######## design 1 ########
===== src/rtl/tiny_slot_sequencer.sv =====
// tiny_slot_sequencer: Wishbone-controlled driver for the 8-bit tiny user
// design slot. Generates the slot clock on tiny_io_in[0] with a programmable
// half-period, holds static stimulus on tiny_io_in[7:1], runs a counted or
// free-running burst of slot clocks and captures tiny_io_out on each one.
module tiny_slot_sequencer #(
    parameter logic [31:0] BASE_ADDR = 32'h3000_0000,
    parameter int          CNT_W     = 16
) (
    input  logic        wb_clk_i,
    input  logic        wb_rst_ni,
    input  logic        wbs_cyc_i,
    input  logic        wbs_stb_i,
    input  logic        wbs_we_i,
    input  logic [3:0]  wbs_sel_i,
    input  logic [31:0] wbs_adr_i,
    input  logic [31:0] wbs_dat_i,
    output logic [31:0] wbs_dat_o,
    output logic        wbs_ack_o,
    output logic [7:0]  tiny_io_in,
    input  logic [7:0]  tiny_io_out,
    output logic        irq
);

    typedef enum logic [1:0] {
        IDLE = 2'd0,
        LOW  = 2'd1,
        HIGH = 2'd2
    } state_t;

    state_t state, state_next;

    // bus decode
    logic             bus_req;
    logic             bus_held;
    logic             access;
    logic             wr_en;
    logic [2:0]       reg_sel;
    logic [31:0]      rdata;

    // programmer-visible registers
    logic [15:0]      div;
    logic [7:1]       stim;
    logic             free_run;
    logic             irq_en;
    logic             done;
    logic [CNT_W-1:0] remaining;
    logic [CNT_W-1:0] executed;
    logic [7:0]       capture;

    // one-cycle command pulses from CTRL writes
    logic             start_pulse;
    logic             stop_pulse;

    // sequencing
    logic [15:0]      phase_cnt;
    logic [15:0]      half_period;
    logic             phase_last;
    logic             start_accept;
    logic             last_high;
    logic             run_allowed;
    logic             final_cycle;
    logic             done_set;
    logic             done_clr;
    logic             slot_clk;
    logic             busy;

    // write data merged with byte enables
    logic [31:0]      remaining_ext;
    logic [31:0]      count_merged;
    logic [31:0]      div_merged;
    logic             unused_bits;

    function automatic logic [31:0] byte_merge(input logic [31:0] old_val,
                                               input logic [31:0] new_val,
                                               input logic [3:0]  sel);
        logic [31:0] result;
        result = old_val;
        for (int i = 0; i < 4; i++) begin
            if (sel[i]) begin
                result[8*i +: 8] = new_val[8*i +: 8];
            end
        end
        return result;
    endfunction

    // An access is taken once per request: the cycle after an ack and any
    // further cycles the master keeps the same request up are not re-acked.
    assign bus_req = wbs_cyc_i && wbs_stb_i && (wbs_adr_i[31:5] == BASE_ADDR[31:5]);
    assign access  = bus_req && !wbs_ack_o && !bus_held;
    assign wr_en   = access && wbs_we_i;
    assign reg_sel = wbs_adr_i[4:2];

    assign count_merged = byte_merge(remaining_ext, wbs_dat_i, wbs_sel_i);
    assign div_merged   = byte_merge({16'h0000, div}, wbs_dat_i, wbs_sel_i);

    assign half_period  = (div < 16'd2) ? 16'd2 : div;
    assign phase_last   = (phase_cnt == 16'd1);
    assign start_accept = (state == IDLE) && start_pulse && !stop_pulse;
    assign last_high    = (state == HIGH) && phase_last && !stop_pulse;
    assign run_allowed  = free_run || (remaining != '0);
    assign final_cycle  = !free_run && (remaining_ext <= 32'd1);
    assign done_set     = (start_accept && !run_allowed) || (last_high && final_cycle);
    assign done_clr     = start_accept ||
                          (wr_en && (reg_sel == 3'd0) && wbs_sel_i[1] && wbs_dat_i[9]);

    assign tiny_io_in   = {stim, slot_clk};
    assign unused_bits  = ^{wbs_adr_i[1:0], count_merged[31:CNT_W], div_merged[31:16]};

    // Zero-extend the remaining count so it can be merged and compared as a word.
    always_comb begin
        remaining_ext = '0;
        remaining_ext[CNT_W-1:0] = remaining;
    end

    // Register read multiplexer; unmapped offsets read as zero.
    always_comb begin
        rdata = '0;
        case (reg_sel)
            3'd0: begin
                rdata[2] = free_run;
                rdata[3] = irq_en;
                rdata[8] = busy;
                rdata[9] = done;
            end
            3'd1: rdata[15:0] = div;
            3'd2: rdata[7:1]  = stim;
            3'd3: rdata = remaining_ext;
            3'd4: begin
                rdata[7:0]        = capture;
                rdata[16 +: CNT_W] = executed;
            end
            default: rdata = '0;
        endcase
    end

    // Ack generation and tracking of a request that stays up after its ack.
    always_ff @(posedge wb_clk_i or negedge wb_rst_ni) begin
        if (!wb_rst_ni) begin
            wbs_ack_o <= 1'b0;
            bus_held  <= 1'b0;
        end else begin
            wbs_ack_o <= access;
            bus_held  <= bus_req && (bus_held || wbs_ack_o);
        end
    end

    // Read data is presented only in the ack cycle of a read.
    always_ff @(posedge wb_clk_i or negedge wb_rst_ni) begin
        if (!wb_rst_ni) begin
            wbs_dat_o <= '0;
        end else begin
            wbs_dat_o <= (access && !wbs_we_i) ? rdata : 32'h0;
        end
    end

    // Static configuration registers and the START/STOP command pulses.
    always_ff @(posedge wb_clk_i or negedge wb_rst_ni) begin
        if (!wb_rst_ni) begin
            div         <= '0;
            stim        <= '0;
            free_run    <= 1'b0;
            irq_en      <= 1'b0;
            start_pulse <= 1'b0;
            stop_pulse  <= 1'b0;
        end else begin
            start_pulse <= wr_en && (reg_sel == 3'd0) && wbs_sel_i[0] && wbs_dat_i[0];
            stop_pulse  <= wr_en && (reg_sel == 3'd0) && wbs_sel_i[0] && wbs_dat_i[1];
            if (wr_en && (reg_sel == 3'd0) && wbs_sel_i[0]) begin
                free_run <= wbs_dat_i[2];
                irq_en   <= wbs_dat_i[3];
            end
            if (wr_en && (reg_sel == 3'd1)) begin
                div <= div_merged[15:0];
            end
            if (wr_en && (reg_sel == 3'd2) && wbs_sel_i[0]) begin
                stim <= wbs_dat_i[7:1];
            end
        end
    end

    // Remaining count: loaded only while idle, counts down on each completed slot clock.
    always_ff @(posedge wb_clk_i or negedge wb_rst_ni) begin
        if (!wb_rst_ni) begin
            remaining <= '0;
        end else if (wr_en && (reg_sel == 3'd3) && !busy) begin
            remaining <= count_merged[CNT_W-1:0];
        end else if (last_high && !free_run && (remaining != '0)) begin
            remaining <= remaining - CNT_W'(1);
        end
    end

    // Executed count restarts on an accepted START and saturates at all-ones.
    always_ff @(posedge wb_clk_i or negedge wb_rst_ni) begin
        if (!wb_rst_ni) begin
            executed <= '0;
        end else if (start_accept) begin
            executed <= '0;
        end else if (last_high && (executed != '1)) begin
            executed <= executed + CNT_W'(1);
        end
    end

    // Sample the slot outputs at the end of each high phase, well after its rising edge.
    always_ff @(posedge wb_clk_i or negedge wb_rst_ni) begin
        if (!wb_rst_ni) begin
            capture <= '0;
        end else if (last_high) begin
            capture <= tiny_io_out;
        end
    end

    // DONE flag: a set in the same cycle as a clear takes priority.
    always_ff @(posedge wb_clk_i or negedge wb_rst_ni) begin
        if (!wb_rst_ni) begin
            done <= 1'b0;
        end else if (done_set) begin
            done <= 1'b1;
        end else if (done_clr) begin
            done <= 1'b0;
        end
    end

    // Registered level interrupt.
    always_ff @(posedge wb_clk_i or negedge wb_rst_ni) begin
        if (!wb_rst_ni) begin
            irq <= 1'b0;
        end else begin
            irq <= done && irq_en;
        end
    end

    // Phase timer: reloads on every state change so a new DIV lands at the next phase.
    always_ff @(posedge wb_clk_i or negedge wb_rst_ni) begin
        if (!wb_rst_ni) begin
            phase_cnt <= '0;
        end else if ((state == IDLE) || (state_next != state)) begin
            phase_cnt <= half_period;
        end else begin
            phase_cnt <= phase_cnt - 16'd1;
        end
    end

    // FSM state register.
    always_ff @(posedge wb_clk_i or negedge wb_rst_ni) begin
        if (!wb_rst_ni) begin
            state <= IDLE;
        end else begin
            state <= state_next;
        end
    end

    // FSM next-state logic; STOP overrides everything else.
    always_comb begin
        state_next = state;
        case (state)
            IDLE: begin
                if (start_accept && run_allowed) begin
                    state_next = LOW;
                end
            end
            LOW: begin
                if (phase_last) begin
                    state_next = HIGH;
                end
            end
            HIGH: begin
                if (phase_last) begin
                    state_next = final_cycle ? IDLE : LOW;
                end
            end
            default: state_next = IDLE;
        endcase
        if (stop_pulse) begin
            state_next = IDLE;
        end
    end

    // FSM outputs: slot clock is high only in HIGH, so reset drops it at once.
    always_comb begin
        slot_clk = (state == HIGH);
        busy     = (state != IDLE);
    end

endmodule


===== config.mk =====
export PLATFORM = sky130hd
export DESIGN_NAME = tiny_slot_sequencer
export DESIGN_NICKNAME = d
export VERILOG_FILES = /design/src/rtl/tiny_slot_sequencer.sv
export SDC_FILE = /design/constraint.sdc
export NUM_CORES = 1
export LEC_CHECK = 0
export CAP_MARGIN = 20
export CORE_MARGIN = 1
export CORE_UTILIZATION = 56
export DETAILED_ROUTE_END_ITERATION = 7
export MAX_ROUTING_LAYER = met4
export PLACE_DENSITY = 0.95
export REMOVE_ABC_BUFFERS = 1
export SETUP_SLACK_MARGIN = 0.5
export SLEW_MARGIN = 15
export SYNTH_ARGS = -nofsm -noshare
export SYNTH_HDL_FRONTEND = slang
export SYNTH_SLANG_ARGS = --single-unit

===== constraint.sdc =====
create_clock -name wb_clk_i -period 3.7 [get_ports wb_clk_i]
set_input_delay 0.555 -clock wb_clk_i [delete_from_list [all_inputs] [get_ports wb_clk_i]]
set_output_delay 0.555 -clock wb_clk_i [all_outputs]
set_load 0.005 [all_outputs]

######## design 2 ########
### config.mk
export PLATFORM = sky130hd
export DESIGN_NAME = clk_div_prog
export DESIGN_NICKNAME = d
export VERILOG_FILES = /design/src/rtl/clk_div_prog.sv
export SDC_FILE = /design/constraint.sdc
export NUM_CORES = 1
export LEC_CHECK = 0
export CORE_ASPECT_RATIO = 0.9
export CORE_MARGIN = 4
export CORE_UTILIZATION = 50
export DETAILED_ROUTE_END_ITERATION = 10
export PLACE_DENSITY = 0.73
export SETUP_SLACK_MARGIN = 0.2
export SLEW_MARGIN = 20
export SYNTH_ARGS = -nofsm -noshare
export SYNTH_HDL_FRONTEND = slang
export SYNTH_SLANG_ARGS = --single-unit
### constraint.sdc
create_clock -name clk -period 2.8 [get_ports clk]
set_clock_uncertainty 0.2 [all_clocks]
set_input_delay 0.28 -clock clk [delete_from_list [all_inputs] [get_ports clk]]
set_output_delay 0.28 -clock clk [all_outputs]
set_load 0.03 [all_outputs]
### src/rtl/clk_div_prog.sv
// Programmable integer clock divider: registered, glitch-free clk_out of period N,
// ratio updates applied only at period wrap. Optional tick strobe under CLK_DIV_TICK_EN.
module clk_div_prog #(
  parameter int CNT_W   = 8,
  parameter int DEF_DIV = 2
) (
  input  logic             clk,
  input  logic             rst,
  input  logic             en,
  input  logic             load,
  input  logic [CNT_W-1:0] div_ratio,
  output logic             clk_out,
  output logic             ratio_ack
`ifdef CLK_DIV_TICK_EN
  ,
  output logic             tick
`endif
);

  localparam logic [CNT_W-1:0] DEF_R = CNT_W'(DEF_DIV);
  localparam logic [CNT_W-1:0] MIN_R = CNT_W'(2);

  logic [CNT_W-1:0] cnt_q, cnt_d;
  logic [CNT_W-1:0] cur_div_q, cur_div_d;
  logic [CNT_W-1:0] pend_div_q, pend_div_d;
  logic             pend_vld_q, pend_vld_d;
  logic             clk_out_q, clk_out_d;
  logic             ratio_ack_q, ratio_ack_d;
  logic [CNT_W-1:0] hi, last, ld_val;
  logic             wrap;
`ifdef CLK_DIV_TICK_EN
  logic             tick_q, tick_d;
`endif

  always_comb begin
    // ceil(N/2) high cycles; fits CNT_W since cur_div never exceeds 2^CNT_W-1
    hi          = cur_div_q - (cur_div_q >> 1);
    last        = cur_div_q - CNT_W'(1);
    wrap        = en && (cnt_q == last);
    ld_val      = (div_ratio < MIN_R) ? MIN_R : div_ratio;

    cnt_d       = cnt_q;
    clk_out_d   = clk_out_q;
    cur_div_d   = cur_div_q;
    pend_div_d  = pend_div_q;
    pend_vld_d  = pend_vld_q;
    ratio_ack_d = 1'b0;

    if (en) begin
      cnt_d     = wrap ? '0 : cnt_q + CNT_W'(1);
      clk_out_d = (cnt_q < hi);
    end

    if (wrap && pend_vld_q) begin
      cur_div_d   = pend_div_q;
      pend_vld_d  = 1'b0;
      ratio_ack_d = 1'b1;
    end

    // A load coinciding with a wrap becomes pending for the following wrap
    if (load) begin
      pend_div_d = ld_val;
      pend_vld_d = 1'b1;
    end
  end

`ifdef CLK_DIV_TICK_EN
  always_comb tick_d = en && (cnt_q == '0);
`endif

  always_ff @(posedge clk or posedge rst) begin
    if (rst) begin
      cnt_q       <= '0;
      cur_div_q   <= DEF_R;
      pend_div_q  <= DEF_R;
      pend_vld_q  <= 1'b0;
      clk_out_q   <= 1'b0;
      ratio_ack_q <= 1'b0;
    end else begin
      cnt_q       <= cnt_d;
      cur_div_q   <= cur_div_d;
      pend_div_q  <= pend_div_d;
      pend_vld_q  <= pend_vld_d;
      clk_out_q   <= clk_out_d;
      ratio_ack_q <= ratio_ack_d;
    end
  end

`ifdef CLK_DIV_TICK_EN
  always_ff @(posedge clk or posedge rst) begin
    if (rst) tick_q <= 1'b0;
    else     tick_q <= tick_d;
  end
  assign tick = tick_q;
`endif

  assign clk_out   = clk_out_q;
  assign ratio_ack = ratio_ack_q;

endmodule

######## design 3 ########
## config.mk

```make
export PLATFORM = sky130hd
export DESIGN_NAME = div_seq_8bit_flat
export DESIGN_NICKNAME = d
export VERILOG_FILES = /design/src/rtl/div_seq_8bit_if.sv /design/src/rtl/div_seq_8bit.sv /design/src/flat_wrapper.sv
export SDC_FILE = /design/constraint.sdc
export NUM_CORES = 1
export LEC_CHECK = 0
export ABC_CLOCK_PERIOD_IN_PS = 3800
export CELL_PAD_IN_SITES_DETAIL_PLACEMENT = 0
export CELL_PAD_IN_SITES_GLOBAL_PLACEMENT = 1
export CORE_AREA = 2 2 80 82
export CTS_CLUSTER_DIAMETER = 120
export DETAILED_ROUTE_END_ITERATION = 8
export DIE_AREA = 0 0 82 84
export PLACE_DENSITY = 0.84
export SETUP_SLACK_MARGIN = 0.15
export SYNTH_ARGS = -nofsm -noshare
export SYNTH_HDL_FRONTEND = slang
export SYNTH_SLANG_ARGS = --single-unit
```

## constraint.sdc

```tcl
create_clock -name clk -period 3.8 [get_ports clk]
set_input_delay 0.57 -clock clk [delete_from_list [all_inputs] [get_ports clk]]
set_output_delay 0.57 -clock clk [all_outputs]
set_load 0.03 [all_outputs]
```

## src/rtl/div_seq_8bit_if.sv

```systemverilog
// Start/operand/result bundle of the sequential divider: master drives requests, slave returns results.
interface div_seq_8bit_if #(
    parameter int WIDTH = 8
);
    logic             start;
    logic [WIDTH-1:0] dividend;
    logic [WIDTH-1:0] divisor;
    logic             busy;
    logic             done;
    logic [WIDTH-1:0] quotient;
    logic [WIDTH-1:0] remainder;
    logic             div_by_zero;

    modport master (
        output start,
        output dividend,
        output divisor,
        input  busy,
        input  done,
        input  quotient,
        input  remainder,
        input  div_by_zero
    );

    modport slave (
        input  start,
        input  dividend,
        input  divisor,
        output busy,
        output done,
        output quotient,
        output remainder,
        output div_by_zero
    );
endinterface

```

## src/rtl/div_seq_8bit.sv

```systemverilog
// Sequential restoring divider (one quotient bit per clock) feeding mux input I0 of the ALU DIV path.
// Optional macro DIV_ZERO_FAST_EN: a zero divisor skips RUN and completes on the accepting edge.
module div_seq_8bit #(
    parameter int WIDTH = 8
) (
    input logic           clk,
    input logic           rst_n,
    div_seq_8bit_if.slave bus
);

    localparam int CW = $clog2(WIDTH);

    typedef enum logic [1:0] {
        IDLE = 2'd0,
        RUN  = 2'd1,
        DONE = 2'd2
    } state_t;

    state_t           state_q, state_d;
    logic [WIDTH-1:0] dividend_q, dividend_d;
    logic [WIDTH-1:0] divisor_q, divisor_d;
    logic [WIDTH:0]   partRem_q, partRem_d;
    logic [WIDTH-1:0] quoWork_q, quoWork_d;
    logic [CW-1:0]    count_q, count_d;
    logic [WIDTH-1:0] quotient_q, quotient_d;
    logic [WIDTH-1:0] remainder_q, remainder_d;
    logic             divByZero_q, divByZero_d;

    logic [WIDTH:0]   shifted;
    logic [WIDTH+1:0] trial;
    logic             fits;
    logic [WIDTH:0]   remNext;
    logic [WIDTH-1:0] quoNext;
    logic             unusedRemMsb;

    // The stored partial remainder is always below the divisor, so its top bit is shifted out unread.
    assign shifted      = {partRem_q[WIDTH-1:0], dividend_q[WIDTH-1]};
    assign trial        = {1'b0, shifted} - {2'b00, divisor_q};
    assign fits         = ~trial[WIDTH+1];
    assign remNext      = fits ? trial[WIDTH:0] : shifted;
    assign quoNext      = {quoWork_q[WIDTH-2:0], fits};
    assign unusedRemMsb = partRem_q[WIDTH];

    always_comb begin
        state_d     = state_q;
        dividend_d  = dividend_q;
        divisor_d   = divisor_q;
        partRem_d   = partRem_q;
        quoWork_d   = quoWork_q;
        count_d     = count_q;
        quotient_d  = quotient_q;
        remainder_d = remainder_q;
        divByZero_d = divByZero_q;

        case (state_q)
            IDLE, DONE: begin
                state_d = IDLE;
                if (bus.start) begin
                    dividend_d = bus.dividend;
                    divisor_d  = bus.divisor;
                    partRem_d  = '0;
                    quoWork_d  = '0;
                    count_d    = CW'(WIDTH - 1);
                    state_d    = RUN;
`ifdef DIV_ZERO_FAST_EN
                    if (bus.divisor == '0) begin
                        quotient_d  = '1;
                        remainder_d = bus.dividend;
                        divByZero_d = 1'b1;
                        state_d     = DONE;
                    end
`endif
                end
            end

            RUN: begin
                partRem_d  = remNext;
                quoWork_d  = quoNext;
                dividend_d = {dividend_q[WIDTH-2:0], 1'b0};
                count_d    = count_q - 1'b1;
                if (count_q == '0) begin
                    quotient_d  = quoNext;
                    remainder_d = remNext[WIDTH-1:0];
                    divByZero_d = (divisor_q == '0);
                    state_d     = DONE;
                end
            end

            default: state_d = IDLE;
        endcase
    end

    always_ff @(posedge clk or negedge rst_n) begin
        if (!rst_n) begin
            state_q <= IDLE;
        end else begin
            state_q <= state_d;
        end
    end

    always_ff @(posedge clk or negedge rst_n) begin
        if (!rst_n) begin
            dividend_q  <= '0;
            divisor_q   <= '0;
            partRem_q   <= '0;
            quoWork_q   <= '0;
            count_q     <= '0;
            quotient_q  <= '0;
            remainder_q <= '0;
            divByZero_q <= 1'b0;
        end else begin
            dividend_q  <= dividend_d;
            divisor_q   <= divisor_d;
            partRem_q   <= partRem_d;
            quoWork_q   <= quoWork_d;
            count_q     <= count_d;
            quotient_q  <= quotient_d;
            remainder_q <= remainder_d;
            divByZero_q <= divByZero_d;
        end
    end

    assign bus.busy        = (state_q == RUN);
    assign bus.done        = (state_q == DONE);
    assign bus.quotient    = quotient_q;
    assign bus.remainder   = remainder_q;
    assign bus.div_by_zero = divByZero_q;

endmodule

```

## src/flat_wrapper.sv

```systemverilog
// flat-port wrapper written by rule: the top's interface ports become plain ports
module div_seq_8bit_flat 
#(
    parameter int WIDTH = 8
)
  (clk, rst_n, bus_start, bus_dividend, bus_divisor, bus_busy, bus_done, bus_quotient, bus_remainder, bus_div_by_zero);
  div_seq_8bit_if #(.WIDTH(WIDTH)) bus_i ();
  input logic clk;
  input logic rst_n;
  input wire logic [$bits(bus_i.start)-1:0] bus_start;
  input wire logic [$bits(bus_i.dividend)-1:0] bus_dividend;
  input wire logic [$bits(bus_i.divisor)-1:0] bus_divisor;
  output wire logic [$bits(bus_i.busy)-1:0] bus_busy;
  output wire logic [$bits(bus_i.done)-1:0] bus_done;
  output wire logic [$bits(bus_i.quotient)-1:0] bus_quotient;
  output wire logic [$bits(bus_i.remainder)-1:0] bus_remainder;
  output wire logic [$bits(bus_i.div_by_zero)-1:0] bus_div_by_zero;
  assign bus_i.start = bus_start;
  assign bus_i.dividend = bus_dividend;
  assign bus_i.divisor = bus_divisor;
  assign bus_busy = bus_i.busy;
  assign bus_done = bus_i.done;
  assign bus_quotient = bus_i.quotient;
  assign bus_remainder = bus_i.remainder;
  assign bus_div_by_zero = bus_i.div_by_zero;
  div_seq_8bit #(.WIDTH(WIDTH)) u_core (.clk(clk), .rst_n(rst_n), .bus(bus_i));
endmodule
```

**Design 1: clock nets**

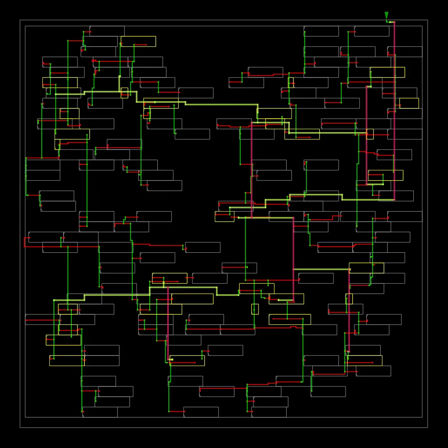
count of clock tree sinks: 121
clock latency (worst-skew pair): 540 ps
setup clock skew after layout: 7.444 ps
P_clk: 1690 µW
clkbuf count: 24

**Design 1: I/O pins on the die edge**

(3 px per µm) Pins as bars across the die edge, other pins in grey.
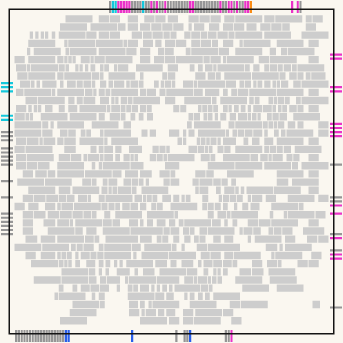
legend:
  orange:
    port: wbs_ack_o
    pins: 1
    direction: output
    edge: north
  magenta:
    port: wbs_dat_o
    pins: 32
    direction: output
    edge: 18 north, 13 east, 1 south
  blue:
    port: wbs_sel_i
    pins: 4
    direction: input
    edge: south
  cyan:
    port: tiny_io_out
    pins: 8
    direction: input
    edge: 5 west, 3 north
all pins by edge: 55 north, 28 south, 21 west, 19 east

==> design notes, design 1 <==
According to the timing report, the critical path is launched from phase_cnt[1]. In this run the horizontal extent of the chip is 107.7 µm. For the setup slack at placement, the log shows 514.0 ps. The post-synth count of flops with an enable pin is 0. The data arrival time reported for the critical path is 3500 ps. STA classifies the critical path startpoint as a flop. Per the OpenROAD timing report, the critical path contains 7 cells. The H-tree generated during clock tree synthesis spans 4 levels. The run gives 0.01159 mm² as the die area. Subtracting the final worst setup slack from the clock period gives 3047 ps. Ranked by total cell area, the synthesized netlist is headed by dfrtp_1 48%, mux2_2 5.4%, nand2_1 3.9%. Per the post-route antenna check, the number of violating nets is 0. Per the GRT congestion report, total overflow comes to 0. The complex-gate fraction of the synthesized area is 0.1210. The count of cells along the worst register-to-register path is 7, and the total met3 wirelength after detailed routing is 1329 µm. Overall fraction of global-route tracks in use: 0.3410.

The top cell types in the final layout, fill and taps aside, are 121 x dfrtp_1, 101 x clkdlybuf4s50_1, 65 x nand2_1. The synthesized instance count came out at 636. The run gives 4150 ps as the data required time of the worst path.

The maximum frequency from static timing analysis was 328.2 MHz; the final cell count without fillers was 892. The sequential cell fraction of total power is 0.418, and the met1 capacity usage during global routing is 0.4079. After synthesis, the mean cell area works out to 9.833 µm². Met3 global-route usage: 0.09383. The biggest power consumer among the groups is clock. Layout-stage area growth over the synthesis result: 28.25%.

Summing every instance area after synthesis gives 0.006253 mm². The run gives 8694 µm for the met2 layer wire length in the routed design. Routed signal wires occupy layers up through met4. The tools report the least setup slack across all paths after layout as 653.2 ps. For this run, design rule violations remaining after detail routing come to 0. Among all flip-flop cells after synthesis, the most frequent one is dfrtp_1. With the delay of the slowest cell on the worst path at 710 ps, the worst hold slack across all endpoints is 95.00 ps. The count of unique library cells instantiated by Yosys is 63.

The setup path with the least slack is of type flop to flop. The area fraction in full adders, half adders and majority gates was 0.01200. Per the gpl log, the routability congestion estimate is 0.9511. In this run, synthesis produced a sequential element count of 121. The tools report the wire length after detailed routing as 17970 µm. The combinational share of power came out at 0.049. The run finished with clean final reports.

Yosys reports a chip area of 0.006253 mm².
## design 1: registers in the layout, summed over array words and instances (netlist names), 2 cells and up
register   flops
wbs_dat_o     32
div           16
executed      16
phase_cnt     16
remaining     16
capture        8
stim           7
state          2
## design 1: area by class of cell
type,count,area (µm²),share of cell area
clock buffer,24,490.5,0.06115
inverter,22,82.58,0.01030
multi-input combinational,466,3030,0.3778
tap,140,175.2,0.02184
clock inverter,8,115.1,0.01435
timing repair buffer,111,1099,0.1370
sequential,121,3028,0.3775
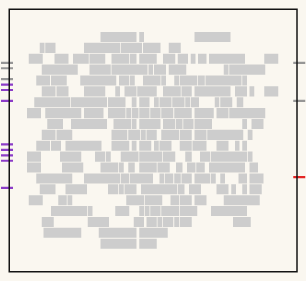
**Above:** design 2 (I/O pins on the die edge).
(4 px per µm) Pins as bars across the die edge, other pins in grey.
legend:
  purple:
    port: div_ratio
    pins: 8
    direction: input
    edge: west
  red:
    port: en
    pins: 1
    direction: input
    edge: east
all pins by edge: 11 west, 3 east

==> design notes, design 2 <==
The number of levels the H-tree was split into was 1; the cell area after layout was 0.002157 mm². The total number of vias is 1261. The DRC violations left came out at 0.

In this run the deepest clock path goes through 2 buffers. Per the layout area report, the combinational gate area comes to 0.001099 mm². The met2 usage was 0.3039; the part of the power in the clock network was 0.093. The cell taking the most area after synthesis was dfrtp_1. Across all setup checks in the final design, the least slack found is 26.90 ps. The post-synthesis instance area came out at 0.001819 mm². The clock network power reported by the tool is 220 µW. The fraction of synthesized cell area in xor and xnor cells is 0.1204, and the via density per instance is 5.276. The logs give 0.3728 for the part of the Yosys area used for sequential elements and 3 for the post-CTS setup repair buffer count. Startpoint of the most critical setup path: cur_div_q[1]. Counting the warning lines in the Yosys log gives 0. For reference, the top cells by area after synthesis are dfrtp_1 34%, ha_1 16%, xnor2_1 6.3%. In this run the most used layer during global routing was met2. The biggest area consumer among cell classes was multi-input combinational cells. At the end of the flow, the number of nets in the layout was 232.

The average instance in the mapped netlist occupies 10.64 µm². The total number of warnings across the stage logs was 37; the switching component of the power was 996.4 µW. The tally of max-capacitance violations came out at 0. The post-synthesis mux area share works out to 0.1066.

The start-to-end type of the worst setup path is flop to flop. The first detailed-routing pass took 4 iterations. The initial antenna violation count was 0. The flow ran to the end, and the final reports show no timing, DRC or antenna violations. The horizontal die dimension reported for this design is 71.58 µm. The commonest cells after synthesis are 25 x dfrtp_1, 23 x ha_1, 18 x inv_1.

The worst setup path is launched from a flop.
design 2: flip-flops by register name, summed over array words and instances (netlist names):
signal      flops
cnt_q           8
cur_div_q       8
pend_div_q      8
clk_out         1
pend_vld_q      1
ratio_ack       1
design 2: worst max-delay path, delay by kind of cell, from the launching register on:
| family | cells | cell delay (ps) |
|---|---|---|
| buffers and inverters | 1 | 60 |
| AOI/OAI and AO/OA | 5 | 690 |
| DFF | 1 | 570 |
| adders and majority gates | 3 | 790 |
| and+or+nand+nor | 3 | 300 |
| xor gates and xnor gates | 1 | 90 |
**Design 3: wiring by layer**

(3 px per µm)
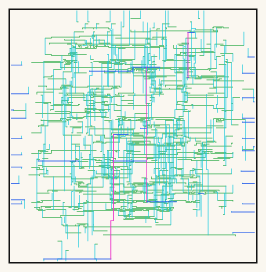
legend:
  cyan:
    layer: met2
    wire_length: 2290 µm
  green:
    layer: met1
    wire_length: 2540 µm
  blue:
    layer: met3
    wire_length: 181 µm
  magenta:
    layer: met4
    wire_length: 102 µm

**Design 3: local utilization**

(4 px per µm) The die is cut into 8 by 8 equal tiles; black is low, pale yellow is high, 0 to 100% covered.
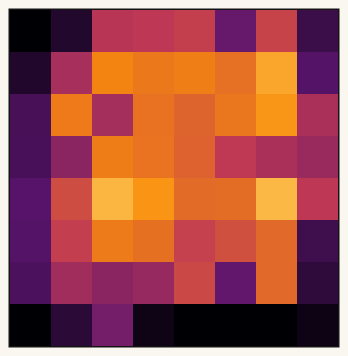
tiles over 75% full: 7.8%
densest ninth of the die: centre
mean over tiles: 44%
nearly empty tiles: 7.8%
emptiest ninth of the die: south-east
fullest tile: 85%

==> design notes, design 3 <==
The flow ran to the end, and the final reports show no timing, DRC or antenna violations. The timing report gives the clock slew at the launch and capture registers of the worst setup and hold paths as 100 ps. The delay of the slowest cell on the worst path came out at 650 ps. In this run, post-CTS repair resized a total of 0 instances. With the simple logic cell fraction of the synthesized area at 0.1393, the maximum frequency from static timing analysis is 366.3 MHz. The run gives 0.5091 for the area fraction of the dominant cell type after synthesis.

Number of tap cells added at floorplan: 77. For reference, the critical path cell chain is nand2b_1 > clkinv_1 > clkdlybuf4s50_1. Final weighted congestion in routability-driven placement: 0.8124. The run gives 0 as the number of endpoints failing setup at the final stage.

The complex-gate fraction of the synthesized area is 0.1734. Most common logic cell in the routed design: dfrtp_1. Wire segments on met3 add up to 180 µm in the final route. TritonCTS built the clock tree. The cell taking the most area after synthesis was dfrtp_1. Synthesis inferred 53 register bits.
-- design 3: path summary, 6_finish.rpt --
check | startpoint | to | slack (ps) | cells after the start
min reg2reg | u_core.count_q[0] | u_core.count_q[0] | 480 | 1
min | rst_n | u_core.quoWork_q[1] | 210 | 1
min in group clk | u_core.count_q[0] | u_core.count_q[0] | 480 | 1
max in group asynchronous | rst_n | u_core.partRem_q[6] | 2810 | 2
max reg2reg | u_core.state_q[1] | u_core.bus.remainder[7] | 1220 | 6
max | u_core.state_q[0] | bus_busy | 1070 | 3

######## design 4 ########
<file path="config.mk">
export PLATFORM = sky130hd
export DESIGN_NAME = cpu_bus_serdes
export DESIGN_NICKNAME = d
export VERILOG_FILES = /design/src/rtl/cpu_bus_serdes.sv
export SDC_FILE = /design/constraint.sdc
export NUM_CORES = 1
export LEC_CHECK = 0
export ABC_AREA = 1
export CORE_AREA = 2 2 169 138
export CTS_BUF_LIST = sky130_fd_sc_hd__clkbuf_4
export DETAILED_ROUTE_END_ITERATION = 6
export DIE_AREA = 0 0 171 140
export PLACE_DENSITY_LB_ADDON = 0.1
export SYNTH_ARGS = -nofsm -noshare
export SYNTH_HDL_FRONTEND = slang
export SYNTH_SLANG_ARGS = --single-unit
export TNS_END_PERCENT = 100
</file>
<file path="constraint.sdc">
create_clock -name clk -period 5.5 [get_ports clk]
set_input_delay 1.65 -clock clk [delete_from_list [all_inputs] [get_ports clk]]
set_output_delay 1.65 -clock clk [all_outputs]
set_load 0.03 [all_outputs]
</file>
<file path="src/rtl/cpu_bus_serdes.sv">
// Purpose: bridges the CPU parallel memory port onto a narrow framed pin bus
//          (address beats, command beat, ack wait with timeout, data beats).
// Latency: ADDR_W/PIN_W + DATA_W/PIN_W + 3 cycles from accept to done, plus
//          one cycle per ack-low wait state (timeout after WAIT_MAX+1 waits).
// Backpressure: one access at a time; req is ignored while busy, and the
//          target stalls the access by holding pin_ack low.
//
// Ports:
//   clk, rst          clock, asynchronous active-high reset
//   req/we/addr/wdata CPU request, latched in IDLE when req=1
//   rdata             read data, updated only by a successful read
//   busy/done/err     status: busy outside IDLE, done pulse, err = timeout
//   frame             pin-bus select, high from first address beat to last data beat
//   pin_out/pin_oe    pin drive value and output enable (all enable bits equal)
//   pin_in/pin_ack    pin receive value and target ready
module cpu_bus_serdes #(
  parameter int ADDR_W   = 32,
  parameter int DATA_W   = 32,
  parameter int PIN_W    = 8,
  parameter int WAIT_MAX = 15
) (
  input  logic              clk,
  input  logic              rst,
  input  logic              req,
  input  logic              we,
  input  logic [ADDR_W-1:0] addr,
  input  logic [DATA_W-1:0] wdata,
  output logic [DATA_W-1:0] rdata,
  output logic              busy,
  output logic              done,
  output logic              err,
  output logic              frame,
  output logic [PIN_W-1:0]  pin_out,
  output logic [PIN_W-1:0]  pin_oe,
  input  logic [PIN_W-1:0]  pin_in,
  input  logic              pin_ack
);

  localparam int AB   = ADDR_W / PIN_W;
  localparam int DB   = DATA_W / PIN_W;
  localparam int MAXB = (AB > DB) ? AB : DB;
  localparam int BW   = $clog2(MAXB + 1);
  // WAIT_MAX=0 still needs a one-bit counter
  localparam int WW   = (WAIT_MAX < 1) ? 1 : $clog2(WAIT_MAX + 1);

  typedef enum logic [2:0] {
    S_IDLE,
    S_ADDR,
    S_CMD,
    S_WAIT,
    S_DATA,
    S_DONE
  } state_t;

  state_t            state_q, state_d;
  logic [BW-1:0]     beat_q, beat_d;
  logic [WW-1:0]     wait_q, wait_d;
  logic              we_q, we_d;
  logic              err_q, err_d;
  logic [ADDR_W-1:0] addr_q, addr_d;
  logic [DATA_W-1:0] wdata_q, wdata_d;
  logic [DATA_W-1:0] shadow_q, shadow_d;
  logic [DATA_W-1:0] rdata_q, rdata_d;

  logic [PIN_W-1:0]  addr_beat;
  logic [PIN_W-1:0]  wdata_beat;
  logic              drive_en;

  always_ff @(posedge clk or posedge rst) begin
    if (rst) begin
      state_q  <= S_IDLE;
      beat_q   <= '0;
      wait_q   <= '0;
      we_q     <= 1'b0;
      err_q    <= 1'b0;
      addr_q   <= '0;
      wdata_q  <= '0;
      shadow_q <= '0;
      rdata_q  <= '0;
    end else begin
      state_q  <= state_d;
      beat_q   <= beat_d;
      wait_q   <= wait_d;
      we_q     <= we_d;
      err_q    <= err_d;
      addr_q   <= addr_d;
      wdata_q  <= wdata_d;
      shadow_q <= shadow_d;
      rdata_q  <= rdata_d;
    end
  end

  always_comb begin
    state_d  = state_q;
    beat_d   = beat_q;
    wait_d   = wait_q;
    we_d     = we_q;
    err_d    = err_q;
    addr_d   = addr_q;
    wdata_d  = wdata_q;
    shadow_d = shadow_q;
    rdata_d  = rdata_q;
    case (state_q)
      S_IDLE: begin
        if (req) begin
          state_d = S_ADDR;
          beat_d  = '0;
          wait_d  = '0;
          we_d    = we;
          addr_d  = addr;
          wdata_d = wdata;
          err_d   = 1'b0;
        end
      end
      S_ADDR: begin
        if (beat_q == BW'(AB - 1)) begin
          state_d = S_CMD;
          beat_d  = '0;
        end else begin
          beat_d = beat_q + BW'(1);
        end
      end
      S_CMD: begin
        state_d = S_WAIT;
        wait_d  = '0;
      end
      S_WAIT: begin
        if (pin_ack) begin
          state_d = S_DATA;
          beat_d  = '0;
        end else if (wait_q == WW'(WAIT_MAX)) begin
          state_d = S_DONE;
          err_d   = 1'b1;
        end else begin
          wait_d = wait_q + WW'(1);
        end
      end
      S_DATA: begin
        if (!we_q) begin
          for (int k = 0; k < DB; k++) begin
            if (beat_q == BW'(k)) shadow_d[k*PIN_W +: PIN_W] = pin_in;
          end
        end
        if (beat_q == BW'(DB - 1)) begin
          state_d = S_DONE;
          beat_d  = '0;
          // shadow_d already holds the final beat merged in
          if (!we_q) rdata_d = shadow_d;
        end else begin
          beat_d = beat_q + BW'(1);
        end
      end
      S_DONE: begin
        state_d = S_IDLE;
      end
      default: begin
        state_d = S_IDLE;
      end
    endcase
  end

  // Beat selection by constant-index slices keeps the mux free of
  // variable part-selects.
  always_comb begin
    addr_beat  = '0;
    wdata_beat = '0;
    for (int k = 0; k < AB; k++) begin
      if (beat_q == BW'(k)) addr_beat = addr_q[k*PIN_W +: PIN_W];
    end
    for (int k = 0; k < DB; k++) begin
      if (beat_q == BW'(k)) wdata_beat = wdata_q[k*PIN_W +: PIN_W];
    end
  end

  always_comb begin
    pin_out = '0;
    case (state_q)
      S_ADDR:  pin_out = addr_beat;
      S_CMD:   pin_out = {{(PIN_W-1){1'b0}}, we_q};
      S_DATA:  pin_out = we_q ? wdata_beat : '0;
      default: pin_out = '0;
    endcase
  end

  assign drive_en = (state_q == S_ADDR) || (state_q == S_CMD) ||
                    ((state_q == S_DATA) && we_q);
  assign pin_oe   = {PIN_W{drive_en}};
  assign frame    = (state_q == S_ADDR) || (state_q == S_CMD) ||
                    (state_q == S_WAIT) || (state_q == S_DATA);
  assign busy     = (state_q != S_IDLE);
  assign done     = (state_q == S_DONE);
  assign err      = (state_q == S_DONE) && err_q;
  assign rdata    = rdata_q;

endmodule

</file>
######## design 5 ########
--- config.mk ---
export PLATFORM = sky130hd
export DESIGN_NAME = core_bus_arb
export DESIGN_NICKNAME = d
export VERILOG_FILES = /design/src/rtl/core_bus_pkg.sv /design/src/rtl/core_bus_arb_rsp_tracker.sv /design/src/rtl/core_bus_arb.sv
export SDC_FILE = /design/constraint.sdc
export NUM_CORES = 1
export LEC_CHECK = 0
export CORE_AREA = 5 5 103 105
export DETAILED_ROUTE_END_ITERATION = 8
export DIE_AREA = 0 0 108 110
export HOLD_SLACK_MARGIN = 0.06
export PLACE_DENSITY = 0.77
export SYNTH_ARGS = -nofsm -noshare
export SYNTH_HDL_FRONTEND = slang
export SYNTH_SLANG_ARGS = --single-unit
--- constraint.sdc ---
create_clock -name clk -period 2.6 [get_ports clk]
set_input_delay 0.39 -clock clk [delete_from_list [all_inputs] [get_ports clk]]
set_output_delay 0.39 -clock clk [all_outputs]
set_load 0.02 [all_outputs]
--- src/rtl/core_bus_pkg.sv ---
// rtl/core_bus_pkg.sv - shared master IDs and byte-enable constants for the core bus arbiter
package core_bus_pkg;

    typedef logic bus_master_id_t;

    localparam bus_master_id_t MID_IF  = 1'b0;
    localparam bus_master_id_t MID_LSU = 1'b1;

    localparam logic [3:0] BYTE_EN_ALL = 4'hf;

endpackage

--- src/rtl/core_bus_arb_rsp_tracker.sv ---
// rtl/core_bus_arb_rsp_tracker.sv - in-order FIFO of master IDs owning outstanding reads
module core_bus_arb_rsp_tracker
    import core_bus_pkg::*;
#(
    parameter int DEPTH = 4
) (
    input  logic           clk,
    input  logic           rest,
    input  logic           push_i,
    input  bus_master_id_t push_id_i,
    input  logic           pop_i,
    output bus_master_id_t head_id_o,
    output logic           full_o,
    output logic           empty_o
);

    localparam int AW = $clog2(DEPTH);
    localparam int CW = AW + 1;

    bus_master_id_t mem_q [DEPTH];
    logic [AW-1:0]  wr_q, wr_d;
    logic [AW-1:0]  rd_q, rd_d;
    logic [CW-1:0]  count_q, count_d;
    logic           push_eff;
    logic           pop_eff;

    assign empty_o   = (count_q == '0);
    assign full_o    = (count_q == CW'(DEPTH));
    assign head_id_o = mem_q[rd_q];

    // A pop frees the slot in the same cycle, so push at full is honoured alongside it.
    assign pop_eff  = pop_i & ~empty_o;
    assign push_eff = push_i & (~full_o | pop_eff);

    always_comb begin
        wr_d    = wr_q + AW'(push_eff);
        rd_d    = rd_q + AW'(pop_eff);
        count_d = count_q + CW'(push_eff) - CW'(pop_eff);
    end

    always_ff @(posedge clk or negedge rest) begin
        if (!rest) begin
            wr_q    <= '0;
            rd_q    <= '0;
            count_q <= '0;
        end else begin
            wr_q    <= wr_d;
            rd_q    <= rd_d;
            count_q <= count_d;
        end
    end

    always_ff @(posedge clk) begin
        if (push_eff) begin
            mem_q[wr_q] <= push_id_i;
        end
    end

endmodule

--- src/rtl/core_bus_arb.sv ---
// rtl/core_bus_arb.sv - fetch/LSU to memory bus arbiter; CORE_BUS_ARB_LSU_PRIO_EN selects fixed LSU priority
module core_bus_arb
    import core_bus_pkg::*;
#(
    parameter int ADDR_W          = 32,
    parameter int DATA_W          = 32,
    parameter int MAX_OUTSTANDING = 4
) (
    input  logic              clk,
    input  logic              rest,
    input  logic              m0_read,
    input  logic [ADDR_W-1:0] m0_address,
    output logic              m0_request_ready,
    output logic [DATA_W-1:0] m0_read_data,
    output logic              m0_read_data_valid,
    input  logic              m1_read,
    input  logic              m1_write,
    input  logic [ADDR_W-1:0] m1_address,
    input  logic [DATA_W-1:0] m1_write_data,
    input  logic [3:0]        m1_byte_en,
    output logic              m1_request_ready,
    output logic [DATA_W-1:0] m1_read_data,
    output logic              m1_read_data_valid,
    output logic              s_read,
    output logic              s_write,
    output logic [ADDR_W-1:0] s_address,
    output logic [DATA_W-1:0] s_write_data,
    output logic [3:0]        s_byte_en,
    input  logic              s_request_ready,
    input  logic [DATA_W-1:0] s_read_data,
    input  logic              s_read_data_valid,
    output logic              err_unexpected
);

    bus_master_id_t trk_head;
    logic           trk_full;
    logic           trk_empty;
    logic           rsp_pop;
    logic           read_room;
    logic           elig0, elig1;
    logic           pick_lsu;
    logic           gnt0, gnt1;
    logic           accept;
    logic           push;
    logic           err_q, err_d;

    // Full implies non-empty, so any response in the cycle frees a slot for a new read.
    assign rsp_pop   = s_read_data_valid & ~trk_empty;
    assign read_room = ~trk_full | s_read_data_valid;

    assign elig0 = m0_read & read_room;
    assign elig1 = m1_write | (m1_read & read_room);

`ifdef CORE_BUS_ARB_LSU_PRIO_EN
    assign pick_lsu = 1'b1;
`else
    bus_master_id_t rr_last_q, rr_last_d;

    assign pick_lsu = (rr_last_q == MID_IF);

    always_comb begin
        rr_last_d = rr_last_q;
        if (accept) begin
            rr_last_d = gnt1 ? MID_LSU : MID_IF;
        end
    end

    always_ff @(posedge clk or negedge rest) begin
        if (!rest) begin
            rr_last_q <= MID_LSU;
        end else begin
            rr_last_q <= rr_last_d;
        end
    end
`endif

    assign gnt1 = elig1 & (~elig0 | pick_lsu);
    assign gnt0 = elig0 & ~gnt1;

    always_comb begin
        s_read       = 1'b0;
        s_write      = 1'b0;
        s_address    = '0;
        s_write_data = '0;
        s_byte_en    = '0;
        if (gnt0) begin
            s_read    = 1'b1;
            s_address = m0_address;
            s_byte_en = BYTE_EN_ALL;
        end else if (gnt1) begin
            s_read       = m1_read;
            s_write      = m1_write;
            s_address    = m1_address;
            s_write_data = m1_write_data;
            s_byte_en    = m1_byte_en;
        end
    end

    assign m0_request_ready = gnt0 & s_request_ready;
    assign m1_request_ready = gnt1 & s_request_ready;
    assign accept           = (gnt0 | gnt1) & s_request_ready;
    assign push             = accept & s_read;

    assign m0_read_data       = s_read_data;
    assign m1_read_data       = s_read_data;
    assign m0_read_data_valid = rsp_pop & (trk_head == MID_IF);
    assign m1_read_data_valid = rsp_pop & (trk_head == MID_LSU);

    assign err_d          = err_q | (s_read_data_valid & trk_empty);
    assign err_unexpected = err_q;

    always_ff @(posedge clk or negedge rest) begin
        if (!rest) begin
            err_q <= 1'b0;
        end else begin
            err_q <= err_d;
        end
    end

    core_bus_arb_rsp_tracker #(
        .DEPTH (MAX_OUTSTANDING)
    ) u_rsp_tracker (
        .clk       (clk),
        .rest      (rest),
        .push_i    (push),
        .push_id_i (gnt1 ? MID_LSU : MID_IF),
        .pop_i     (rsp_pop),
        .head_id_o (trk_head),
        .full_o    (trk_full),
        .empty_o   (trk_empty)
    );

endmodule

**Design 5: clock nets**

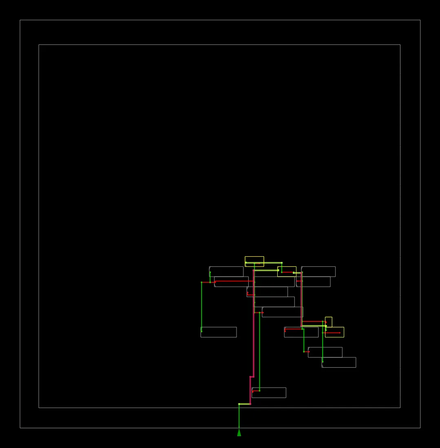
clkbuf count: 3
layout sequential cell count: 13
count of clock tree sinks: 13

==> design notes, design 5 <==
The run gives 0.165 as the sequential cell fraction of total power. For the number of buffers inserted by hold repair at cts, the log shows 0. The wire-length estimate of the detail-placed layout is 6125 µm. The cell sequence reported for the critical path is or4b_4 > a21o_4 > buf_12 > a31oi_1 > a21oi_1 > clkdlybuf4s15_2. The library cells used most frequently in the layout, excluding fill and tap cells, are 110 x clkdlybuf4s50_1, 43 x nand2_1, 34 x and3_1. Count of unique library cells instantiated by Yosys: 30. The OpenROAD report gives the critical path a required time of 2210 ps. In this run the layout overhead on the synthesized area is reported as 86.13%.

The floorplan die width was 108 µm; the delay of the slowest cell on the worst path was 560 ps. The STA report counts the stages on the worst setup path as 6. The register with the most flip-flops in the final layout is u_rsp_tracker.mem_q.

At floorplan, the net count of the design was reported as 423. With the floorplan-stage core utilization at 0.2060, the least setup slack across all paths after layout is 74.67 ps. In the post-synthesis netlist, the biggest area contributors are buf_4 25%, and3_1 11%, a31oi_1 10%. STA classifies the critical path startpoint as a flop. Post-route clock period utilization: 0.9713.

The run finished with clean final reports. The logs give 36 for the number of standard-cell rows in the floorplan and 0.2407 for the met2 usage. The registers of the reported paths see a clock transition of 60 ps.

The fraction of layout cells with a size suffix above 1 came out at 0.1805. The area fraction of the dominant cell type after synthesis works out to 0.2481. The most common flop cell mapped by yosys is dfrtp_1. The worst hold-check path type was primary input to async pin. The capture point of the worst reg-to-reg path is u_rsp_tracker.count_q[2].

At the worst endpoint, the arrival time is 2140 ps. Signal routing reaches up to met4. In the power breakdown, the biggest contributor is combinational cells. Total number of warnings across the stage logs: 26.

The detailed placer reported the number of placed instances as 520.
design 5: timing repair:
| item | CTS | global route |
|---|---|---|
| buffers inserted | 2 | 1 |
| endpoints found under the setup margin | 72 | 19 |
| pin swaps | 2 | 1 |
| resized | 200 | 14 |
| gates cloned | 5 | 1 |
design 5: layout make-up:
type                            instances  area [µm²]
Fill cell                             983        5888
Timing Repair Buffer                  202        1997
Multi-Input combinational cell        175        1086
Sequential cell                        13       346.6
Tap cell                              133       166.4
Clock buffer                            3       41.29
Inverter                                5       18.77
Clock inverter                          1       5.005
**Design 4: wiring by layer**

(1.5 px per µm)
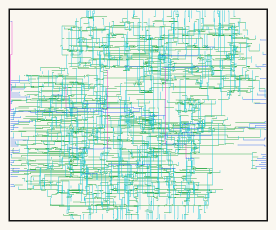
legend:
  cyan:
    layer: met2
    wire_length: 6890 µm
  green:
    layer: met1
    wire_length: 9600 µm
  blue:
    layer: met3
    wire_length: 766 µm
  magenta:
    layer: met4
    wire_length: 187 µm

==> design notes, design 4 <==
The run finished with clean final reports. The power per unit of standard cell area was 559.4 mW/mm². Entering global routing, the biggest net connects 77 pins.

The run gives 0.006365 mm² for the post-synthesis instance area. The sequential cell fraction of total power was 0.362. In the routed design, unresolved DRC markers number 0. The final route contains 5361 vias. The run gives 0.3641 as the final core utilization. The setup clock skew after layout is 27.09 ps, and the clock input transition at the sequential cells of the worst setup and hold paths is 110 ps. The total core area was 0.02219 mm². Leaving out fill and tap cells, the most frequent cells in the layout are 390 x nand2_1, 132 x dfrtp_1, 128 x clkdlybuf4s50_1. Biggest area consumer among cell classes: flip-flops and latches. The async set-or-reset flop fraction in the synthesized netlist works out to 1.000. The tightest slew margin relative to the limit is 0.3338. The tools report the start point of the worst min-delay path as addr_q[14].

The run gives 0 as the tally of max-capacitance violations. The logs give 0 for the total overflow reported by the global router and 1630 µW for the sequential power.
design 4: sequential cells by signal, indices dropped and copies added, names as in the netlist:
| signal | flops |
|---|---|
| shadow_q | 24 |
| we_q | 1 |
| beat_q | 3 |
| err_q | 1 |
| wdata_q | 32 |
| state_q | 3 |
| wait_q | 4 |
| rdata | 32 |
| addr_q | 32 |
design 4: final timing paths:
path                           endpoint  cells after the start
max in group asynchronous  shadow_q[13]                      3
hold reg to reg              addr_q[14]                      2
setup reg to reg              rdata[17]                      6
setup / recovery             pin_out[4]                      7
hold / removal               addr_q[14]                      2
min in group asynchronous      rdata[4]                      2

######## design 6 ########
`src/rtl/pe2_writeback_pkg.sv`:
```
// pe2_writeback_pkg
//   Shared constants and types for the PE2 writeback collector.
//   - KYBER_Q / DILITHIUM_Q : moduli used by the optional range checker
//   - PAIR_W                : width of one buffered result pair (out3,out4)
//   - wb_state_e            : writeback FSM state encoding
//   - coeff_pair_in_range   : range predicate for one accepted pair
package pe2_writeback_pkg;

    localparam int KYBER_Q     = 3329;
    localparam int DILITHIUM_Q = 8380417;
    localparam int PAIR_W      = 48;

    typedef enum logic [1:0] {
        ST_IDLE  = 2'd0,
        ST_RUN   = 2'd1,
        ST_DRAIN = 2'd2,
        ST_DONE  = 2'd3
    } wb_state_e;

    // Kyber words carry two packed 12-bit coefficients, so every half is
    // checked; Dilithium words are a single 24-bit coefficient.
    function automatic logic coeff_pair_in_range(input logic        kd_mode,
                                                 input logic [23:0] a,
                                                 input logic [23:0] b);
        if (kd_mode) begin
            return (a < 24'(DILITHIUM_Q)) && (b < 24'(DILITHIUM_Q));
        end
        return (a[23:12] < 12'(KYBER_Q)) && (a[11:0] < 12'(KYBER_Q)) &&
               (b[23:12] < 12'(KYBER_Q)) && (b[11:0] < 12'(KYBER_Q));
    endfunction

endpackage

```
`src/rtl/pe2_writeback_wb_fifo.sv`:
```
// wb_fifo
//   Small synchronous FIFO buffering PE2 result pairs.
//   Ports:
//     clk, rst_n          : clock, asynchronous active-low reset
//     push, push_data     : write a word when not full
//     pop, pop_data       : pop_data shows the head; pop removes it when not empty
//     full, empty         : registered status flags
//   DEPTH must be a power of two (pointers wrap naturally).
module wb_fifo #(
    parameter int DEPTH = 4,
    parameter int W     = 48
) (
    input  logic         clk,
    input  logic         rst_n,
    input  logic         push,
    input  logic [W-1:0] push_data,
    input  logic         pop,
    output logic [W-1:0] pop_data,
    output logic         full,
    output logic         empty
);

    localparam int PW = (DEPTH > 1) ? $clog2(DEPTH) : 1;

    logic [W-1:0]  store [DEPTH];
    logic [PW-1:0] wr_ptr;
    logic [PW-1:0] rd_ptr;
    logic [PW:0]   count;
    logic [PW:0]   count_next;
    logic          do_push;
    logic          do_pop;

    assign do_push  = push & ~full;
    assign do_pop   = pop & ~empty;
    assign pop_data = store[rd_ptr];

    always_comb begin
        count_next = count;
        if (do_push && !do_pop) begin
            count_next = count + 1'b1;
        end else if (do_pop && !do_push) begin
            count_next = count - 1'b1;
        end
    end

    // Flags are registered from the next count, so a pop while full only
    // frees the slot from the following cycle on.
    always_ff @(posedge clk or negedge rst_n) begin
        if (!rst_n) begin
            wr_ptr <= '0;
            rd_ptr <= '0;
            count  <= '0;
            full   <= 1'b0;
            empty  <= 1'b1;
        end else begin
            if (do_push) begin
                wr_ptr <= wr_ptr + 1'b1;
            end
            if (do_pop) begin
                rd_ptr <= rd_ptr + 1'b1;
            end
            count <= count_next;
            full  <= (count_next == (PW+1)'(DEPTH));
            empty <= (count_next == '0);
        end
    end

    always_ff @(posedge clk) begin
        if (do_push) begin
            store[wr_ptr] <= push_data;
        end
    end

endmodule

```
`src/rtl/pe2_writeback.sv`:
```
// pe2_writeback
//   Collects PE2 butterfly result pairs, buffers them in wb_fifo and writes
//   them to two coefficient banks at consecutive addresses, then pulses done.
//   Ports:
//     clk, rst                      : clock, asynchronous active-low reset
//     start, num_pairs, base_addr,
//     KD_mode                       : pass setup, sampled on start in IDLE
//     in_valid, in_out3, in_out4,
//     in_ready                      : PE2 result input
//     mem_we, mem_ready, mem_addr,
//     mem_wdata0, mem_wdata1        : dual-bank write port
//     busy, done                    : pass status to the NTT controller
//     overflow, range_err           : sticky error flags
//   Handshakes: the input side transfers when in_valid & in_ready at a rising
//   edge; in_valid while in_ready is low drops the pair and sets overflow.
//   The memory side transfers when mem_we & mem_ready at a rising edge;
//   mem_we, mem_addr and the data hold steady until that edge.
//   Optional feature: define PE2_WB_RANGE_CHECK_EN to enable range checking
//   of accepted pairs; otherwise range_err is constant 0.
module pe2_writeback
    import pe2_writeback_pkg::*;
#(
    parameter int DEPTH = 4,
    parameter int AW    = 7,
    parameter int CW    = 8
) (
    input  logic          clk,
    input  logic          rst,
    input  logic          start,
    input  logic [CW-1:0] num_pairs,
    input  logic [AW-1:0] base_addr,
    input  logic          KD_mode,
    input  logic          in_valid,
    input  logic [23:0]   in_out3,
    input  logic [23:0]   in_out4,
    output logic          in_ready,
    output logic          mem_we,
    input  logic          mem_ready,
    output logic [AW-1:0] mem_addr,
    output logic [23:0]   mem_wdata0,
    output logic [23:0]   mem_wdata1,
    output logic          busy,
    output logic          done,
    output logic          overflow,
    output logic          range_err
);

    wb_state_e         state;
    wb_state_e         state_next;
    logic [CW-1:0]     num_q;
    logic [CW-1:0]     acc_cnt;
    logic [CW-1:0]     wr_cnt;
    logic              fifo_full;
    logic              fifo_empty;
    logic [PAIR_W-1:0] fifo_head;
    logic              start_ok;
    logic              accept;
    logic              hs;
    logic              load;
    logic              acc_last;
    logic              wr_last;

    assign start_ok = start & (state == ST_IDLE);
    assign in_ready = (state == ST_RUN) & ~fifo_full;
    assign accept   = in_valid & in_ready;
    assign hs       = mem_we & mem_ready;
    // Refill the output register when it is empty or being written this edge,
    // which gives one write per cycle with mem_ready held high.
    assign load     = ~fifo_empty & (~mem_we | hs);
    assign acc_last = (acc_cnt == num_q - 1'b1);
    assign wr_last  = (wr_cnt == num_q - 1'b1);
    assign busy     = (state != ST_IDLE);
    assign done     = (state == ST_DONE);

    wb_fifo #(
        .DEPTH (DEPTH),
        .W     (PAIR_W)
    ) u_fifo (
        .clk       (clk),
        .rst_n     (rst),
        .push      (accept),
        .push_data ({in_out3, in_out4}),
        .pop       (load),
        .pop_data  (fifo_head),
        .full      (fifo_full),
        .empty     (fifo_empty)
    );

    always_comb begin
        state_next = state;
        case (state)
            ST_IDLE: begin
                if (start) begin
                    state_next = (num_pairs == '0) ? ST_DONE : ST_RUN;
                end
            end
            ST_RUN: begin
                if (accept && acc_last) begin
                    state_next = ST_DRAIN;
                end
            end
            ST_DRAIN: begin
                if (hs && wr_last) begin
                    state_next = ST_DONE;
                end
            end
            ST_DONE: begin
                state_next = ST_IDLE;
            end
            default: begin
                state_next = ST_IDLE;
            end
        endcase
    end

    always_ff @(posedge clk or negedge rst) begin
        if (!rst) begin
            state    <= ST_IDLE;
            num_q    <= '0;
            acc_cnt  <= '0;
            wr_cnt   <= '0;
            mem_addr <= '0;
            overflow <= 1'b0;
        end else begin
            state <= state_next;
            if (start_ok) begin
                num_q    <= num_pairs;
                acc_cnt  <= '0;
                wr_cnt   <= '0;
                mem_addr <= base_addr;
            end else begin
                if (accept) begin
                    acc_cnt <= acc_cnt + 1'b1;
                end
                if (hs) begin
                    wr_cnt   <= wr_cnt + 1'b1;
                    mem_addr <= mem_addr + 1'b1;
                end
            end
            // A pair dropped in the same cycle as the clearing start still
            // counts as an overflow.
            if (in_valid && !in_ready) begin
                overflow <= 1'b1;
            end else if (start_ok) begin
                overflow <= 1'b0;
            end
        end
    end

    always_ff @(posedge clk or negedge rst) begin
        if (!rst) begin
            mem_we     <= 1'b0;
            mem_wdata0 <= '0;
            mem_wdata1 <= '0;
        end else begin
            if (load) begin
                mem_we     <= 1'b1;
                mem_wdata0 <= fifo_head[47:24];
                mem_wdata1 <= fifo_head[23:0];
            end else if (hs) begin
                mem_we <= 1'b0;
            end
        end
    end

`ifdef PE2_WB_RANGE_CHECK_EN
    logic kd_q;
    logic range_err_q;

    always_ff @(posedge clk or negedge rst) begin
        if (!rst) begin
            kd_q        <= 1'b0;
            range_err_q <= 1'b0;
        end else begin
            if (start_ok) begin
                kd_q <= KD_mode;
            end
            if (accept && !coeff_pair_in_range(kd_q, in_out3, in_out4)) begin
                range_err_q <= 1'b1;
            end else if (start_ok) begin
                range_err_q <= 1'b0;
            end
        end
    end

    assign range_err = range_err_q;
`else
    // Mode only steers range checking, so it has no consumer in this build.
    logic unused_kd_mode;
    assign unused_kd_mode = KD_mode;
    assign range_err      = 1'b0;
`endif

endmodule

```
`config.mk`:
```
export PLATFORM = sky130hd
export DESIGN_NAME = pe2_writeback
export DESIGN_NICKNAME = d
export VERILOG_FILES = /design/src/rtl/pe2_writeback_pkg.sv /design/src/rtl/pe2_writeback_wb_fifo.sv /design/src/rtl/pe2_writeback.sv
export SDC_FILE = /design/constraint.sdc
export NUM_CORES = 1
export LEC_CHECK = 0
export CAP_MARGIN = 40
export CORE_AREA = 2 2 146 148
export CTS_CLUSTER_DIAMETER = 60
export DETAILED_ROUTE_END_ITERATION = 16
export DIE_AREA = 0 0 148 150
export PLACE_DENSITY = 0.78
export SLEW_MARGIN = 20
export SYNTH_ARGS = -nofsm -noshare
export SYNTH_HDL_FRONTEND = slang
export SYNTH_SLANG_ARGS = --single-unit
```
`constraint.sdc`:
```
create_clock -name clk -period 4.1 [get_ports clk]
set_clock_uncertainty 0.2 [all_clocks]
set_input_delay 0.615 -clock clk [delete_from_list [all_inputs] [get_ports clk]]
set_output_delay 0.615 -clock clk [all_outputs]
set_load 0.01 [all_outputs]
```
######## design 7 ########
### src/rtl/hdlc_line_monitor.sv
// hdlc_line_monitor: watches CHANNELS serial HDLC lines in parallel. Each channel
// finds flags, aborts and idle, drops stuffed zeros, delimits frames and sorts them
// into good or errored. Each channel keeps four saturating counters, and a
// registered select/readback port with a per-channel clear gives access to them.
module hdlc_line_monitor #(
  parameter int CHANNELS  = 2,
  parameter int CNT_W     = 16,
  parameter int MIN_BYTES = 4,
  parameter int MAX_BYTES = 128,
  localparam int CH_W     = (CHANNELS > 1) ? $clog2(CHANNELS) : 1
) (
  input  logic                  Clk,
  input  logic                  Rst,
  input  logic [CHANNELS-1:0]   Line,
  input  logic [CHANNELS-1:0]   LineEn,
  output logic [CHANNELS-1:0]   FlagDet,
  output logic [CHANNELS-1:0]   AbortDet,
  output logic [CHANNELS-1:0]   FrameOk,
  output logic [CHANNELS-1:0]   FrameErr,
  output logic [CHANNELS-1:0]   InFrame,
  output logic [CHANNELS-1:0]   Idle,
  output logic [CHANNELS*8-1:0] FrameBytes,
  input  logic [CH_W-1:0]       RdChan,
  input  logic [1:0]            RdSel,
  output logic [CNT_W-1:0]      RdData,
  input  logic                  Clr
);

  // The destuffed bit count saturates one byte past the largest legal frame.
  // Any saturated count is therefore still classified as oversize.
  localparam int                BITS_MAX  = MAX_BYTES * 8 + 8;
  localparam int                BITS_W    = $clog2(BITS_MAX + 1);
  localparam logic [BITS_W-1:0] BITS_SAT  = BITS_W'(BITS_MAX);
  localparam logic [7:0]        FLAG_PAT  = 8'h7E;
  localparam logic [7:0]        ABORT_PAT = 8'h7F;

  typedef enum logic {S_HUNT = 1'b0, S_OPEN = 1'b1} state_t;

  logic             rd_valid;
  logic [CNT_W-1:0] cnt_next [CHANNELS][4];
  logic [CNT_W-1:0] rd_data_q, rd_data_d;

  assign rd_valid = (int'(RdChan) < CHANNELS);

  for (genvar gi = 0; gi < CHANNELS; gi++) begin : g_ch
    state_t            state_q, state_d;
    // Only the seven most recent raw bits are stored. The eighth bit of the
    // window is the bit arriving on the current edge.
    logic [6:0]        sh_q, sh_d;
    logic [7:0]        win;
    logic [3:0]        run_q, run_d;
    logic [BITS_W-1:0] bits_q, bits_d;
    logic              flag_q, flag_d, abort_q, abort_d;
    logic              ok_q, ok_d, err_q, err_d;
    logic [7:0]        fb_q, fb_d;
    logic [3:0]        inc;
    logic              clr;
    logic [CNT_W-1:0]  cnt_q [4];
    logic [CNT_W-1:0]  cnt_d [4];
    int                payload;

    // Bit-level detection, destuffed bit counting, HUNT/OPEN transitions and frame classification.
    always_comb begin
      state_d = state_q;
      sh_d    = sh_q;
      run_d   = run_q;
      bits_d  = bits_q;
      flag_d  = 1'b0;
      abort_d = 1'b0;
      ok_d    = 1'b0;
      err_d   = 1'b0;
      fb_d    = fb_q;
      inc     = 4'b0000;
      win     = {sh_q, Line[gi]};
      // At the flag's final 0, the count already holds the flag's leading 0 and its six 1s.
      payload = int'(bits_q) - 7;
      if (LineEn[gi]) begin
        sh_d = win[6:0];
        if (Line[gi]) begin
          run_d = (run_q == 4'd15) ? run_q : run_q + 4'd1;
        end else begin
          run_d = 4'd0;
        end
        // A 0 that follows exactly five 1s was inserted by the transmitter, so it is not counted.
        if (Line[gi] || run_q != 4'd5) begin
          bits_d = (bits_q == BITS_SAT) ? bits_q : bits_q + BITS_W'(1);
        end
        if (win == FLAG_PAT) begin
          flag_d  = 1'b1;
          inc[3]  = 1'b1;
          bits_d  = '0;
          state_d = S_OPEN;
          // A payload of zero or less means back-to-back or shared flags, which are not frames.
          if (state_q == S_OPEN && payload > 0) begin
            if ((payload % 8) != 0 || payload < MIN_BYTES * 8 || payload > MAX_BYTES * 8) begin
              err_d  = 1'b1;
              inc[1] = 1'b1;
            end else begin
              ok_d   = 1'b1;
              inc[0] = 1'b1;
              fb_d   = 8'(payload / 8);
            end
          end
        end else if (win == ABORT_PAT) begin
          abort_d = 1'b1;
          if (state_q == S_OPEN) begin
            inc[2]  = 1'b1;
            state_d = S_HUNT;
          end
        end
      end
    end

    // Frame state register.
    always_ff @(posedge Clk or posedge Rst) begin
      if (Rst) begin
        state_q <= S_HUNT;
      end else begin
        state_q <= state_d;
      end
    end

    // Line tracking registers and the registered detection pulses.
    always_ff @(posedge Clk or posedge Rst) begin
      if (Rst) begin
        sh_q    <= 7'h7F;
        run_q   <= 4'd0;
        bits_q  <= '0;
        flag_q  <= 1'b0;
        abort_q <= 1'b0;
        ok_q    <= 1'b0;
        err_q   <= 1'b0;
        fb_q    <= 8'd0;
      end else begin
        sh_q    <= sh_d;
        run_q   <= run_d;
        bits_q  <= bits_d;
        flag_q  <= flag_d;
        abort_q <= abort_d;
        ok_q    <= ok_d;
        err_q   <= err_d;
        fb_q    <= fb_d;
      end
    end

    assign clr = Clr && rd_valid && (int'(RdChan) == gi);

    // Saturating statistics. Order is good, err, abort, flag. A clear on the same edge overrides any increment.
    always_comb begin
      for (int k = 0; k < 4; k++) begin
        cnt_d[k] = cnt_q[k];
        if (clr) begin
          cnt_d[k] = '0;
        end else if (inc[k] && cnt_q[k] != '1) begin
          cnt_d[k] = cnt_q[k] + CNT_W'(1);
        end
      end
    end

    // Statistics registers.
    always_ff @(posedge Clk or posedge Rst) begin
      if (Rst) begin
        for (int k = 0; k < 4; k++) cnt_q[k] <= '0;
      end else begin
        for (int k = 0; k < 4; k++) cnt_q[k] <= cnt_d[k];
      end
    end

    for (genvar gk = 0; gk < 4; gk++) begin : g_cnt
      assign cnt_next[gi][gk] = cnt_d[gk];
    end

    assign FlagDet[gi]           = flag_q;
    assign AbortDet[gi]          = abort_q;
    assign FrameOk[gi]           = ok_q;
    assign FrameErr[gi]          = err_q;
    assign InFrame[gi]           = (state_q == S_OPEN);
    assign Idle[gi]              = (run_q >= 4'd8);
    assign FrameBytes[gi*8 +: 8] = fb_q;
  end

  // The readback mux uses the counters after this edge's update or clear.
  // An out-of-range channel reads as zero.
  always_comb begin
    rd_data_d = '0;
    for (int c = 0; c < CHANNELS; c++) begin
      if (int'(RdChan) == c) rd_data_d = cnt_next[c][RdSel];
    end
  end

  // Readback data register.
  always_ff @(posedge Clk or posedge Rst) begin
    if (Rst) begin
      rd_data_q <= '0;
    end else begin
      rd_data_q <= rd_data_d;
    end
  end

  assign RdData = rd_data_q;

endmodule

### config.mk
export PLATFORM = sky130hd
export DESIGN_NAME = hdlc_line_monitor
export DESIGN_NICKNAME = d
export VERILOG_FILES = /design/src/rtl/hdlc_line_monitor.sv
export SDC_FILE = /design/constraint.sdc
export NUM_CORES = 1
export LEC_CHECK = 0
export CAP_MARGIN = 20
export CORE_AREA = 2 2 142 144
export CTS_CLUSTER_DIAMETER = 50
export DETAILED_ROUTE_END_ITERATION = 8
export DIE_AREA = 0 0 144 146
export GPL_TIMING_DRIVEN = 0
export PLACE_DENSITY = 0.92
export SLEW_MARGIN = 20
export SYNTH_ARGS = -nofsm -noshare
export SYNTH_HDL_FRONTEND = slang
export SYNTH_SLANG_ARGS = --single-unit
### constraint.sdc
create_clock -name Clk -period 11.1 [get_ports Clk]
set_clock_uncertainty 0.05 [all_clocks]
set_input_delay 2.22 -clock Clk [delete_from_list [all_inputs] [get_ports Clk]]
set_output_delay 2.22 -clock Clk [all_outputs]
set_load 0.005 [all_outputs]
######## design 8 ########
`config.mk`:
```
export PLATFORM = sky130hd
export DESIGN_NAME = write_output
export DESIGN_NICKNAME = d
export VERILOG_FILES = /design/src/rtl/write_output_pkg.sv /design/src/rtl/write_output_interleave_buffer.sv /design/src/rtl/write_output.sv
export SDC_FILE = /design/constraint.sdc
export NUM_CORES = 1
export LEC_CHECK = 0
export CELL_PAD_IN_SITES_DETAIL_PLACEMENT = 0
export CELL_PAD_IN_SITES_GLOBAL_PLACEMENT = 1
export CORE_MARGIN = 8
export CORE_UTILIZATION = 53
export CTS_BUF_LIST = sky130_fd_sc_hd__clkbuf_4 sky130_fd_sc_hd__clkbuf_8 sky130_fd_sc_hd__clkbuf_16
export CTS_CLUSTER_DIAMETER = 30
export DETAILED_ROUTE_END_ITERATION = 10
export HOLD_SLACK_MARGIN = 0.06
export PLACE_DENSITY = 0.92
export SLEW_MARGIN = 0
export SYNTH_ARGS = -nofsm -noshare
export SYNTH_HDL_FRONTEND = slang
export SYNTH_SLANG_ARGS = --single-unit
```
`constraint.sdc`:
```
create_clock -name clk -period 9.6 [get_ports clk]
set_clock_uncertainty 0.05 [all_clocks]
set_input_delay 1.92 -clock clk [delete_from_list [all_inputs] [get_ports clk]]
set_output_delay 1.92 -clock clk [all_outputs]
set_load 0.01 [all_outputs]
```
`src/rtl/write_output_pkg.sv`:
```
// Shared defaults, state encoding and sizing helper for the write_output batch serializer.
package write_output_pkg;

    localparam int unsigned WORDSIZE_DEF     = 16;
    localparam int unsigned NUMSAMPLES_DEF   = 32;
    localparam int unsigned TOTALSAMPLES_DEF = 96;
    localparam int unsigned NUM_PORTS        = 4;

    typedef enum logic [1:0] {
        ST_IDLE    = 2'b00,
        ST_COLLECT = 2'b01,
        ST_DRAIN   = 2'b10,
        ST_DONE    = 2'b11
    } state_e;

    // Counter width for a range of n values, never narrower than one bit.
    function automatic int unsigned clog2_min1(input int unsigned n);
        return (n <= 2) ? 1 : $clog2(n);
    endfunction

endpackage

```
`src/rtl/write_output_interleave_buffer.sv`:
```
// Sample buffer: four write ports at stride NUMSAMPLES/4 sharing one write index, one async read port.
module interleave_buffer
    import write_output_pkg::*;
#(
    parameter int unsigned WORDSIZE   = WORDSIZE_DEF,
    parameter int unsigned NUMSAMPLES = NUMSAMPLES_DEF,
    localparam int unsigned STRIDE    = NUMSAMPLES / NUM_PORTS,
    localparam int unsigned AW        = clog2_min1(NUMSAMPLES),
    localparam int unsigned IW        = clog2_min1(STRIDE)
) (
    input  logic                clk,
    input  logic                we,
    input  logic [IW-1:0]       waddr,
    input  logic [WORDSIZE-1:0] wdata0,
    input  logic [WORDSIZE-1:0] wdata1,
    input  logic [WORDSIZE-1:0] wdata2,
    input  logic [WORDSIZE-1:0] wdata3,
    input  logic [AW-1:0]       raddr,
    output logic [WORDSIZE-1:0] rdata_c
);

    logic [WORDSIZE-1:0] mem_q   [NUMSAMPLES];
    logic [WORDSIZE-1:0] mem_d   [NUMSAMPLES];
    logic [WORDSIZE-1:0] wdata_c [NUM_PORTS];

    assign wdata_c[0] = wdata0;
    assign wdata_c[1] = wdata1;
    assign wdata_c[2] = wdata2;
    assign wdata_c[3] = wdata3;

    // Port n lands at waddr + n*STRIDE, so one beat fills one column of the buffer.
    always_comb begin
        mem_d = mem_q;
        if (we) begin
            for (int n = 0; n < int'(NUM_PORTS); n++) begin
                mem_d[AW'(n * int'(STRIDE)) + AW'(waddr)] = wdata_c[n];
            end
        end
    end

    always_ff @(posedge clk) begin
        mem_q <= mem_d;
    end

    assign rdata_c = mem_q[raddr];

endmodule

```
`src/rtl/write_output.sv`:
```
// Collects interleaved 4-word beats into a batch buffer, then serializes it with valid/ready,
// repeating for TOTALSAMPLES/NUMSAMPLES batches per start.
module write_output
    import write_output_pkg::*;
#(
    parameter int unsigned WORDSIZE     = WORDSIZE_DEF,
    parameter int unsigned NUMSAMPLES   = NUMSAMPLES_DEF,
    parameter int unsigned TOTALSAMPLES = TOTALSAMPLES_DEF
) (
    input  logic                clk,
    input  logic                rst,
    input  logic                s,
    input  logic                in_valid,
    output logic                in_ready,
    input  logic [WORDSIZE-1:0] data_in0,
    input  logic [WORDSIZE-1:0] data_in1,
    input  logic [WORDSIZE-1:0] data_in2,
    input  logic [WORDSIZE-1:0] data_in3,
    output logic                out_valid,
    input  logic                out_ready,
    output logic [WORDSIZE-1:0] data_out,
    output logic                done,
    output logic                error
);

    localparam int unsigned BEATS  = NUMSAMPLES / NUM_PORTS;
    localparam int unsigned NBATCH = TOTALSAMPLES / NUMSAMPLES;
    localparam int unsigned IW     = clog2_min1(BEATS);
    localparam int unsigned KW     = clog2_min1(NUMSAMPLES);
    localparam int unsigned BW     = clog2_min1(NBATCH + 1);

    state_e              state_q, state_d;
    logic [IW-1:0]       i_q, i_d;
    logic [KW-1:0]       k_q, k_d;
    logic [BW-1:0]       batch_q, batch_d;
    logic                error_q, error_d;
    logic                done_q, done_d;
    logic                in_ready_q, in_ready_d;
    logic                out_valid_q, out_valid_d;
    logic [WORDSIZE-1:0] data_out_q, data_out_d;
    logic                buf_we_c;
    logic [WORDSIZE-1:0] rdata_c;

    interleave_buffer #(
        .WORDSIZE   (WORDSIZE),
        .NUMSAMPLES (NUMSAMPLES)
    ) u_buf (
        .clk     (clk),
        .we      (buf_we_c),
        .waddr   (i_q),
        .wdata0  (data_in0),
        .wdata1  (data_in1),
        .wdata2  (data_in2),
        .wdata3  (data_in3),
        .raddr   (k_d),
        .rdata_c (rdata_c)
    );

    // Next state, counters and sticky error; outputs are registered from the next state.
    always_comb begin
        state_d     = state_q;
        i_d         = i_q;
        k_d         = k_q;
        batch_d     = batch_q;
        error_d     = error_q;
        buf_we_c    = 1'b0;

        unique case (state_q)
            ST_IDLE: begin
                batch_d = '0;
                if (s) state_d = ST_COLLECT;
            end
            ST_COLLECT: begin
                if (in_valid) begin
                    buf_we_c = 1'b1;
                    if (i_q == IW'(BEATS - 1)) begin
                        i_d     = '0;
                        state_d = ST_DRAIN;
                    end else begin
                        i_d = i_q + IW'(1);
                    end
                end
            end
            ST_DRAIN: begin
                if (in_valid) error_d = 1'b1;
                if (out_ready) begin
                    if (k_q == KW'(NUMSAMPLES - 1)) begin
                        k_d     = '0;
                        batch_d = batch_q + BW'(1);
                        state_d = (batch_q + BW'(1) == BW'(NBATCH)) ? ST_DONE : ST_COLLECT;
                    end else begin
                        k_d = k_q + KW'(1);
                    end
                end
            end
            ST_DONE: begin
                if (!s) begin
                    state_d = ST_IDLE;
                    error_d = 1'b0;
                    batch_d = '0;
                end
            end
            default: state_d = ST_IDLE;
        endcase

        in_ready_d  = (state_d == ST_COLLECT);
        out_valid_d = (state_d == ST_DRAIN);
        done_d      = (state_d == ST_DONE);
        data_out_d  = '0;
        if (state_d == ST_DRAIN) begin
            data_out_d = rdata_c;
            // Word 0 is still in flight when a batch is a single beat deep.
            if (buf_we_c && i_q == '0) data_out_d = data_in0;
        end
    end

    always_ff @(posedge clk) begin
        if (rst) begin
            state_q     <= ST_IDLE;
            i_q         <= '0;
            k_q         <= '0;
            batch_q     <= '0;
            error_q     <= 1'b0;
            done_q      <= 1'b0;
            in_ready_q  <= 1'b0;
            out_valid_q <= 1'b0;
            data_out_q  <= '0;
        end else begin
            state_q     <= state_d;
            i_q         <= i_d;
            k_q         <= k_d;
            batch_q     <= batch_d;
            error_q     <= error_d;
            done_q      <= done_d;
            in_ready_q  <= in_ready_d;
            out_valid_q <= out_valid_d;
            data_out_q  <= data_out_d;
        end
    end

    assign in_ready  = in_ready_q;
    assign out_valid = out_valid_q;
    assign data_out  = data_out_q;
    assign done      = done_q;
    assign error     = error_q;

endmodule
```
**Design 8: local utilization**

(1.5 px per µm) The die is cut into 22 by 22 equal tiles; black is low, pale yellow is high, 0 to 100% covered.
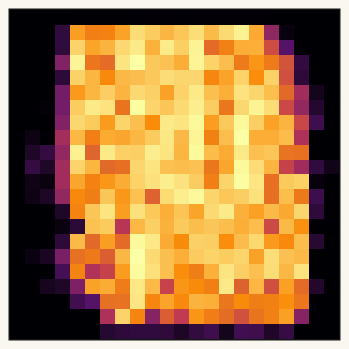
emptiest ninth of the die: south-west
mean over tiles: 54%
densest ninth of the die: centre
tiles over 75% full: 47%
fullest tile: 100%

==> design notes, design 8 <==
The post-synthesis mux area share was 0.1372; the post-route clock period utilization was 0.5279. The logic depth of the worst setup path including buffers is 6, and the final core utilization is 0.6515. The initial antenna violation count is 9. The run finished with clean final reports. The run gives 92 as the total clock buffers created by CTS.

The run gives 1763 as the number of placed instances with taps included. Worst hold-check path type: flop to flop. After layout, the worst setup slack is 4532 ps.

After clock tree synthesis, the clock-pin slew on the worst setup and hold paths is 50 ps. For this design, the CTS-stage hold fixing added 0 buffers. Yosys mapped a number of flops with a built-in enable equal to 512. The run gives 1935 as the final cell count without fillers.

The tools report the met2 usage as 0.3816. The post-synth register bit count is 544. Per the timing report, the most critical flop-to-flop path finishes at data_out[10]. The area recorded from the Yosys report for this design is 0.02192 mm². The floorplan step set the die height to 219.4 µm. The floorplan-stage core utilization is 0.5367.

The count of nets left with antenna violations once routing finished came out at 0. Post-route setup TNS: 0 ps. According to the floorplan report, the die width is 219.4 µm. Before any placement, the netlist area is recorded as 0.02192 mm². Per the timing report, the biggest fanout along the worst path comes to 17. The iteration count recorded for the first detailed-route pass is 8. The part of the Yosys area used for sequential elements is 0.7308, and the total number of warnings across the stage logs is 30. The area fraction in full adders, half adders and majority gates was 0.003996. The first global-routing pass estimated 82290 µm of wire. Per the post-synthesis report, the number of cells in the design is 1190. The run gives 0.06265 as the met3 global-route usage. The async set-or-reset flop fraction in the synthesized netlist came out at 0. In the final routed layout, each cell accounts on average for 28.69 µm. The logs give 20880 µm for the routed length on met1 and 0.04811 mm² for the die area. Wire segments on met2 add up to 27490 µm in the final route.
design 8: power groups by stage:
stage	combinational (µW)	sequential, µW	clock (µW)
after global routing	124	2610	3470
after global placement	109	2660	0
after detailed placement	113	2660	0
after CTS	116	2610	3370
after floorplan	39.0	2660	0
final	117	2610	3340
design 8: cell type report:
type,instances,area (µm²)
Antenna cell,2,5.005
Clock buffer,101,2406
Clock inverter,69,788.3
Fill cell,2510,14230
Inverter,5,18.77
Multi-Input combinational cell,570,5628
Sequential cell,544,16020
Tap cell,532,665.6
Timing Repair Buffer,112,1074
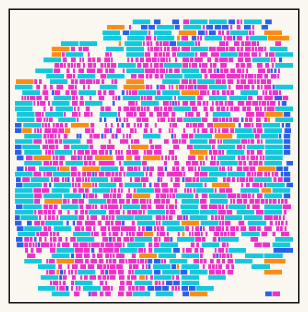
**Above:** design 7 (placement by cell class).
(2 px per µm)
legend:
  orange:
    class: clock drivers and dummy loads
    cells: 46
    share_of_their_area: 6.3%
  magenta:
    class: all other logic
    cells: 1102
    share_of_their_area: 50%
  blue:
    class: other buffers and delay cells
    cells: 124
    share_of_their_area: 6.2%
  cyan:
    class: flip-flops
    cells: 214
    share_of_their_area: 38%

==> design notes, design 7 <==
The flow ran to the end, and the final reports show no timing, DRC or antenna violations. The met3 global-route usage is 0.06910, and the count of inverters other than clock inverters in the layout is 41. The run gives 686.5 µW for the switching component of the power. Register with the most flip-flops: g_ch.cnt_q. Leaving out fill and tap cells, the most frequent cell in the layout is dfrtp_1.

TritonCTS built the clock tree. In this run, synthesis inferred 0 flip-flops with an integrated enable. Setup slack at placement: 5445 ps. The remaining antenna violation count was 0.

Entering global routing, the biggest net connects 112 pins. The post-synthesis average cell area is 9.157 µm², and the static leakage power is 0.006247 µW. Share of final layout cell area taken by clock buffers and inverters: 0.06159. The design received a total of 265 well taps at floorplan. Per the hold report, the tightest min-delay path originates at g_ch[0].fb_q[1]. The worst-case reg-to-reg setup slack stands at 7170 ps.

The wire length after detailed routing was 36610 µm. Synthesis-stage register bit count: 214. The run gives 51 as the number of standard-cell rows in the floorplan. Count of final hold-check violations: 0. The critical path is of the primary input to flop type.

Setup repair after global routing left no endpoint under its margin. The run gives 214 for the CTS sink count. Time the final worst path needs with I/O delays and setup: 5206 ps.

The run gives 0.4690 for the post-route clock period utilization. The synthesized netlist was found by Yosys to have 1386 cells. After detailed routing, the wire length on met1 is 14100 µm. The tools report the sequential cell fraction of total power as 0.385.

The run gives 0 as the number of buffers inserted by hold repair at cts. The type recorded for the worst min-delay path is flop to flop. Power spread over the standard cell area amounts to 156.1 mW/mm². Per the timing report, the most critical flop-to-flop path finishes at RdData[7]. The run gives 0 for the total overflow reported by the global router. The tools report the post-route setup TNS as 0 ps. The async set-or-reset flop fraction in the synthesized netlist is 1.000, and the maximum frequency from static timing analysis is 192.1 MHz. The tools report the part of the power in the clock network as 0.391. Per report_power, the Sequential row totals 869 µW. For the final weighted congestion in routability-driven placement, the log shows 1.023. The tree is rooted in a clkbuf_16. The logs give 0.01269 mm² for the post-synthesis instance area and 0.02102 mm² for the die area. The data required time of the worst path was 11420 ps. The flip-flop count of the largest register, all copies and words added works out to 128.
## design 7: stage by stage
step	hold WS, ps	area (µm²)	utilization	total power [µW]	instances
after floorplan	412.8	12690	-	1247	1386
after global placement	402.0	13550	0.7010	1359	1704
after detailed placement	406.7	13590	0.7028	1377	1705
after CTS	430.9	14480	0.7490	2257	1751
after global routing	445.2	14480	0.7490	2343	1751
final	426.2	14480	0.7491	2261	1752
## design 7: cell families after synthesis
logic type / share of synthesized area
flops: 0.4233
simple gates: 0.2665
fa+ha+maj: 0.02366
mux: 0.03460
buf+inv: 0.03746
compound gates: 0.1138
xor+xnor: 0.1007
**Design 6: I/O pins on the die edge**

(2 px per µm) Pins as bars across the die edge, other pins in grey.
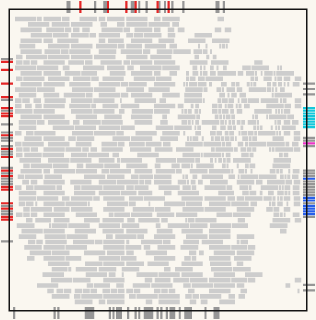
legend:
  red:
    port: in_out4
    pins: 24
    direction: input
    edge: 18 west, 6 north
  cyan:
    port: num_pairs
    pins: 8
    direction: input
    edge: east
  magenta:
    port: mem_ready
    pins: 1
    direction: input
    edge: east
  blue:
    port: mem_addr
    pins: 7
    direction: output
    edge: east

**Design 6: placement by cell class**

(2 px per µm)
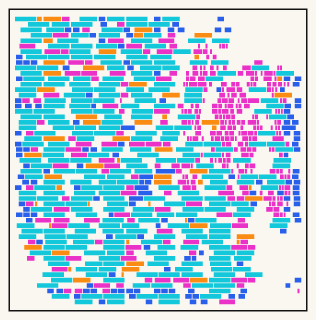
legend:
  orange:
    class: clock drivers and dummy loads
    cells: 53
    share_of_their_area: 7.1%
  magenta:
    class: all other logic
    cells: 335
    share_of_their_area: 23%
  cyan:
    class: flip-flops
    cells: 284
    share_of_their_area: 59%
  blue:
    class: other buffers and delay cells
    cells: 144
    share_of_their_area: 11%

==> design notes, design 6 <==
The flow ran to the end, and the final reports show no timing, DRC or antenna violations. The final report gives the standard cell area, fillers excluded, as 0.01402 mm². The part of the Yosys area used for sequential elements came out at 0.7137. The logic share of the area was 0.2199.

Data required time of the worst path: 3280 ps. For reference, the top cells by area after synthesis are edfxtp_1 51%, dfrtp_1 20%, mux4_2 9.6%. After detailed routing, no signal wire sits above met5. For this block, the via count after detailed routing is 6141.

The combinational share of power came out at 0.306. The switching power share of the total came out at 0.2917. With the post-route clock period utilization at 0.7075, the count of antenna diodes in the layout is 0. With the simple logic cell fraction of the synthesized area at 0.05190, the static leakage power is 0.005031 µW. Yosys shows that the main logic family after synthesis is multiplexers.
==> design 6: state kept, by name (all words and copies together) (netlist names) <==
| name | flops |
|---|---|
| acc_cnt | 8 |
| mem_addr | 7 |
| mem_wdata0 | 24 |
| mem_wdata1 | 24 |
| mem_we | 1 |
| num_q | 8 |
| overflow | 1 |
| state | 2 |
| u_fifo.count | 3 |
| u_fifo.empty | 1 |
| u_fifo.full | 1 |
| u_fifo.rd_ptr | 2 |
| u_fifo.store | 192 |
| u_fifo.wr_ptr | 2 |
| wr_cnt | 8 |

######## design 9 ########
**Design 9: wiring by layer**

(2 px per µm)
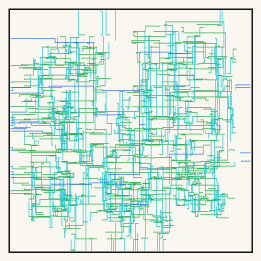

`config.mk`:
```
export PLATFORM = sky130hd
export DESIGN_NAME = morra_tabellone_flat
export DESIGN_NICKNAME = d
export VERILOG_FILES = /design/src/rtl/morra_tabellone_if.sv /design/src/rtl/morra_tabellone.sv /design/src/flat_wrapper.sv
export SDC_FILE = /design/constraint.sdc
export NUM_CORES = 1
export LEC_CHECK = 0
export CAP_MARGIN = 5
export CELL_PAD_IN_SITES_DETAIL_PLACEMENT = 1
export CELL_PAD_IN_SITES_GLOBAL_PLACEMENT = 1
export CORE_MARGIN = 4
export CORE_UTILIZATION = 31
export DETAILED_ROUTE_END_ITERATION = 16
export PLACE_DENSITY = 0.56
export SYNTH_ARGS = -nofsm -noshare
export SYNTH_HDL_FRONTEND = slang
export SYNTH_SLANG_ARGS = --single-unit
```
`constraint.sdc`:
```
create_clock -name clk -period 7.2 [get_ports clk]
set_input_delay 1.8 -clock clk [delete_from_list [all_inputs] [get_ports clk]]
set_output_delay 1.8 -clock clk [all_outputs]
set_load 0.02 [all_outputs]
```
`src/rtl/morra_tabellone_if.sv`:
```
// Scoreboard bus between the Morra game FSMD, the scoreboard and the host.
// master drives the game/host strobes; slave is the scoreboard side.
interface morra_tabellone_if #(
  parameter int CW = 8
);
  logic          INIZIO;
  logic [1:0]    MANCHE;
  logic [1:0]    PARTITA;
  logic          RD_EN;
  logic [CW-1:0] VITT1;
  logic [CW-1:0] VITT2;
  logic [CW-1:0] PAREGGI;
  logic [CW-1:0] NUM_MANCHE;
  logic [1:0]    STATO;
  logic [1:0]    HIST_DATA;
  logic          HIST_VALID;
  logic          HIST_FULL;
  logic          HIST_OVF;

  modport master (
    output INIZIO, MANCHE, PARTITA, RD_EN,
    input  VITT1, VITT2, PAREGGI, NUM_MANCHE,
    input  STATO, HIST_DATA, HIST_VALID,
    input  HIST_FULL, HIST_OVF
  );

  modport slave (
    input  INIZIO, MANCHE, PARTITA, RD_EN,
    output VITT1, VITT2, PAREGGI, NUM_MANCHE,
    output STATO, HIST_DATA, HIST_VALID,
    output HIST_FULL, HIST_OVF
  );
endinterface

```
`src/rtl/morra_tabellone.sv`:
```
// Morra scoreboard: saturating match totals, round counter
// and a first-word-fall-through history FIFO of round outcomes.
module morra_tabellone #(
  parameter int DEPTH = 16,
  parameter int CW    = 8
) (
  input logic               clk,
  input logic               RST,
  morra_tabellone_if.slave  bus
);
  localparam int AW = $clog2(DEPTH);

  typedef enum logic [1:0] {
    S_IDLE  = 2'b00,
    S_GIOCO = 2'b01,
    S_FINE  = 2'b10
  } st_t;

  st_t           r_state;
  st_t           w_nxt;
  logic [CW-1:0] r_v1;
  logic [CW-1:0] r_v2;
  logic [CW-1:0] r_par;
  logic [CW-1:0] r_num;
  logic [1:0]    r_mem [DEPTH];
  logic [AW-1:0] r_wp;
  logic [AW-1:0] r_rp;
  logic [AW:0]   r_cnt;
  logic          r_ovf;

  logic w_play;
  logic w_push;
  logic w_pop;
  logic w_full;
  logic w_wr;
  logic w_drop;
  logic w_end;

  assign w_play = (r_state == S_GIOCO) && !bus.INIZIO;
  assign w_push = w_play && (bus.MANCHE != 2'b00);
  assign w_end  = w_play && (bus.PARTITA != 2'b00);
  assign w_full = (r_cnt == (AW+1)'(DEPTH));
  assign w_pop  = !bus.INIZIO && bus.RD_EN
                  && (r_cnt != '0);
  // A full FIFO still accepts a push when a pop frees a slot
  assign w_wr   = w_push && (!w_full || w_pop);
  assign w_drop = w_push && w_full && !w_pop;

  always_comb begin
    w_nxt = r_state;
    if (bus.INIZIO)
      w_nxt = S_GIOCO;
    else if (w_end)
      w_nxt = S_FINE;
  end

  always_ff @(posedge clk) begin
    if (RST) r_state <= S_IDLE;
    else     r_state <= w_nxt;
  end

  always_ff @(posedge clk) begin
    if (RST) begin
      r_v1  <= '0;
      r_v2  <= '0;
      r_par <= '0;
      r_num <= '0;
      r_wp  <= '0;
      r_rp  <= '0;
      r_cnt <= '0;
      r_ovf <= 1'b0;
    end else if (bus.INIZIO) begin
      r_num <= '0;
      r_wp  <= '0;
      r_rp  <= '0;
      r_cnt <= '0;
      r_ovf <= 1'b0;
    end else begin
      if (w_push && r_num != '1)
        r_num <= r_num + 1'b1;
      if (w_wr)
        r_wp <= r_wp + 1'b1;
      if (w_pop)
        r_rp <= r_rp + 1'b1;
      if (w_wr && !w_pop)
        r_cnt <= r_cnt + 1'b1;
      else if (!w_wr && w_pop)
        r_cnt <= r_cnt - 1'b1;
      if (w_drop)
        r_ovf <= 1'b1;
      if (w_end) begin
        if (bus.PARTITA == 2'b01 && r_v1 != '1)
          r_v1 <= r_v1 + 1'b1;
        if (bus.PARTITA == 2'b10 && r_v2 != '1)
          r_v2 <= r_v2 + 1'b1;
        if (bus.PARTITA == 2'b11 && r_par != '1)
          r_par <= r_par + 1'b1;
      end
    end
  end

  always_ff @(posedge clk) begin
    if (!RST && w_wr)
      r_mem[r_wp] <= bus.MANCHE;
  end

  assign bus.VITT1      = r_v1;
  assign bus.VITT2      = r_v2;
  assign bus.PAREGGI    = r_par;
  assign bus.NUM_MANCHE = r_num;
  assign bus.STATO      = r_state;
  assign bus.HIST_VALID = (r_cnt != '0);
  assign bus.HIST_FULL  = w_full;
  assign bus.HIST_OVF   = r_ovf;
  assign bus.HIST_DATA  = (r_cnt != '0)
                          ? r_mem[r_rp] : 2'b00;
endmodule
```
`src/flat_wrapper.sv`:
```
// flat-port wrapper written by rule: the top's interface ports become plain ports
module morra_tabellone_flat 
#(
  parameter int DEPTH = 16,
  parameter int CW    = 8
)
  (clk, RST, bus_INIZIO, bus_MANCHE, bus_PARTITA, bus_RD_EN, bus_VITT1, bus_VITT2, bus_PAREGGI, bus_NUM_MANCHE, bus_STATO, bus_HIST_DATA, bus_HIST_VALID, bus_HIST_FULL, bus_HIST_OVF);
  morra_tabellone_if #(.CW(CW)) bus_i ();
  input logic clk;
  input logic RST;
  input wire logic [$bits(bus_i.INIZIO)-1:0] bus_INIZIO;
  input wire logic [$bits(bus_i.MANCHE)-1:0] bus_MANCHE;
  input wire logic [$bits(bus_i.PARTITA)-1:0] bus_PARTITA;
  input wire logic [$bits(bus_i.RD_EN)-1:0] bus_RD_EN;
  output wire logic [$bits(bus_i.VITT1)-1:0] bus_VITT1;
  output wire logic [$bits(bus_i.VITT2)-1:0] bus_VITT2;
  output wire logic [$bits(bus_i.PAREGGI)-1:0] bus_PAREGGI;
  output wire logic [$bits(bus_i.NUM_MANCHE)-1:0] bus_NUM_MANCHE;
  output wire logic [$bits(bus_i.STATO)-1:0] bus_STATO;
  output wire logic [$bits(bus_i.HIST_DATA)-1:0] bus_HIST_DATA;
  output wire logic [$bits(bus_i.HIST_VALID)-1:0] bus_HIST_VALID;
  output wire logic [$bits(bus_i.HIST_FULL)-1:0] bus_HIST_FULL;
  output wire logic [$bits(bus_i.HIST_OVF)-1:0] bus_HIST_OVF;
  assign bus_i.INIZIO = bus_INIZIO;
  assign bus_i.MANCHE = bus_MANCHE;
  assign bus_i.PARTITA = bus_PARTITA;
  assign bus_i.RD_EN = bus_RD_EN;
  assign bus_VITT1 = bus_i.VITT1;
  assign bus_VITT2 = bus_i.VITT2;
  assign bus_PAREGGI = bus_i.PAREGGI;
  assign bus_NUM_MANCHE = bus_i.NUM_MANCHE;
  assign bus_STATO = bus_i.STATO;
  assign bus_HIST_DATA = bus_i.HIST_DATA;
  assign bus_HIST_VALID = bus_i.HIST_VALID;
  assign bus_HIST_FULL = bus_i.HIST_FULL;
  assign bus_HIST_OVF = bus_i.HIST_OVF;
  morra_tabellone #(.DEPTH(DEPTH), .CW(CW)) u_core (.clk(clk), .RST(RST), .bus(bus_i));
endmodule
```
######## design 10 ########
==> src/rtl/rgb_ordered_dither.sv <==
// rgb_ordered_dither: 2-stage Bayer/temporal ditherer; define RGB_DITHER_LFSR_EN for per-channel LFSR dither in mode 11
module rgb_ordered_dither #(
  parameter int CHANNELS    = 3,
  parameter int IN_W        = 8,
  parameter int OUT_W       = 1,
  parameter int MATRIX_LOG2 = 2
) (
  input  logic                      clk,
  input  logic                      reset,
  input  logic [10:0]               hc,
  input  logic [10:0]               vc,
  input  logic [CHANNELS*IN_W-1:0]  pixel,
  input  logic                      in_valid,
  output logic                      in_ready,
  input  logic [1:0]                mode,
  output logic [CHANNELS*OUT_W-1:0] out_pixel,
  output logic                      out_valid,
  input  logic                      out_ready,
  output logic [1:0]                active_mode
);
  localparam int L = MATRIX_LOG2;
  localparam int K = 2 * L;
  localparam int S = IN_W - OUT_W;
  function automatic logic [K-1:0] bayer(input logic [L-1:0] x, input logic [L-1:0] y);
    logic [K-1:0] b;
    b = '0;
    for (int i = 0; i < L; i++) b[2*(L-1-i) +: 2] = {x[i] ^ y[i], y[i]};
    return b;
  endfunction
  logic                      en, xfer, fs;
  logic [1:0]                mode_eff, active_mode_q;
  logic [7:0]                fc_q, fc_d;
  logic [L-1:0]              bx, by;
  logic [S-1:0]              bt;
  logic [CHANNELS*IN_W-1:0]  pix1_q;
  logic [CHANNELS*S-1:0]     thr1_q, thr_d;
  logic                      trunc1_q, v1_q, out_valid_q;
  logic [CHANNELS*OUT_W-1:0] q_d, out_pixel_q;
  assign en          = !out_valid_q || out_ready;
  assign in_ready    = en;
  assign xfer        = in_valid && en;
  assign fs          = xfer && hc == 11'd0 && vc == 11'd0;
  assign mode_eff    = fs ? mode : active_mode_q;
  assign fc_d        = fs ? fc_q + 8'd1 : fc_q;
  assign bx          = hc[L-1:0] + (mode_eff == 2'b10 ? fc_d[L-1:0] : '0);
  assign by          = vc[L-1:0] + (mode_eff == 2'b10 ? fc_d[L-1:0] : '0);
  // (B << S) >> K covers both the left-shift and right-shift threshold scalings
  assign bt          = S'({bayer(bx, by), {S{1'b0}}} >> K);
  assign out_pixel   = out_pixel_q;
  assign out_valid   = out_valid_q;
  assign active_mode = active_mode_q;
  for (genvar c = 0; c < CHANNELS; c++) begin : g_ch
    logic [IN_W-1:0] px;
    logic [OUT_W:0]  sum;
    assign px  = pix1_q[c*IN_W +: IN_W];
    assign sum = {1'b0, px[IN_W-1:S]} + (OUT_W+1)'(!trunc1_q && px[S-1:0] > thr1_q[c*S +: S]);
    assign q_d[c*OUT_W +: OUT_W] = sum[OUT_W] ? '1 : sum[OUT_W-1:0];
`ifdef RGB_DITHER_LFSR_EN
    logic [15:0] lfsr_q;
    always_ff @(posedge clk)
      if (!reset) lfsr_q <= 16'hACE1 ^ 16'(c);
      else if (xfer) lfsr_q <= {lfsr_q[14:0], lfsr_q[15] ^ lfsr_q[13] ^ lfsr_q[12] ^ lfsr_q[10]};
    assign thr_d[c*S +: S] = mode_eff == 2'b11 ? lfsr_q[S-1:0] : bt;
`else
    assign thr_d[c*S +: S] = bt;
`endif
  end
  always_ff @(posedge clk)
    if (!reset) begin
      v1_q          <= 1'b0;
      out_valid_q   <= 1'b0;
      out_pixel_q   <= '0;
      fc_q          <= '0;
      active_mode_q <= 2'b01;
    end else begin
      fc_q          <= fc_d;
      active_mode_q <= mode_eff;
      if (en) begin
        v1_q        <= in_valid;
        pix1_q      <= pixel;
        thr1_q      <= thr_d;
        trunc1_q    <= mode_eff == 2'b00;
        out_valid_q <= v1_q;
        out_pixel_q <= q_d;
      end
    end
endmodule

==> config.mk <==
export PLATFORM = sky130hd
export DESIGN_NAME = rgb_ordered_dither
export DESIGN_NICKNAME = d
export VERILOG_FILES = /design/src/rtl/rgb_ordered_dither.sv
export SDC_FILE = /design/constraint.sdc
export NUM_CORES = 1
export LEC_CHECK = 0
export ABC_AREA = 0
export CAP_MARGIN = 20
export CORE_MARGIN = 4
export CORE_UTILIZATION = 28
export CTS_BUF_LIST = sky130_fd_sc_hd__clkbuf_8
export CTS_CLUSTER_DIAMETER = 200
export CTS_CLUSTER_SIZE = 12
export DETAILED_ROUTE_END_ITERATION = 10
export SYNTH_ARGS = -nofsm -noshare
export SYNTH_HDL_FRONTEND = slang
export SYNTH_SLANG_ARGS = --single-unit
==> constraint.sdc <==
create_clock -name clk -period 2.55 [get_ports clk]
set_input_delay 0.6375 -clock clk [delete_from_list [all_inputs] [get_ports clk]]
set_output_delay 0.6375 -clock clk [all_outputs]
set_load 0.02 [all_outputs]
**Design 10: wiring by layer**

(3 px per µm)
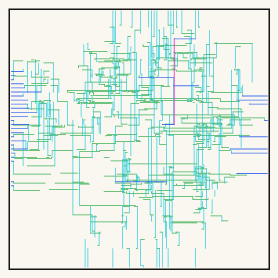
legend:
  cyan:
    layer: met2
    wire_length: 1950 µm
  green:
    layer: met1
    wire_length: 1520 µm
  magenta:
    layer: met4
    wire_length: 28.6 µm
  blue:
    layer: met3
    wire_length: 205 µm

==> design notes, design 10 <==
Main logic family after synthesis: simple AND/OR/NAND/NOR gates. The final core utilization was 0.4408. Of all nets on the critical path, the largest fanout is 3.

The synthesized design contains 29 enable-type register cells. The logs give 0 for the tally of max-capacitance violations and 132 for the post-synthesis cell count from yosys. From synthesis to final layout, the design area changed by 52.71%. For the sequential cell fraction of total power, the log shows 0.548. The run gives 2590 ps as the data required time of the worst path.

The start-to-end type of the worst setup path is primary input to flop. The run gives 9 for the count of instances resized after the clock tree is built. With the post-synthesis instance area at 0.001709 mm², the number of levels the H-tree was split into is 2. The count of inverters other than clock inverters in the layout was 8; the floorplan die width was 86.13 µm. The post-synthesis mux area share is 0.01757. In this run, synthesis produced a sequential element count of 38.

The tree built by TritonCTS fans out to 38 sinks. For the combinational group, total power comes out at 199 µW. The final route contains 1272 vias. Per the timing report, the achievable frequency comes out to 406.9 MHz.

Once routing completed, OpenROAD measured the worst setup slack at 92.54 ps. Layout clock buffer count: 5. 59 I/O pins were placed.

Detailed placement reports a standard cell area of 0.002490 mm². The filler cells instantiated in the layout total 565. Internal power comes to 1012 µW. The run gives 0.1780 for the met2 usage.

The logs give 1312 for the number of global-route vias before repair and 0 for the tally of yosys warning messages. The flow ran to the end, and the final reports show no timing, DRC or antenna violations. Synthesized instance count: 132. The cell taking the most area after synthesis was edfxtp_1.

The met1 capacity usage during global routing came out at 0.1190. In this run the remaining antenna-violating nets after routing total 0. The largest part of the power goes to registers. The part of the power in the clock network was 0.300. The sequential cell count was 38; the time the final worst path needs with I/O delays and setup was 2457 ps.

With the final weighted congestion in routability-driven placement at 0.7311, the sequential standard cell area is 0.001051 mm².
-- design 10: worst reg2reg max path: stages (launching register included) --
cell and delay [ps]:
dfxtp_1 310, nor2b_1 130, inv_1 70, nand2_1 130, nor4_4 200, nand2_1 80, o21ai_1 80, ha_2 210
xor2_2 150, xor2_1 190, xnor2_1 80
-- design 10: worst paths after layout --
| path | end | start |
|---|---|---|
| setup / recovery | thr1_q[18] | vc[7] |
| hold / removal | v1_q | v1_q |
| setup reg to reg | thr1_q[18] | out_valid |
| hold reg to reg | v1_q | v1_q |
**Design 9: clock nets**

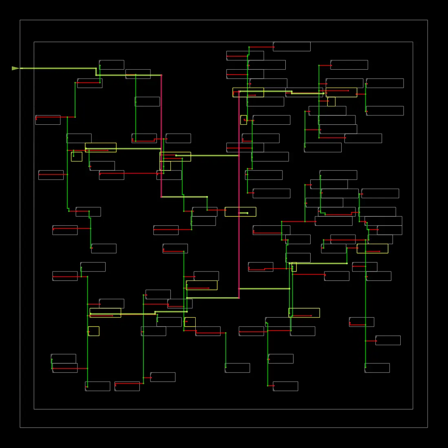
P_clk: 430 µW
setup clock skew after layout: 6.073 ps
clock latency (worst-skew pair): 340 ps
layout sequential cell count: 84
number of buffers created by CTS: 9

**Design 9: I/O pins on the die edge**

(3 px per µm) Pins as bars across the die edge, other pins in grey.
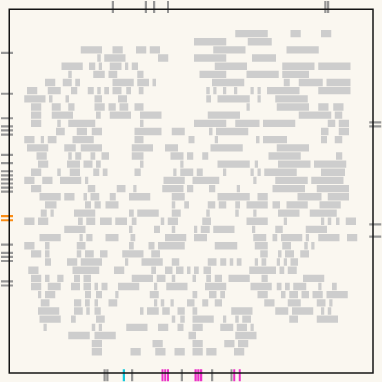
legend:
  cyan:
    port: bus_INIZIO
    pins: 1
    direction: input
    edge: south
  orange:
    port: bus_STATO
    pins: 2
    direction: output
    edge: west
  magenta:
    port: bus_NUM_MANCHE
    pins: 8
    direction: output
    edge: south
all pins by edge: 22 west, 15 south, 6 north, 4 east

About 'wiring by layer' of design 9:
legend:
  cyan:
    layer: met2
    wire_length: 4420 µm
  magenta:
    layer: met4
    wire_length: 97.2 µm
  blue:
    layer: met3
    wire_length: 342 µm
  green:
    layer: met1
    wire_length: 4390 µm

==> design notes, design 9 <==
The flow ran to the end, and the final reports show no timing, DRC or antenna violations. For the reg2reg setup slack, the log shows 4170 ps. STA classifies the critical path startpoint as a primary input.

Routability-driven placement finished with a final weighted congestion of 0.6941. 47 I/O pins were placed. The transition time recorded at the tightest slew-check pin is 791.8 ps.

The script reports the combined buffer and inverter count of the critical path as 2. The run gives 15980 µm for the wire length of the first global-routing pass. The fill cell instance count of the final layout is 1356.

The post-route clock period utilization is 0.6150, and the number of standard-cell rows in the floorplan is 40. The initial antenna violation count was 0; the DRC marker count from the first detailed-route iteration was 133. After detailed placement, the total cell area comes to 0.004554 mm². The buffer_ports step reported a buffer count of 46.

With the layout buffering overhead excluding clock cells at 0.09689, the count of final hold-check violations is 0. The biggest area consumer among cell classes is flip-flops and latches. Relative to the synthesized area, the layout overhead comes to 22.58%. Combinational share of power: 0.059. The tree is rooted in a clkbuf_16. According to the report, the first pass of detailed routing completed in 4 iterations. The logs give a warning total of 29. The worst path needs 4428 ps of the cycle, external delays included. Top cell family by delay on the critical path: AND-OR/OR-AND gates.

The run gives 15.97 µm for the detailed-route wire length per cell. The run gives 2406 ps as the setup slack at placement. The delay of the slowest cell on the worst path was 880 ps; the floorplan die width was 120.7 µm. The logs give 0.001610 µW for the static leakage power and 987.4 µW for the final total power.

The top routing layer in use is met4. In this run the most critical hold path is launched from u_core.r_rp[3]. The total met3 wirelength after detailed routing is 342 µm, and the CTS sink count is 84. Remaining antenna violation count: 0. The tally of max-capacitance violations was 0.

The count of library flops with an enable pin was 32; the number of logic gates was 255. The synthesis run shows the most used standard cells to be 56 x nor2_1, 52 x dfxtp_1, 32 x edfxtp_1. Per STA, the library cell used most along the worst path is ha_1.
-- design 9: worst max-delay path by stage --
stage | cells past startpoint | start | to | slack, ps
2_1_floorplan | 10 | bus_INIZIO | u_core.r_cnt[3] | 3350
3_3_place_gp | 10 | bus_MANCHE[0] | u_core.r_cnt[3] | 2460
5_1_grt | 10 | bus_MANCHE[0] | u_core.r_cnt[3] | 2570
6_report | 10 | bus_MANCHE[0] | u_core.r_cnt[3] | 2770
3_5_place_dp | 10 | bus_MANCHE[0] | u_core.r_cnt[3] | 2410
4_1_cts | 10 | bus_MANCHE[0] | u_core.r_cnt[3] | 2770

==> screenshots <==
Local utilization.
Plate I
(3 px per µm) The die is cut into 12 by 12 equal tiles; black is low, pale yellow is high, 0 to 100% covered.
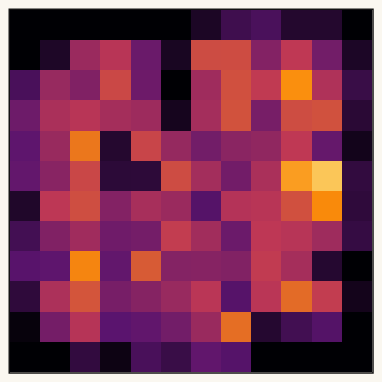
Plate II
(4 px per µm) The die is cut into 9 by 9 equal tiles; black is low, pale yellow is high, 0 to 100% covered.
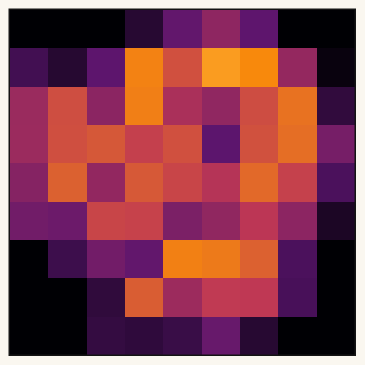
- Plate II = design 10
- Plate I = design 9


######## design 11 ########
==> config.mk <==
export PLATFORM = sky130hd
export DESIGN_NAME = freq_gate_ctrl
export DESIGN_NICKNAME = d
export VERILOG_FILES = /design/src/rtl/freq_pkg.sv /design/src/rtl/freq_scale.sv /design/src/rtl/freq_gate_ctrl.sv
export SDC_FILE = /design/constraint.sdc
export NUM_CORES = 1
export LEC_CHECK = 0
export CAP_MARGIN = 40
export CORE_MARGIN = 2
export CORE_UTILIZATION = 39
export CTS_BUF_LIST = sky130_fd_sc_hd__clkbuf_4
export DETAILED_ROUTE_END_ITERATION = 6
export SYNTH_ARGS = -nofsm -noshare
export SYNTH_HDL_FRONTEND = slang
export SYNTH_SLANG_ARGS = --single-unit
==> constraint.sdc <==
create_clock -name clk -period 4.1 [get_ports clk]
set_clock_uncertainty 0.15 [all_clocks]
set_input_delay 0.615 -clock clk [delete_from_list [all_inputs] [get_ports clk]]
set_output_delay 0.615 -clock clk [all_outputs]
set_load 0.01 [all_outputs]
==> src/rtl/freq_pkg.sv <==
// freq_pkg: range encodings, FSM states and thresholds shared by the frequency meter.
package freq_pkg;
    localparam logic [1:0] RANGE_1S    = 2'b00;
    localparam logic [1:0] RANGE_100MS = 2'b01;
    localparam logic [1:0] RANGE_10MS  = 2'b10;
    localparam logic [1:0] RANGE_AUTO  = 2'b11;
    localparam int FREQ_W = 28;
    localparam logic [FREQ_W-1:0] FREQ_MAX = '1;
    localparam logic [34:0] DISPLAY_MAX   = 35'd999_999;
    localparam logic [34:0] AUTO_HI_100MS = 35'd99_999;
    localparam logic [34:0] AUTO_LO_100MS = 35'd90_000;
    localparam logic [34:0] AUTO_HI_10MS  = 35'd9_999;
    localparam logic [34:0] AUTO_LO_10MS  = 35'd9_000;
    typedef enum logic [2:0] {
        S_IDLE, S_CLEAR, S_GATE, S_SETTLE, S_LATCH, S_HOLD
    } state_e;
endpackage

==> src/rtl/freq_scale.sv <==
// freq_scale: scales a gate count to Hz by 1/10/100 with saturation and over-range flag.
module freq_scale
    import freq_pkg::*;
#(
    parameter int CNT_W = 28
) (
    input  logic [CNT_W-1:0]  cnt,
    input  logic [1:0]        rng,
    input  logic              ovf,
    output logic [FREQ_W-1:0] freq,
    output logic              over
);
    logic [34:0] c;
    logic [34:0] s;
    always_comb begin
        c    = 35'(cnt);
        s    = rng == RANGE_100MS ? (c << 3) + (c << 1) :
               rng == RANGE_10MS  ? (c << 6) + (c << 5) + (c << 2) : c;
        freq = (ovf || s > 35'(FREQ_MAX)) ? FREQ_MAX : s[FREQ_W-1:0];
        over = ovf || s > DISPLAY_MAX;
    end
endmodule

==> src/rtl/freq_gate_ctrl.sv <==
// freq_gate_ctrl: gate-window sequencer that clears, gates and captures the edge counter and ranges the result.
module freq_gate_ctrl
    import freq_pkg::*;
#(
    parameter int CLK_FREQ      = 100_000_000,
    parameter int CNT_W         = 28,
    parameter int SETTLE_CYCLES = 4,
    parameter int HOLD_CYCLES   = 1000
) (
    input  logic              clk,
    input  logic              rst,
    input  logic              enable,
    input  logic [1:0]        range_sel,
    input  logic [CNT_W-1:0]  cnt_value,
    input  logic              cnt_ovf,
    output logic              cnt_clr,
    output logic              cnt_en,
    output logic [FREQ_W-1:0] freq_out,
    output logic              freq_valid,
    output logic [1:0]        range_cur,
    output logic              over_range,
    output logic              busy
);
    localparam int TW = $clog2(CLK_FREQ);
    localparam int WMAX = SETTLE_CYCLES > HOLD_CYCLES ? SETTLE_CYCLES : HOLD_CYCLES;
    localparam int WW = $clog2(WMAX + 1);
    localparam logic [TW-1:0] LOAD_1S    = TW'(CLK_FREQ - 1);
    localparam logic [TW-1:0] LOAD_100MS = TW'(CLK_FREQ / 10 - 1);
    localparam logic [TW-1:0] LOAD_10MS  = TW'(CLK_FREQ / 100 - 1);

    state_e            state_q, state_d;
    logic [TW-1:0]     gate_q, gate_d;
    logic [WW-1:0]     wait_q, wait_d;
    logic [1:0]        rng_q, rng_d, cur_q, cur_d, nxt;
    logic              auto_q, auto_d, over_q, over_d, valid_q, valid_d, over;
    logic [FREQ_W-1:0] freq_q, freq_d, scaled;
    logic [34:0]       c35;

    freq_scale #(.CNT_W(CNT_W)) u_scale (
        .cnt  (cnt_value),
        .rng  (rng_q),
        .ovf  (cnt_ovf),
        .freq (scaled),
        .over (over)
    );

    // Auto-range step decided from the raw count of the measurement just taken
    always_comb begin
        c35 = 35'(cnt_value);
        nxt = rng_q == RANGE_1S    ? (over ? RANGE_100MS : RANGE_1S) :
              rng_q == RANGE_100MS ? ((c35 > AUTO_HI_100MS || cnt_ovf) ? RANGE_10MS :
                                      c35 <= AUTO_LO_100MS ? RANGE_1S : RANGE_100MS) :
              (c35 <= AUTO_LO_10MS ? RANGE_100MS : RANGE_10MS);
    end

    always_comb begin
        state_d = state_q;
        gate_d  = gate_q;
        wait_d  = wait_q;
        rng_d   = rng_q;
        auto_d  = auto_q;
        cur_d   = cur_q;
        freq_d  = freq_q;
        over_d  = over_q;
        valid_d = 1'b0;
        case (state_q)
            S_IDLE: state_d = enable ? S_CLEAR : S_IDLE;
            S_CLEAR: begin
                auto_d  = range_sel == RANGE_AUTO;
                rng_d   = auto_d ? cur_q : range_sel;
                gate_d  = rng_d == RANGE_100MS ? LOAD_100MS :
                          rng_d == RANGE_10MS  ? LOAD_10MS : LOAD_1S;
                state_d = enable ? S_GATE : S_IDLE;
            end
            S_GATE: begin
                state_d = !enable ? S_IDLE : gate_q == '0 ? S_SETTLE : S_GATE;
                gate_d  = (enable && gate_q != '0) ? gate_q - 1'b1 : gate_q;
                wait_d  = WW'(SETTLE_CYCLES - 1);
            end
            S_SETTLE: begin
                state_d = !enable ? S_IDLE : wait_q == '0 ? S_LATCH : S_SETTLE;
                wait_d  = wait_q == '0 ? wait_q : wait_q - 1'b1;
            end
            S_LATCH: begin
                freq_d  = scaled;
                over_d  = over;
                cur_d   = auto_q ? nxt : rng_q;
                valid_d = 1'b1;
                wait_d  = WW'(HOLD_CYCLES - 1);
                state_d = S_HOLD;
            end
            S_HOLD: begin
                state_d = wait_q != '0 ? S_HOLD : enable ? S_CLEAR : S_IDLE;
                wait_d  = wait_q == '0 ? wait_q : wait_q - 1'b1;
            end
            default: state_d = S_IDLE;
        endcase
    end

    always_ff @(posedge clk or negedge rst) begin
        if (!rst) begin
            state_q <= S_IDLE;
            gate_q  <= '0;
            wait_q  <= '0;
            rng_q   <= RANGE_1S;
            auto_q  <= 1'b0;
            cur_q   <= RANGE_1S;
            freq_q  <= '0;
            over_q  <= 1'b0;
            valid_q <= 1'b0;
        end else begin
            state_q <= state_d;
            gate_q  <= gate_d;
            wait_q  <= wait_d;
            rng_q   <= rng_d;
            auto_q  <= auto_d;
            cur_q   <= cur_d;
            freq_q  <= freq_d;
            over_q  <= over_d;
            valid_q <= valid_d;
        end
    end

    assign cnt_clr    = state_q == S_CLEAR;
    assign cnt_en     = state_q == S_GATE;
    assign busy       = state_q != S_IDLE;
    assign freq_out   = freq_q;
    assign freq_valid = valid_q;
    assign range_cur  = cur_q;
    assign over_range = over_q;
endmodule

######## design 12 ########
[src/rtl/emu_time_pkg.sv]
// Shared types for the emulation timestep scheduler.
// State encoding is fixed because the host reads it back directly.
package emu_time_pkg;

    localparam int unsigned STATE_WIDTH = 2;

    typedef enum logic [STATE_WIDTH-1:0] {
        IDLE = 2'd0,
        RUN  = 2'd1,
        HALT = 2'd2
    } emu_time_state_t;

endpackage

[src/rtl/emu_dt_min.sv]
// Combinational minimum over the valid timestep requests.
// Falls back to DT_MAX when no requester is valid.
module emu_dt_min #(
    parameter int unsigned         N_REQ    = 4,
    parameter int unsigned         DT_WIDTH = 24,
    parameter logic [DT_WIDTH-1:0] DT_MAX   = {DT_WIDTH{1'b1}}
) (
    input  logic [N_REQ*DT_WIDTH-1:0] dt_req,
    input  logic [N_REQ-1:0]          dt_req_vld,
    output logic [DT_WIDTH-1:0]       dt_min
);

    // Heap-ordered binary tree; unused and invalid leaves hold DT_MAX.
    localparam int unsigned LEAVES = 1 << $clog2(N_REQ);

    logic [DT_WIDTH-1:0] node [1:2*LEAVES-1];

    always_comb begin
        for (int i = 0; i < LEAVES; i++) begin
            node[LEAVES+i] = DT_MAX;
        end
        for (int i = 0; i < N_REQ; i++) begin
            if (dt_req_vld[i]) begin
                node[LEAVES+i] = dt_req[i*DT_WIDTH +: DT_WIDTH];
            end
        end
        for (int i = LEAVES - 1; i >= 1; i--) begin
            node[i] = (node[2*i+1] < node[2*i]) ? node[2*i+1] : node[2*i];
        end
    end

    assign dt_min = node[1];

endmodule

[src/rtl/emu_time_sched.sv]
// Global timestep scheduler: grants the smallest requested step, advances emulation
// time, handles run/halt with an optional stop time, and strobes probe decimation.
module emu_time_sched
    import emu_time_pkg::*;
#(
    parameter int unsigned         N_REQ      = 4,
    parameter int unsigned         TIME_WIDTH = 40,
    parameter int unsigned         DT_WIDTH   = 24,
    parameter int unsigned         DEC_WIDTH  = 16,
    parameter logic [DT_WIDTH-1:0] DT_MAX     = {DT_WIDTH{1'b1}}
) (
    input  logic                      emu_clk,
    input  logic                      emu_rst_n,
    input  logic [N_REQ*DT_WIDTH-1:0] dt_req,
    input  logic [N_REQ-1:0]          dt_req_vld,
    input  logic                      run_req,
    input  logic                      stop_en,
    input  logic [TIME_WIDTH-1:0]     stop_time,
    input  logic [DEC_WIDTH-1:0]      dec_thr,
    output logic [DT_WIDTH-1:0]       emu_dt,
    output logic [TIME_WIDTH-1:0]     emu_time,
    output logic                      emu_step,
    output logic                      emu_dec_cmp,
    output logic                      halted,
    output logic [STATE_WIDTH-1:0]    state
);

    emu_time_state_t       state_q, state_d;
    logic [TIME_WIDTH-1:0] emu_time_q, emu_time_d;
    logic [DEC_WIDTH-1:0]  dec_cnt_q, dec_cnt_d;

    logic [DT_WIDTH-1:0]   dt_min;
    logic [TIME_WIDTH-1:0] dt_ext;
    logic [TIME_WIDTH-1:0] dt_full;
    logic [TIME_WIDTH:0]   time_sum;
    logic                  stop_hit;
    logic                  time_ovf;
    logic                  halt_hit;

    emu_dt_min #(
        .N_REQ    (N_REQ),
        .DT_WIDTH (DT_WIDTH),
        .DT_MAX   (DT_MAX)
    ) u_dt_min (
        .dt_req     (dt_req),
        .dt_req_vld (dt_req_vld),
        .dt_min     (dt_min)
    );

    // Step selection: stop clip wins over overflow clip since it is never larger.
    always_comb begin
        dt_ext   = TIME_WIDTH'(dt_min);
        time_sum = {1'b0, emu_time_q} + {1'b0, dt_ext};
        stop_hit = stop_en && (time_sum >= {1'b0, stop_time});
        time_ovf = time_sum[TIME_WIDTH];
        emu_step = (state_q == RUN) && run_req;
        dt_full  = '0;
        if (emu_step) begin
            if (stop_hit) begin
                // Already at or past the stop time: take a zero step, then halt.
                dt_full = (emu_time_q >= stop_time) ? '0 : stop_time - emu_time_q;
            end else if (time_ovf) begin
                dt_full = ~emu_time_q;
            end else begin
                dt_full = dt_ext;
            end
        end
        halt_hit   = emu_step && (stop_hit || time_ovf);
        emu_time_d = emu_time_q + dt_full;
    end

    assign emu_dt = dt_full[DT_WIDTH-1:0];

    always_comb begin
        state_d = state_q;
        unique case (state_q)
            IDLE: begin
                if (run_req) begin
                    state_d = RUN;
                end
            end
            RUN: begin
                if (!run_req) begin
                    state_d = IDLE;
                end else if (halt_hit) begin
                    state_d = HALT;
                end
            end
            HALT: begin
                if (!run_req) begin
                    state_d = IDLE;
                end
            end
            default: state_d = IDLE;
        endcase
    end

    // Lowering dec_thr below the count lets the counter wrap through all-ones.
    always_comb begin
        emu_dec_cmp = emu_step && (dec_cnt_q == dec_thr);
        dec_cnt_d   = dec_cnt_q;
        if (emu_step) begin
            dec_cnt_d = emu_dec_cmp ? '0 : dec_cnt_q + DEC_WIDTH'(1);
        end
    end

    always_ff @(posedge emu_clk or negedge emu_rst_n) begin
        if (!emu_rst_n) begin
            state_q    <= IDLE;
            emu_time_q <= '0;
            dec_cnt_q  <= '0;
        end else begin
            state_q    <= state_d;
            emu_time_q <= emu_time_d;
            dec_cnt_q  <= dec_cnt_d;
        end
    end

    assign emu_time = emu_time_q;
    assign halted   = (state_q == HALT);
    assign state    = state_q;

endmodule
[config.mk]
export PLATFORM = sky130hd
export DESIGN_NAME = emu_time_sched
export DESIGN_NICKNAME = d
export VERILOG_FILES = /design/src/rtl/emu_time_pkg.sv /design/src/rtl/emu_dt_min.sv /design/src/rtl/emu_time_sched.sv
export SDC_FILE = /design/constraint.sdc
export NUM_CORES = 1
export LEC_CHECK = 0
export CAP_MARGIN = 10
export CORE_MARGIN = 4
export CORE_UTILIZATION = 35
export DETAILED_ROUTE_END_ITERATION = 8
export SLEW_MARGIN = 10
export SYNTH_ARGS = -nofsm -noshare
export SYNTH_HDL_FRONTEND = slang
export SYNTH_SLANG_ARGS = --single-unit
[constraint.sdc]
create_clock -name emu_clk -period 14.3 [get_ports emu_clk]
set_clock_uncertainty 0.2 [all_clocks]
set_input_delay 1.43 -clock emu_clk [delete_from_list [all_inputs] [get_ports emu_clk]]
set_output_delay 1.43 -clock emu_clk [all_outputs]
set_load 0.005 [all_outputs]
######## design 13 ########
==> config.mk <==
export PLATFORM = sky130hd
export DESIGN_NAME = mux_2to1
export DESIGN_NICKNAME = d
export VERILOG_FILES = /design/src/rtl/mux_2to1.sv
export SDC_FILE = /design/constraint.sdc
export NUM_CORES = 1
export LEC_CHECK = 0
export ABC_AREA = 1
export CORE_AREA = 2 2 39 41
export CTS_BUF_LIST = sky130_fd_sc_hd__clkbuf_8
export CTS_CLUSTER_DIAMETER = 50
export DETAILED_ROUTE_END_ITERATION = 8
export DIE_AREA = 0 0 41 43
export HOLD_SLACK_MARGIN = 0.08
export PLACE_DENSITY = 0.71
export SYNTH_ARGS = -nofsm -noshare
export SYNTH_HDL_FRONTEND = slang
export SYNTH_SLANG_ARGS = --single-unit
==> constraint.sdc <==
create_clock -name clk -period 2.5 [get_ports clk]
set_input_delay 0.25 -clock clk [delete_from_list [all_inputs] [get_ports clk]]
set_output_delay 0.25 -clock clk [all_outputs]
set_load 0.05 [all_outputs]
==> src/rtl/mux_2to1.sv <==
// One-bit 2:1 multiplexer with a combinational result, a registered copy of it,
// and a saturating counter of clock edges on which the select differs from its last sampled value.
module mux_2to1 #(
    parameter int unsigned CNT_W = 8
) (
    input  logic             clk,
    input  logic             rst,
    input  logic [1:0]       data,
    input  logic             sel,
    output logic             out,
    output logic             out_q,
    output logic [CNT_W-1:0] sel_changes
);

    logic             sel_q;
    logic [CNT_W-1:0] cnt_q;
    logic [CNT_W-1:0] cnt_d;

    // The mux never looks at clk or rst, so it keeps working during reset or without a clock.
    assign out = sel ? data[1] : data[0];

    always_comb begin
        // NOTE: give every always_comb output a default first so no path can infer a latch.
        cnt_d = cnt_q;
        if ((sel != sel_q) && (cnt_q != {CNT_W{1'b1}})) begin
            cnt_d = cnt_q + CNT_W'(1);
        end
    end

    // NOTE: state registers use non-blocking assignments so every flop samples pre-edge values.
    always_ff @(posedge clk or posedge rst) begin
        if (rst) begin
            out_q <= 1'b0;
            sel_q <= 1'b0;
            cnt_q <= '0;
        end else begin
            out_q <= out;
            sel_q <= sel;
            cnt_q <= cnt_d;
        end
    end

    assign sel_changes = cnt_q;

endmodule

######## design 14 ########
[src/rtl/dmem_port_arbiter.sv]
// -----------------------------------------------------------------------------
// dmem_port_arbiter
//
// Shares the single port of a synchronous data BRAM between two requesters:
//   requester 0 : core load/store path (priority requester)
//   requester 1 : debug/loader master (guaranteed service via starvation count)
//
// Grants and the BRAM drive are combinational from the requests and the
// registered state. Read responses come back one cycle after the grant and
// are steered to the requester that issued the read.
//
// Ports
//   clk, rst_n          clock (rising edge), asynchronous active-low reset
//   r0_* / r1_*         per-requester request (req/addr/wmask/wdata), grant,
//                       read-valid and read-data; wmask == 4'b0000 is a read
//   mem_en/addr/we/wdata  BRAM port drive
//   mem_rdata           BRAM read data, valid the cycle after a read access
//   starve_cnt          current requester 1 wait count (debug)
// -----------------------------------------------------------------------------
module dmem_port_arbiter #(
    parameter int BYTE_WIDTH   = 8,
    parameter int ADDR_WIDTH   = 13,
    parameter int STARVE_LIMIT = 4
) (
    input  logic                    clk,
    input  logic                    rst_n,

    input  logic                    r0_req,
    input  logic [ADDR_WIDTH-1:0]   r0_addr,
    input  logic [3:0]              r0_wmask,
    input  logic [4*BYTE_WIDTH-1:0] r0_wdata,
    output logic                    r0_gnt,
    output logic                    r0_rvalid,
    output logic [4*BYTE_WIDTH-1:0] r0_rdata,

    input  logic                    r1_req,
    input  logic [ADDR_WIDTH-1:0]   r1_addr,
    input  logic [3:0]              r1_wmask,
    input  logic [4*BYTE_WIDTH-1:0] r1_wdata,
    output logic                    r1_gnt,
    output logic                    r1_rvalid,
    output logic [4*BYTE_WIDTH-1:0] r1_rdata,

    output logic                    mem_en,
    output logic [ADDR_WIDTH-1:0]   mem_addr,
    output logic [3:0]              mem_we,
    output logic [4*BYTE_WIDTH-1:0] mem_wdata,
    input  logic [4*BYTE_WIDTH-1:0] mem_rdata,

    output logic [3:0]              starve_cnt
);

    localparam logic [3:0] LIMIT = 4'(STARVE_LIMIT);

    typedef enum logic [1:0] {
        OWN_NONE = 2'd0,
        OWN_R0   = 2'd1,
        OWN_R1   = 2'd2
    } owner_t;

    owner_t     r_resp_owner;
    owner_t     w_resp_owner_next;
    logic [3:0] r_starve_cnt;
    logic [3:0] w_starve_cnt_next;
    logic       w_force1;
    logic       w_r0_gnt;
    logic       w_r1_gnt;

    // State registers
    always_ff @(posedge clk or negedge rst_n) begin
        if (!rst_n) begin
            r_resp_owner <= OWN_NONE;
            r_starve_cnt <= 4'd0;
        end else begin
            r_resp_owner <= w_resp_owner_next;
            r_starve_cnt <= w_starve_cnt_next;
        end
    end

    // Arbitration, BRAM drive and next-state logic
    always_comb begin
        w_force1          = 1'b0;
        w_r0_gnt          = 1'b0;
        w_r1_gnt          = 1'b0;
        mem_en            = 1'b0;
        mem_addr          = '0;
        mem_we            = 4'b0000;
        mem_wdata         = '0;
        w_starve_cnt_next = 4'd0;
        w_resp_owner_next = OWN_NONE;

        // Requester 1 normally yields to requester 0, but once it has waited
        // long enough it takes the port even if requester 0 is asking.
        w_force1 = r1_req && (r_starve_cnt >= LIMIT);
        w_r1_gnt = r1_req && (w_force1 || !r0_req);
        w_r0_gnt = r0_req && !w_r1_gnt;

        mem_en = w_r0_gnt || w_r1_gnt;
        if (w_r1_gnt) begin
            mem_addr  = r1_addr;
            mem_we    = r1_wmask;
            mem_wdata = r1_wdata;
        end else if (w_r0_gnt) begin
            mem_addr  = r0_addr;
            mem_we    = r0_wmask;
            mem_wdata = r0_wdata;
        end

        // Count consecutive denied cycles; saturate so it never wraps to 0
        // while requester 1 is still waiting.
        if (w_r1_gnt) begin
            w_starve_cnt_next = 4'd0;
        end else if (r1_req) begin
            w_starve_cnt_next = (r_starve_cnt == 4'd15) ? 4'd15 : r_starve_cnt + 4'd1;
        end else begin
            w_starve_cnt_next = 4'd0;
        end

        // Only reads produce a response next cycle.
        if (w_r0_gnt && (r0_wmask == 4'b0000)) begin
            w_resp_owner_next = OWN_R0;
        end else if (w_r1_gnt && (r1_wmask == 4'b0000)) begin
            w_resp_owner_next = OWN_R1;
        end
    end

    assign r0_gnt     = w_r0_gnt;
    assign r1_gnt     = w_r1_gnt;
    assign starve_cnt = r_starve_cnt;

    // Response steering: the owner sees BRAM data, the other side sees zero.
    assign r0_rvalid = (r_resp_owner == OWN_R0);
    assign r1_rvalid = (r_resp_owner == OWN_R1);
    assign r0_rdata  = r0_rvalid ? mem_rdata : '0;
    assign r1_rdata  = r1_rvalid ? mem_rdata : '0;

endmodule

[config.mk]
export PLATFORM = sky130hd
export DESIGN_NAME = dmem_port_arbiter
export DESIGN_NICKNAME = d
export VERILOG_FILES = /design/src/rtl/dmem_port_arbiter.sv
export SDC_FILE = /design/constraint.sdc
export NUM_CORES = 1
export LEC_CHECK = 0
export CAP_MARGIN = 0
export CORE_AREA = 2 2 100 102
export DETAILED_ROUTE_END_ITERATION = 6
export DIE_AREA = 0 0 102 104
export PLACE_DENSITY = 0.63
export REMOVE_ABC_BUFFERS = 1
export SLEW_MARGIN = 40
export SYNTH_ARGS = -nofsm -noshare
export SYNTH_HDL_FRONTEND = slang
export SYNTH_SLANG_ARGS = --single-unit
[constraint.sdc]
create_clock -name clk -period 2.72 [get_ports clk]
set_clock_uncertainty 0.15 [all_clocks]
set_input_delay 0.544 -clock clk [delete_from_list [all_inputs] [get_ports clk]]
set_output_delay 0.544 -clock clk [all_outputs]
set_load 0.005 [all_outputs]
######## design 15 ########
<file path="src/rtl/reload_timer.sv">
// Auto-reload interval timer: loadable up-counter with reload register, terminal-count pulse and latched interrupt.
// Optional one-shot mode enabled by defining TIMER_ONESHOT_EN (adds the ONESHOT input).
module reload_timer #(
  parameter int WIDTH = 16
) (
  input  logic             MasterClock,
  input  logic             RESET,
  input  logic [WIDTH-1:0] D,
  input  logic             WR,
  input  logic             START,
  input  logic             STOP,
  input  logic             TICK,
  input  logic             ACK,
`ifdef TIMER_ONESHOT_EN
  input  logic             ONESHOT,
`endif
  output logic [WIDTH-1:0] Q,
  output logic             TC,
  output logic             RUN,
  output logic             INT
);

  typedef enum logic {IDLE = 1'b0, COUNT = 1'b1} state_t;

  localparam logic [WIDTH-1:0] ONE = {{(WIDTH-1){1'b0}}, 1'b1};

  state_t           state_q;
  logic [WIDTH-1:0] q_q;
  logic [WIDTH-1:0] rld_q;
  logic             tc_q;
  logic             int_q;

  logic             start_go;
  logic             at_top;
  logic             wrap;
  logic             oneshot_sel;
  logic [WIDTH-1:0] load_val;

  // STOP beats START; a START in COUNT restarts and swallows any tick in that cycle.
  assign start_go = START & ~STOP;
  assign at_top   = (q_q == {WIDTH{1'b1}});
  assign wrap     = (state_q == COUNT) & TICK & at_top & ~start_go;
  assign load_val = WR ? D : rld_q;

`ifdef TIMER_ONESHOT_EN
  assign oneshot_sel = ONESHOT;
`else
  assign oneshot_sel = 1'b0;
`endif

  always_ff @(posedge MasterClock) begin
    if (RESET) begin
      state_q <= IDLE;
      q_q     <= '0;
      rld_q   <= '0;
      tc_q    <= 1'b0;
      int_q   <= 1'b0;
    end else begin
      if (WR) rld_q <= D;
      tc_q <= wrap;
      // A wrap wins over a coincident ACK so no interrupt is lost.
      if (wrap)     int_q <= 1'b1;
      else if (ACK) int_q <= 1'b0;

      case (state_q)
        IDLE: begin
          if (start_go) begin
            state_q <= COUNT;
            q_q     <= load_val;
          end else if (WR) begin
            q_q <= D;
          end
        end
        COUNT: begin
          // A wrap reloads the old RLD even when WR lands on the same edge.
          if (start_go)             q_q <= load_val;
          else if (wrap)            q_q <= rld_q;
          else if (TICK && !STOP)   q_q <= q_q + ONE;
          if (STOP || (wrap && oneshot_sel)) state_q <= IDLE;
        end
        default: state_q <= IDLE;
      endcase
    end
  end

  assign Q   = q_q;
  assign TC  = tc_q;
  assign RUN = (state_q == COUNT);
  assign INT = int_q;

endmodule

</file>
<file path="config.mk">
export PLATFORM = sky130hd
export DESIGN_NAME = reload_timer
export DESIGN_NICKNAME = d
export VERILOG_FILES = /design/src/rtl/reload_timer.sv
export SDC_FILE = /design/constraint.sdc
export NUM_CORES = 1
export LEC_CHECK = 0
export ABC_AREA = 1
export ABC_CLOCK_PERIOD_IN_PS = 4100
export CAP_MARGIN = 20
export CORE_MARGIN = 2
export CORE_UTILIZATION = 56
export CTS_CLUSTER_SIZE = 40
export DETAILED_ROUTE_END_ITERATION = 10
export PLACE_DENSITY_LB_ADDON = 0.2
export SYNTH_ARGS = -nofsm -noshare
export SYNTH_HDL_FRONTEND = slang
export SYNTH_SLANG_ARGS = --single-unit
</file>
<file path="constraint.sdc">
create_clock -name MasterClock -period 4.1 [get_ports MasterClock]
set_input_delay 1.025 -clock MasterClock [delete_from_list [all_inputs] [get_ports MasterClock]]
set_output_delay 1.025 -clock MasterClock [all_outputs]
set_load 0.02 [all_outputs]
</file>

==> gallery <==
Placement by cell class.
shot_01.png
(4 px per µm)
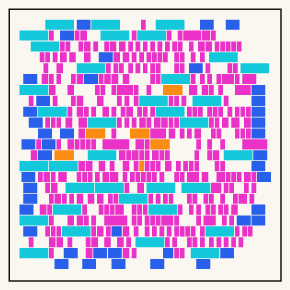
shot_02.png
(3 px per µm)
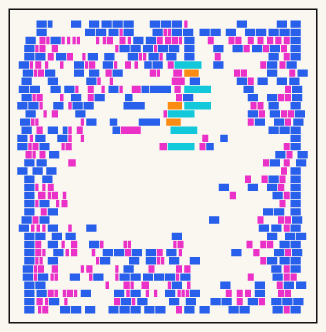
shot_03.png
(6 px per µm)
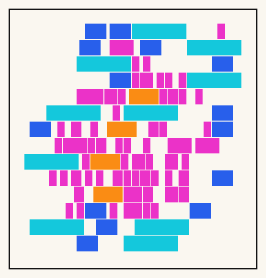
shot_04.png
(2 px per µm)
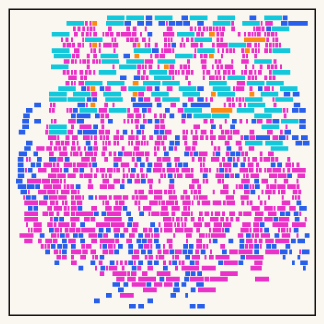
shot_05.png
(1.5 px per µm)
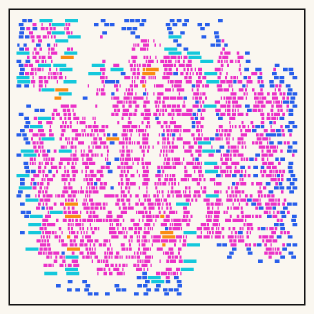
shot_03.png comes from design 13.
shot_01.png comes from design 15.
shot_02.png comes from design 14.
shot_05.png comes from design 12.
shot_04.png comes from design 11.
- fewest cells: shot_03.png

Key to shot_02.png:
legend:
  cyan:
    class: flip-flops
    cells: 6
    share_of_their_area: 3.7%
  blue:
    class: other buffers and delay cells
    cells: 265
    share_of_their_area: 66%
  orange:
    class: cells driving clock nets
    cells: 3
    share_of_their_area: 1.0%
  magenta:
    class: all other logic
    cells: 227
    share_of_their_area: 30%

**Design 11: local utilization**

(2 px per µm) The die is cut into 15 by 15 equal tiles; black is low, pale yellow is high, 0 to 100% covered.
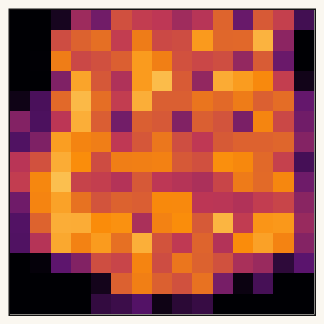
emptiest ninth of the die: south-west
nearly empty tiles: 12%
tiles over 75% full: 13%
mean over tiles: 48%
fullest tile: 86%

==> design notes, design 11 <==
The run finished with clean final reports. Top cell family by delay on the critical path: AND-OR/OR-AND gates. The main logic family after synthesis was AND-OR/OR-AND gates. Largest voltage drop on the vdd net: 0.1895 mV. The number of nets in the finished design came out at 1485. The total met3 wirelength after detailed routing was 1190 µm. The tools report the count of final hold-check violations as 0. With the number of placed instances with taps included at 1557, the overall fraction of global-route tracks in use is 0.2279. By count the netlist is led by 115 x ha_1, 103 x a21oi_1, 101 x o21ai_0. For this block, the initial DRC count from the detailed router was 592. The simple logic cell fraction of the synthesized area was 0.1900.

The floorplan report lists the tap cell count as 280. After detailed routing, the met2 layer carries 12100 µm of wire. In this run the worst setup path begins at cnt_value[8]. In this run, distinct cell masters in the synthesized netlist total 73. The worst hold slack across all endpoints is 368.2 ps. Buffers inserted during clock tree synthesis total 9.

Once detail routing completed, the nets flagged for antenna violations numbered 0. The setup slack at placement was -788.9 ps; the async set-or-reset flop fraction in the synthesized netlist was 1.000. In this run the most critical hold path is launched from gate_q[0].

The via density per instance was 5.449; the tally of yosys warning messages was 0. Among all cell types in the netlist, the one instantiated most often is ha_1. In the power breakdown, the biggest contributor is combinational cells. The run gives 248.4 MHz for the maximum frequency from static timing analysis.

For the initial antenna violation count, the log shows 0. The layout buffering overhead excluding clock cells is 0.2056. The tree is rooted in a clkbuf_4.

Looking at the clock tree report, the maximum root-to-sink buffer count equals 2. For the count of instances resized after the clock tree is built, the log shows 64. By area, multi-input combinational cells come first. The worst path arrival time is 4200 ps, and the post-DP HPWL is 20570 µm. Critical register-to-register path startpoint: gate_q[13]. The met1 capacity usage during global routing was 0.3413.

For the sequential power, the log shows 1170 µW. Sequential cells placed in the final layout were counted as 75. The area figure in the yosys stat output is 0.008567 mm², and the switching power share of the total is 0.4288. The static leakage power is 0.005281 µW.
## design 11: sequential cells by signal, summed over array words and instances, names as in the netlist
| register | count |
|---|---|
| freq_valid | 1 |
| gate_q | 27 |
| state_q | 3 |
| wait_q | 10 |
| auto_q | 1 |
| rng_q | 2 |
| range_cur | 2 |
| over_range | 1 |
| freq_out | 28 |
## design 11: worst paths after layout
kind                                end  slack [ps]  depth (start not counted)
min reg2reg                   gate_q[0]         370                          1
max reg2reg                   gate_q[8]         430                         11
min                           gate_q[0]         370                          1
max in group asynchronous  freq_out[19]        2790                          3
max                        freq_out[11]          70                         17
min in group asynchronous    gate_q[14]         430                          2
**Design 14: wiring by layer**

(3 px per µm)
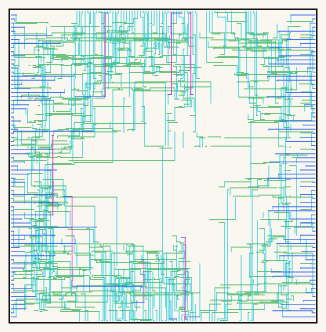
legend:
  cyan:
    layer: met2
    wire_length: 4270 µm
  green:
    layer: met1
    wire_length: 3580 µm
  magenta:
    layer: met4
    wire_length: 180 µm
  blue:
    layer: met3
    wire_length: 978 µm

==> design notes, design 14 <==
The flow ran to the end, and the final reports show no timing, DRC or antenna violations. The area fraction in full adders, half adders and majority gates came out at 0.008340. Counting flops and latches in the post-synthesis netlist gives 6. The setup slack at placement is 174.1 ps. The DRC violations left is 0, and the DRC marker count from the first detailed-route iteration is 43.

The number of buffers inserted by hold repair at cts was 0; the layout buffer count excluding clock buffers was 265. Via density per instance: 4.306. The layout buffering overhead excluding clock cells is 0.6300.

The design has 6 sequential cells. According to the dpl log, the detail-placed design has an HPWL of 7292 µm. In this run, power in flip-flops and latches comes to 93.7 µW. Counting I/O delays and the setup requirement, the final critical path takes 2533 ps. The floorplan-stage core utilization came out at 0.1571.

The final weighted congestion recorded by global placement is 0.7731. Looking at the critical path, the single cell with the biggest stage delay is clkdlybuf4s50_1. The startpoint class of the critical path is a primary input. Per the Yosys statistics, synthesis produced 262 cells.

The number of standard-cell rows in the floorplan is 36, and the fill cell instance count of the final layout is 988. The leakage component of the power was reported as 0.001656 µW. Biggest power consumer among the groups: combinational cells. Worst hold-check path type: primary input to async pin. The worst register-to-register path ends at r_resp_owner[0]. According to the tapcell log, the count of inserted taps is 133. No sink is reached through more buffers than the 2 on the longest clock path. Clock latency at the later pin of the worst-skew pair: 220 ps.

The first global-routing pass estimated 13600 µm of wire. Tally of yosys warning messages: 0. The post-synthesis mux area share is 0, and the logic depth of the worst setup path including buffers is 4. For the final routed database, the setup TNS stands at 0 ps. The logs give 0.173 for the part of the power in the clock network and 516 µW for the total combinational power. The non-clock inverters instantiated in the layout total 0. Pins over their slew limit in the final report were tallied at 0. Broken down by cell family, the worst path's largest delay share belongs to buffers and inverters. The run gives 6 as the CTS sink count. The count of unique library cells instantiated by Yosys came out at 17. The run gives 0.5796 for the simple logic cell fraction of the synthesized area.

The run gives 0.127 as the sequential cell fraction of total power.
==> design 14: synthesized netlist by cell type, drive strengths merged <==
library cell	number
and2	64
and3	2
and3b	1
buf	8
clkbuf	21
conb	1
dfrtp	6
ha	1
nand2	98
nor2b	4
nor3b	3
o21a	1
o22ai	49
or2	1
or4	2
==> design 14: cells by family (layout without fill, tap and decap cells) <==
logic type / count (synthesis) / in the layout
AND-OR/OR-AND: 50 / 50
adder cells (fa/ha/maj): 1 / 1
buffers and inverters: 29 / 268
flip-flops: 6 / 6
other: 1 / 1
AND/OR/NAND/NOR: 175 / 175
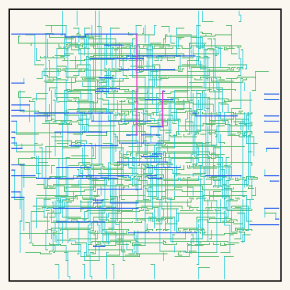
**Above:** design 15 (wiring by layer).
(4 px per µm)
legend:
  cyan:
    layer: met2
    wire_length: 2500 µm
  magenta:
    layer: met4
    wire_length: 34.0 µm
  blue:
    layer: met3
    wire_length: 427 µm
  green:
    layer: met1
    wire_length: 2750 µm

==> design notes, design 15 <==
The run finished with clean final reports. Per the final timing report, the hold violations number 0. The start point of the worst min-delay path is INT. The run gives 4111 µm for the post-DP HPWL.

The tools report the met2 usage as 0.4069. The post-synth register bit count is 35. In the synthesized netlist, the cells that appear most often are 112 x nand2_1, 95 x nor2_1, 39 x inv_1.

The data required time of the worst path was 4270 ps. The number of nets at floorplan is 413, and the setup slack at placement is 928.4 ps. With the part of the power in the clock network at 0.269, the complex-gate fraction of the synthesized area is 0.1083. The switching power share of the total works out to 0.3212.

The worst VDD IR drop from the latest analysis is 0.2453 mV. Across all hold checks on the routed design, the worst slack comes to 474.8 ps. According to the floorplan report, the placeable core area is 0.003943 mm². The tightest slew margin relative to the limit is 0.6278. The fraction of layout cells with a size suffix above 1 came out at 0.05882. Summed over all instances, the cell type with the most area after synthesis is dfxtp_1. RePlAce ended its routability-driven mode at a weighted congestion of 0.8171.

The height of the die works out to 67.59 µm. The sort of element at the end of the critical path was a flop. The count of port buffers added during placement is 41, and the floorplan-stage core utilization is 0.5744. The worst setup path is launched from a primary input.

Per the cell usage report, the commonest logic cell in the layout is nand2_1.
==> design 15: routing by layer <==
layer | up-vias | share of wire
li1 | 1274 | -
met1 | 1065 | 0.48
met2 | 101 | 0.44
met3 | 4 | 0.075
met4 | 0 | 0.0060
met5 | - | 0
==> design 15: area by class of cell <==
cell class | instances | area, µm² | area share
Multi-Input combinational cell | 298 | 1331 | 0.4834
Timing Repair Buffer | 43 | 425.4 | 0.1545
Inverter | 43 | 161.4 | 0.05861
Clock buffer | 6 | 72.57 | 0.02635
Sequential cell | 35 | 700.7 | 0.2544
Tap cell | 50 | 62.56 | 0.02272
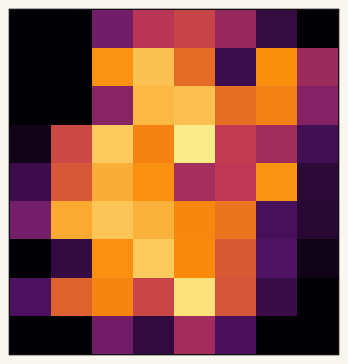
**Above:** design 13 (local utilization).
(8 px per µm) The die is cut into 8 by 9 equal tiles; black is low, pale yellow is high, 0 to 100% covered.
tiles over 75% full: 22%
fullest tile: 96%
emptiest ninth of the die: north-west
mean over tiles: 43%
densest ninth of the die: centre
nearly empty tiles: 18%

**Design 13: I/O pins on the die edge**

(8 px per µm) Pins as bars across the die edge, other pins in grey.
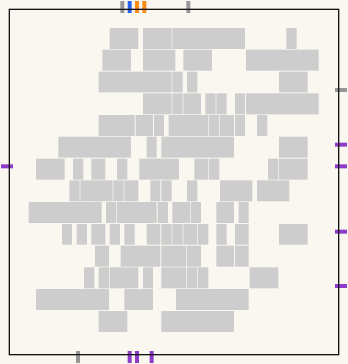
legend:
  purple:
    port: sel_changes
    pins: 8
    direction: output
    edge: 4 east, 3 south, 1 west
  blue:
    port: out
    pins: 1
    direction: output
    edge: north
  orange:
    port: data
    pins: 2
    direction: input
    edge: north

==> design notes, design 13 <==
STA shows the worst reg2reg path with a cell count of 7. The final layout report lists a clock buffer count of 4. Per the OpenROAD floorplan log, the area of the core is 0.001384 mm².

Count of library flops with an enable pin: 0. The height of the die is 43 µm. Setup repair after global routing left no endpoint under its margin. The logs give 480.9 MHz for the maximum frequency from static timing analysis and 347 µW for the total combinational power. Cell internal power was estimated by the tool at 459.1 µW. In the layout the commonest cells are 24 x nand2_1, 14 x clkdlybuf4s50_1, 10 x nand3_1, 10 x dfrtp_1, 9 x inv_1. The synthesized netlist occupies a cell area of 561.8 µm². The warning tally printed by Yosys for this design is 0. For the number of placed I/O pins, the log shows 15. The run gives 0.6679 for the tightest slew margin relative to the limit. In the Yosys report the total cell count is 72. The tools report the worst setup path endpoint as out. The transition time at the pin with the least slew margin works out to 496.6 ps. The detail route stage leaves a number of antenna-violating nets equal to 0. For the number of tap cells added at floorplan, the log shows 16.

The tightest min-delay check is of the primary input to async pin type. The most common flop cell mapped by yosys was dfrtp_1. The sequential standard cell area came out at 250.2 µm². The flow ran to the end, and the final reports show no timing, DRC or antenna violations. For the total clock buffers created by CTS, the log shows 3.

The post-route clock period utilization was 0.8318; the synthesis-stage register bit count was 10. The final timing report gives a worst setup slack of 420.5 ps. The share of final layout cell area taken by clock buffers and inverters came out at 0.07154. The combinational share of power was 0.428; the floorplan die width was 41 µm. The switching power share of the total is 0.4335. The power per unit of standard cell area works out to 1053 mW/mm².

For the final weighted congestion in routability-driven placement, the log shows 0.7964. The number of levels the H-tree was split into was 1; the post-synthesis mux area share was 0.02004. The critical register-to-register path startpoint was sel_changes[0]. The highest-utilization routing layer at the global route stage was met1. In this run the critical register-to-register path is captured at sel_changes[2]. Subtracting the final worst setup slack from the clock period gives 2079 ps.
## design 13: metrics by stage
stage / total power (µW) / hold WS (ps) / cell area, µm² / instances / util
global placement: 599.7 / 522.2 / 714.4 / 101 / 0.5163
CTS: 813.7 / 325.5 / 769.5 / 105 / 0.5561
global route: 862.8 / 356.3 / 769.5 / 105 / 0.5561
detailed placement: 602.1 / 538.8 / 714.4 / 101 / 0.5163
floorplan: 496.1 / 90.18 / 561.8 / 72 / -
finish: 810.4 / 298.7 / 769.5 / 105 / 0.5561
## design 13: critical path, cell delays in order
cell and delay, ps:
clkdlybuf4s50_1 520, mux2_2 360, clkdlybuf4s50_1 700
**Design 12: wiring by layer**

(1.5 px per µm)
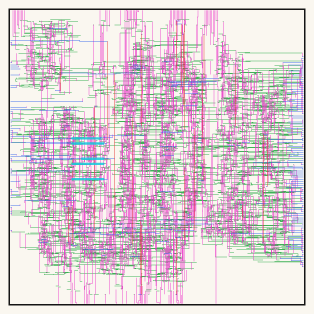
legend:
  cyan:
    layer: met5
    wire_length: 92.9 µm
  red:
    layer: met4
    wire_length: 1150 µm
  magenta:
    layer: met2
    wire_length: 20.4 mm
  blue:
    layer: met3
    wire_length: 2040 µm
  green:
    layer: met1
    wire_length: 19400 µm

==> design notes, design 12 <==
The transition time at the pin with the least slew margin was 839.7 ps; the static leakage power was 0.007596 µW. For reference, the critical path is launched at dt_req_vld[1]. Counting along the longest clock path gives a buffer depth of 2. Top cell family by delay on the critical path: AND-OR/OR-AND gates. The run finished with clean final reports. The tools report the cell area after layout as 0.01579 mm². At the worst endpoint, the required time is 14380 ps. Tally of max-capacitance violations: 0. The tightest slew margin relative to the limit was 0.4350; the wire length after detailed routing was 43100 µm. Subtracting the final worst setup slack from the clock period gives 13350 ps. In this run the standard cell core region covers 0.03471 mm². Prior to clock tree synthesis, the placed netlist has a worst setup slack of -121.1 ps. The slowest cell on the critical path was or4_1. The most common flop cell mapped by yosys was dfrtp_1.

TritonCTS reports the number of clock sinks as 58. Summed over all nets, the half-perimeter wirelength after detailed placement is 36570 µm. The synthesized netlist handed to floorplanning was reported with a cell count of 1623.

The tools report the number of buffers inserted by hold repair at cts as 0. The fraction of synthesized cell area in xor and xnor cells is 0.09450. In the layout the commonest cells are 224 x clkdlybuf4s50_1, 214 x ha_1, 179 x inv_1. Per the cell usage report, the commonest logic cell in the layout is clkdlybuf4s50_1. The area recorded from the Yosys report for this design is 0.01238 mm².
==> design 12: cell type report <==
cell class              count  area (µm²)
clock buffers              10       239.0
multi-input cells        1352       10140
inverters                 179       671.9
well taps                 455       569.3
fillers                  3487       18920
flip-flops and latches     58        1451
clock inverters             6       66.31
repair buffers            273        2648
==> design 12: flip-flops by register name (all words and copies together) (netlist names) <==
register   cells
emu_time      40
dec_cnt_q     16
state          2
==> design 12: layer usage <==
metal,vias to the layer above,track usage,wire length [µm]
li1,6286,-,-
met1,5880,0.2717,19390
met2,320,0.3794,20420
met3,65,0.03160,2044
met4,10,0.06336,1147
met5,-,0,92

######## design 16 ########
**Design 16: local utilization**

(4 px per µm) The die is cut into 9 by 9 equal tiles; black is low, pale yellow is high, 0 to 100% covered.
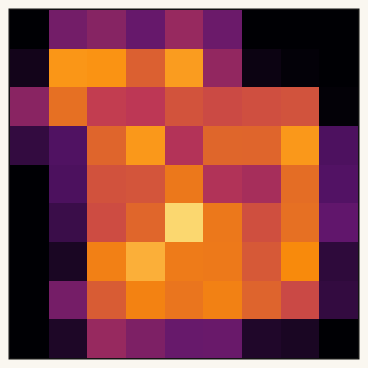

<file path="src/rtl/mips_defines_pkg.sv">
// Shared encodings for the multi-cycle MIPS controller: opcodes, funct codes,
// ALU operation codes, datapath select codes, FSM state encoding and the
// bundled control word passed from the decode table to the top level.
package mips_defines_pkg;

    // Primary opcodes (IR[31:26])
    localparam logic [5:0] OP_RTYPE = 6'h00;
    localparam logic [5:0] OP_J     = 6'h02;
    localparam logic [5:0] OP_BEQ   = 6'h04;
    localparam logic [5:0] OP_LW    = 6'h23;
    localparam logic [5:0] OP_SW    = 6'h2B;

    // R-type function codes (IR[5:0])
    localparam logic [5:0] FN_ADD = 6'h20;
    localparam logic [5:0] FN_SUB = 6'h22;
    localparam logic [5:0] FN_AND = 6'h24;
    localparam logic [5:0] FN_OR  = 6'h25;
    localparam logic [5:0] FN_SLT = 6'h2A;

    // ALU operation encodings
    localparam logic [2:0] ALU_OP_ADD = 3'b010;
    localparam logic [2:0] ALU_OP_SUB = 3'b110;
    localparam logic [2:0] ALU_OP_AND = 3'b000;
    localparam logic [2:0] ALU_OP_OR  = 3'b001;
    localparam logic [2:0] ALU_OP_SLT = 3'b111;
    localparam logic [2:0] ALU_OP_NOP = 3'b101;

    // PC source select
    localparam logic [1:0] PCSRC_ALU    = 2'b00;
    localparam logic [1:0] PCSRC_ALUOUT = 2'b01;
    localparam logic [1:0] PCSRC_JUMP   = 2'b10;

    // ALU B operand select
    localparam logic [1:0] ALUSRCB_B      = 2'b00;
    localparam logic [1:0] ALUSRCB_FOUR   = 2'b01;
    localparam logic [1:0] ALUSRCB_IMM    = 2'b10;
    localparam logic [1:0] ALUSRCB_IMM_SH = 2'b11;

    typedef enum logic [3:0] {
        ST_FETCH    = 4'd0,
        ST_DECODE   = 4'd1,
        ST_MEM_ADDR = 4'd2,
        ST_MEM_RD   = 4'd3,
        ST_MEM_WB   = 4'd4,
        ST_MEM_WR   = 4'd5,
        ST_EXEC     = 4'd6,
        ST_ALU_WB   = 4'd7,
        ST_BRANCH   = 4'd8,
        ST_JUMP     = 4'd9,
        ST_HALT     = 4'd10
    } state_e;

    // Every datapath control produced by the decode table
    typedef struct packed {
        logic       pc_write;
        logic       pc_write_cond;
        logic [1:0] pc_source;
        logic       iord;
        logic       mem_read;
        logic       mem_write;
        logic       ir_write;
        logic       reg_dst;
        logic       mem_to_reg;
        logic       reg_write;
        logic       alu_src_a;
        logic [1:0] alu_src_b;
        logic [2:0] alu_op;
        logic       illegal_instr;
    } ctrl_t;

    // True for the five supported R-type function codes
    function automatic logic funct_supported(input logic [5:0] funct);
        return (funct == FN_ADD) || (funct == FN_SUB) || (funct == FN_AND) ||
               (funct == FN_OR)  || (funct == FN_SLT);
    endfunction

    // True when opcode/funct form an instruction this controller can sequence
    function automatic logic instr_supported(input logic [5:0] opcode,
                                             input logic [5:0] funct);
        logic ok;
        ok = 1'b0;
        case (opcode)
            OP_LW, OP_SW, OP_BEQ, OP_J: ok = 1'b1;
            OP_RTYPE:                   ok = funct_supported(funct);
            default:                    ok = 1'b0;
        endcase
        return ok;
    endfunction

    // funct to ALU operation; unsupported codes fall back to NOP
    function automatic logic [2:0] funct_to_alu_op(input logic [5:0] funct);
        logic [2:0] op;
        op = ALU_OP_NOP;
        case (funct)
            FN_ADD:  op = ALU_OP_ADD;
            FN_SUB:  op = ALU_OP_SUB;
            FN_AND:  op = ALU_OP_AND;
            FN_OR:   op = ALU_OP_OR;
            FN_SLT:  op = ALU_OP_SLT;
            default: op = ALU_OP_NOP;
        endcase
        return op;
    endfunction

endpackage

</file>
<file path="src/rtl/mod_ctrl_decode.sv">
// Purpose: combinational state-to-control table for the multi-cycle MIPS FSM.
// Latency: purely combinational, zero cycles.
// Backpressure: none itself; FETCH strobes ir_write/pc_write only once mem_ready arrives.
module mod_ctrl_decode
    import mips_defines_pkg::*;
(
    input  state_e     state_i,
    input  logic [5:0] opcode_i,
    input  logic [5:0] funct_i,
    input  logic       mem_ready_i,
    output ctrl_t      ctrl_o
);

    // Start from the idle control word, then raise only what the state owns
    always_comb begin
        ctrl_o        = '0;
        ctrl_o.alu_op = ALU_OP_NOP;
        case (state_i)
            ST_FETCH: begin
                ctrl_o.mem_read  = 1'b1;
                ctrl_o.iord      = 1'b0;
                ctrl_o.alu_src_a = 1'b0;
                ctrl_o.alu_src_b = ALUSRCB_FOUR;
                ctrl_o.alu_op    = ALU_OP_ADD;
                // IR and PC+4 are captured on the cycle the read completes
                if (mem_ready_i) begin
                    ctrl_o.ir_write  = 1'b1;
                    ctrl_o.pc_write  = 1'b1;
                    ctrl_o.pc_source = PCSRC_ALU;
                end
            end
            ST_DECODE: begin
                // Speculatively compute the branch target into ALUOut
                ctrl_o.alu_src_a     = 1'b0;
                ctrl_o.alu_src_b     = ALUSRCB_IMM_SH;
                ctrl_o.alu_op        = ALU_OP_ADD;
                ctrl_o.illegal_instr = !instr_supported(opcode_i, funct_i);
            end
            ST_MEM_ADDR: begin
                ctrl_o.alu_src_a = 1'b1;
                ctrl_o.alu_src_b = ALUSRCB_IMM;
                ctrl_o.alu_op    = ALU_OP_ADD;
            end
            ST_MEM_RD: begin
                ctrl_o.mem_read = 1'b1;
                ctrl_o.iord     = 1'b1;
            end
            ST_MEM_WB: begin
                ctrl_o.reg_dst    = 1'b0;
                ctrl_o.mem_to_reg = 1'b1;
                ctrl_o.reg_write  = 1'b1;
            end
            ST_MEM_WR: begin
                ctrl_o.mem_write = 1'b1;
                ctrl_o.iord      = 1'b1;
            end
            ST_EXEC: begin
                ctrl_o.alu_src_a = 1'b1;
                ctrl_o.alu_src_b = ALUSRCB_B;
                ctrl_o.alu_op    = funct_to_alu_op(funct_i);
            end
            ST_ALU_WB: begin
                ctrl_o.reg_dst    = 1'b1;
                ctrl_o.mem_to_reg = 1'b0;
                ctrl_o.reg_write  = 1'b1;
            end
            ST_BRANCH: begin
                ctrl_o.alu_src_a     = 1'b1;
                ctrl_o.alu_src_b     = ALUSRCB_B;
                ctrl_o.alu_op        = ALU_OP_SUB;
                ctrl_o.pc_write_cond = 1'b1;
                ctrl_o.pc_source     = PCSRC_ALUOUT;
            end
            ST_JUMP: begin
                ctrl_o.pc_write  = 1'b1;
                ctrl_o.pc_source = PCSRC_JUMP;
            end
            default: begin
                // HALT and unused encodings keep the idle word
            end
        endcase
    end

endmodule

</file>
<file path="src/rtl/mod_multicycle_ctrl.sv">
// Purpose: Moore sequencer for the multi-cycle MIPS datapath with retire counter and bus timeout.
// Latency: lw 5, sw 4, R-type 4, beq 3, j 3 cycles at zero memory wait.
// Backpressure: memory states hold their request until mem_ready; WAIT_MAX idle cycles -> bus_err, HALT.
module mod_multicycle_ctrl
    import mips_defines_pkg::*;
#(
    parameter int WAIT_MAX = 15,
    parameter int CNT_W    = 32
) (
    input  logic             clk,
    input  logic             rst_n,
    input  logic [5:0]       opcode,
    input  logic [5:0]       funct,
    input  logic             zero_flag,
    input  logic             mem_ready,
    output logic             pc_write,
    output logic             pc_write_cond,
    output logic [1:0]       pc_source,
    output logic             iord,
    output logic             mem_read,
    output logic             mem_write,
    output logic             ir_write,
    output logic             reg_dst,
    output logic             mem_to_reg,
    output logic             reg_write,
    output logic             alu_src_a,
    output logic [1:0]       alu_src_b,
    output logic [2:0]       alu_op,
    output logic             illegal_instr,
    output logic             bus_err,
    output logic [CNT_W-1:0] retired
);

    localparam int WCW = (WAIT_MAX < 2) ? 1 : $clog2(WAIT_MAX + 1);
    localparam logic [WCW-1:0] WAIT_LAST = WCW'(WAIT_MAX - 1);

    state_e           state_q, state_d;
    logic [WCW-1:0]   wait_cnt_q, wait_cnt_d;
    logic [CNT_W-1:0] retired_q, retired_d;
    logic             bus_err_q, bus_err_d;
    logic             retire;
    logic             wait_state;
    logic             timeout;
    ctrl_t            ctrl;

    // The branch decision is made in the datapath via pc_write_cond
    logic unused_zero_flag;
    assign unused_zero_flag = zero_flag;

    // Memory-facing states wait on mem_ready; the last permitted idle cycle
    // without mem_ready is the timeout, a late mem_ready still succeeds
    assign wait_state = (state_q == ST_FETCH) || (state_q == ST_MEM_RD) ||
                        (state_q == ST_MEM_WR);
    assign timeout    = wait_state && !mem_ready && (wait_cnt_q == WAIT_LAST);

    // Next-state selection and retirement strobe
    always_comb begin
        state_d = state_q;
        retire  = 1'b0;
        case (state_q)
            ST_FETCH: begin
                if (mem_ready) state_d = ST_DECODE;
            end
            ST_DECODE: begin
                case (opcode)
                    OP_LW, OP_SW: state_d = ST_MEM_ADDR;
                    OP_RTYPE:     state_d = funct_supported(funct) ? ST_EXEC : ST_FETCH;
                    OP_BEQ:       state_d = ST_BRANCH;
                    OP_J:         state_d = ST_JUMP;
                    default:      state_d = ST_FETCH;
                endcase
            end
            ST_MEM_ADDR: begin
                state_d = (opcode == OP_SW) ? ST_MEM_WR : ST_MEM_RD;
            end
            ST_MEM_RD: begin
                if (mem_ready) state_d = ST_MEM_WB;
            end
            ST_MEM_WB: begin
                state_d = ST_FETCH;
                retire  = 1'b1;
            end
            ST_MEM_WR: begin
                if (mem_ready) begin
                    state_d = ST_FETCH;
                    retire  = 1'b1;
                end
            end
            ST_EXEC: begin
                state_d = ST_ALU_WB;
            end
            ST_ALU_WB, ST_BRANCH, ST_JUMP: begin
                state_d = ST_FETCH;
                retire  = 1'b1;
            end
            ST_HALT: begin
                state_d = ST_HALT;
            end
            default: begin
                state_d = ST_FETCH;
            end
        endcase
        if (timeout) state_d = ST_HALT;
    end

    // Wait counter, sticky bus error and wrapping retire count
    always_comb begin
        wait_cnt_d = '0;
        if (wait_state && !mem_ready && !timeout) wait_cnt_d = wait_cnt_q + 1'b1;
        bus_err_d = bus_err_q | timeout;
        retired_d = retired_q + CNT_W'(retire);
    end

    // State and counter registers with synchronous active-low reset
    always_ff @(posedge clk) begin
        if (!rst_n) begin
            state_q    <= ST_FETCH;
            wait_cnt_q <= '0;
            retired_q  <= '0;
            bus_err_q  <= 1'b0;
        end else begin
            state_q    <= state_d;
            wait_cnt_q <= wait_cnt_d;
            retired_q  <= retired_d;
            bus_err_q  <= bus_err_d;
        end
    end

    mod_ctrl_decode u_decode (
        .state_i     (state_q),
        .opcode_i    (opcode),
        .funct_i     (funct),
        .mem_ready_i (mem_ready),
        .ctrl_o      (ctrl)
    );

    assign pc_write      = ctrl.pc_write;
    assign pc_write_cond = ctrl.pc_write_cond;
    assign pc_source     = ctrl.pc_source;
    assign iord          = ctrl.iord;
    assign mem_read      = ctrl.mem_read;
    assign mem_write     = ctrl.mem_write;
    assign ir_write      = ctrl.ir_write;
    assign reg_dst       = ctrl.reg_dst;
    assign mem_to_reg    = ctrl.mem_to_reg;
    assign reg_write     = ctrl.reg_write;
    assign alu_src_a     = ctrl.alu_src_a;
    assign alu_src_b     = ctrl.alu_src_b;
    assign alu_op        = ctrl.alu_op;
    assign illegal_instr = ctrl.illegal_instr;
    assign bus_err       = bus_err_q;
    assign retired       = retired_q;

endmodule

</file>
<file path="config.mk">
export PLATFORM = sky130hd
export DESIGN_NAME = mod_multicycle_ctrl
export DESIGN_NICKNAME = d
export VERILOG_FILES = /design/src/rtl/mips_defines_pkg.sv /design/src/rtl/mod_ctrl_decode.sv /design/src/rtl/mod_multicycle_ctrl.sv
export SDC_FILE = /design/constraint.sdc
export NUM_CORES = 1
export LEC_CHECK = 0
export CORE_MARGIN = 5
export CORE_UTILIZATION = 40
export DETAILED_ROUTE_END_ITERATION = 10
export PLACE_DENSITY = 0.72
export SLEW_MARGIN = 20
export SYNTH_ARGS = -nofsm -noshare
export SYNTH_HDL_FRONTEND = slang
export SYNTH_HIERARCHICAL = 1
export SYNTH_SLANG_ARGS = --single-unit
export TNS_END_PERCENT = 20
</file>
<file path="constraint.sdc">
create_clock -name clk -period 3.4 [get_ports clk]
set_clock_uncertainty 0.05 [all_clocks]
set_input_delay 0.68 -clock clk [delete_from_list [all_inputs] [get_ports clk]]
set_output_delay 0.68 -clock clk [all_outputs]
set_load 0.02 [all_outputs]
</file>
######## design 17 ########
**src/rtl/irq_pkg.sv**
```systemverilog
// Shared types and sizes for the interrupt pending/dispatch stage.
package irq_pkg;

   localparam int unsigned N_REQ = 16;
   localparam int unsigned IDX_W = $clog2(N_REQ);

   typedef logic [N_REQ-1:0] req_vec_t;
   typedef logic [IDX_W-1:0] irq_idx_t;

endpackage

```
**src/rtl/irq_pend_encoder_if.sv**
```systemverilog
// Valid/ready dispatch channel carrying the selected request index.
interface irq_pend_encoder_if;
   import irq_pkg::*;

   logic     out_valid_o;
   irq_idx_t out_idx_o;
   logic     out_ready_i;

   modport master (
      output out_valid_o,
      output out_idx_o,
      input  out_ready_i
   );

   modport slave (
      input  out_valid_o,
      input  out_idx_o,
      output out_ready_i
   );

endinterface

```
**src/rtl/prio_sel16.sv**
```systemverilog
// Combinational 16-way priority select; the highest set index wins.
module prio_sel16
   import irq_pkg::*;
(
   input  req_vec_t cand,
   output irq_idx_t sel,
   output logic     any
);

   always_comb begin
      sel = '0;
      any = |cand;
      // Ascending scan so the highest set bit is the last one written.
      for (int i = 0; i < N_REQ; i++) begin
         if (cand[i]) begin
            sel = irq_idx_t'(i);
         end
      end
   end

endmodule

```
**src/rtl/irq_pend_encoder.sv**
```systemverilog
// Pending-request capture with mask and highest-index-first dispatch.
// Optional edge-triggered capture is enabled by defining IRQ_EDGE_DETECT_EN.
module irq_pend_encoder
   import irq_pkg::*;
(
   input  logic                      clk,
   input  logic                      rst,
   input  req_vec_t                  req_i,
   input  logic                      mask_wr_i,
   input  req_vec_t                  mask_i,
   irq_pend_encoder_if.master        dispatch,
   output req_vec_t                  pend_o,
   output logic                      overflow_o
);

   req_vec_t pend_q, pend_d;
   req_vec_t mask_q;
   logic     valid_q;
   irq_idx_t idx_q;
   logic     ovf_q, ovf_d;

   req_vec_t new_req;
   req_vec_t cand;
   req_vec_t clear;
   irq_idx_t sel;
   logic     any;
   logic     load;
   logic     take;

`ifdef IRQ_EDGE_DETECT_EN
   req_vec_t req_q;

   always_ff @(posedge clk) begin
      if (rst) begin
         req_q <= '0;
      end else begin
         req_q <= req_i;
      end
   end

   assign new_req = req_i & ~req_q;
`else
   assign new_req = req_i;
`endif

   assign load = !valid_q || dispatch.out_ready_i;
   assign cand = pend_q & ~mask_q;

   prio_sel16 u_prio_sel16 (
      .cand (cand),
      .sel  (sel),
      .any  (any)
   );

   assign take = load && any;

   always_comb begin
      clear = '0;
      if (take) begin
         clear = req_vec_t'(1) << sel;
      end
      // A fresh request on the bit being taken re-pends it.
      pend_d = (pend_q & ~clear) | new_req;
      ovf_d  = |(new_req & pend_q & ~clear);
   end

   always_ff @(posedge clk) begin
      if (rst) begin
         pend_q  <= '0;
         mask_q  <= '0;
         valid_q <= 1'b0;
         idx_q   <= '0;
         ovf_q   <= 1'b0;
      end else begin
         pend_q <= pend_d;
         ovf_q  <= ovf_d;
         if (mask_wr_i) begin
            mask_q <= mask_i;
         end
         if (load) begin
            valid_q <= any;
            if (any) begin
               idx_q <= sel;
            end
         end
      end
   end

   assign dispatch.out_valid_o = valid_q;
   assign dispatch.out_idx_o   = idx_q;
   assign pend_o               = pend_q;
   assign overflow_o           = ovf_q;

endmodule

```
**src/flat_wrapper.sv**
```systemverilog
// flat-port wrapper written by rule: the top's interface ports become plain ports
module irq_pend_encoder_flat import irq_pkg::*;
  (clk, rst, req_i, mask_wr_i, mask_i, pend_o, overflow_o, dispatch_out_valid_o, dispatch_out_idx_o, dispatch_out_ready_i);
  irq_pend_encoder_if dispatch_i ();
  input  logic clk;
  input  logic rst;
  input  req_vec_t req_i;
  input  logic mask_wr_i;
  input  req_vec_t mask_i;
  output req_vec_t pend_o;
  output logic overflow_o;
  output wire logic [$bits(dispatch_i.out_valid_o)-1:0] dispatch_out_valid_o;
  output wire logic [$bits(dispatch_i.out_idx_o)-1:0] dispatch_out_idx_o;
  input wire logic [$bits(dispatch_i.out_ready_i)-1:0] dispatch_out_ready_i;
  assign dispatch_out_valid_o = dispatch_i.out_valid_o;
  assign dispatch_out_idx_o = dispatch_i.out_idx_o;
  assign dispatch_i.out_ready_i = dispatch_out_ready_i;
  irq_pend_encoder u_core (.clk(clk), .rst(rst), .req_i(req_i), .mask_wr_i(mask_wr_i), .mask_i(mask_i), .dispatch(dispatch_i), .pend_o(pend_o), .overflow_o(overflow_o));
endmodule
```
**config.mk**
```make
export PLATFORM = sky130hd
export DESIGN_NAME = irq_pend_encoder_flat
export DESIGN_NICKNAME = d
export VERILOG_FILES = /design/src/rtl/irq_pkg.sv /design/src/rtl/irq_pend_encoder_if.sv /design/src/rtl/prio_sel16.sv /design/src/rtl/irq_pend_encoder.sv /design/src/flat_wrapper.sv
export SDC_FILE = /design/constraint.sdc
export NUM_CORES = 1
export LEC_CHECK = 0
export CAP_MARGIN = 20
export CORE_MARGIN = 3
export CORE_UTILIZATION = 46
export DETAILED_ROUTE_END_ITERATION = 10
export GPL_TIMING_DRIVEN = 0
export PLACE_DENSITY = 0.84
export SETUP_SLACK_MARGIN = 0.15
export SKIP_LAST_GASP = 1
export SYNTH_ARGS = -nofsm -noshare
export SYNTH_HDL_FRONTEND = slang
export SYNTH_HIERARCHICAL = 1
export SYNTH_SLANG_ARGS = --single-unit
```
**constraint.sdc**
```tcl
create_clock -name clk -period 2.9 [get_ports clk]
set_clock_uncertainty 0.1 [all_clocks]
set_input_delay 0.58 -clock clk [delete_from_list [all_inputs] [get_ports clk]]
set_output_delay 0.58 -clock clk [all_outputs]
set_load 0.01 [all_outputs]
```
######## design 18 ########
File: src/rtl/riscv_32i_defs_pkg.sv
// Shared RV32I type definitions.
//   word_t     : 32-bit architectural data word
//   reg_addr_t : 5-bit architectural register index (x0..x31)
//   NUM_REGS   : architectural register count for rv32i
package riscv_32i_defs_pkg;

   typedef logic [31:0] word_t;
   typedef logic [4:0]  reg_addr_t;

   localparam int NUM_REGS = 32;

endpackage : riscv_32i_defs_pkg

File: src/rtl/reg_file.sv
// RV32I integer register file: two combinational read ports, one write port.
// x0 is hardwired to zero and has no storage behind it.
//
// Parameters
//   WRITE_BYPASS : 1 = a read of the register being written this cycle
//                  returns wr_data; 0 = it returns the old stored value
//   NUM_REGS     : architectural register count (32 for rv32i)
//
// Ports
//   clk        in   single clock, rising-edge
//   rst_n      in   synchronous active-low reset, clears x1..x31
//   rd_addr_1  in   rs1 index        rd_data_1  out  rs1 contents (alu in_a)
//   rd_addr_2  in   rs2 index        rd_data_2  out  rs2 contents (alu in_b)
//   wr_en      in   write enable
//   wr_addr    in   rd index
//   wr_data    in   write-back value
module reg_file
   import riscv_32i_defs_pkg::*;
#(
   parameter bit WRITE_BYPASS = 1'b1,
   parameter int NUM_REGS     = riscv_32i_defs_pkg::NUM_REGS
) (
   input  logic      clk,
   input  logic      rst_n,
   input  reg_addr_t rd_addr_1,
   input  reg_addr_t rd_addr_2,
   output word_t     rd_data_1,
   output word_t     rd_data_2,
   input  logic      wr_en,
   input  reg_addr_t wr_addr,
   input  word_t     wr_data
);

   word_t regs [1:NUM_REGS-1];
   word_t stored_1;
   word_t stored_2;

   // Reset wins over a concurrent write.
   always_ff @(posedge clk) begin
      if (!rst_n) begin
         for (int i = 1; i < NUM_REGS; i++) begin
            regs[i] <= '0;
         end
      end else if (wr_en && (wr_addr != '0)) begin
         regs[wr_addr] <= wr_data;
      end
   end

   // x0 has no storage, so the index is only used for non-zero addresses.
   always_comb begin
      stored_1 = '0;
      if (rd_addr_1 != '0) begin
         stored_1 = regs[rd_addr_1];
      end
   end

   always_comb begin
      stored_2 = '0;
      if (rd_addr_2 != '0) begin
         stored_2 = regs[rd_addr_2];
      end
   end

   if (WRITE_BYPASS) begin : g_bypass
      // Only a write that will actually commit is forwarded: not to x0,
      // and not while reset is holding the array.
      logic wr_live;
      assign wr_live   = rst_n && wr_en && (wr_addr != '0);
      assign rd_data_1 = (wr_live && (rd_addr_1 == wr_addr)) ? wr_data : stored_1;
      assign rd_data_2 = (wr_live && (rd_addr_2 == wr_addr)) ? wr_data : stored_2;
   end else begin : g_no_bypass
      assign rd_data_1 = stored_1;
      assign rd_data_2 = stored_2;
   end

endmodule : reg_file

File: config.mk
export PLATFORM = sky130hd
export DESIGN_NAME = reg_file
export DESIGN_NICKNAME = d
export VERILOG_FILES = /design/src/rtl/riscv_32i_defs_pkg.sv /design/src/rtl/reg_file.sv
export SDC_FILE = /design/constraint.sdc
export NUM_CORES = 2
export LEC_CHECK = 0
export CORE_MARGIN = 4
export CORE_UTILIZATION = 30
export CTS_CLUSTER_SIZE = 30
export DETAILED_ROUTE_END_ITERATION = 10
export PLACE_DENSITY_LB_ADDON = 0.12
export SYNTH_ARGS = -nofsm -noshare
export SYNTH_HDL_FRONTEND = slang
export SYNTH_SLANG_ARGS = --single-unit
File: constraint.sdc
create_clock -name clk -period 16.75 [get_ports clk]
set_clock_uncertainty 0.2 [all_clocks]
set_input_delay 5.025 -clock clk [delete_from_list [all_inputs] [get_ports clk]]
set_output_delay 5.025 -clock clk [all_outputs]
set_load 0.02 [all_outputs]
######## design 19 ########
<file path="config.mk">
export PLATFORM = sky130hd
export DESIGN_NAME = logic_unit_pipe
export DESIGN_NICKNAME = d
export VERILOG_FILES = /design/src/rtl/logic_unit_pkg.sv /design/src/rtl/logic_unit_core.sv /design/src/rtl/logic_unit_pipe.sv
export SDC_FILE = /design/constraint.sdc
export NUM_CORES = 1
export LEC_CHECK = 0
export ABC_AREA = 1
export CAP_MARGIN = 20
export CORE_ASPECT_RATIO = 1.1
export CORE_MARGIN = 2
export CORE_UTILIZATION = 41
export CTS_CLUSTER_DIAMETER = 80
export CTS_CLUSTER_SIZE = 14
export DETAILED_ROUTE_END_ITERATION = 8
export HOLD_SLACK_MARGIN = 0.15
export PLACE_DENSITY_LB_ADDON = 0.08
export SETUP_SLACK_MARGIN = 0.1
export SYNTH_ARGS = -nofsm -noshare
export SYNTH_HDL_FRONTEND = slang
export SYNTH_SLANG_ARGS = --single-unit
</file>
<file path="constraint.sdc">
create_clock -name clk -period 12.22 [get_ports clk]
set_input_delay 2.444 -clock clk [delete_from_list [all_inputs] [get_ports clk]]
set_output_delay 2.444 -clock clk [all_outputs]
set_load 0.05 [all_outputs]
</file>
<file path="src/rtl/logic_unit_pkg.sv">
// Shared definitions for the pipelined logic unit: op encoding and popcount sizing.
// Compile-time option LOGIC_UNIT_PIPE_POPCNT_EN is consumed by logic_unit_pipe.
package logic_unit_pkg;

    localparam int OP_W = 3;

    // Codes 000-011 keep the legacy 32-bit logic unit encoding.
    typedef enum logic [OP_W-1:0] {
        OP_XOR    = 3'b000,
        OP_NOT_A  = 3'b001,
        OP_AND    = 3'b010,
        OP_OR     = 3'b011,
        OP_NAND   = 3'b100,
        OP_NOR    = 3'b101,
        OP_XNOR   = 3'b110,
        OP_PASS_A = 3'b111
    } op_e;

    function automatic int popcnt_width(input int width);
        return $clog2(width + 1);
    endfunction

endpackage

</file>
<file path="src/rtl/logic_unit_core.sv">
// Combinational bitwise operation decode; sits between the S1 and S2 registers.
module logic_unit_core
    import logic_unit_pkg::*;
#(
    parameter int WIDTH = 32
) (
    input  logic [WIDTH-1:0] a,
    input  logic [WIDTH-1:0] b,
    input  logic [OP_W-1:0]  op,
    output logic [WIDTH-1:0] result
);

    // NOTE: default assigned first so no path through the case can infer a latch.
    always_comb begin
        result = '0;
        case (op_e'(op))
            OP_XOR:    result = a ^ b;
            OP_NOT_A:  result = ~a;
            OP_AND:    result = a & b;
            OP_OR:     result = a | b;
            OP_NAND:   result = ~(a & b);
            OP_NOR:    result = ~(a | b);
            OP_XNOR:   result = ~(a ^ b);
            OP_PASS_A: result = a;
        endcase
    end

endmodule

</file>
<file path="src/rtl/logic_unit_pipe.sv">
// Two-stage valid/ready pipelined logic unit (S1: operands, S2: result/flags).
// Define LOGIC_UNIT_PIPE_POPCNT_EN to add the registered out_popcnt output.
module logic_unit_pipe
    import logic_unit_pkg::*;
#(
    parameter int WIDTH = 32
) (
    input  logic                            clk,
    input  logic                            rst_n,
    input  logic                            in_valid,
    output logic                            in_ready,
    input  logic [WIDTH-1:0]                a,
    input  logic [WIDTH-1:0]                b,
    input  logic [OP_W-1:0]                 op,
    output logic                            out_valid,
    input  logic                            out_ready,
    output logic [WIDTH-1:0]                out_result,
`ifdef LOGIC_UNIT_PIPE_POPCNT_EN
    output logic [popcnt_width(WIDTH)-1:0]  out_popcnt,
`endif
    output logic                            out_zero
);

    logic             s1_valid;
    logic [WIDTH-1:0] s1_a;
    logic [WIDTH-1:0] s1_b;
    logic [OP_W-1:0]  s1_op;
    logic             s2_valid;
    logic [WIDTH-1:0] s2_result;
    logic             s2_zero;
    logic [WIDTH-1:0] core_result;
    logic             s2_advance;
    logic             in_fire;

    // S1 empties exactly when S2 loads, so S2's advance also frees S1.
    assign s2_advance = s1_valid && (!s2_valid || out_ready);
    assign in_ready   = rst_n && (!s1_valid || s2_advance);
    assign in_fire    = in_valid && in_ready;

    // NOTE: sequential state uses non-blocking assignments so every flop samples pre-edge values.
    always_ff @(posedge clk or negedge rst_n) begin
        if (!rst_n) begin
            s1_valid <= 1'b0;
            s2_valid <= 1'b0;
        end else begin
            if (in_fire)
                s1_valid <= 1'b1;
            else if (s2_advance)
                s1_valid <= 1'b0;

            if (s2_advance)
                s2_valid <= 1'b1;
            else if (out_ready)
                s2_valid <= 1'b0;
        end
    end

    // NOTE: S1 payload is left unreset; it is never observed unless s1_valid is set.
    always_ff @(posedge clk) begin
        if (in_fire) begin
            s1_a  <= a;
            s1_b  <= b;
            s1_op <= op;
        end
    end

    logic_unit_core #(.WIDTH(WIDTH)) u_core (
        .a      (s1_a),
        .b      (s1_b),
        .op     (s1_op),
        .result (core_result)
    );

    // S2 payload is reset because the outputs must read zero during reset.
    always_ff @(posedge clk or negedge rst_n) begin
        if (!rst_n) begin
            s2_result <= '0;
            s2_zero   <= 1'b0;
        end else if (s2_advance) begin
            s2_result <= core_result;
            s2_zero   <= (core_result == '0);
        end
    end

`ifdef LOGIC_UNIT_PIPE_POPCNT_EN
    localparam int PCW = popcnt_width(WIDTH);

    logic [PCW-1:0] core_popcnt;
    logic [PCW-1:0] s2_popcnt;

    always_comb begin
        core_popcnt = '0;
        for (int i = 0; i < WIDTH; i++)
            core_popcnt = core_popcnt + PCW'(core_result[i]);
    end

    always_ff @(posedge clk or negedge rst_n) begin
        if (!rst_n)
            s2_popcnt <= '0;
        else if (s2_advance)
            s2_popcnt <= core_popcnt;
    end

    assign out_popcnt = s2_popcnt;
`endif

    assign out_valid  = s2_valid;
    assign out_result = s2_result;
    assign out_zero   = s2_zero;

endmodule

</file>
**Design 19: placement by cell class**

(2 px per µm)
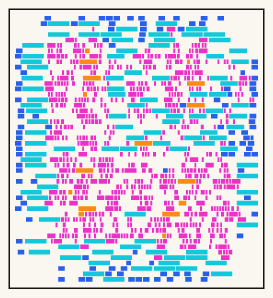
legend:
  magenta:
    class: all other logic
    cells: 727
    share_of_their_area: 46%
  cyan:
    class: flip-flops
    cells: 102
    share_of_their_area: 36%
  blue:
    class: other buffers and delay cells
    cells: 111
    share_of_their_area: 14%
  orange:
    class: clock drivers and dummy loads
    cells: 16
    share_of_their_area: 3.5%

==> design notes, design 19 <==
Sequential fraction of total cell area: 0.3534. Per the layout report, the design carries 111 non-clock buffers. TritonCTS built the clock tree.

For the part of the power in the clock network, the log shows 0.276. The data required time of the worst path is 9780 ps. The run gives 0 for the post-synthesis mux area share.

The number of buffers inserted by hold repair at cts was 0. Per the hold report, the tightest min-delay path originates at out_result[5]. Once detail routing completed, the nets flagged for antenna violations numbered 0. In the synthesized netlist, the cells that appear most often are 238 x nand2_1, 112 x nor2_1, 111 x inv_1. The tools report the sort of element at the end of the critical path as a primary output.

Ranked by power, first place goes to registers. For the initial antenna violation count, the log shows 0. By instance count after routing, the leading logic cell types are 238 x nand2_1, 111 x inv_1, 111 x nor2_1. The count of port buffers added during placement is 105. The number of pins with negative max-slew slack in the final report is 0. The script logs the ratio of routed vias to standard cells as 5.045. The part of the Yosys area used for sequential elements is 0.4267. After filler insertion, the fill cell instance count of the layout stands at 1607.

The design received a total of 204 well taps at floorplan. The run gives 0.003916 µW for the static leakage power. The area fraction of the dominant cell type after synthesis works out to 0.2973.

The tools report the root cell of the clock tree as clkbuf_16. The transition time at the pin with the least slew margin came out at 1089 ps. The CTS log lists the clock sinks for this run as 102.

The area fraction in full adders, half adders and majority gates is 0.1183, and the tally of max-capacitance violations is 0. Async set-or-reset flop fraction in the synthesized netlist: 0.3431. According to the cell report, the number of logic gates is 610.

The fraction of layout cells with a size suffix above 1 was 0.03975; the internal power component was 651.3 µW. Largest voltage drop on the vdd net: 0.07910 mV. The run finished with clean final reports.
## design 19: worst max-delay path, cell delays in order
cell and delay [ps]:
buf_2 610, nand2_1 240, inv_1 90, clkdlybuf4s50_1 790
## design 19: sequential cells by signal, summed over array words and instances (netlist names)
name and cells:
out_result 32, s1_a 32, s1_b 32, s1_op 3, out_valid 1, out_zero 1, s1_valid 1
## design 19: metal layers
layer	vias up	wire, µm	GRT usage
li1	2974	-	-
met1	2675	8106	0.2819
met2	188	7952	0.3155
met3	15	892	0.02701
met4	0	244	0.05610
met5	-	0	0
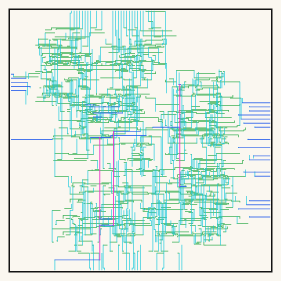
**Above:** design 16 (wiring by layer).
(3 px per µm)
legend:
  blue:
    layer: met3
    wire_length: 256 µm
  magenta:
    layer: met4
    wire_length: 104 µm
  cyan:
    layer: met2
    wire_length: 2840 µm
  green:
    layer: met1
    wire_length: 2630 µm

**Design 16: placement by cell class**

(3 px per µm)
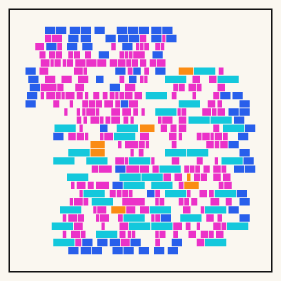
legend:
  orange:
    class: clock drivers and dummy loads
    cells: 7
    share_of_their_area: 2.8%
  magenta:
    class: all other logic
    cells: 231
    share_of_their_area: 48%
  cyan:
    class: flip-flops
    cells: 41
    share_of_their_area: 27%
  blue:
    class: other buffers and delay cells
    cells: 71
    share_of_their_area: 23%

Notes on 'local utilization' of design 16 above:
mean over tiles: 40%
nearly empty tiles: 16%
emptiest ninth of the die: north-east

==> design notes, design 16 <==
The run finished with clean final reports. For the first-pass iteration count of the detailed router, the log shows 4. For the tally of yosys warning messages, the log shows 6. Internal power comes to 723.5 µW. The die is 87.03 µm tall. The cell sequence reported for the critical path is clkdlybuf4s50_1 > a2111oi_2 > a41oi_1 > o31a_1 > clkdlybuf4s50_1. The routed design has 5826 µm of wire.

The initial antenna violation count was 0; the sequential power was 497 µW. STA classifies the critical path endpoint as a primary output. The run gives 2670 ps for the data required time of the worst path.

The later pin in the worst-skew pair is clocked with a latency of 300 ps. The cell count after synthesis came out at 291. The layout buffering overhead excluding clock cells came out at 0.2209. Max-slew check failures listed in the final report amount to 0. The run gives 0.05904 for the fraction of synthesized cell area in xor and xnor cells. Following the worst setup path forward leads to its endpoint at illegal_instr.

The number of stages on the worst hold path works out to 1. The tools report the startpoint class of the critical path as a primary input. The floorplan step defined a die boundary enclosing 0.007574 mm². The cell area after layout is 0.003149 mm².

The transition time recorded at the tightest slew-check pin is 708.3 ps. The critical path in the final layout is reported with a setup slack of 132.0 ps. The async set-or-reset flop fraction in the synthesized netlist was 0; the number of levels the H-tree was split into was 2. The tools report the floorplan-stage core utilization as 0.4057. For the number of placed I/O pins, the log shows 67. Startpoint of the most critical setup path: opcode[2]. The area fraction in full adders, half adders and majority gates is 0.02530.

The combinational share of power is 0.161, and the count of port buffers added during placement is 65. The run gives 0.001419 mm² as the combinational cell area excluding buffers and inverters. Setup repair after global routing left no endpoint under its margin. The time the final worst path needs with I/O delays and setup works out to 3268 ps.

The tools report the number of logic gates as 222. For the overall fraction of global-route tracks in use, the log shows 0.1574. Looking at the area split, the leading class of cells is multi-input combinational cells.
## design 16: per-layer routing
metal  vias to the layer above  part of all wire
li1                       1197                 -
met1                      1119              0.45
met2                        39              0.49
met3                         9             0.044
met4                         0             0.018
met5                         -                 0
## design 16: cell usage after synthesis (8+ instances only)
cell,instances,area (µm²)
dfxtp_1,41,820.8
nand2b_1,8,50.05
nand2_1,19,71.32
a21oi_1,23,115.1
or4_1,13,97.59
nand3_1,12,60.06
xor2_1,10,87.58
inv_1,9,33.78
nor3_1,11,55.05
nor2_1,27,101.4
clkbuf_1,10,37.54
nand4_1,9,56.30
o31ai_1,13,97.59
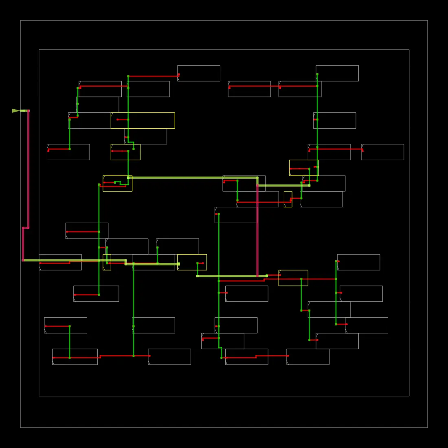
**Above:** design 17 (clock nets).
count of clock tree sinks: 38
layout sequential cell count: 38
clock latency (worst-skew pair): 290 ps
number of buffers created by CTS: 5
clkbuf count: 7

**Design 17: wiring by layer**

(4 px per µm)
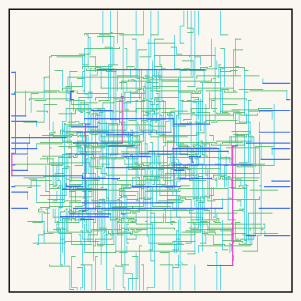
legend:
  cyan:
    layer: met2
    wire_length: 2670 µm
  blue:
    layer: met3
    wire_length: 519 µm
  green:
    layer: met1
    wire_length: 2230 µm
  magenta:
    layer: met4
    wire_length: 106 µm

==> design notes, design 17 <==
The flow ran to the end, and the final reports show no timing, DRC or antenna violations. The run gives 0 for the fraction of synthesized cell area in xor and xnor cells. Ranked by instance count, the synthesized netlist is headed by 49 x nor2_1, 38 x dfxtp_1, 23 x nand2_1.

In the layout the tool counted multi-input logic cells amounting to 180. The part of the power in the clock network was 0.303. The run gives 0.416 for the sequential cell fraction of total power.

The routed design shows a via density per instance of 5.722. Detailed routing placed a total of 519 µm of wire on met3. In the final layout, the fill cell count is 304. The tools report the setup slack at placement as -84.02 ps.

Area fraction of the dominant cell type after synthesis: 0.3995. Setup repair after global routing left no endpoint under its margin. With the count of unique library cells instantiated by Yosys at 38, the height of the die is 70.34 µm. Sorting the Yosys area breakdown by cell type puts at the top dfxtp_1.

The first global-routing pass estimated 8562 µm of wire. IR analysis of the VDD net gives a maximum drop of 0.3662 mV. Looking at the critical path, the highest net fanout was 8. The floorplan-stage core utilization was 0.4977. met2 is the most crowded layer. The final layout contains 329 nets. The layout stage reports a final design area of 0.002754 mm². The final core utilization came out at 0.7198.

The run gives 0 as the initial antenna violation count. The run gives 0 for the async set-or-reset flop fraction in the synthesized netlist. The total core area is 0.003826 mm². The complex-gate fraction of the synthesized area was 0.1294.

STA classifies the critical path endpoint as a flop. In the final design, more cell area goes to multi-input combinational cells than to any other class. The share of final layout cell area taken by clock buffers and inverters is 0.03862.
==> design 17: repair_timing <==
| action | 4_1_cts | 5_1_grt |
|---|---|---|
| resized | 9 | 21 |
| endpoints found under the setup margin | 1 | 1 |
| pin swaps | 1 | 3 |
| buffers inserted | 1 | 1 |
==> design 17: final timing paths <==
check / slack [ps] / end / start
max: 220 / u_core/overflow_o / u_core/pend_o[4]
min: 400 / u_core/mask_q[2] / u_core/mask_q[2]
max reg2reg: 220 / u_core/overflow_o / u_core/pend_o[4]
min reg2reg: 400 / u_core/mask_q[2] / u_core/mask_q[2]
**Design 18: clock nets**

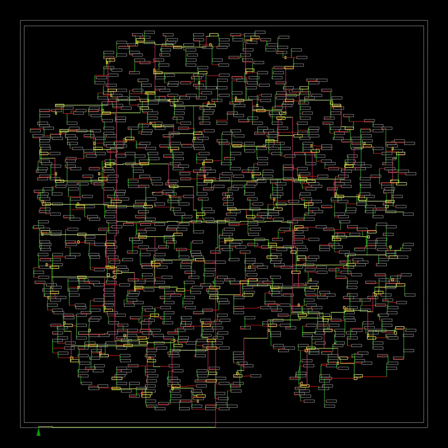
count of clock tree sinks: 1024
layout sequential cell count: 1024
P_clk: 2610 µW

**Design 18: placement by cell class**

(1 px per µm)
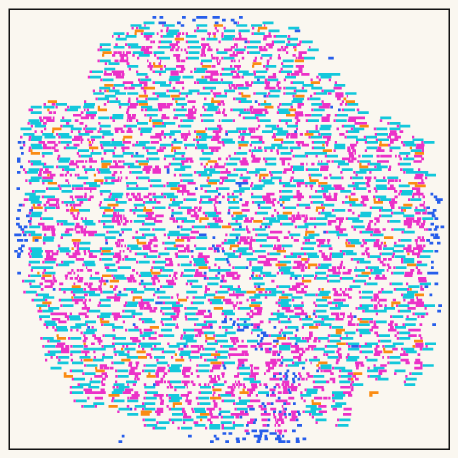
legend:
  magenta:
    class: all other logic
    cells: 2573
    share_of_their_area: 39%
  blue:
    class: other buffers and delay cells
    cells: 272
    share_of_their_area: 3.9%
  cyan:
    class: flip-flops
    cells: 1024
    share_of_their_area: 51%
  orange:
    class: clock drivers and dummy loads
    cells: 222
    share_of_their_area: 6.2%

==> design notes, design 18 <==
In this run, post-CTS repair resized a total of 0 instances. Fraction of synthesized cell area in xor and xnor cells: 0.001711. The first global-routing pass estimated 328600 µm of wire. The script logs the ratio of routed vias to standard cells as 5.608. The total number of warnings across the stage logs was 29; the final total power was 6516 µW. The script parses the final routing iteration and logs DRC violations as 0. The layout has 141 clock buffers. The transition time recorded at the tightest slew-check pin is 1266 ps.

The largest registers in the layout are regs x1024. The library cells used most frequently in the layout, excluding fill and tap cells, are 1024 x edfxtp_1, 992 x and2_1, 366 x mux2i_1. The slowest cell on the critical path was or4b_2.

The post-synth register bit count is 1024. The clock input transition at the sequential cells of the worst setup and hold paths works out to 60 ps. Clock tree synthesis selected as its root buffer the cell clkbuf_16.

Detailed placement reports a standard cell area of 0.06006 mm². The run finished with clean final reports. The post-synthesis instance area was 0.05559 mm².

In this run the worst path has a maximum fanout of 34. Count of antenna diodes in the layout: 12. The tally of max-capacitance violations is 0, and the floorplan-stage core utilization is 0.3027. The critical path in the final layout is reported with a setup slack of 1802 ps. The worst setup path endpoint is rd_data_2[14]. The run gives 1742 ps as the setup slack at placement. The run gives 14950 ps for the time the final worst path needs with I/O delays and setup.

Most common flop cell mapped by yosys: edfxtp_1. For the worst hold slack across all endpoints, the log shows 4914 ps. Per the final timing report, the hold violations number 0.

Area fraction in full adders, half adders and majority gates: 0. The run gives 4041 for the number of nets in the finished design. In the hold report, the worst path ends at regs[0][29].

Data on the critical path arrives at its endpoint at 9720 ps. The cell sequence reported for the critical path is clkdlybuf4s50_1 > or3_1 > o311a_4 > or4b_2 > buf_4 > nand3_1 > o22ai_1 > clkdlybuf4s50_1. The logs give 157 for the number of standard-cell rows in the floorplan and 0.05559 mm² for the area figure in the yosys stat output. The layout has 17650 filler cells.

During synthesis, Yosys emitted a total of 0 warnings.
## design 18: routing by layer
layer  global-route usage  up-vias  share of wire
met5                    0        -       0.000054
met4              0.06584        2          0.026
met3              0.04296      319          0.068
met2               0.4198     1602           0.49
met1               0.3257    19620           0.41
li1                     -    15290              -
## design 18: power groups by stage
stage	sequential [µW]	combinational [µW]	clock, µW
after floorplan	3060	498	0
after CTS	3040	875	2650
after detailed placement	3090	872	0
after global placement	3090	874	0
after global routing	3050	909	2750
final	3040	872	2610

==> layout pictures side by side <==
I/O pins on the die edge.
image #1
(3 px per µm) Pins as bars across the die edge, other pins in grey.
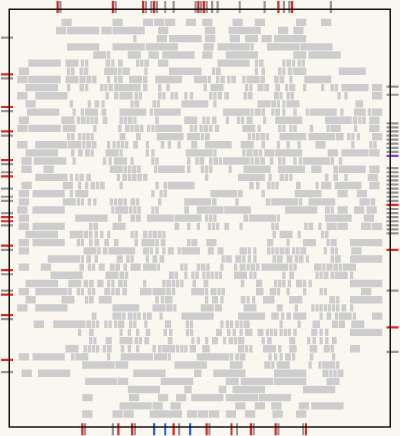
image #2
(6 px per µm) Pins as bars across the die edge, other pins in grey.
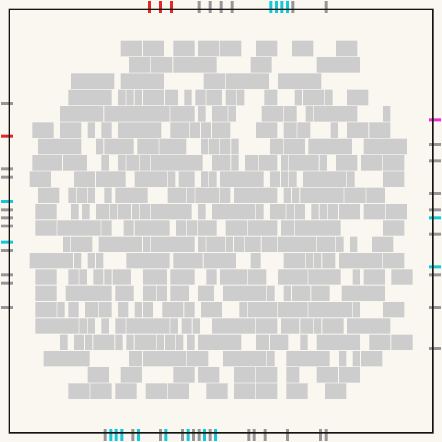
image #3
(4 px per µm) Pins as bars across the die edge, other pins in grey.
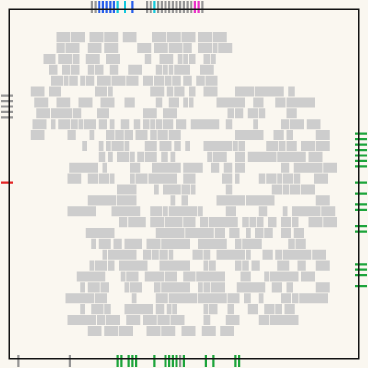
image #4
Pins as bars across the die edge, other pins in grey.
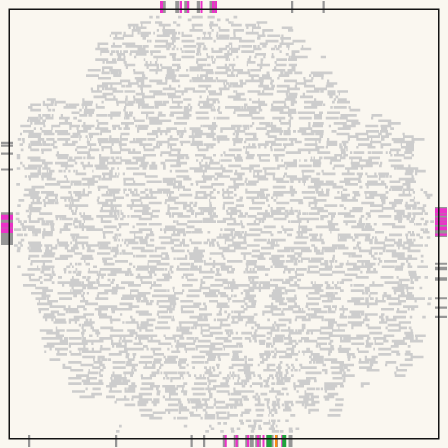
The one with the smallest die is image #2.
The one with the largest die is image #4.
image #3 -> design 16
image #2 -> design 17
image #1 -> design 19
image #4 -> design 18



==> layout pictures side by side <==
Wiring by layer.
panel A
(1 px per µm)
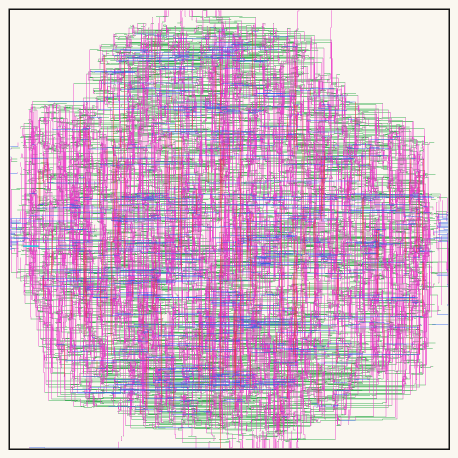
panel B
(2 px per µm)
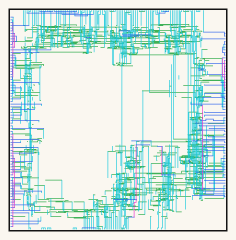
panel C
(4 px per µm)
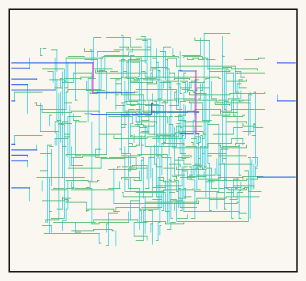
panel D
(2 px per µm)
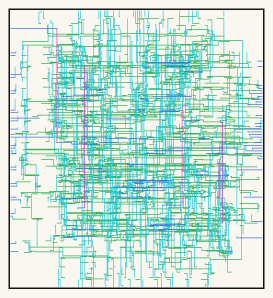
panel E
(2 px per µm)
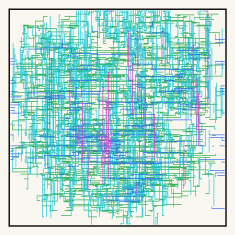
panel F
(6 px per µm)
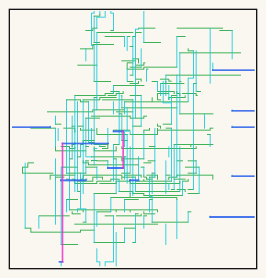
Of these, least wire: panel F
panel A -> design 18
panel B -> design 5
panel D -> design 19
panel E -> design 1
panel F -> design 13
panel C -> design 2


==> layout pictures side by side <==
Local utilization.
(a)
(6 px per µm) The die is cut into 7 by 7 equal tiles; black is low, pale yellow is high, 0 to 100% covered.
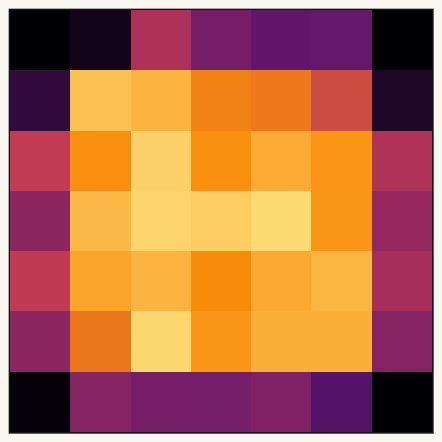
(b)
(2 px per µm) The die is cut into 20 by 20 equal tiles; black is low, pale yellow is high, 0 to 100% covered.
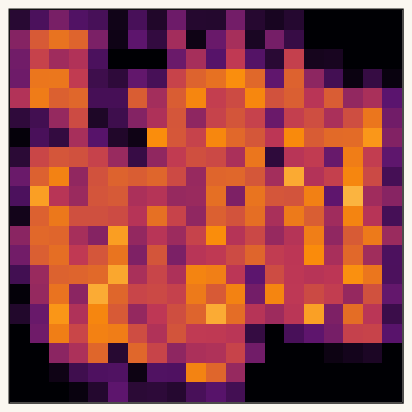
(c)
(6 px per µm) The die is cut into 7 by 7 equal tiles; black is low, pale yellow is high, 0 to 100% covered.
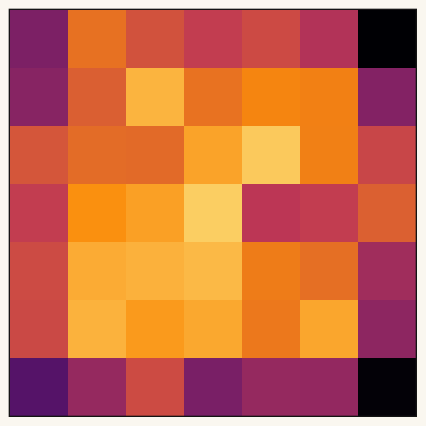
(d)
(3 px per µm) The die is cut into 11 by 11 equal tiles; black is low, pale yellow is high, 0 to 100% covered.
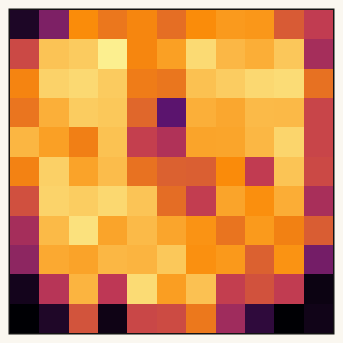
(e)
(4 px per µm) The die is cut into 10 by 10 equal tiles; black is low, pale yellow is high, 0 to 100% covered.
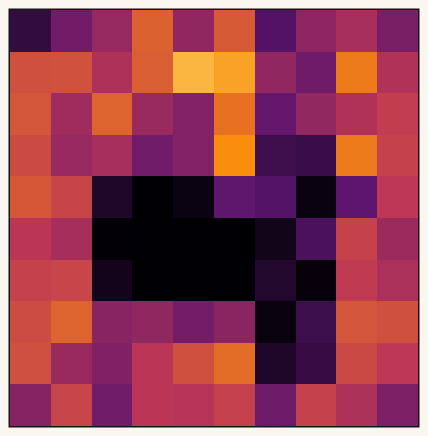
(f)
(3 px per µm) The die is cut into 11 by 11 equal tiles; black is low, pale yellow is high, 0 to 100% covered.
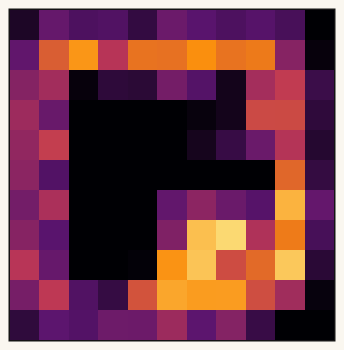
Of these, lowest utilization: (f)
design 5: (f)
design 15: (c)
design 17: (a)
design 12: (b)
design 14: (e)
design 1: (d)

Key to (a):
emptiest ninth of the die: north-east
mean over tiles: 54%
densest ninth of the die: centre

Power and IR drop assume default switching activity.
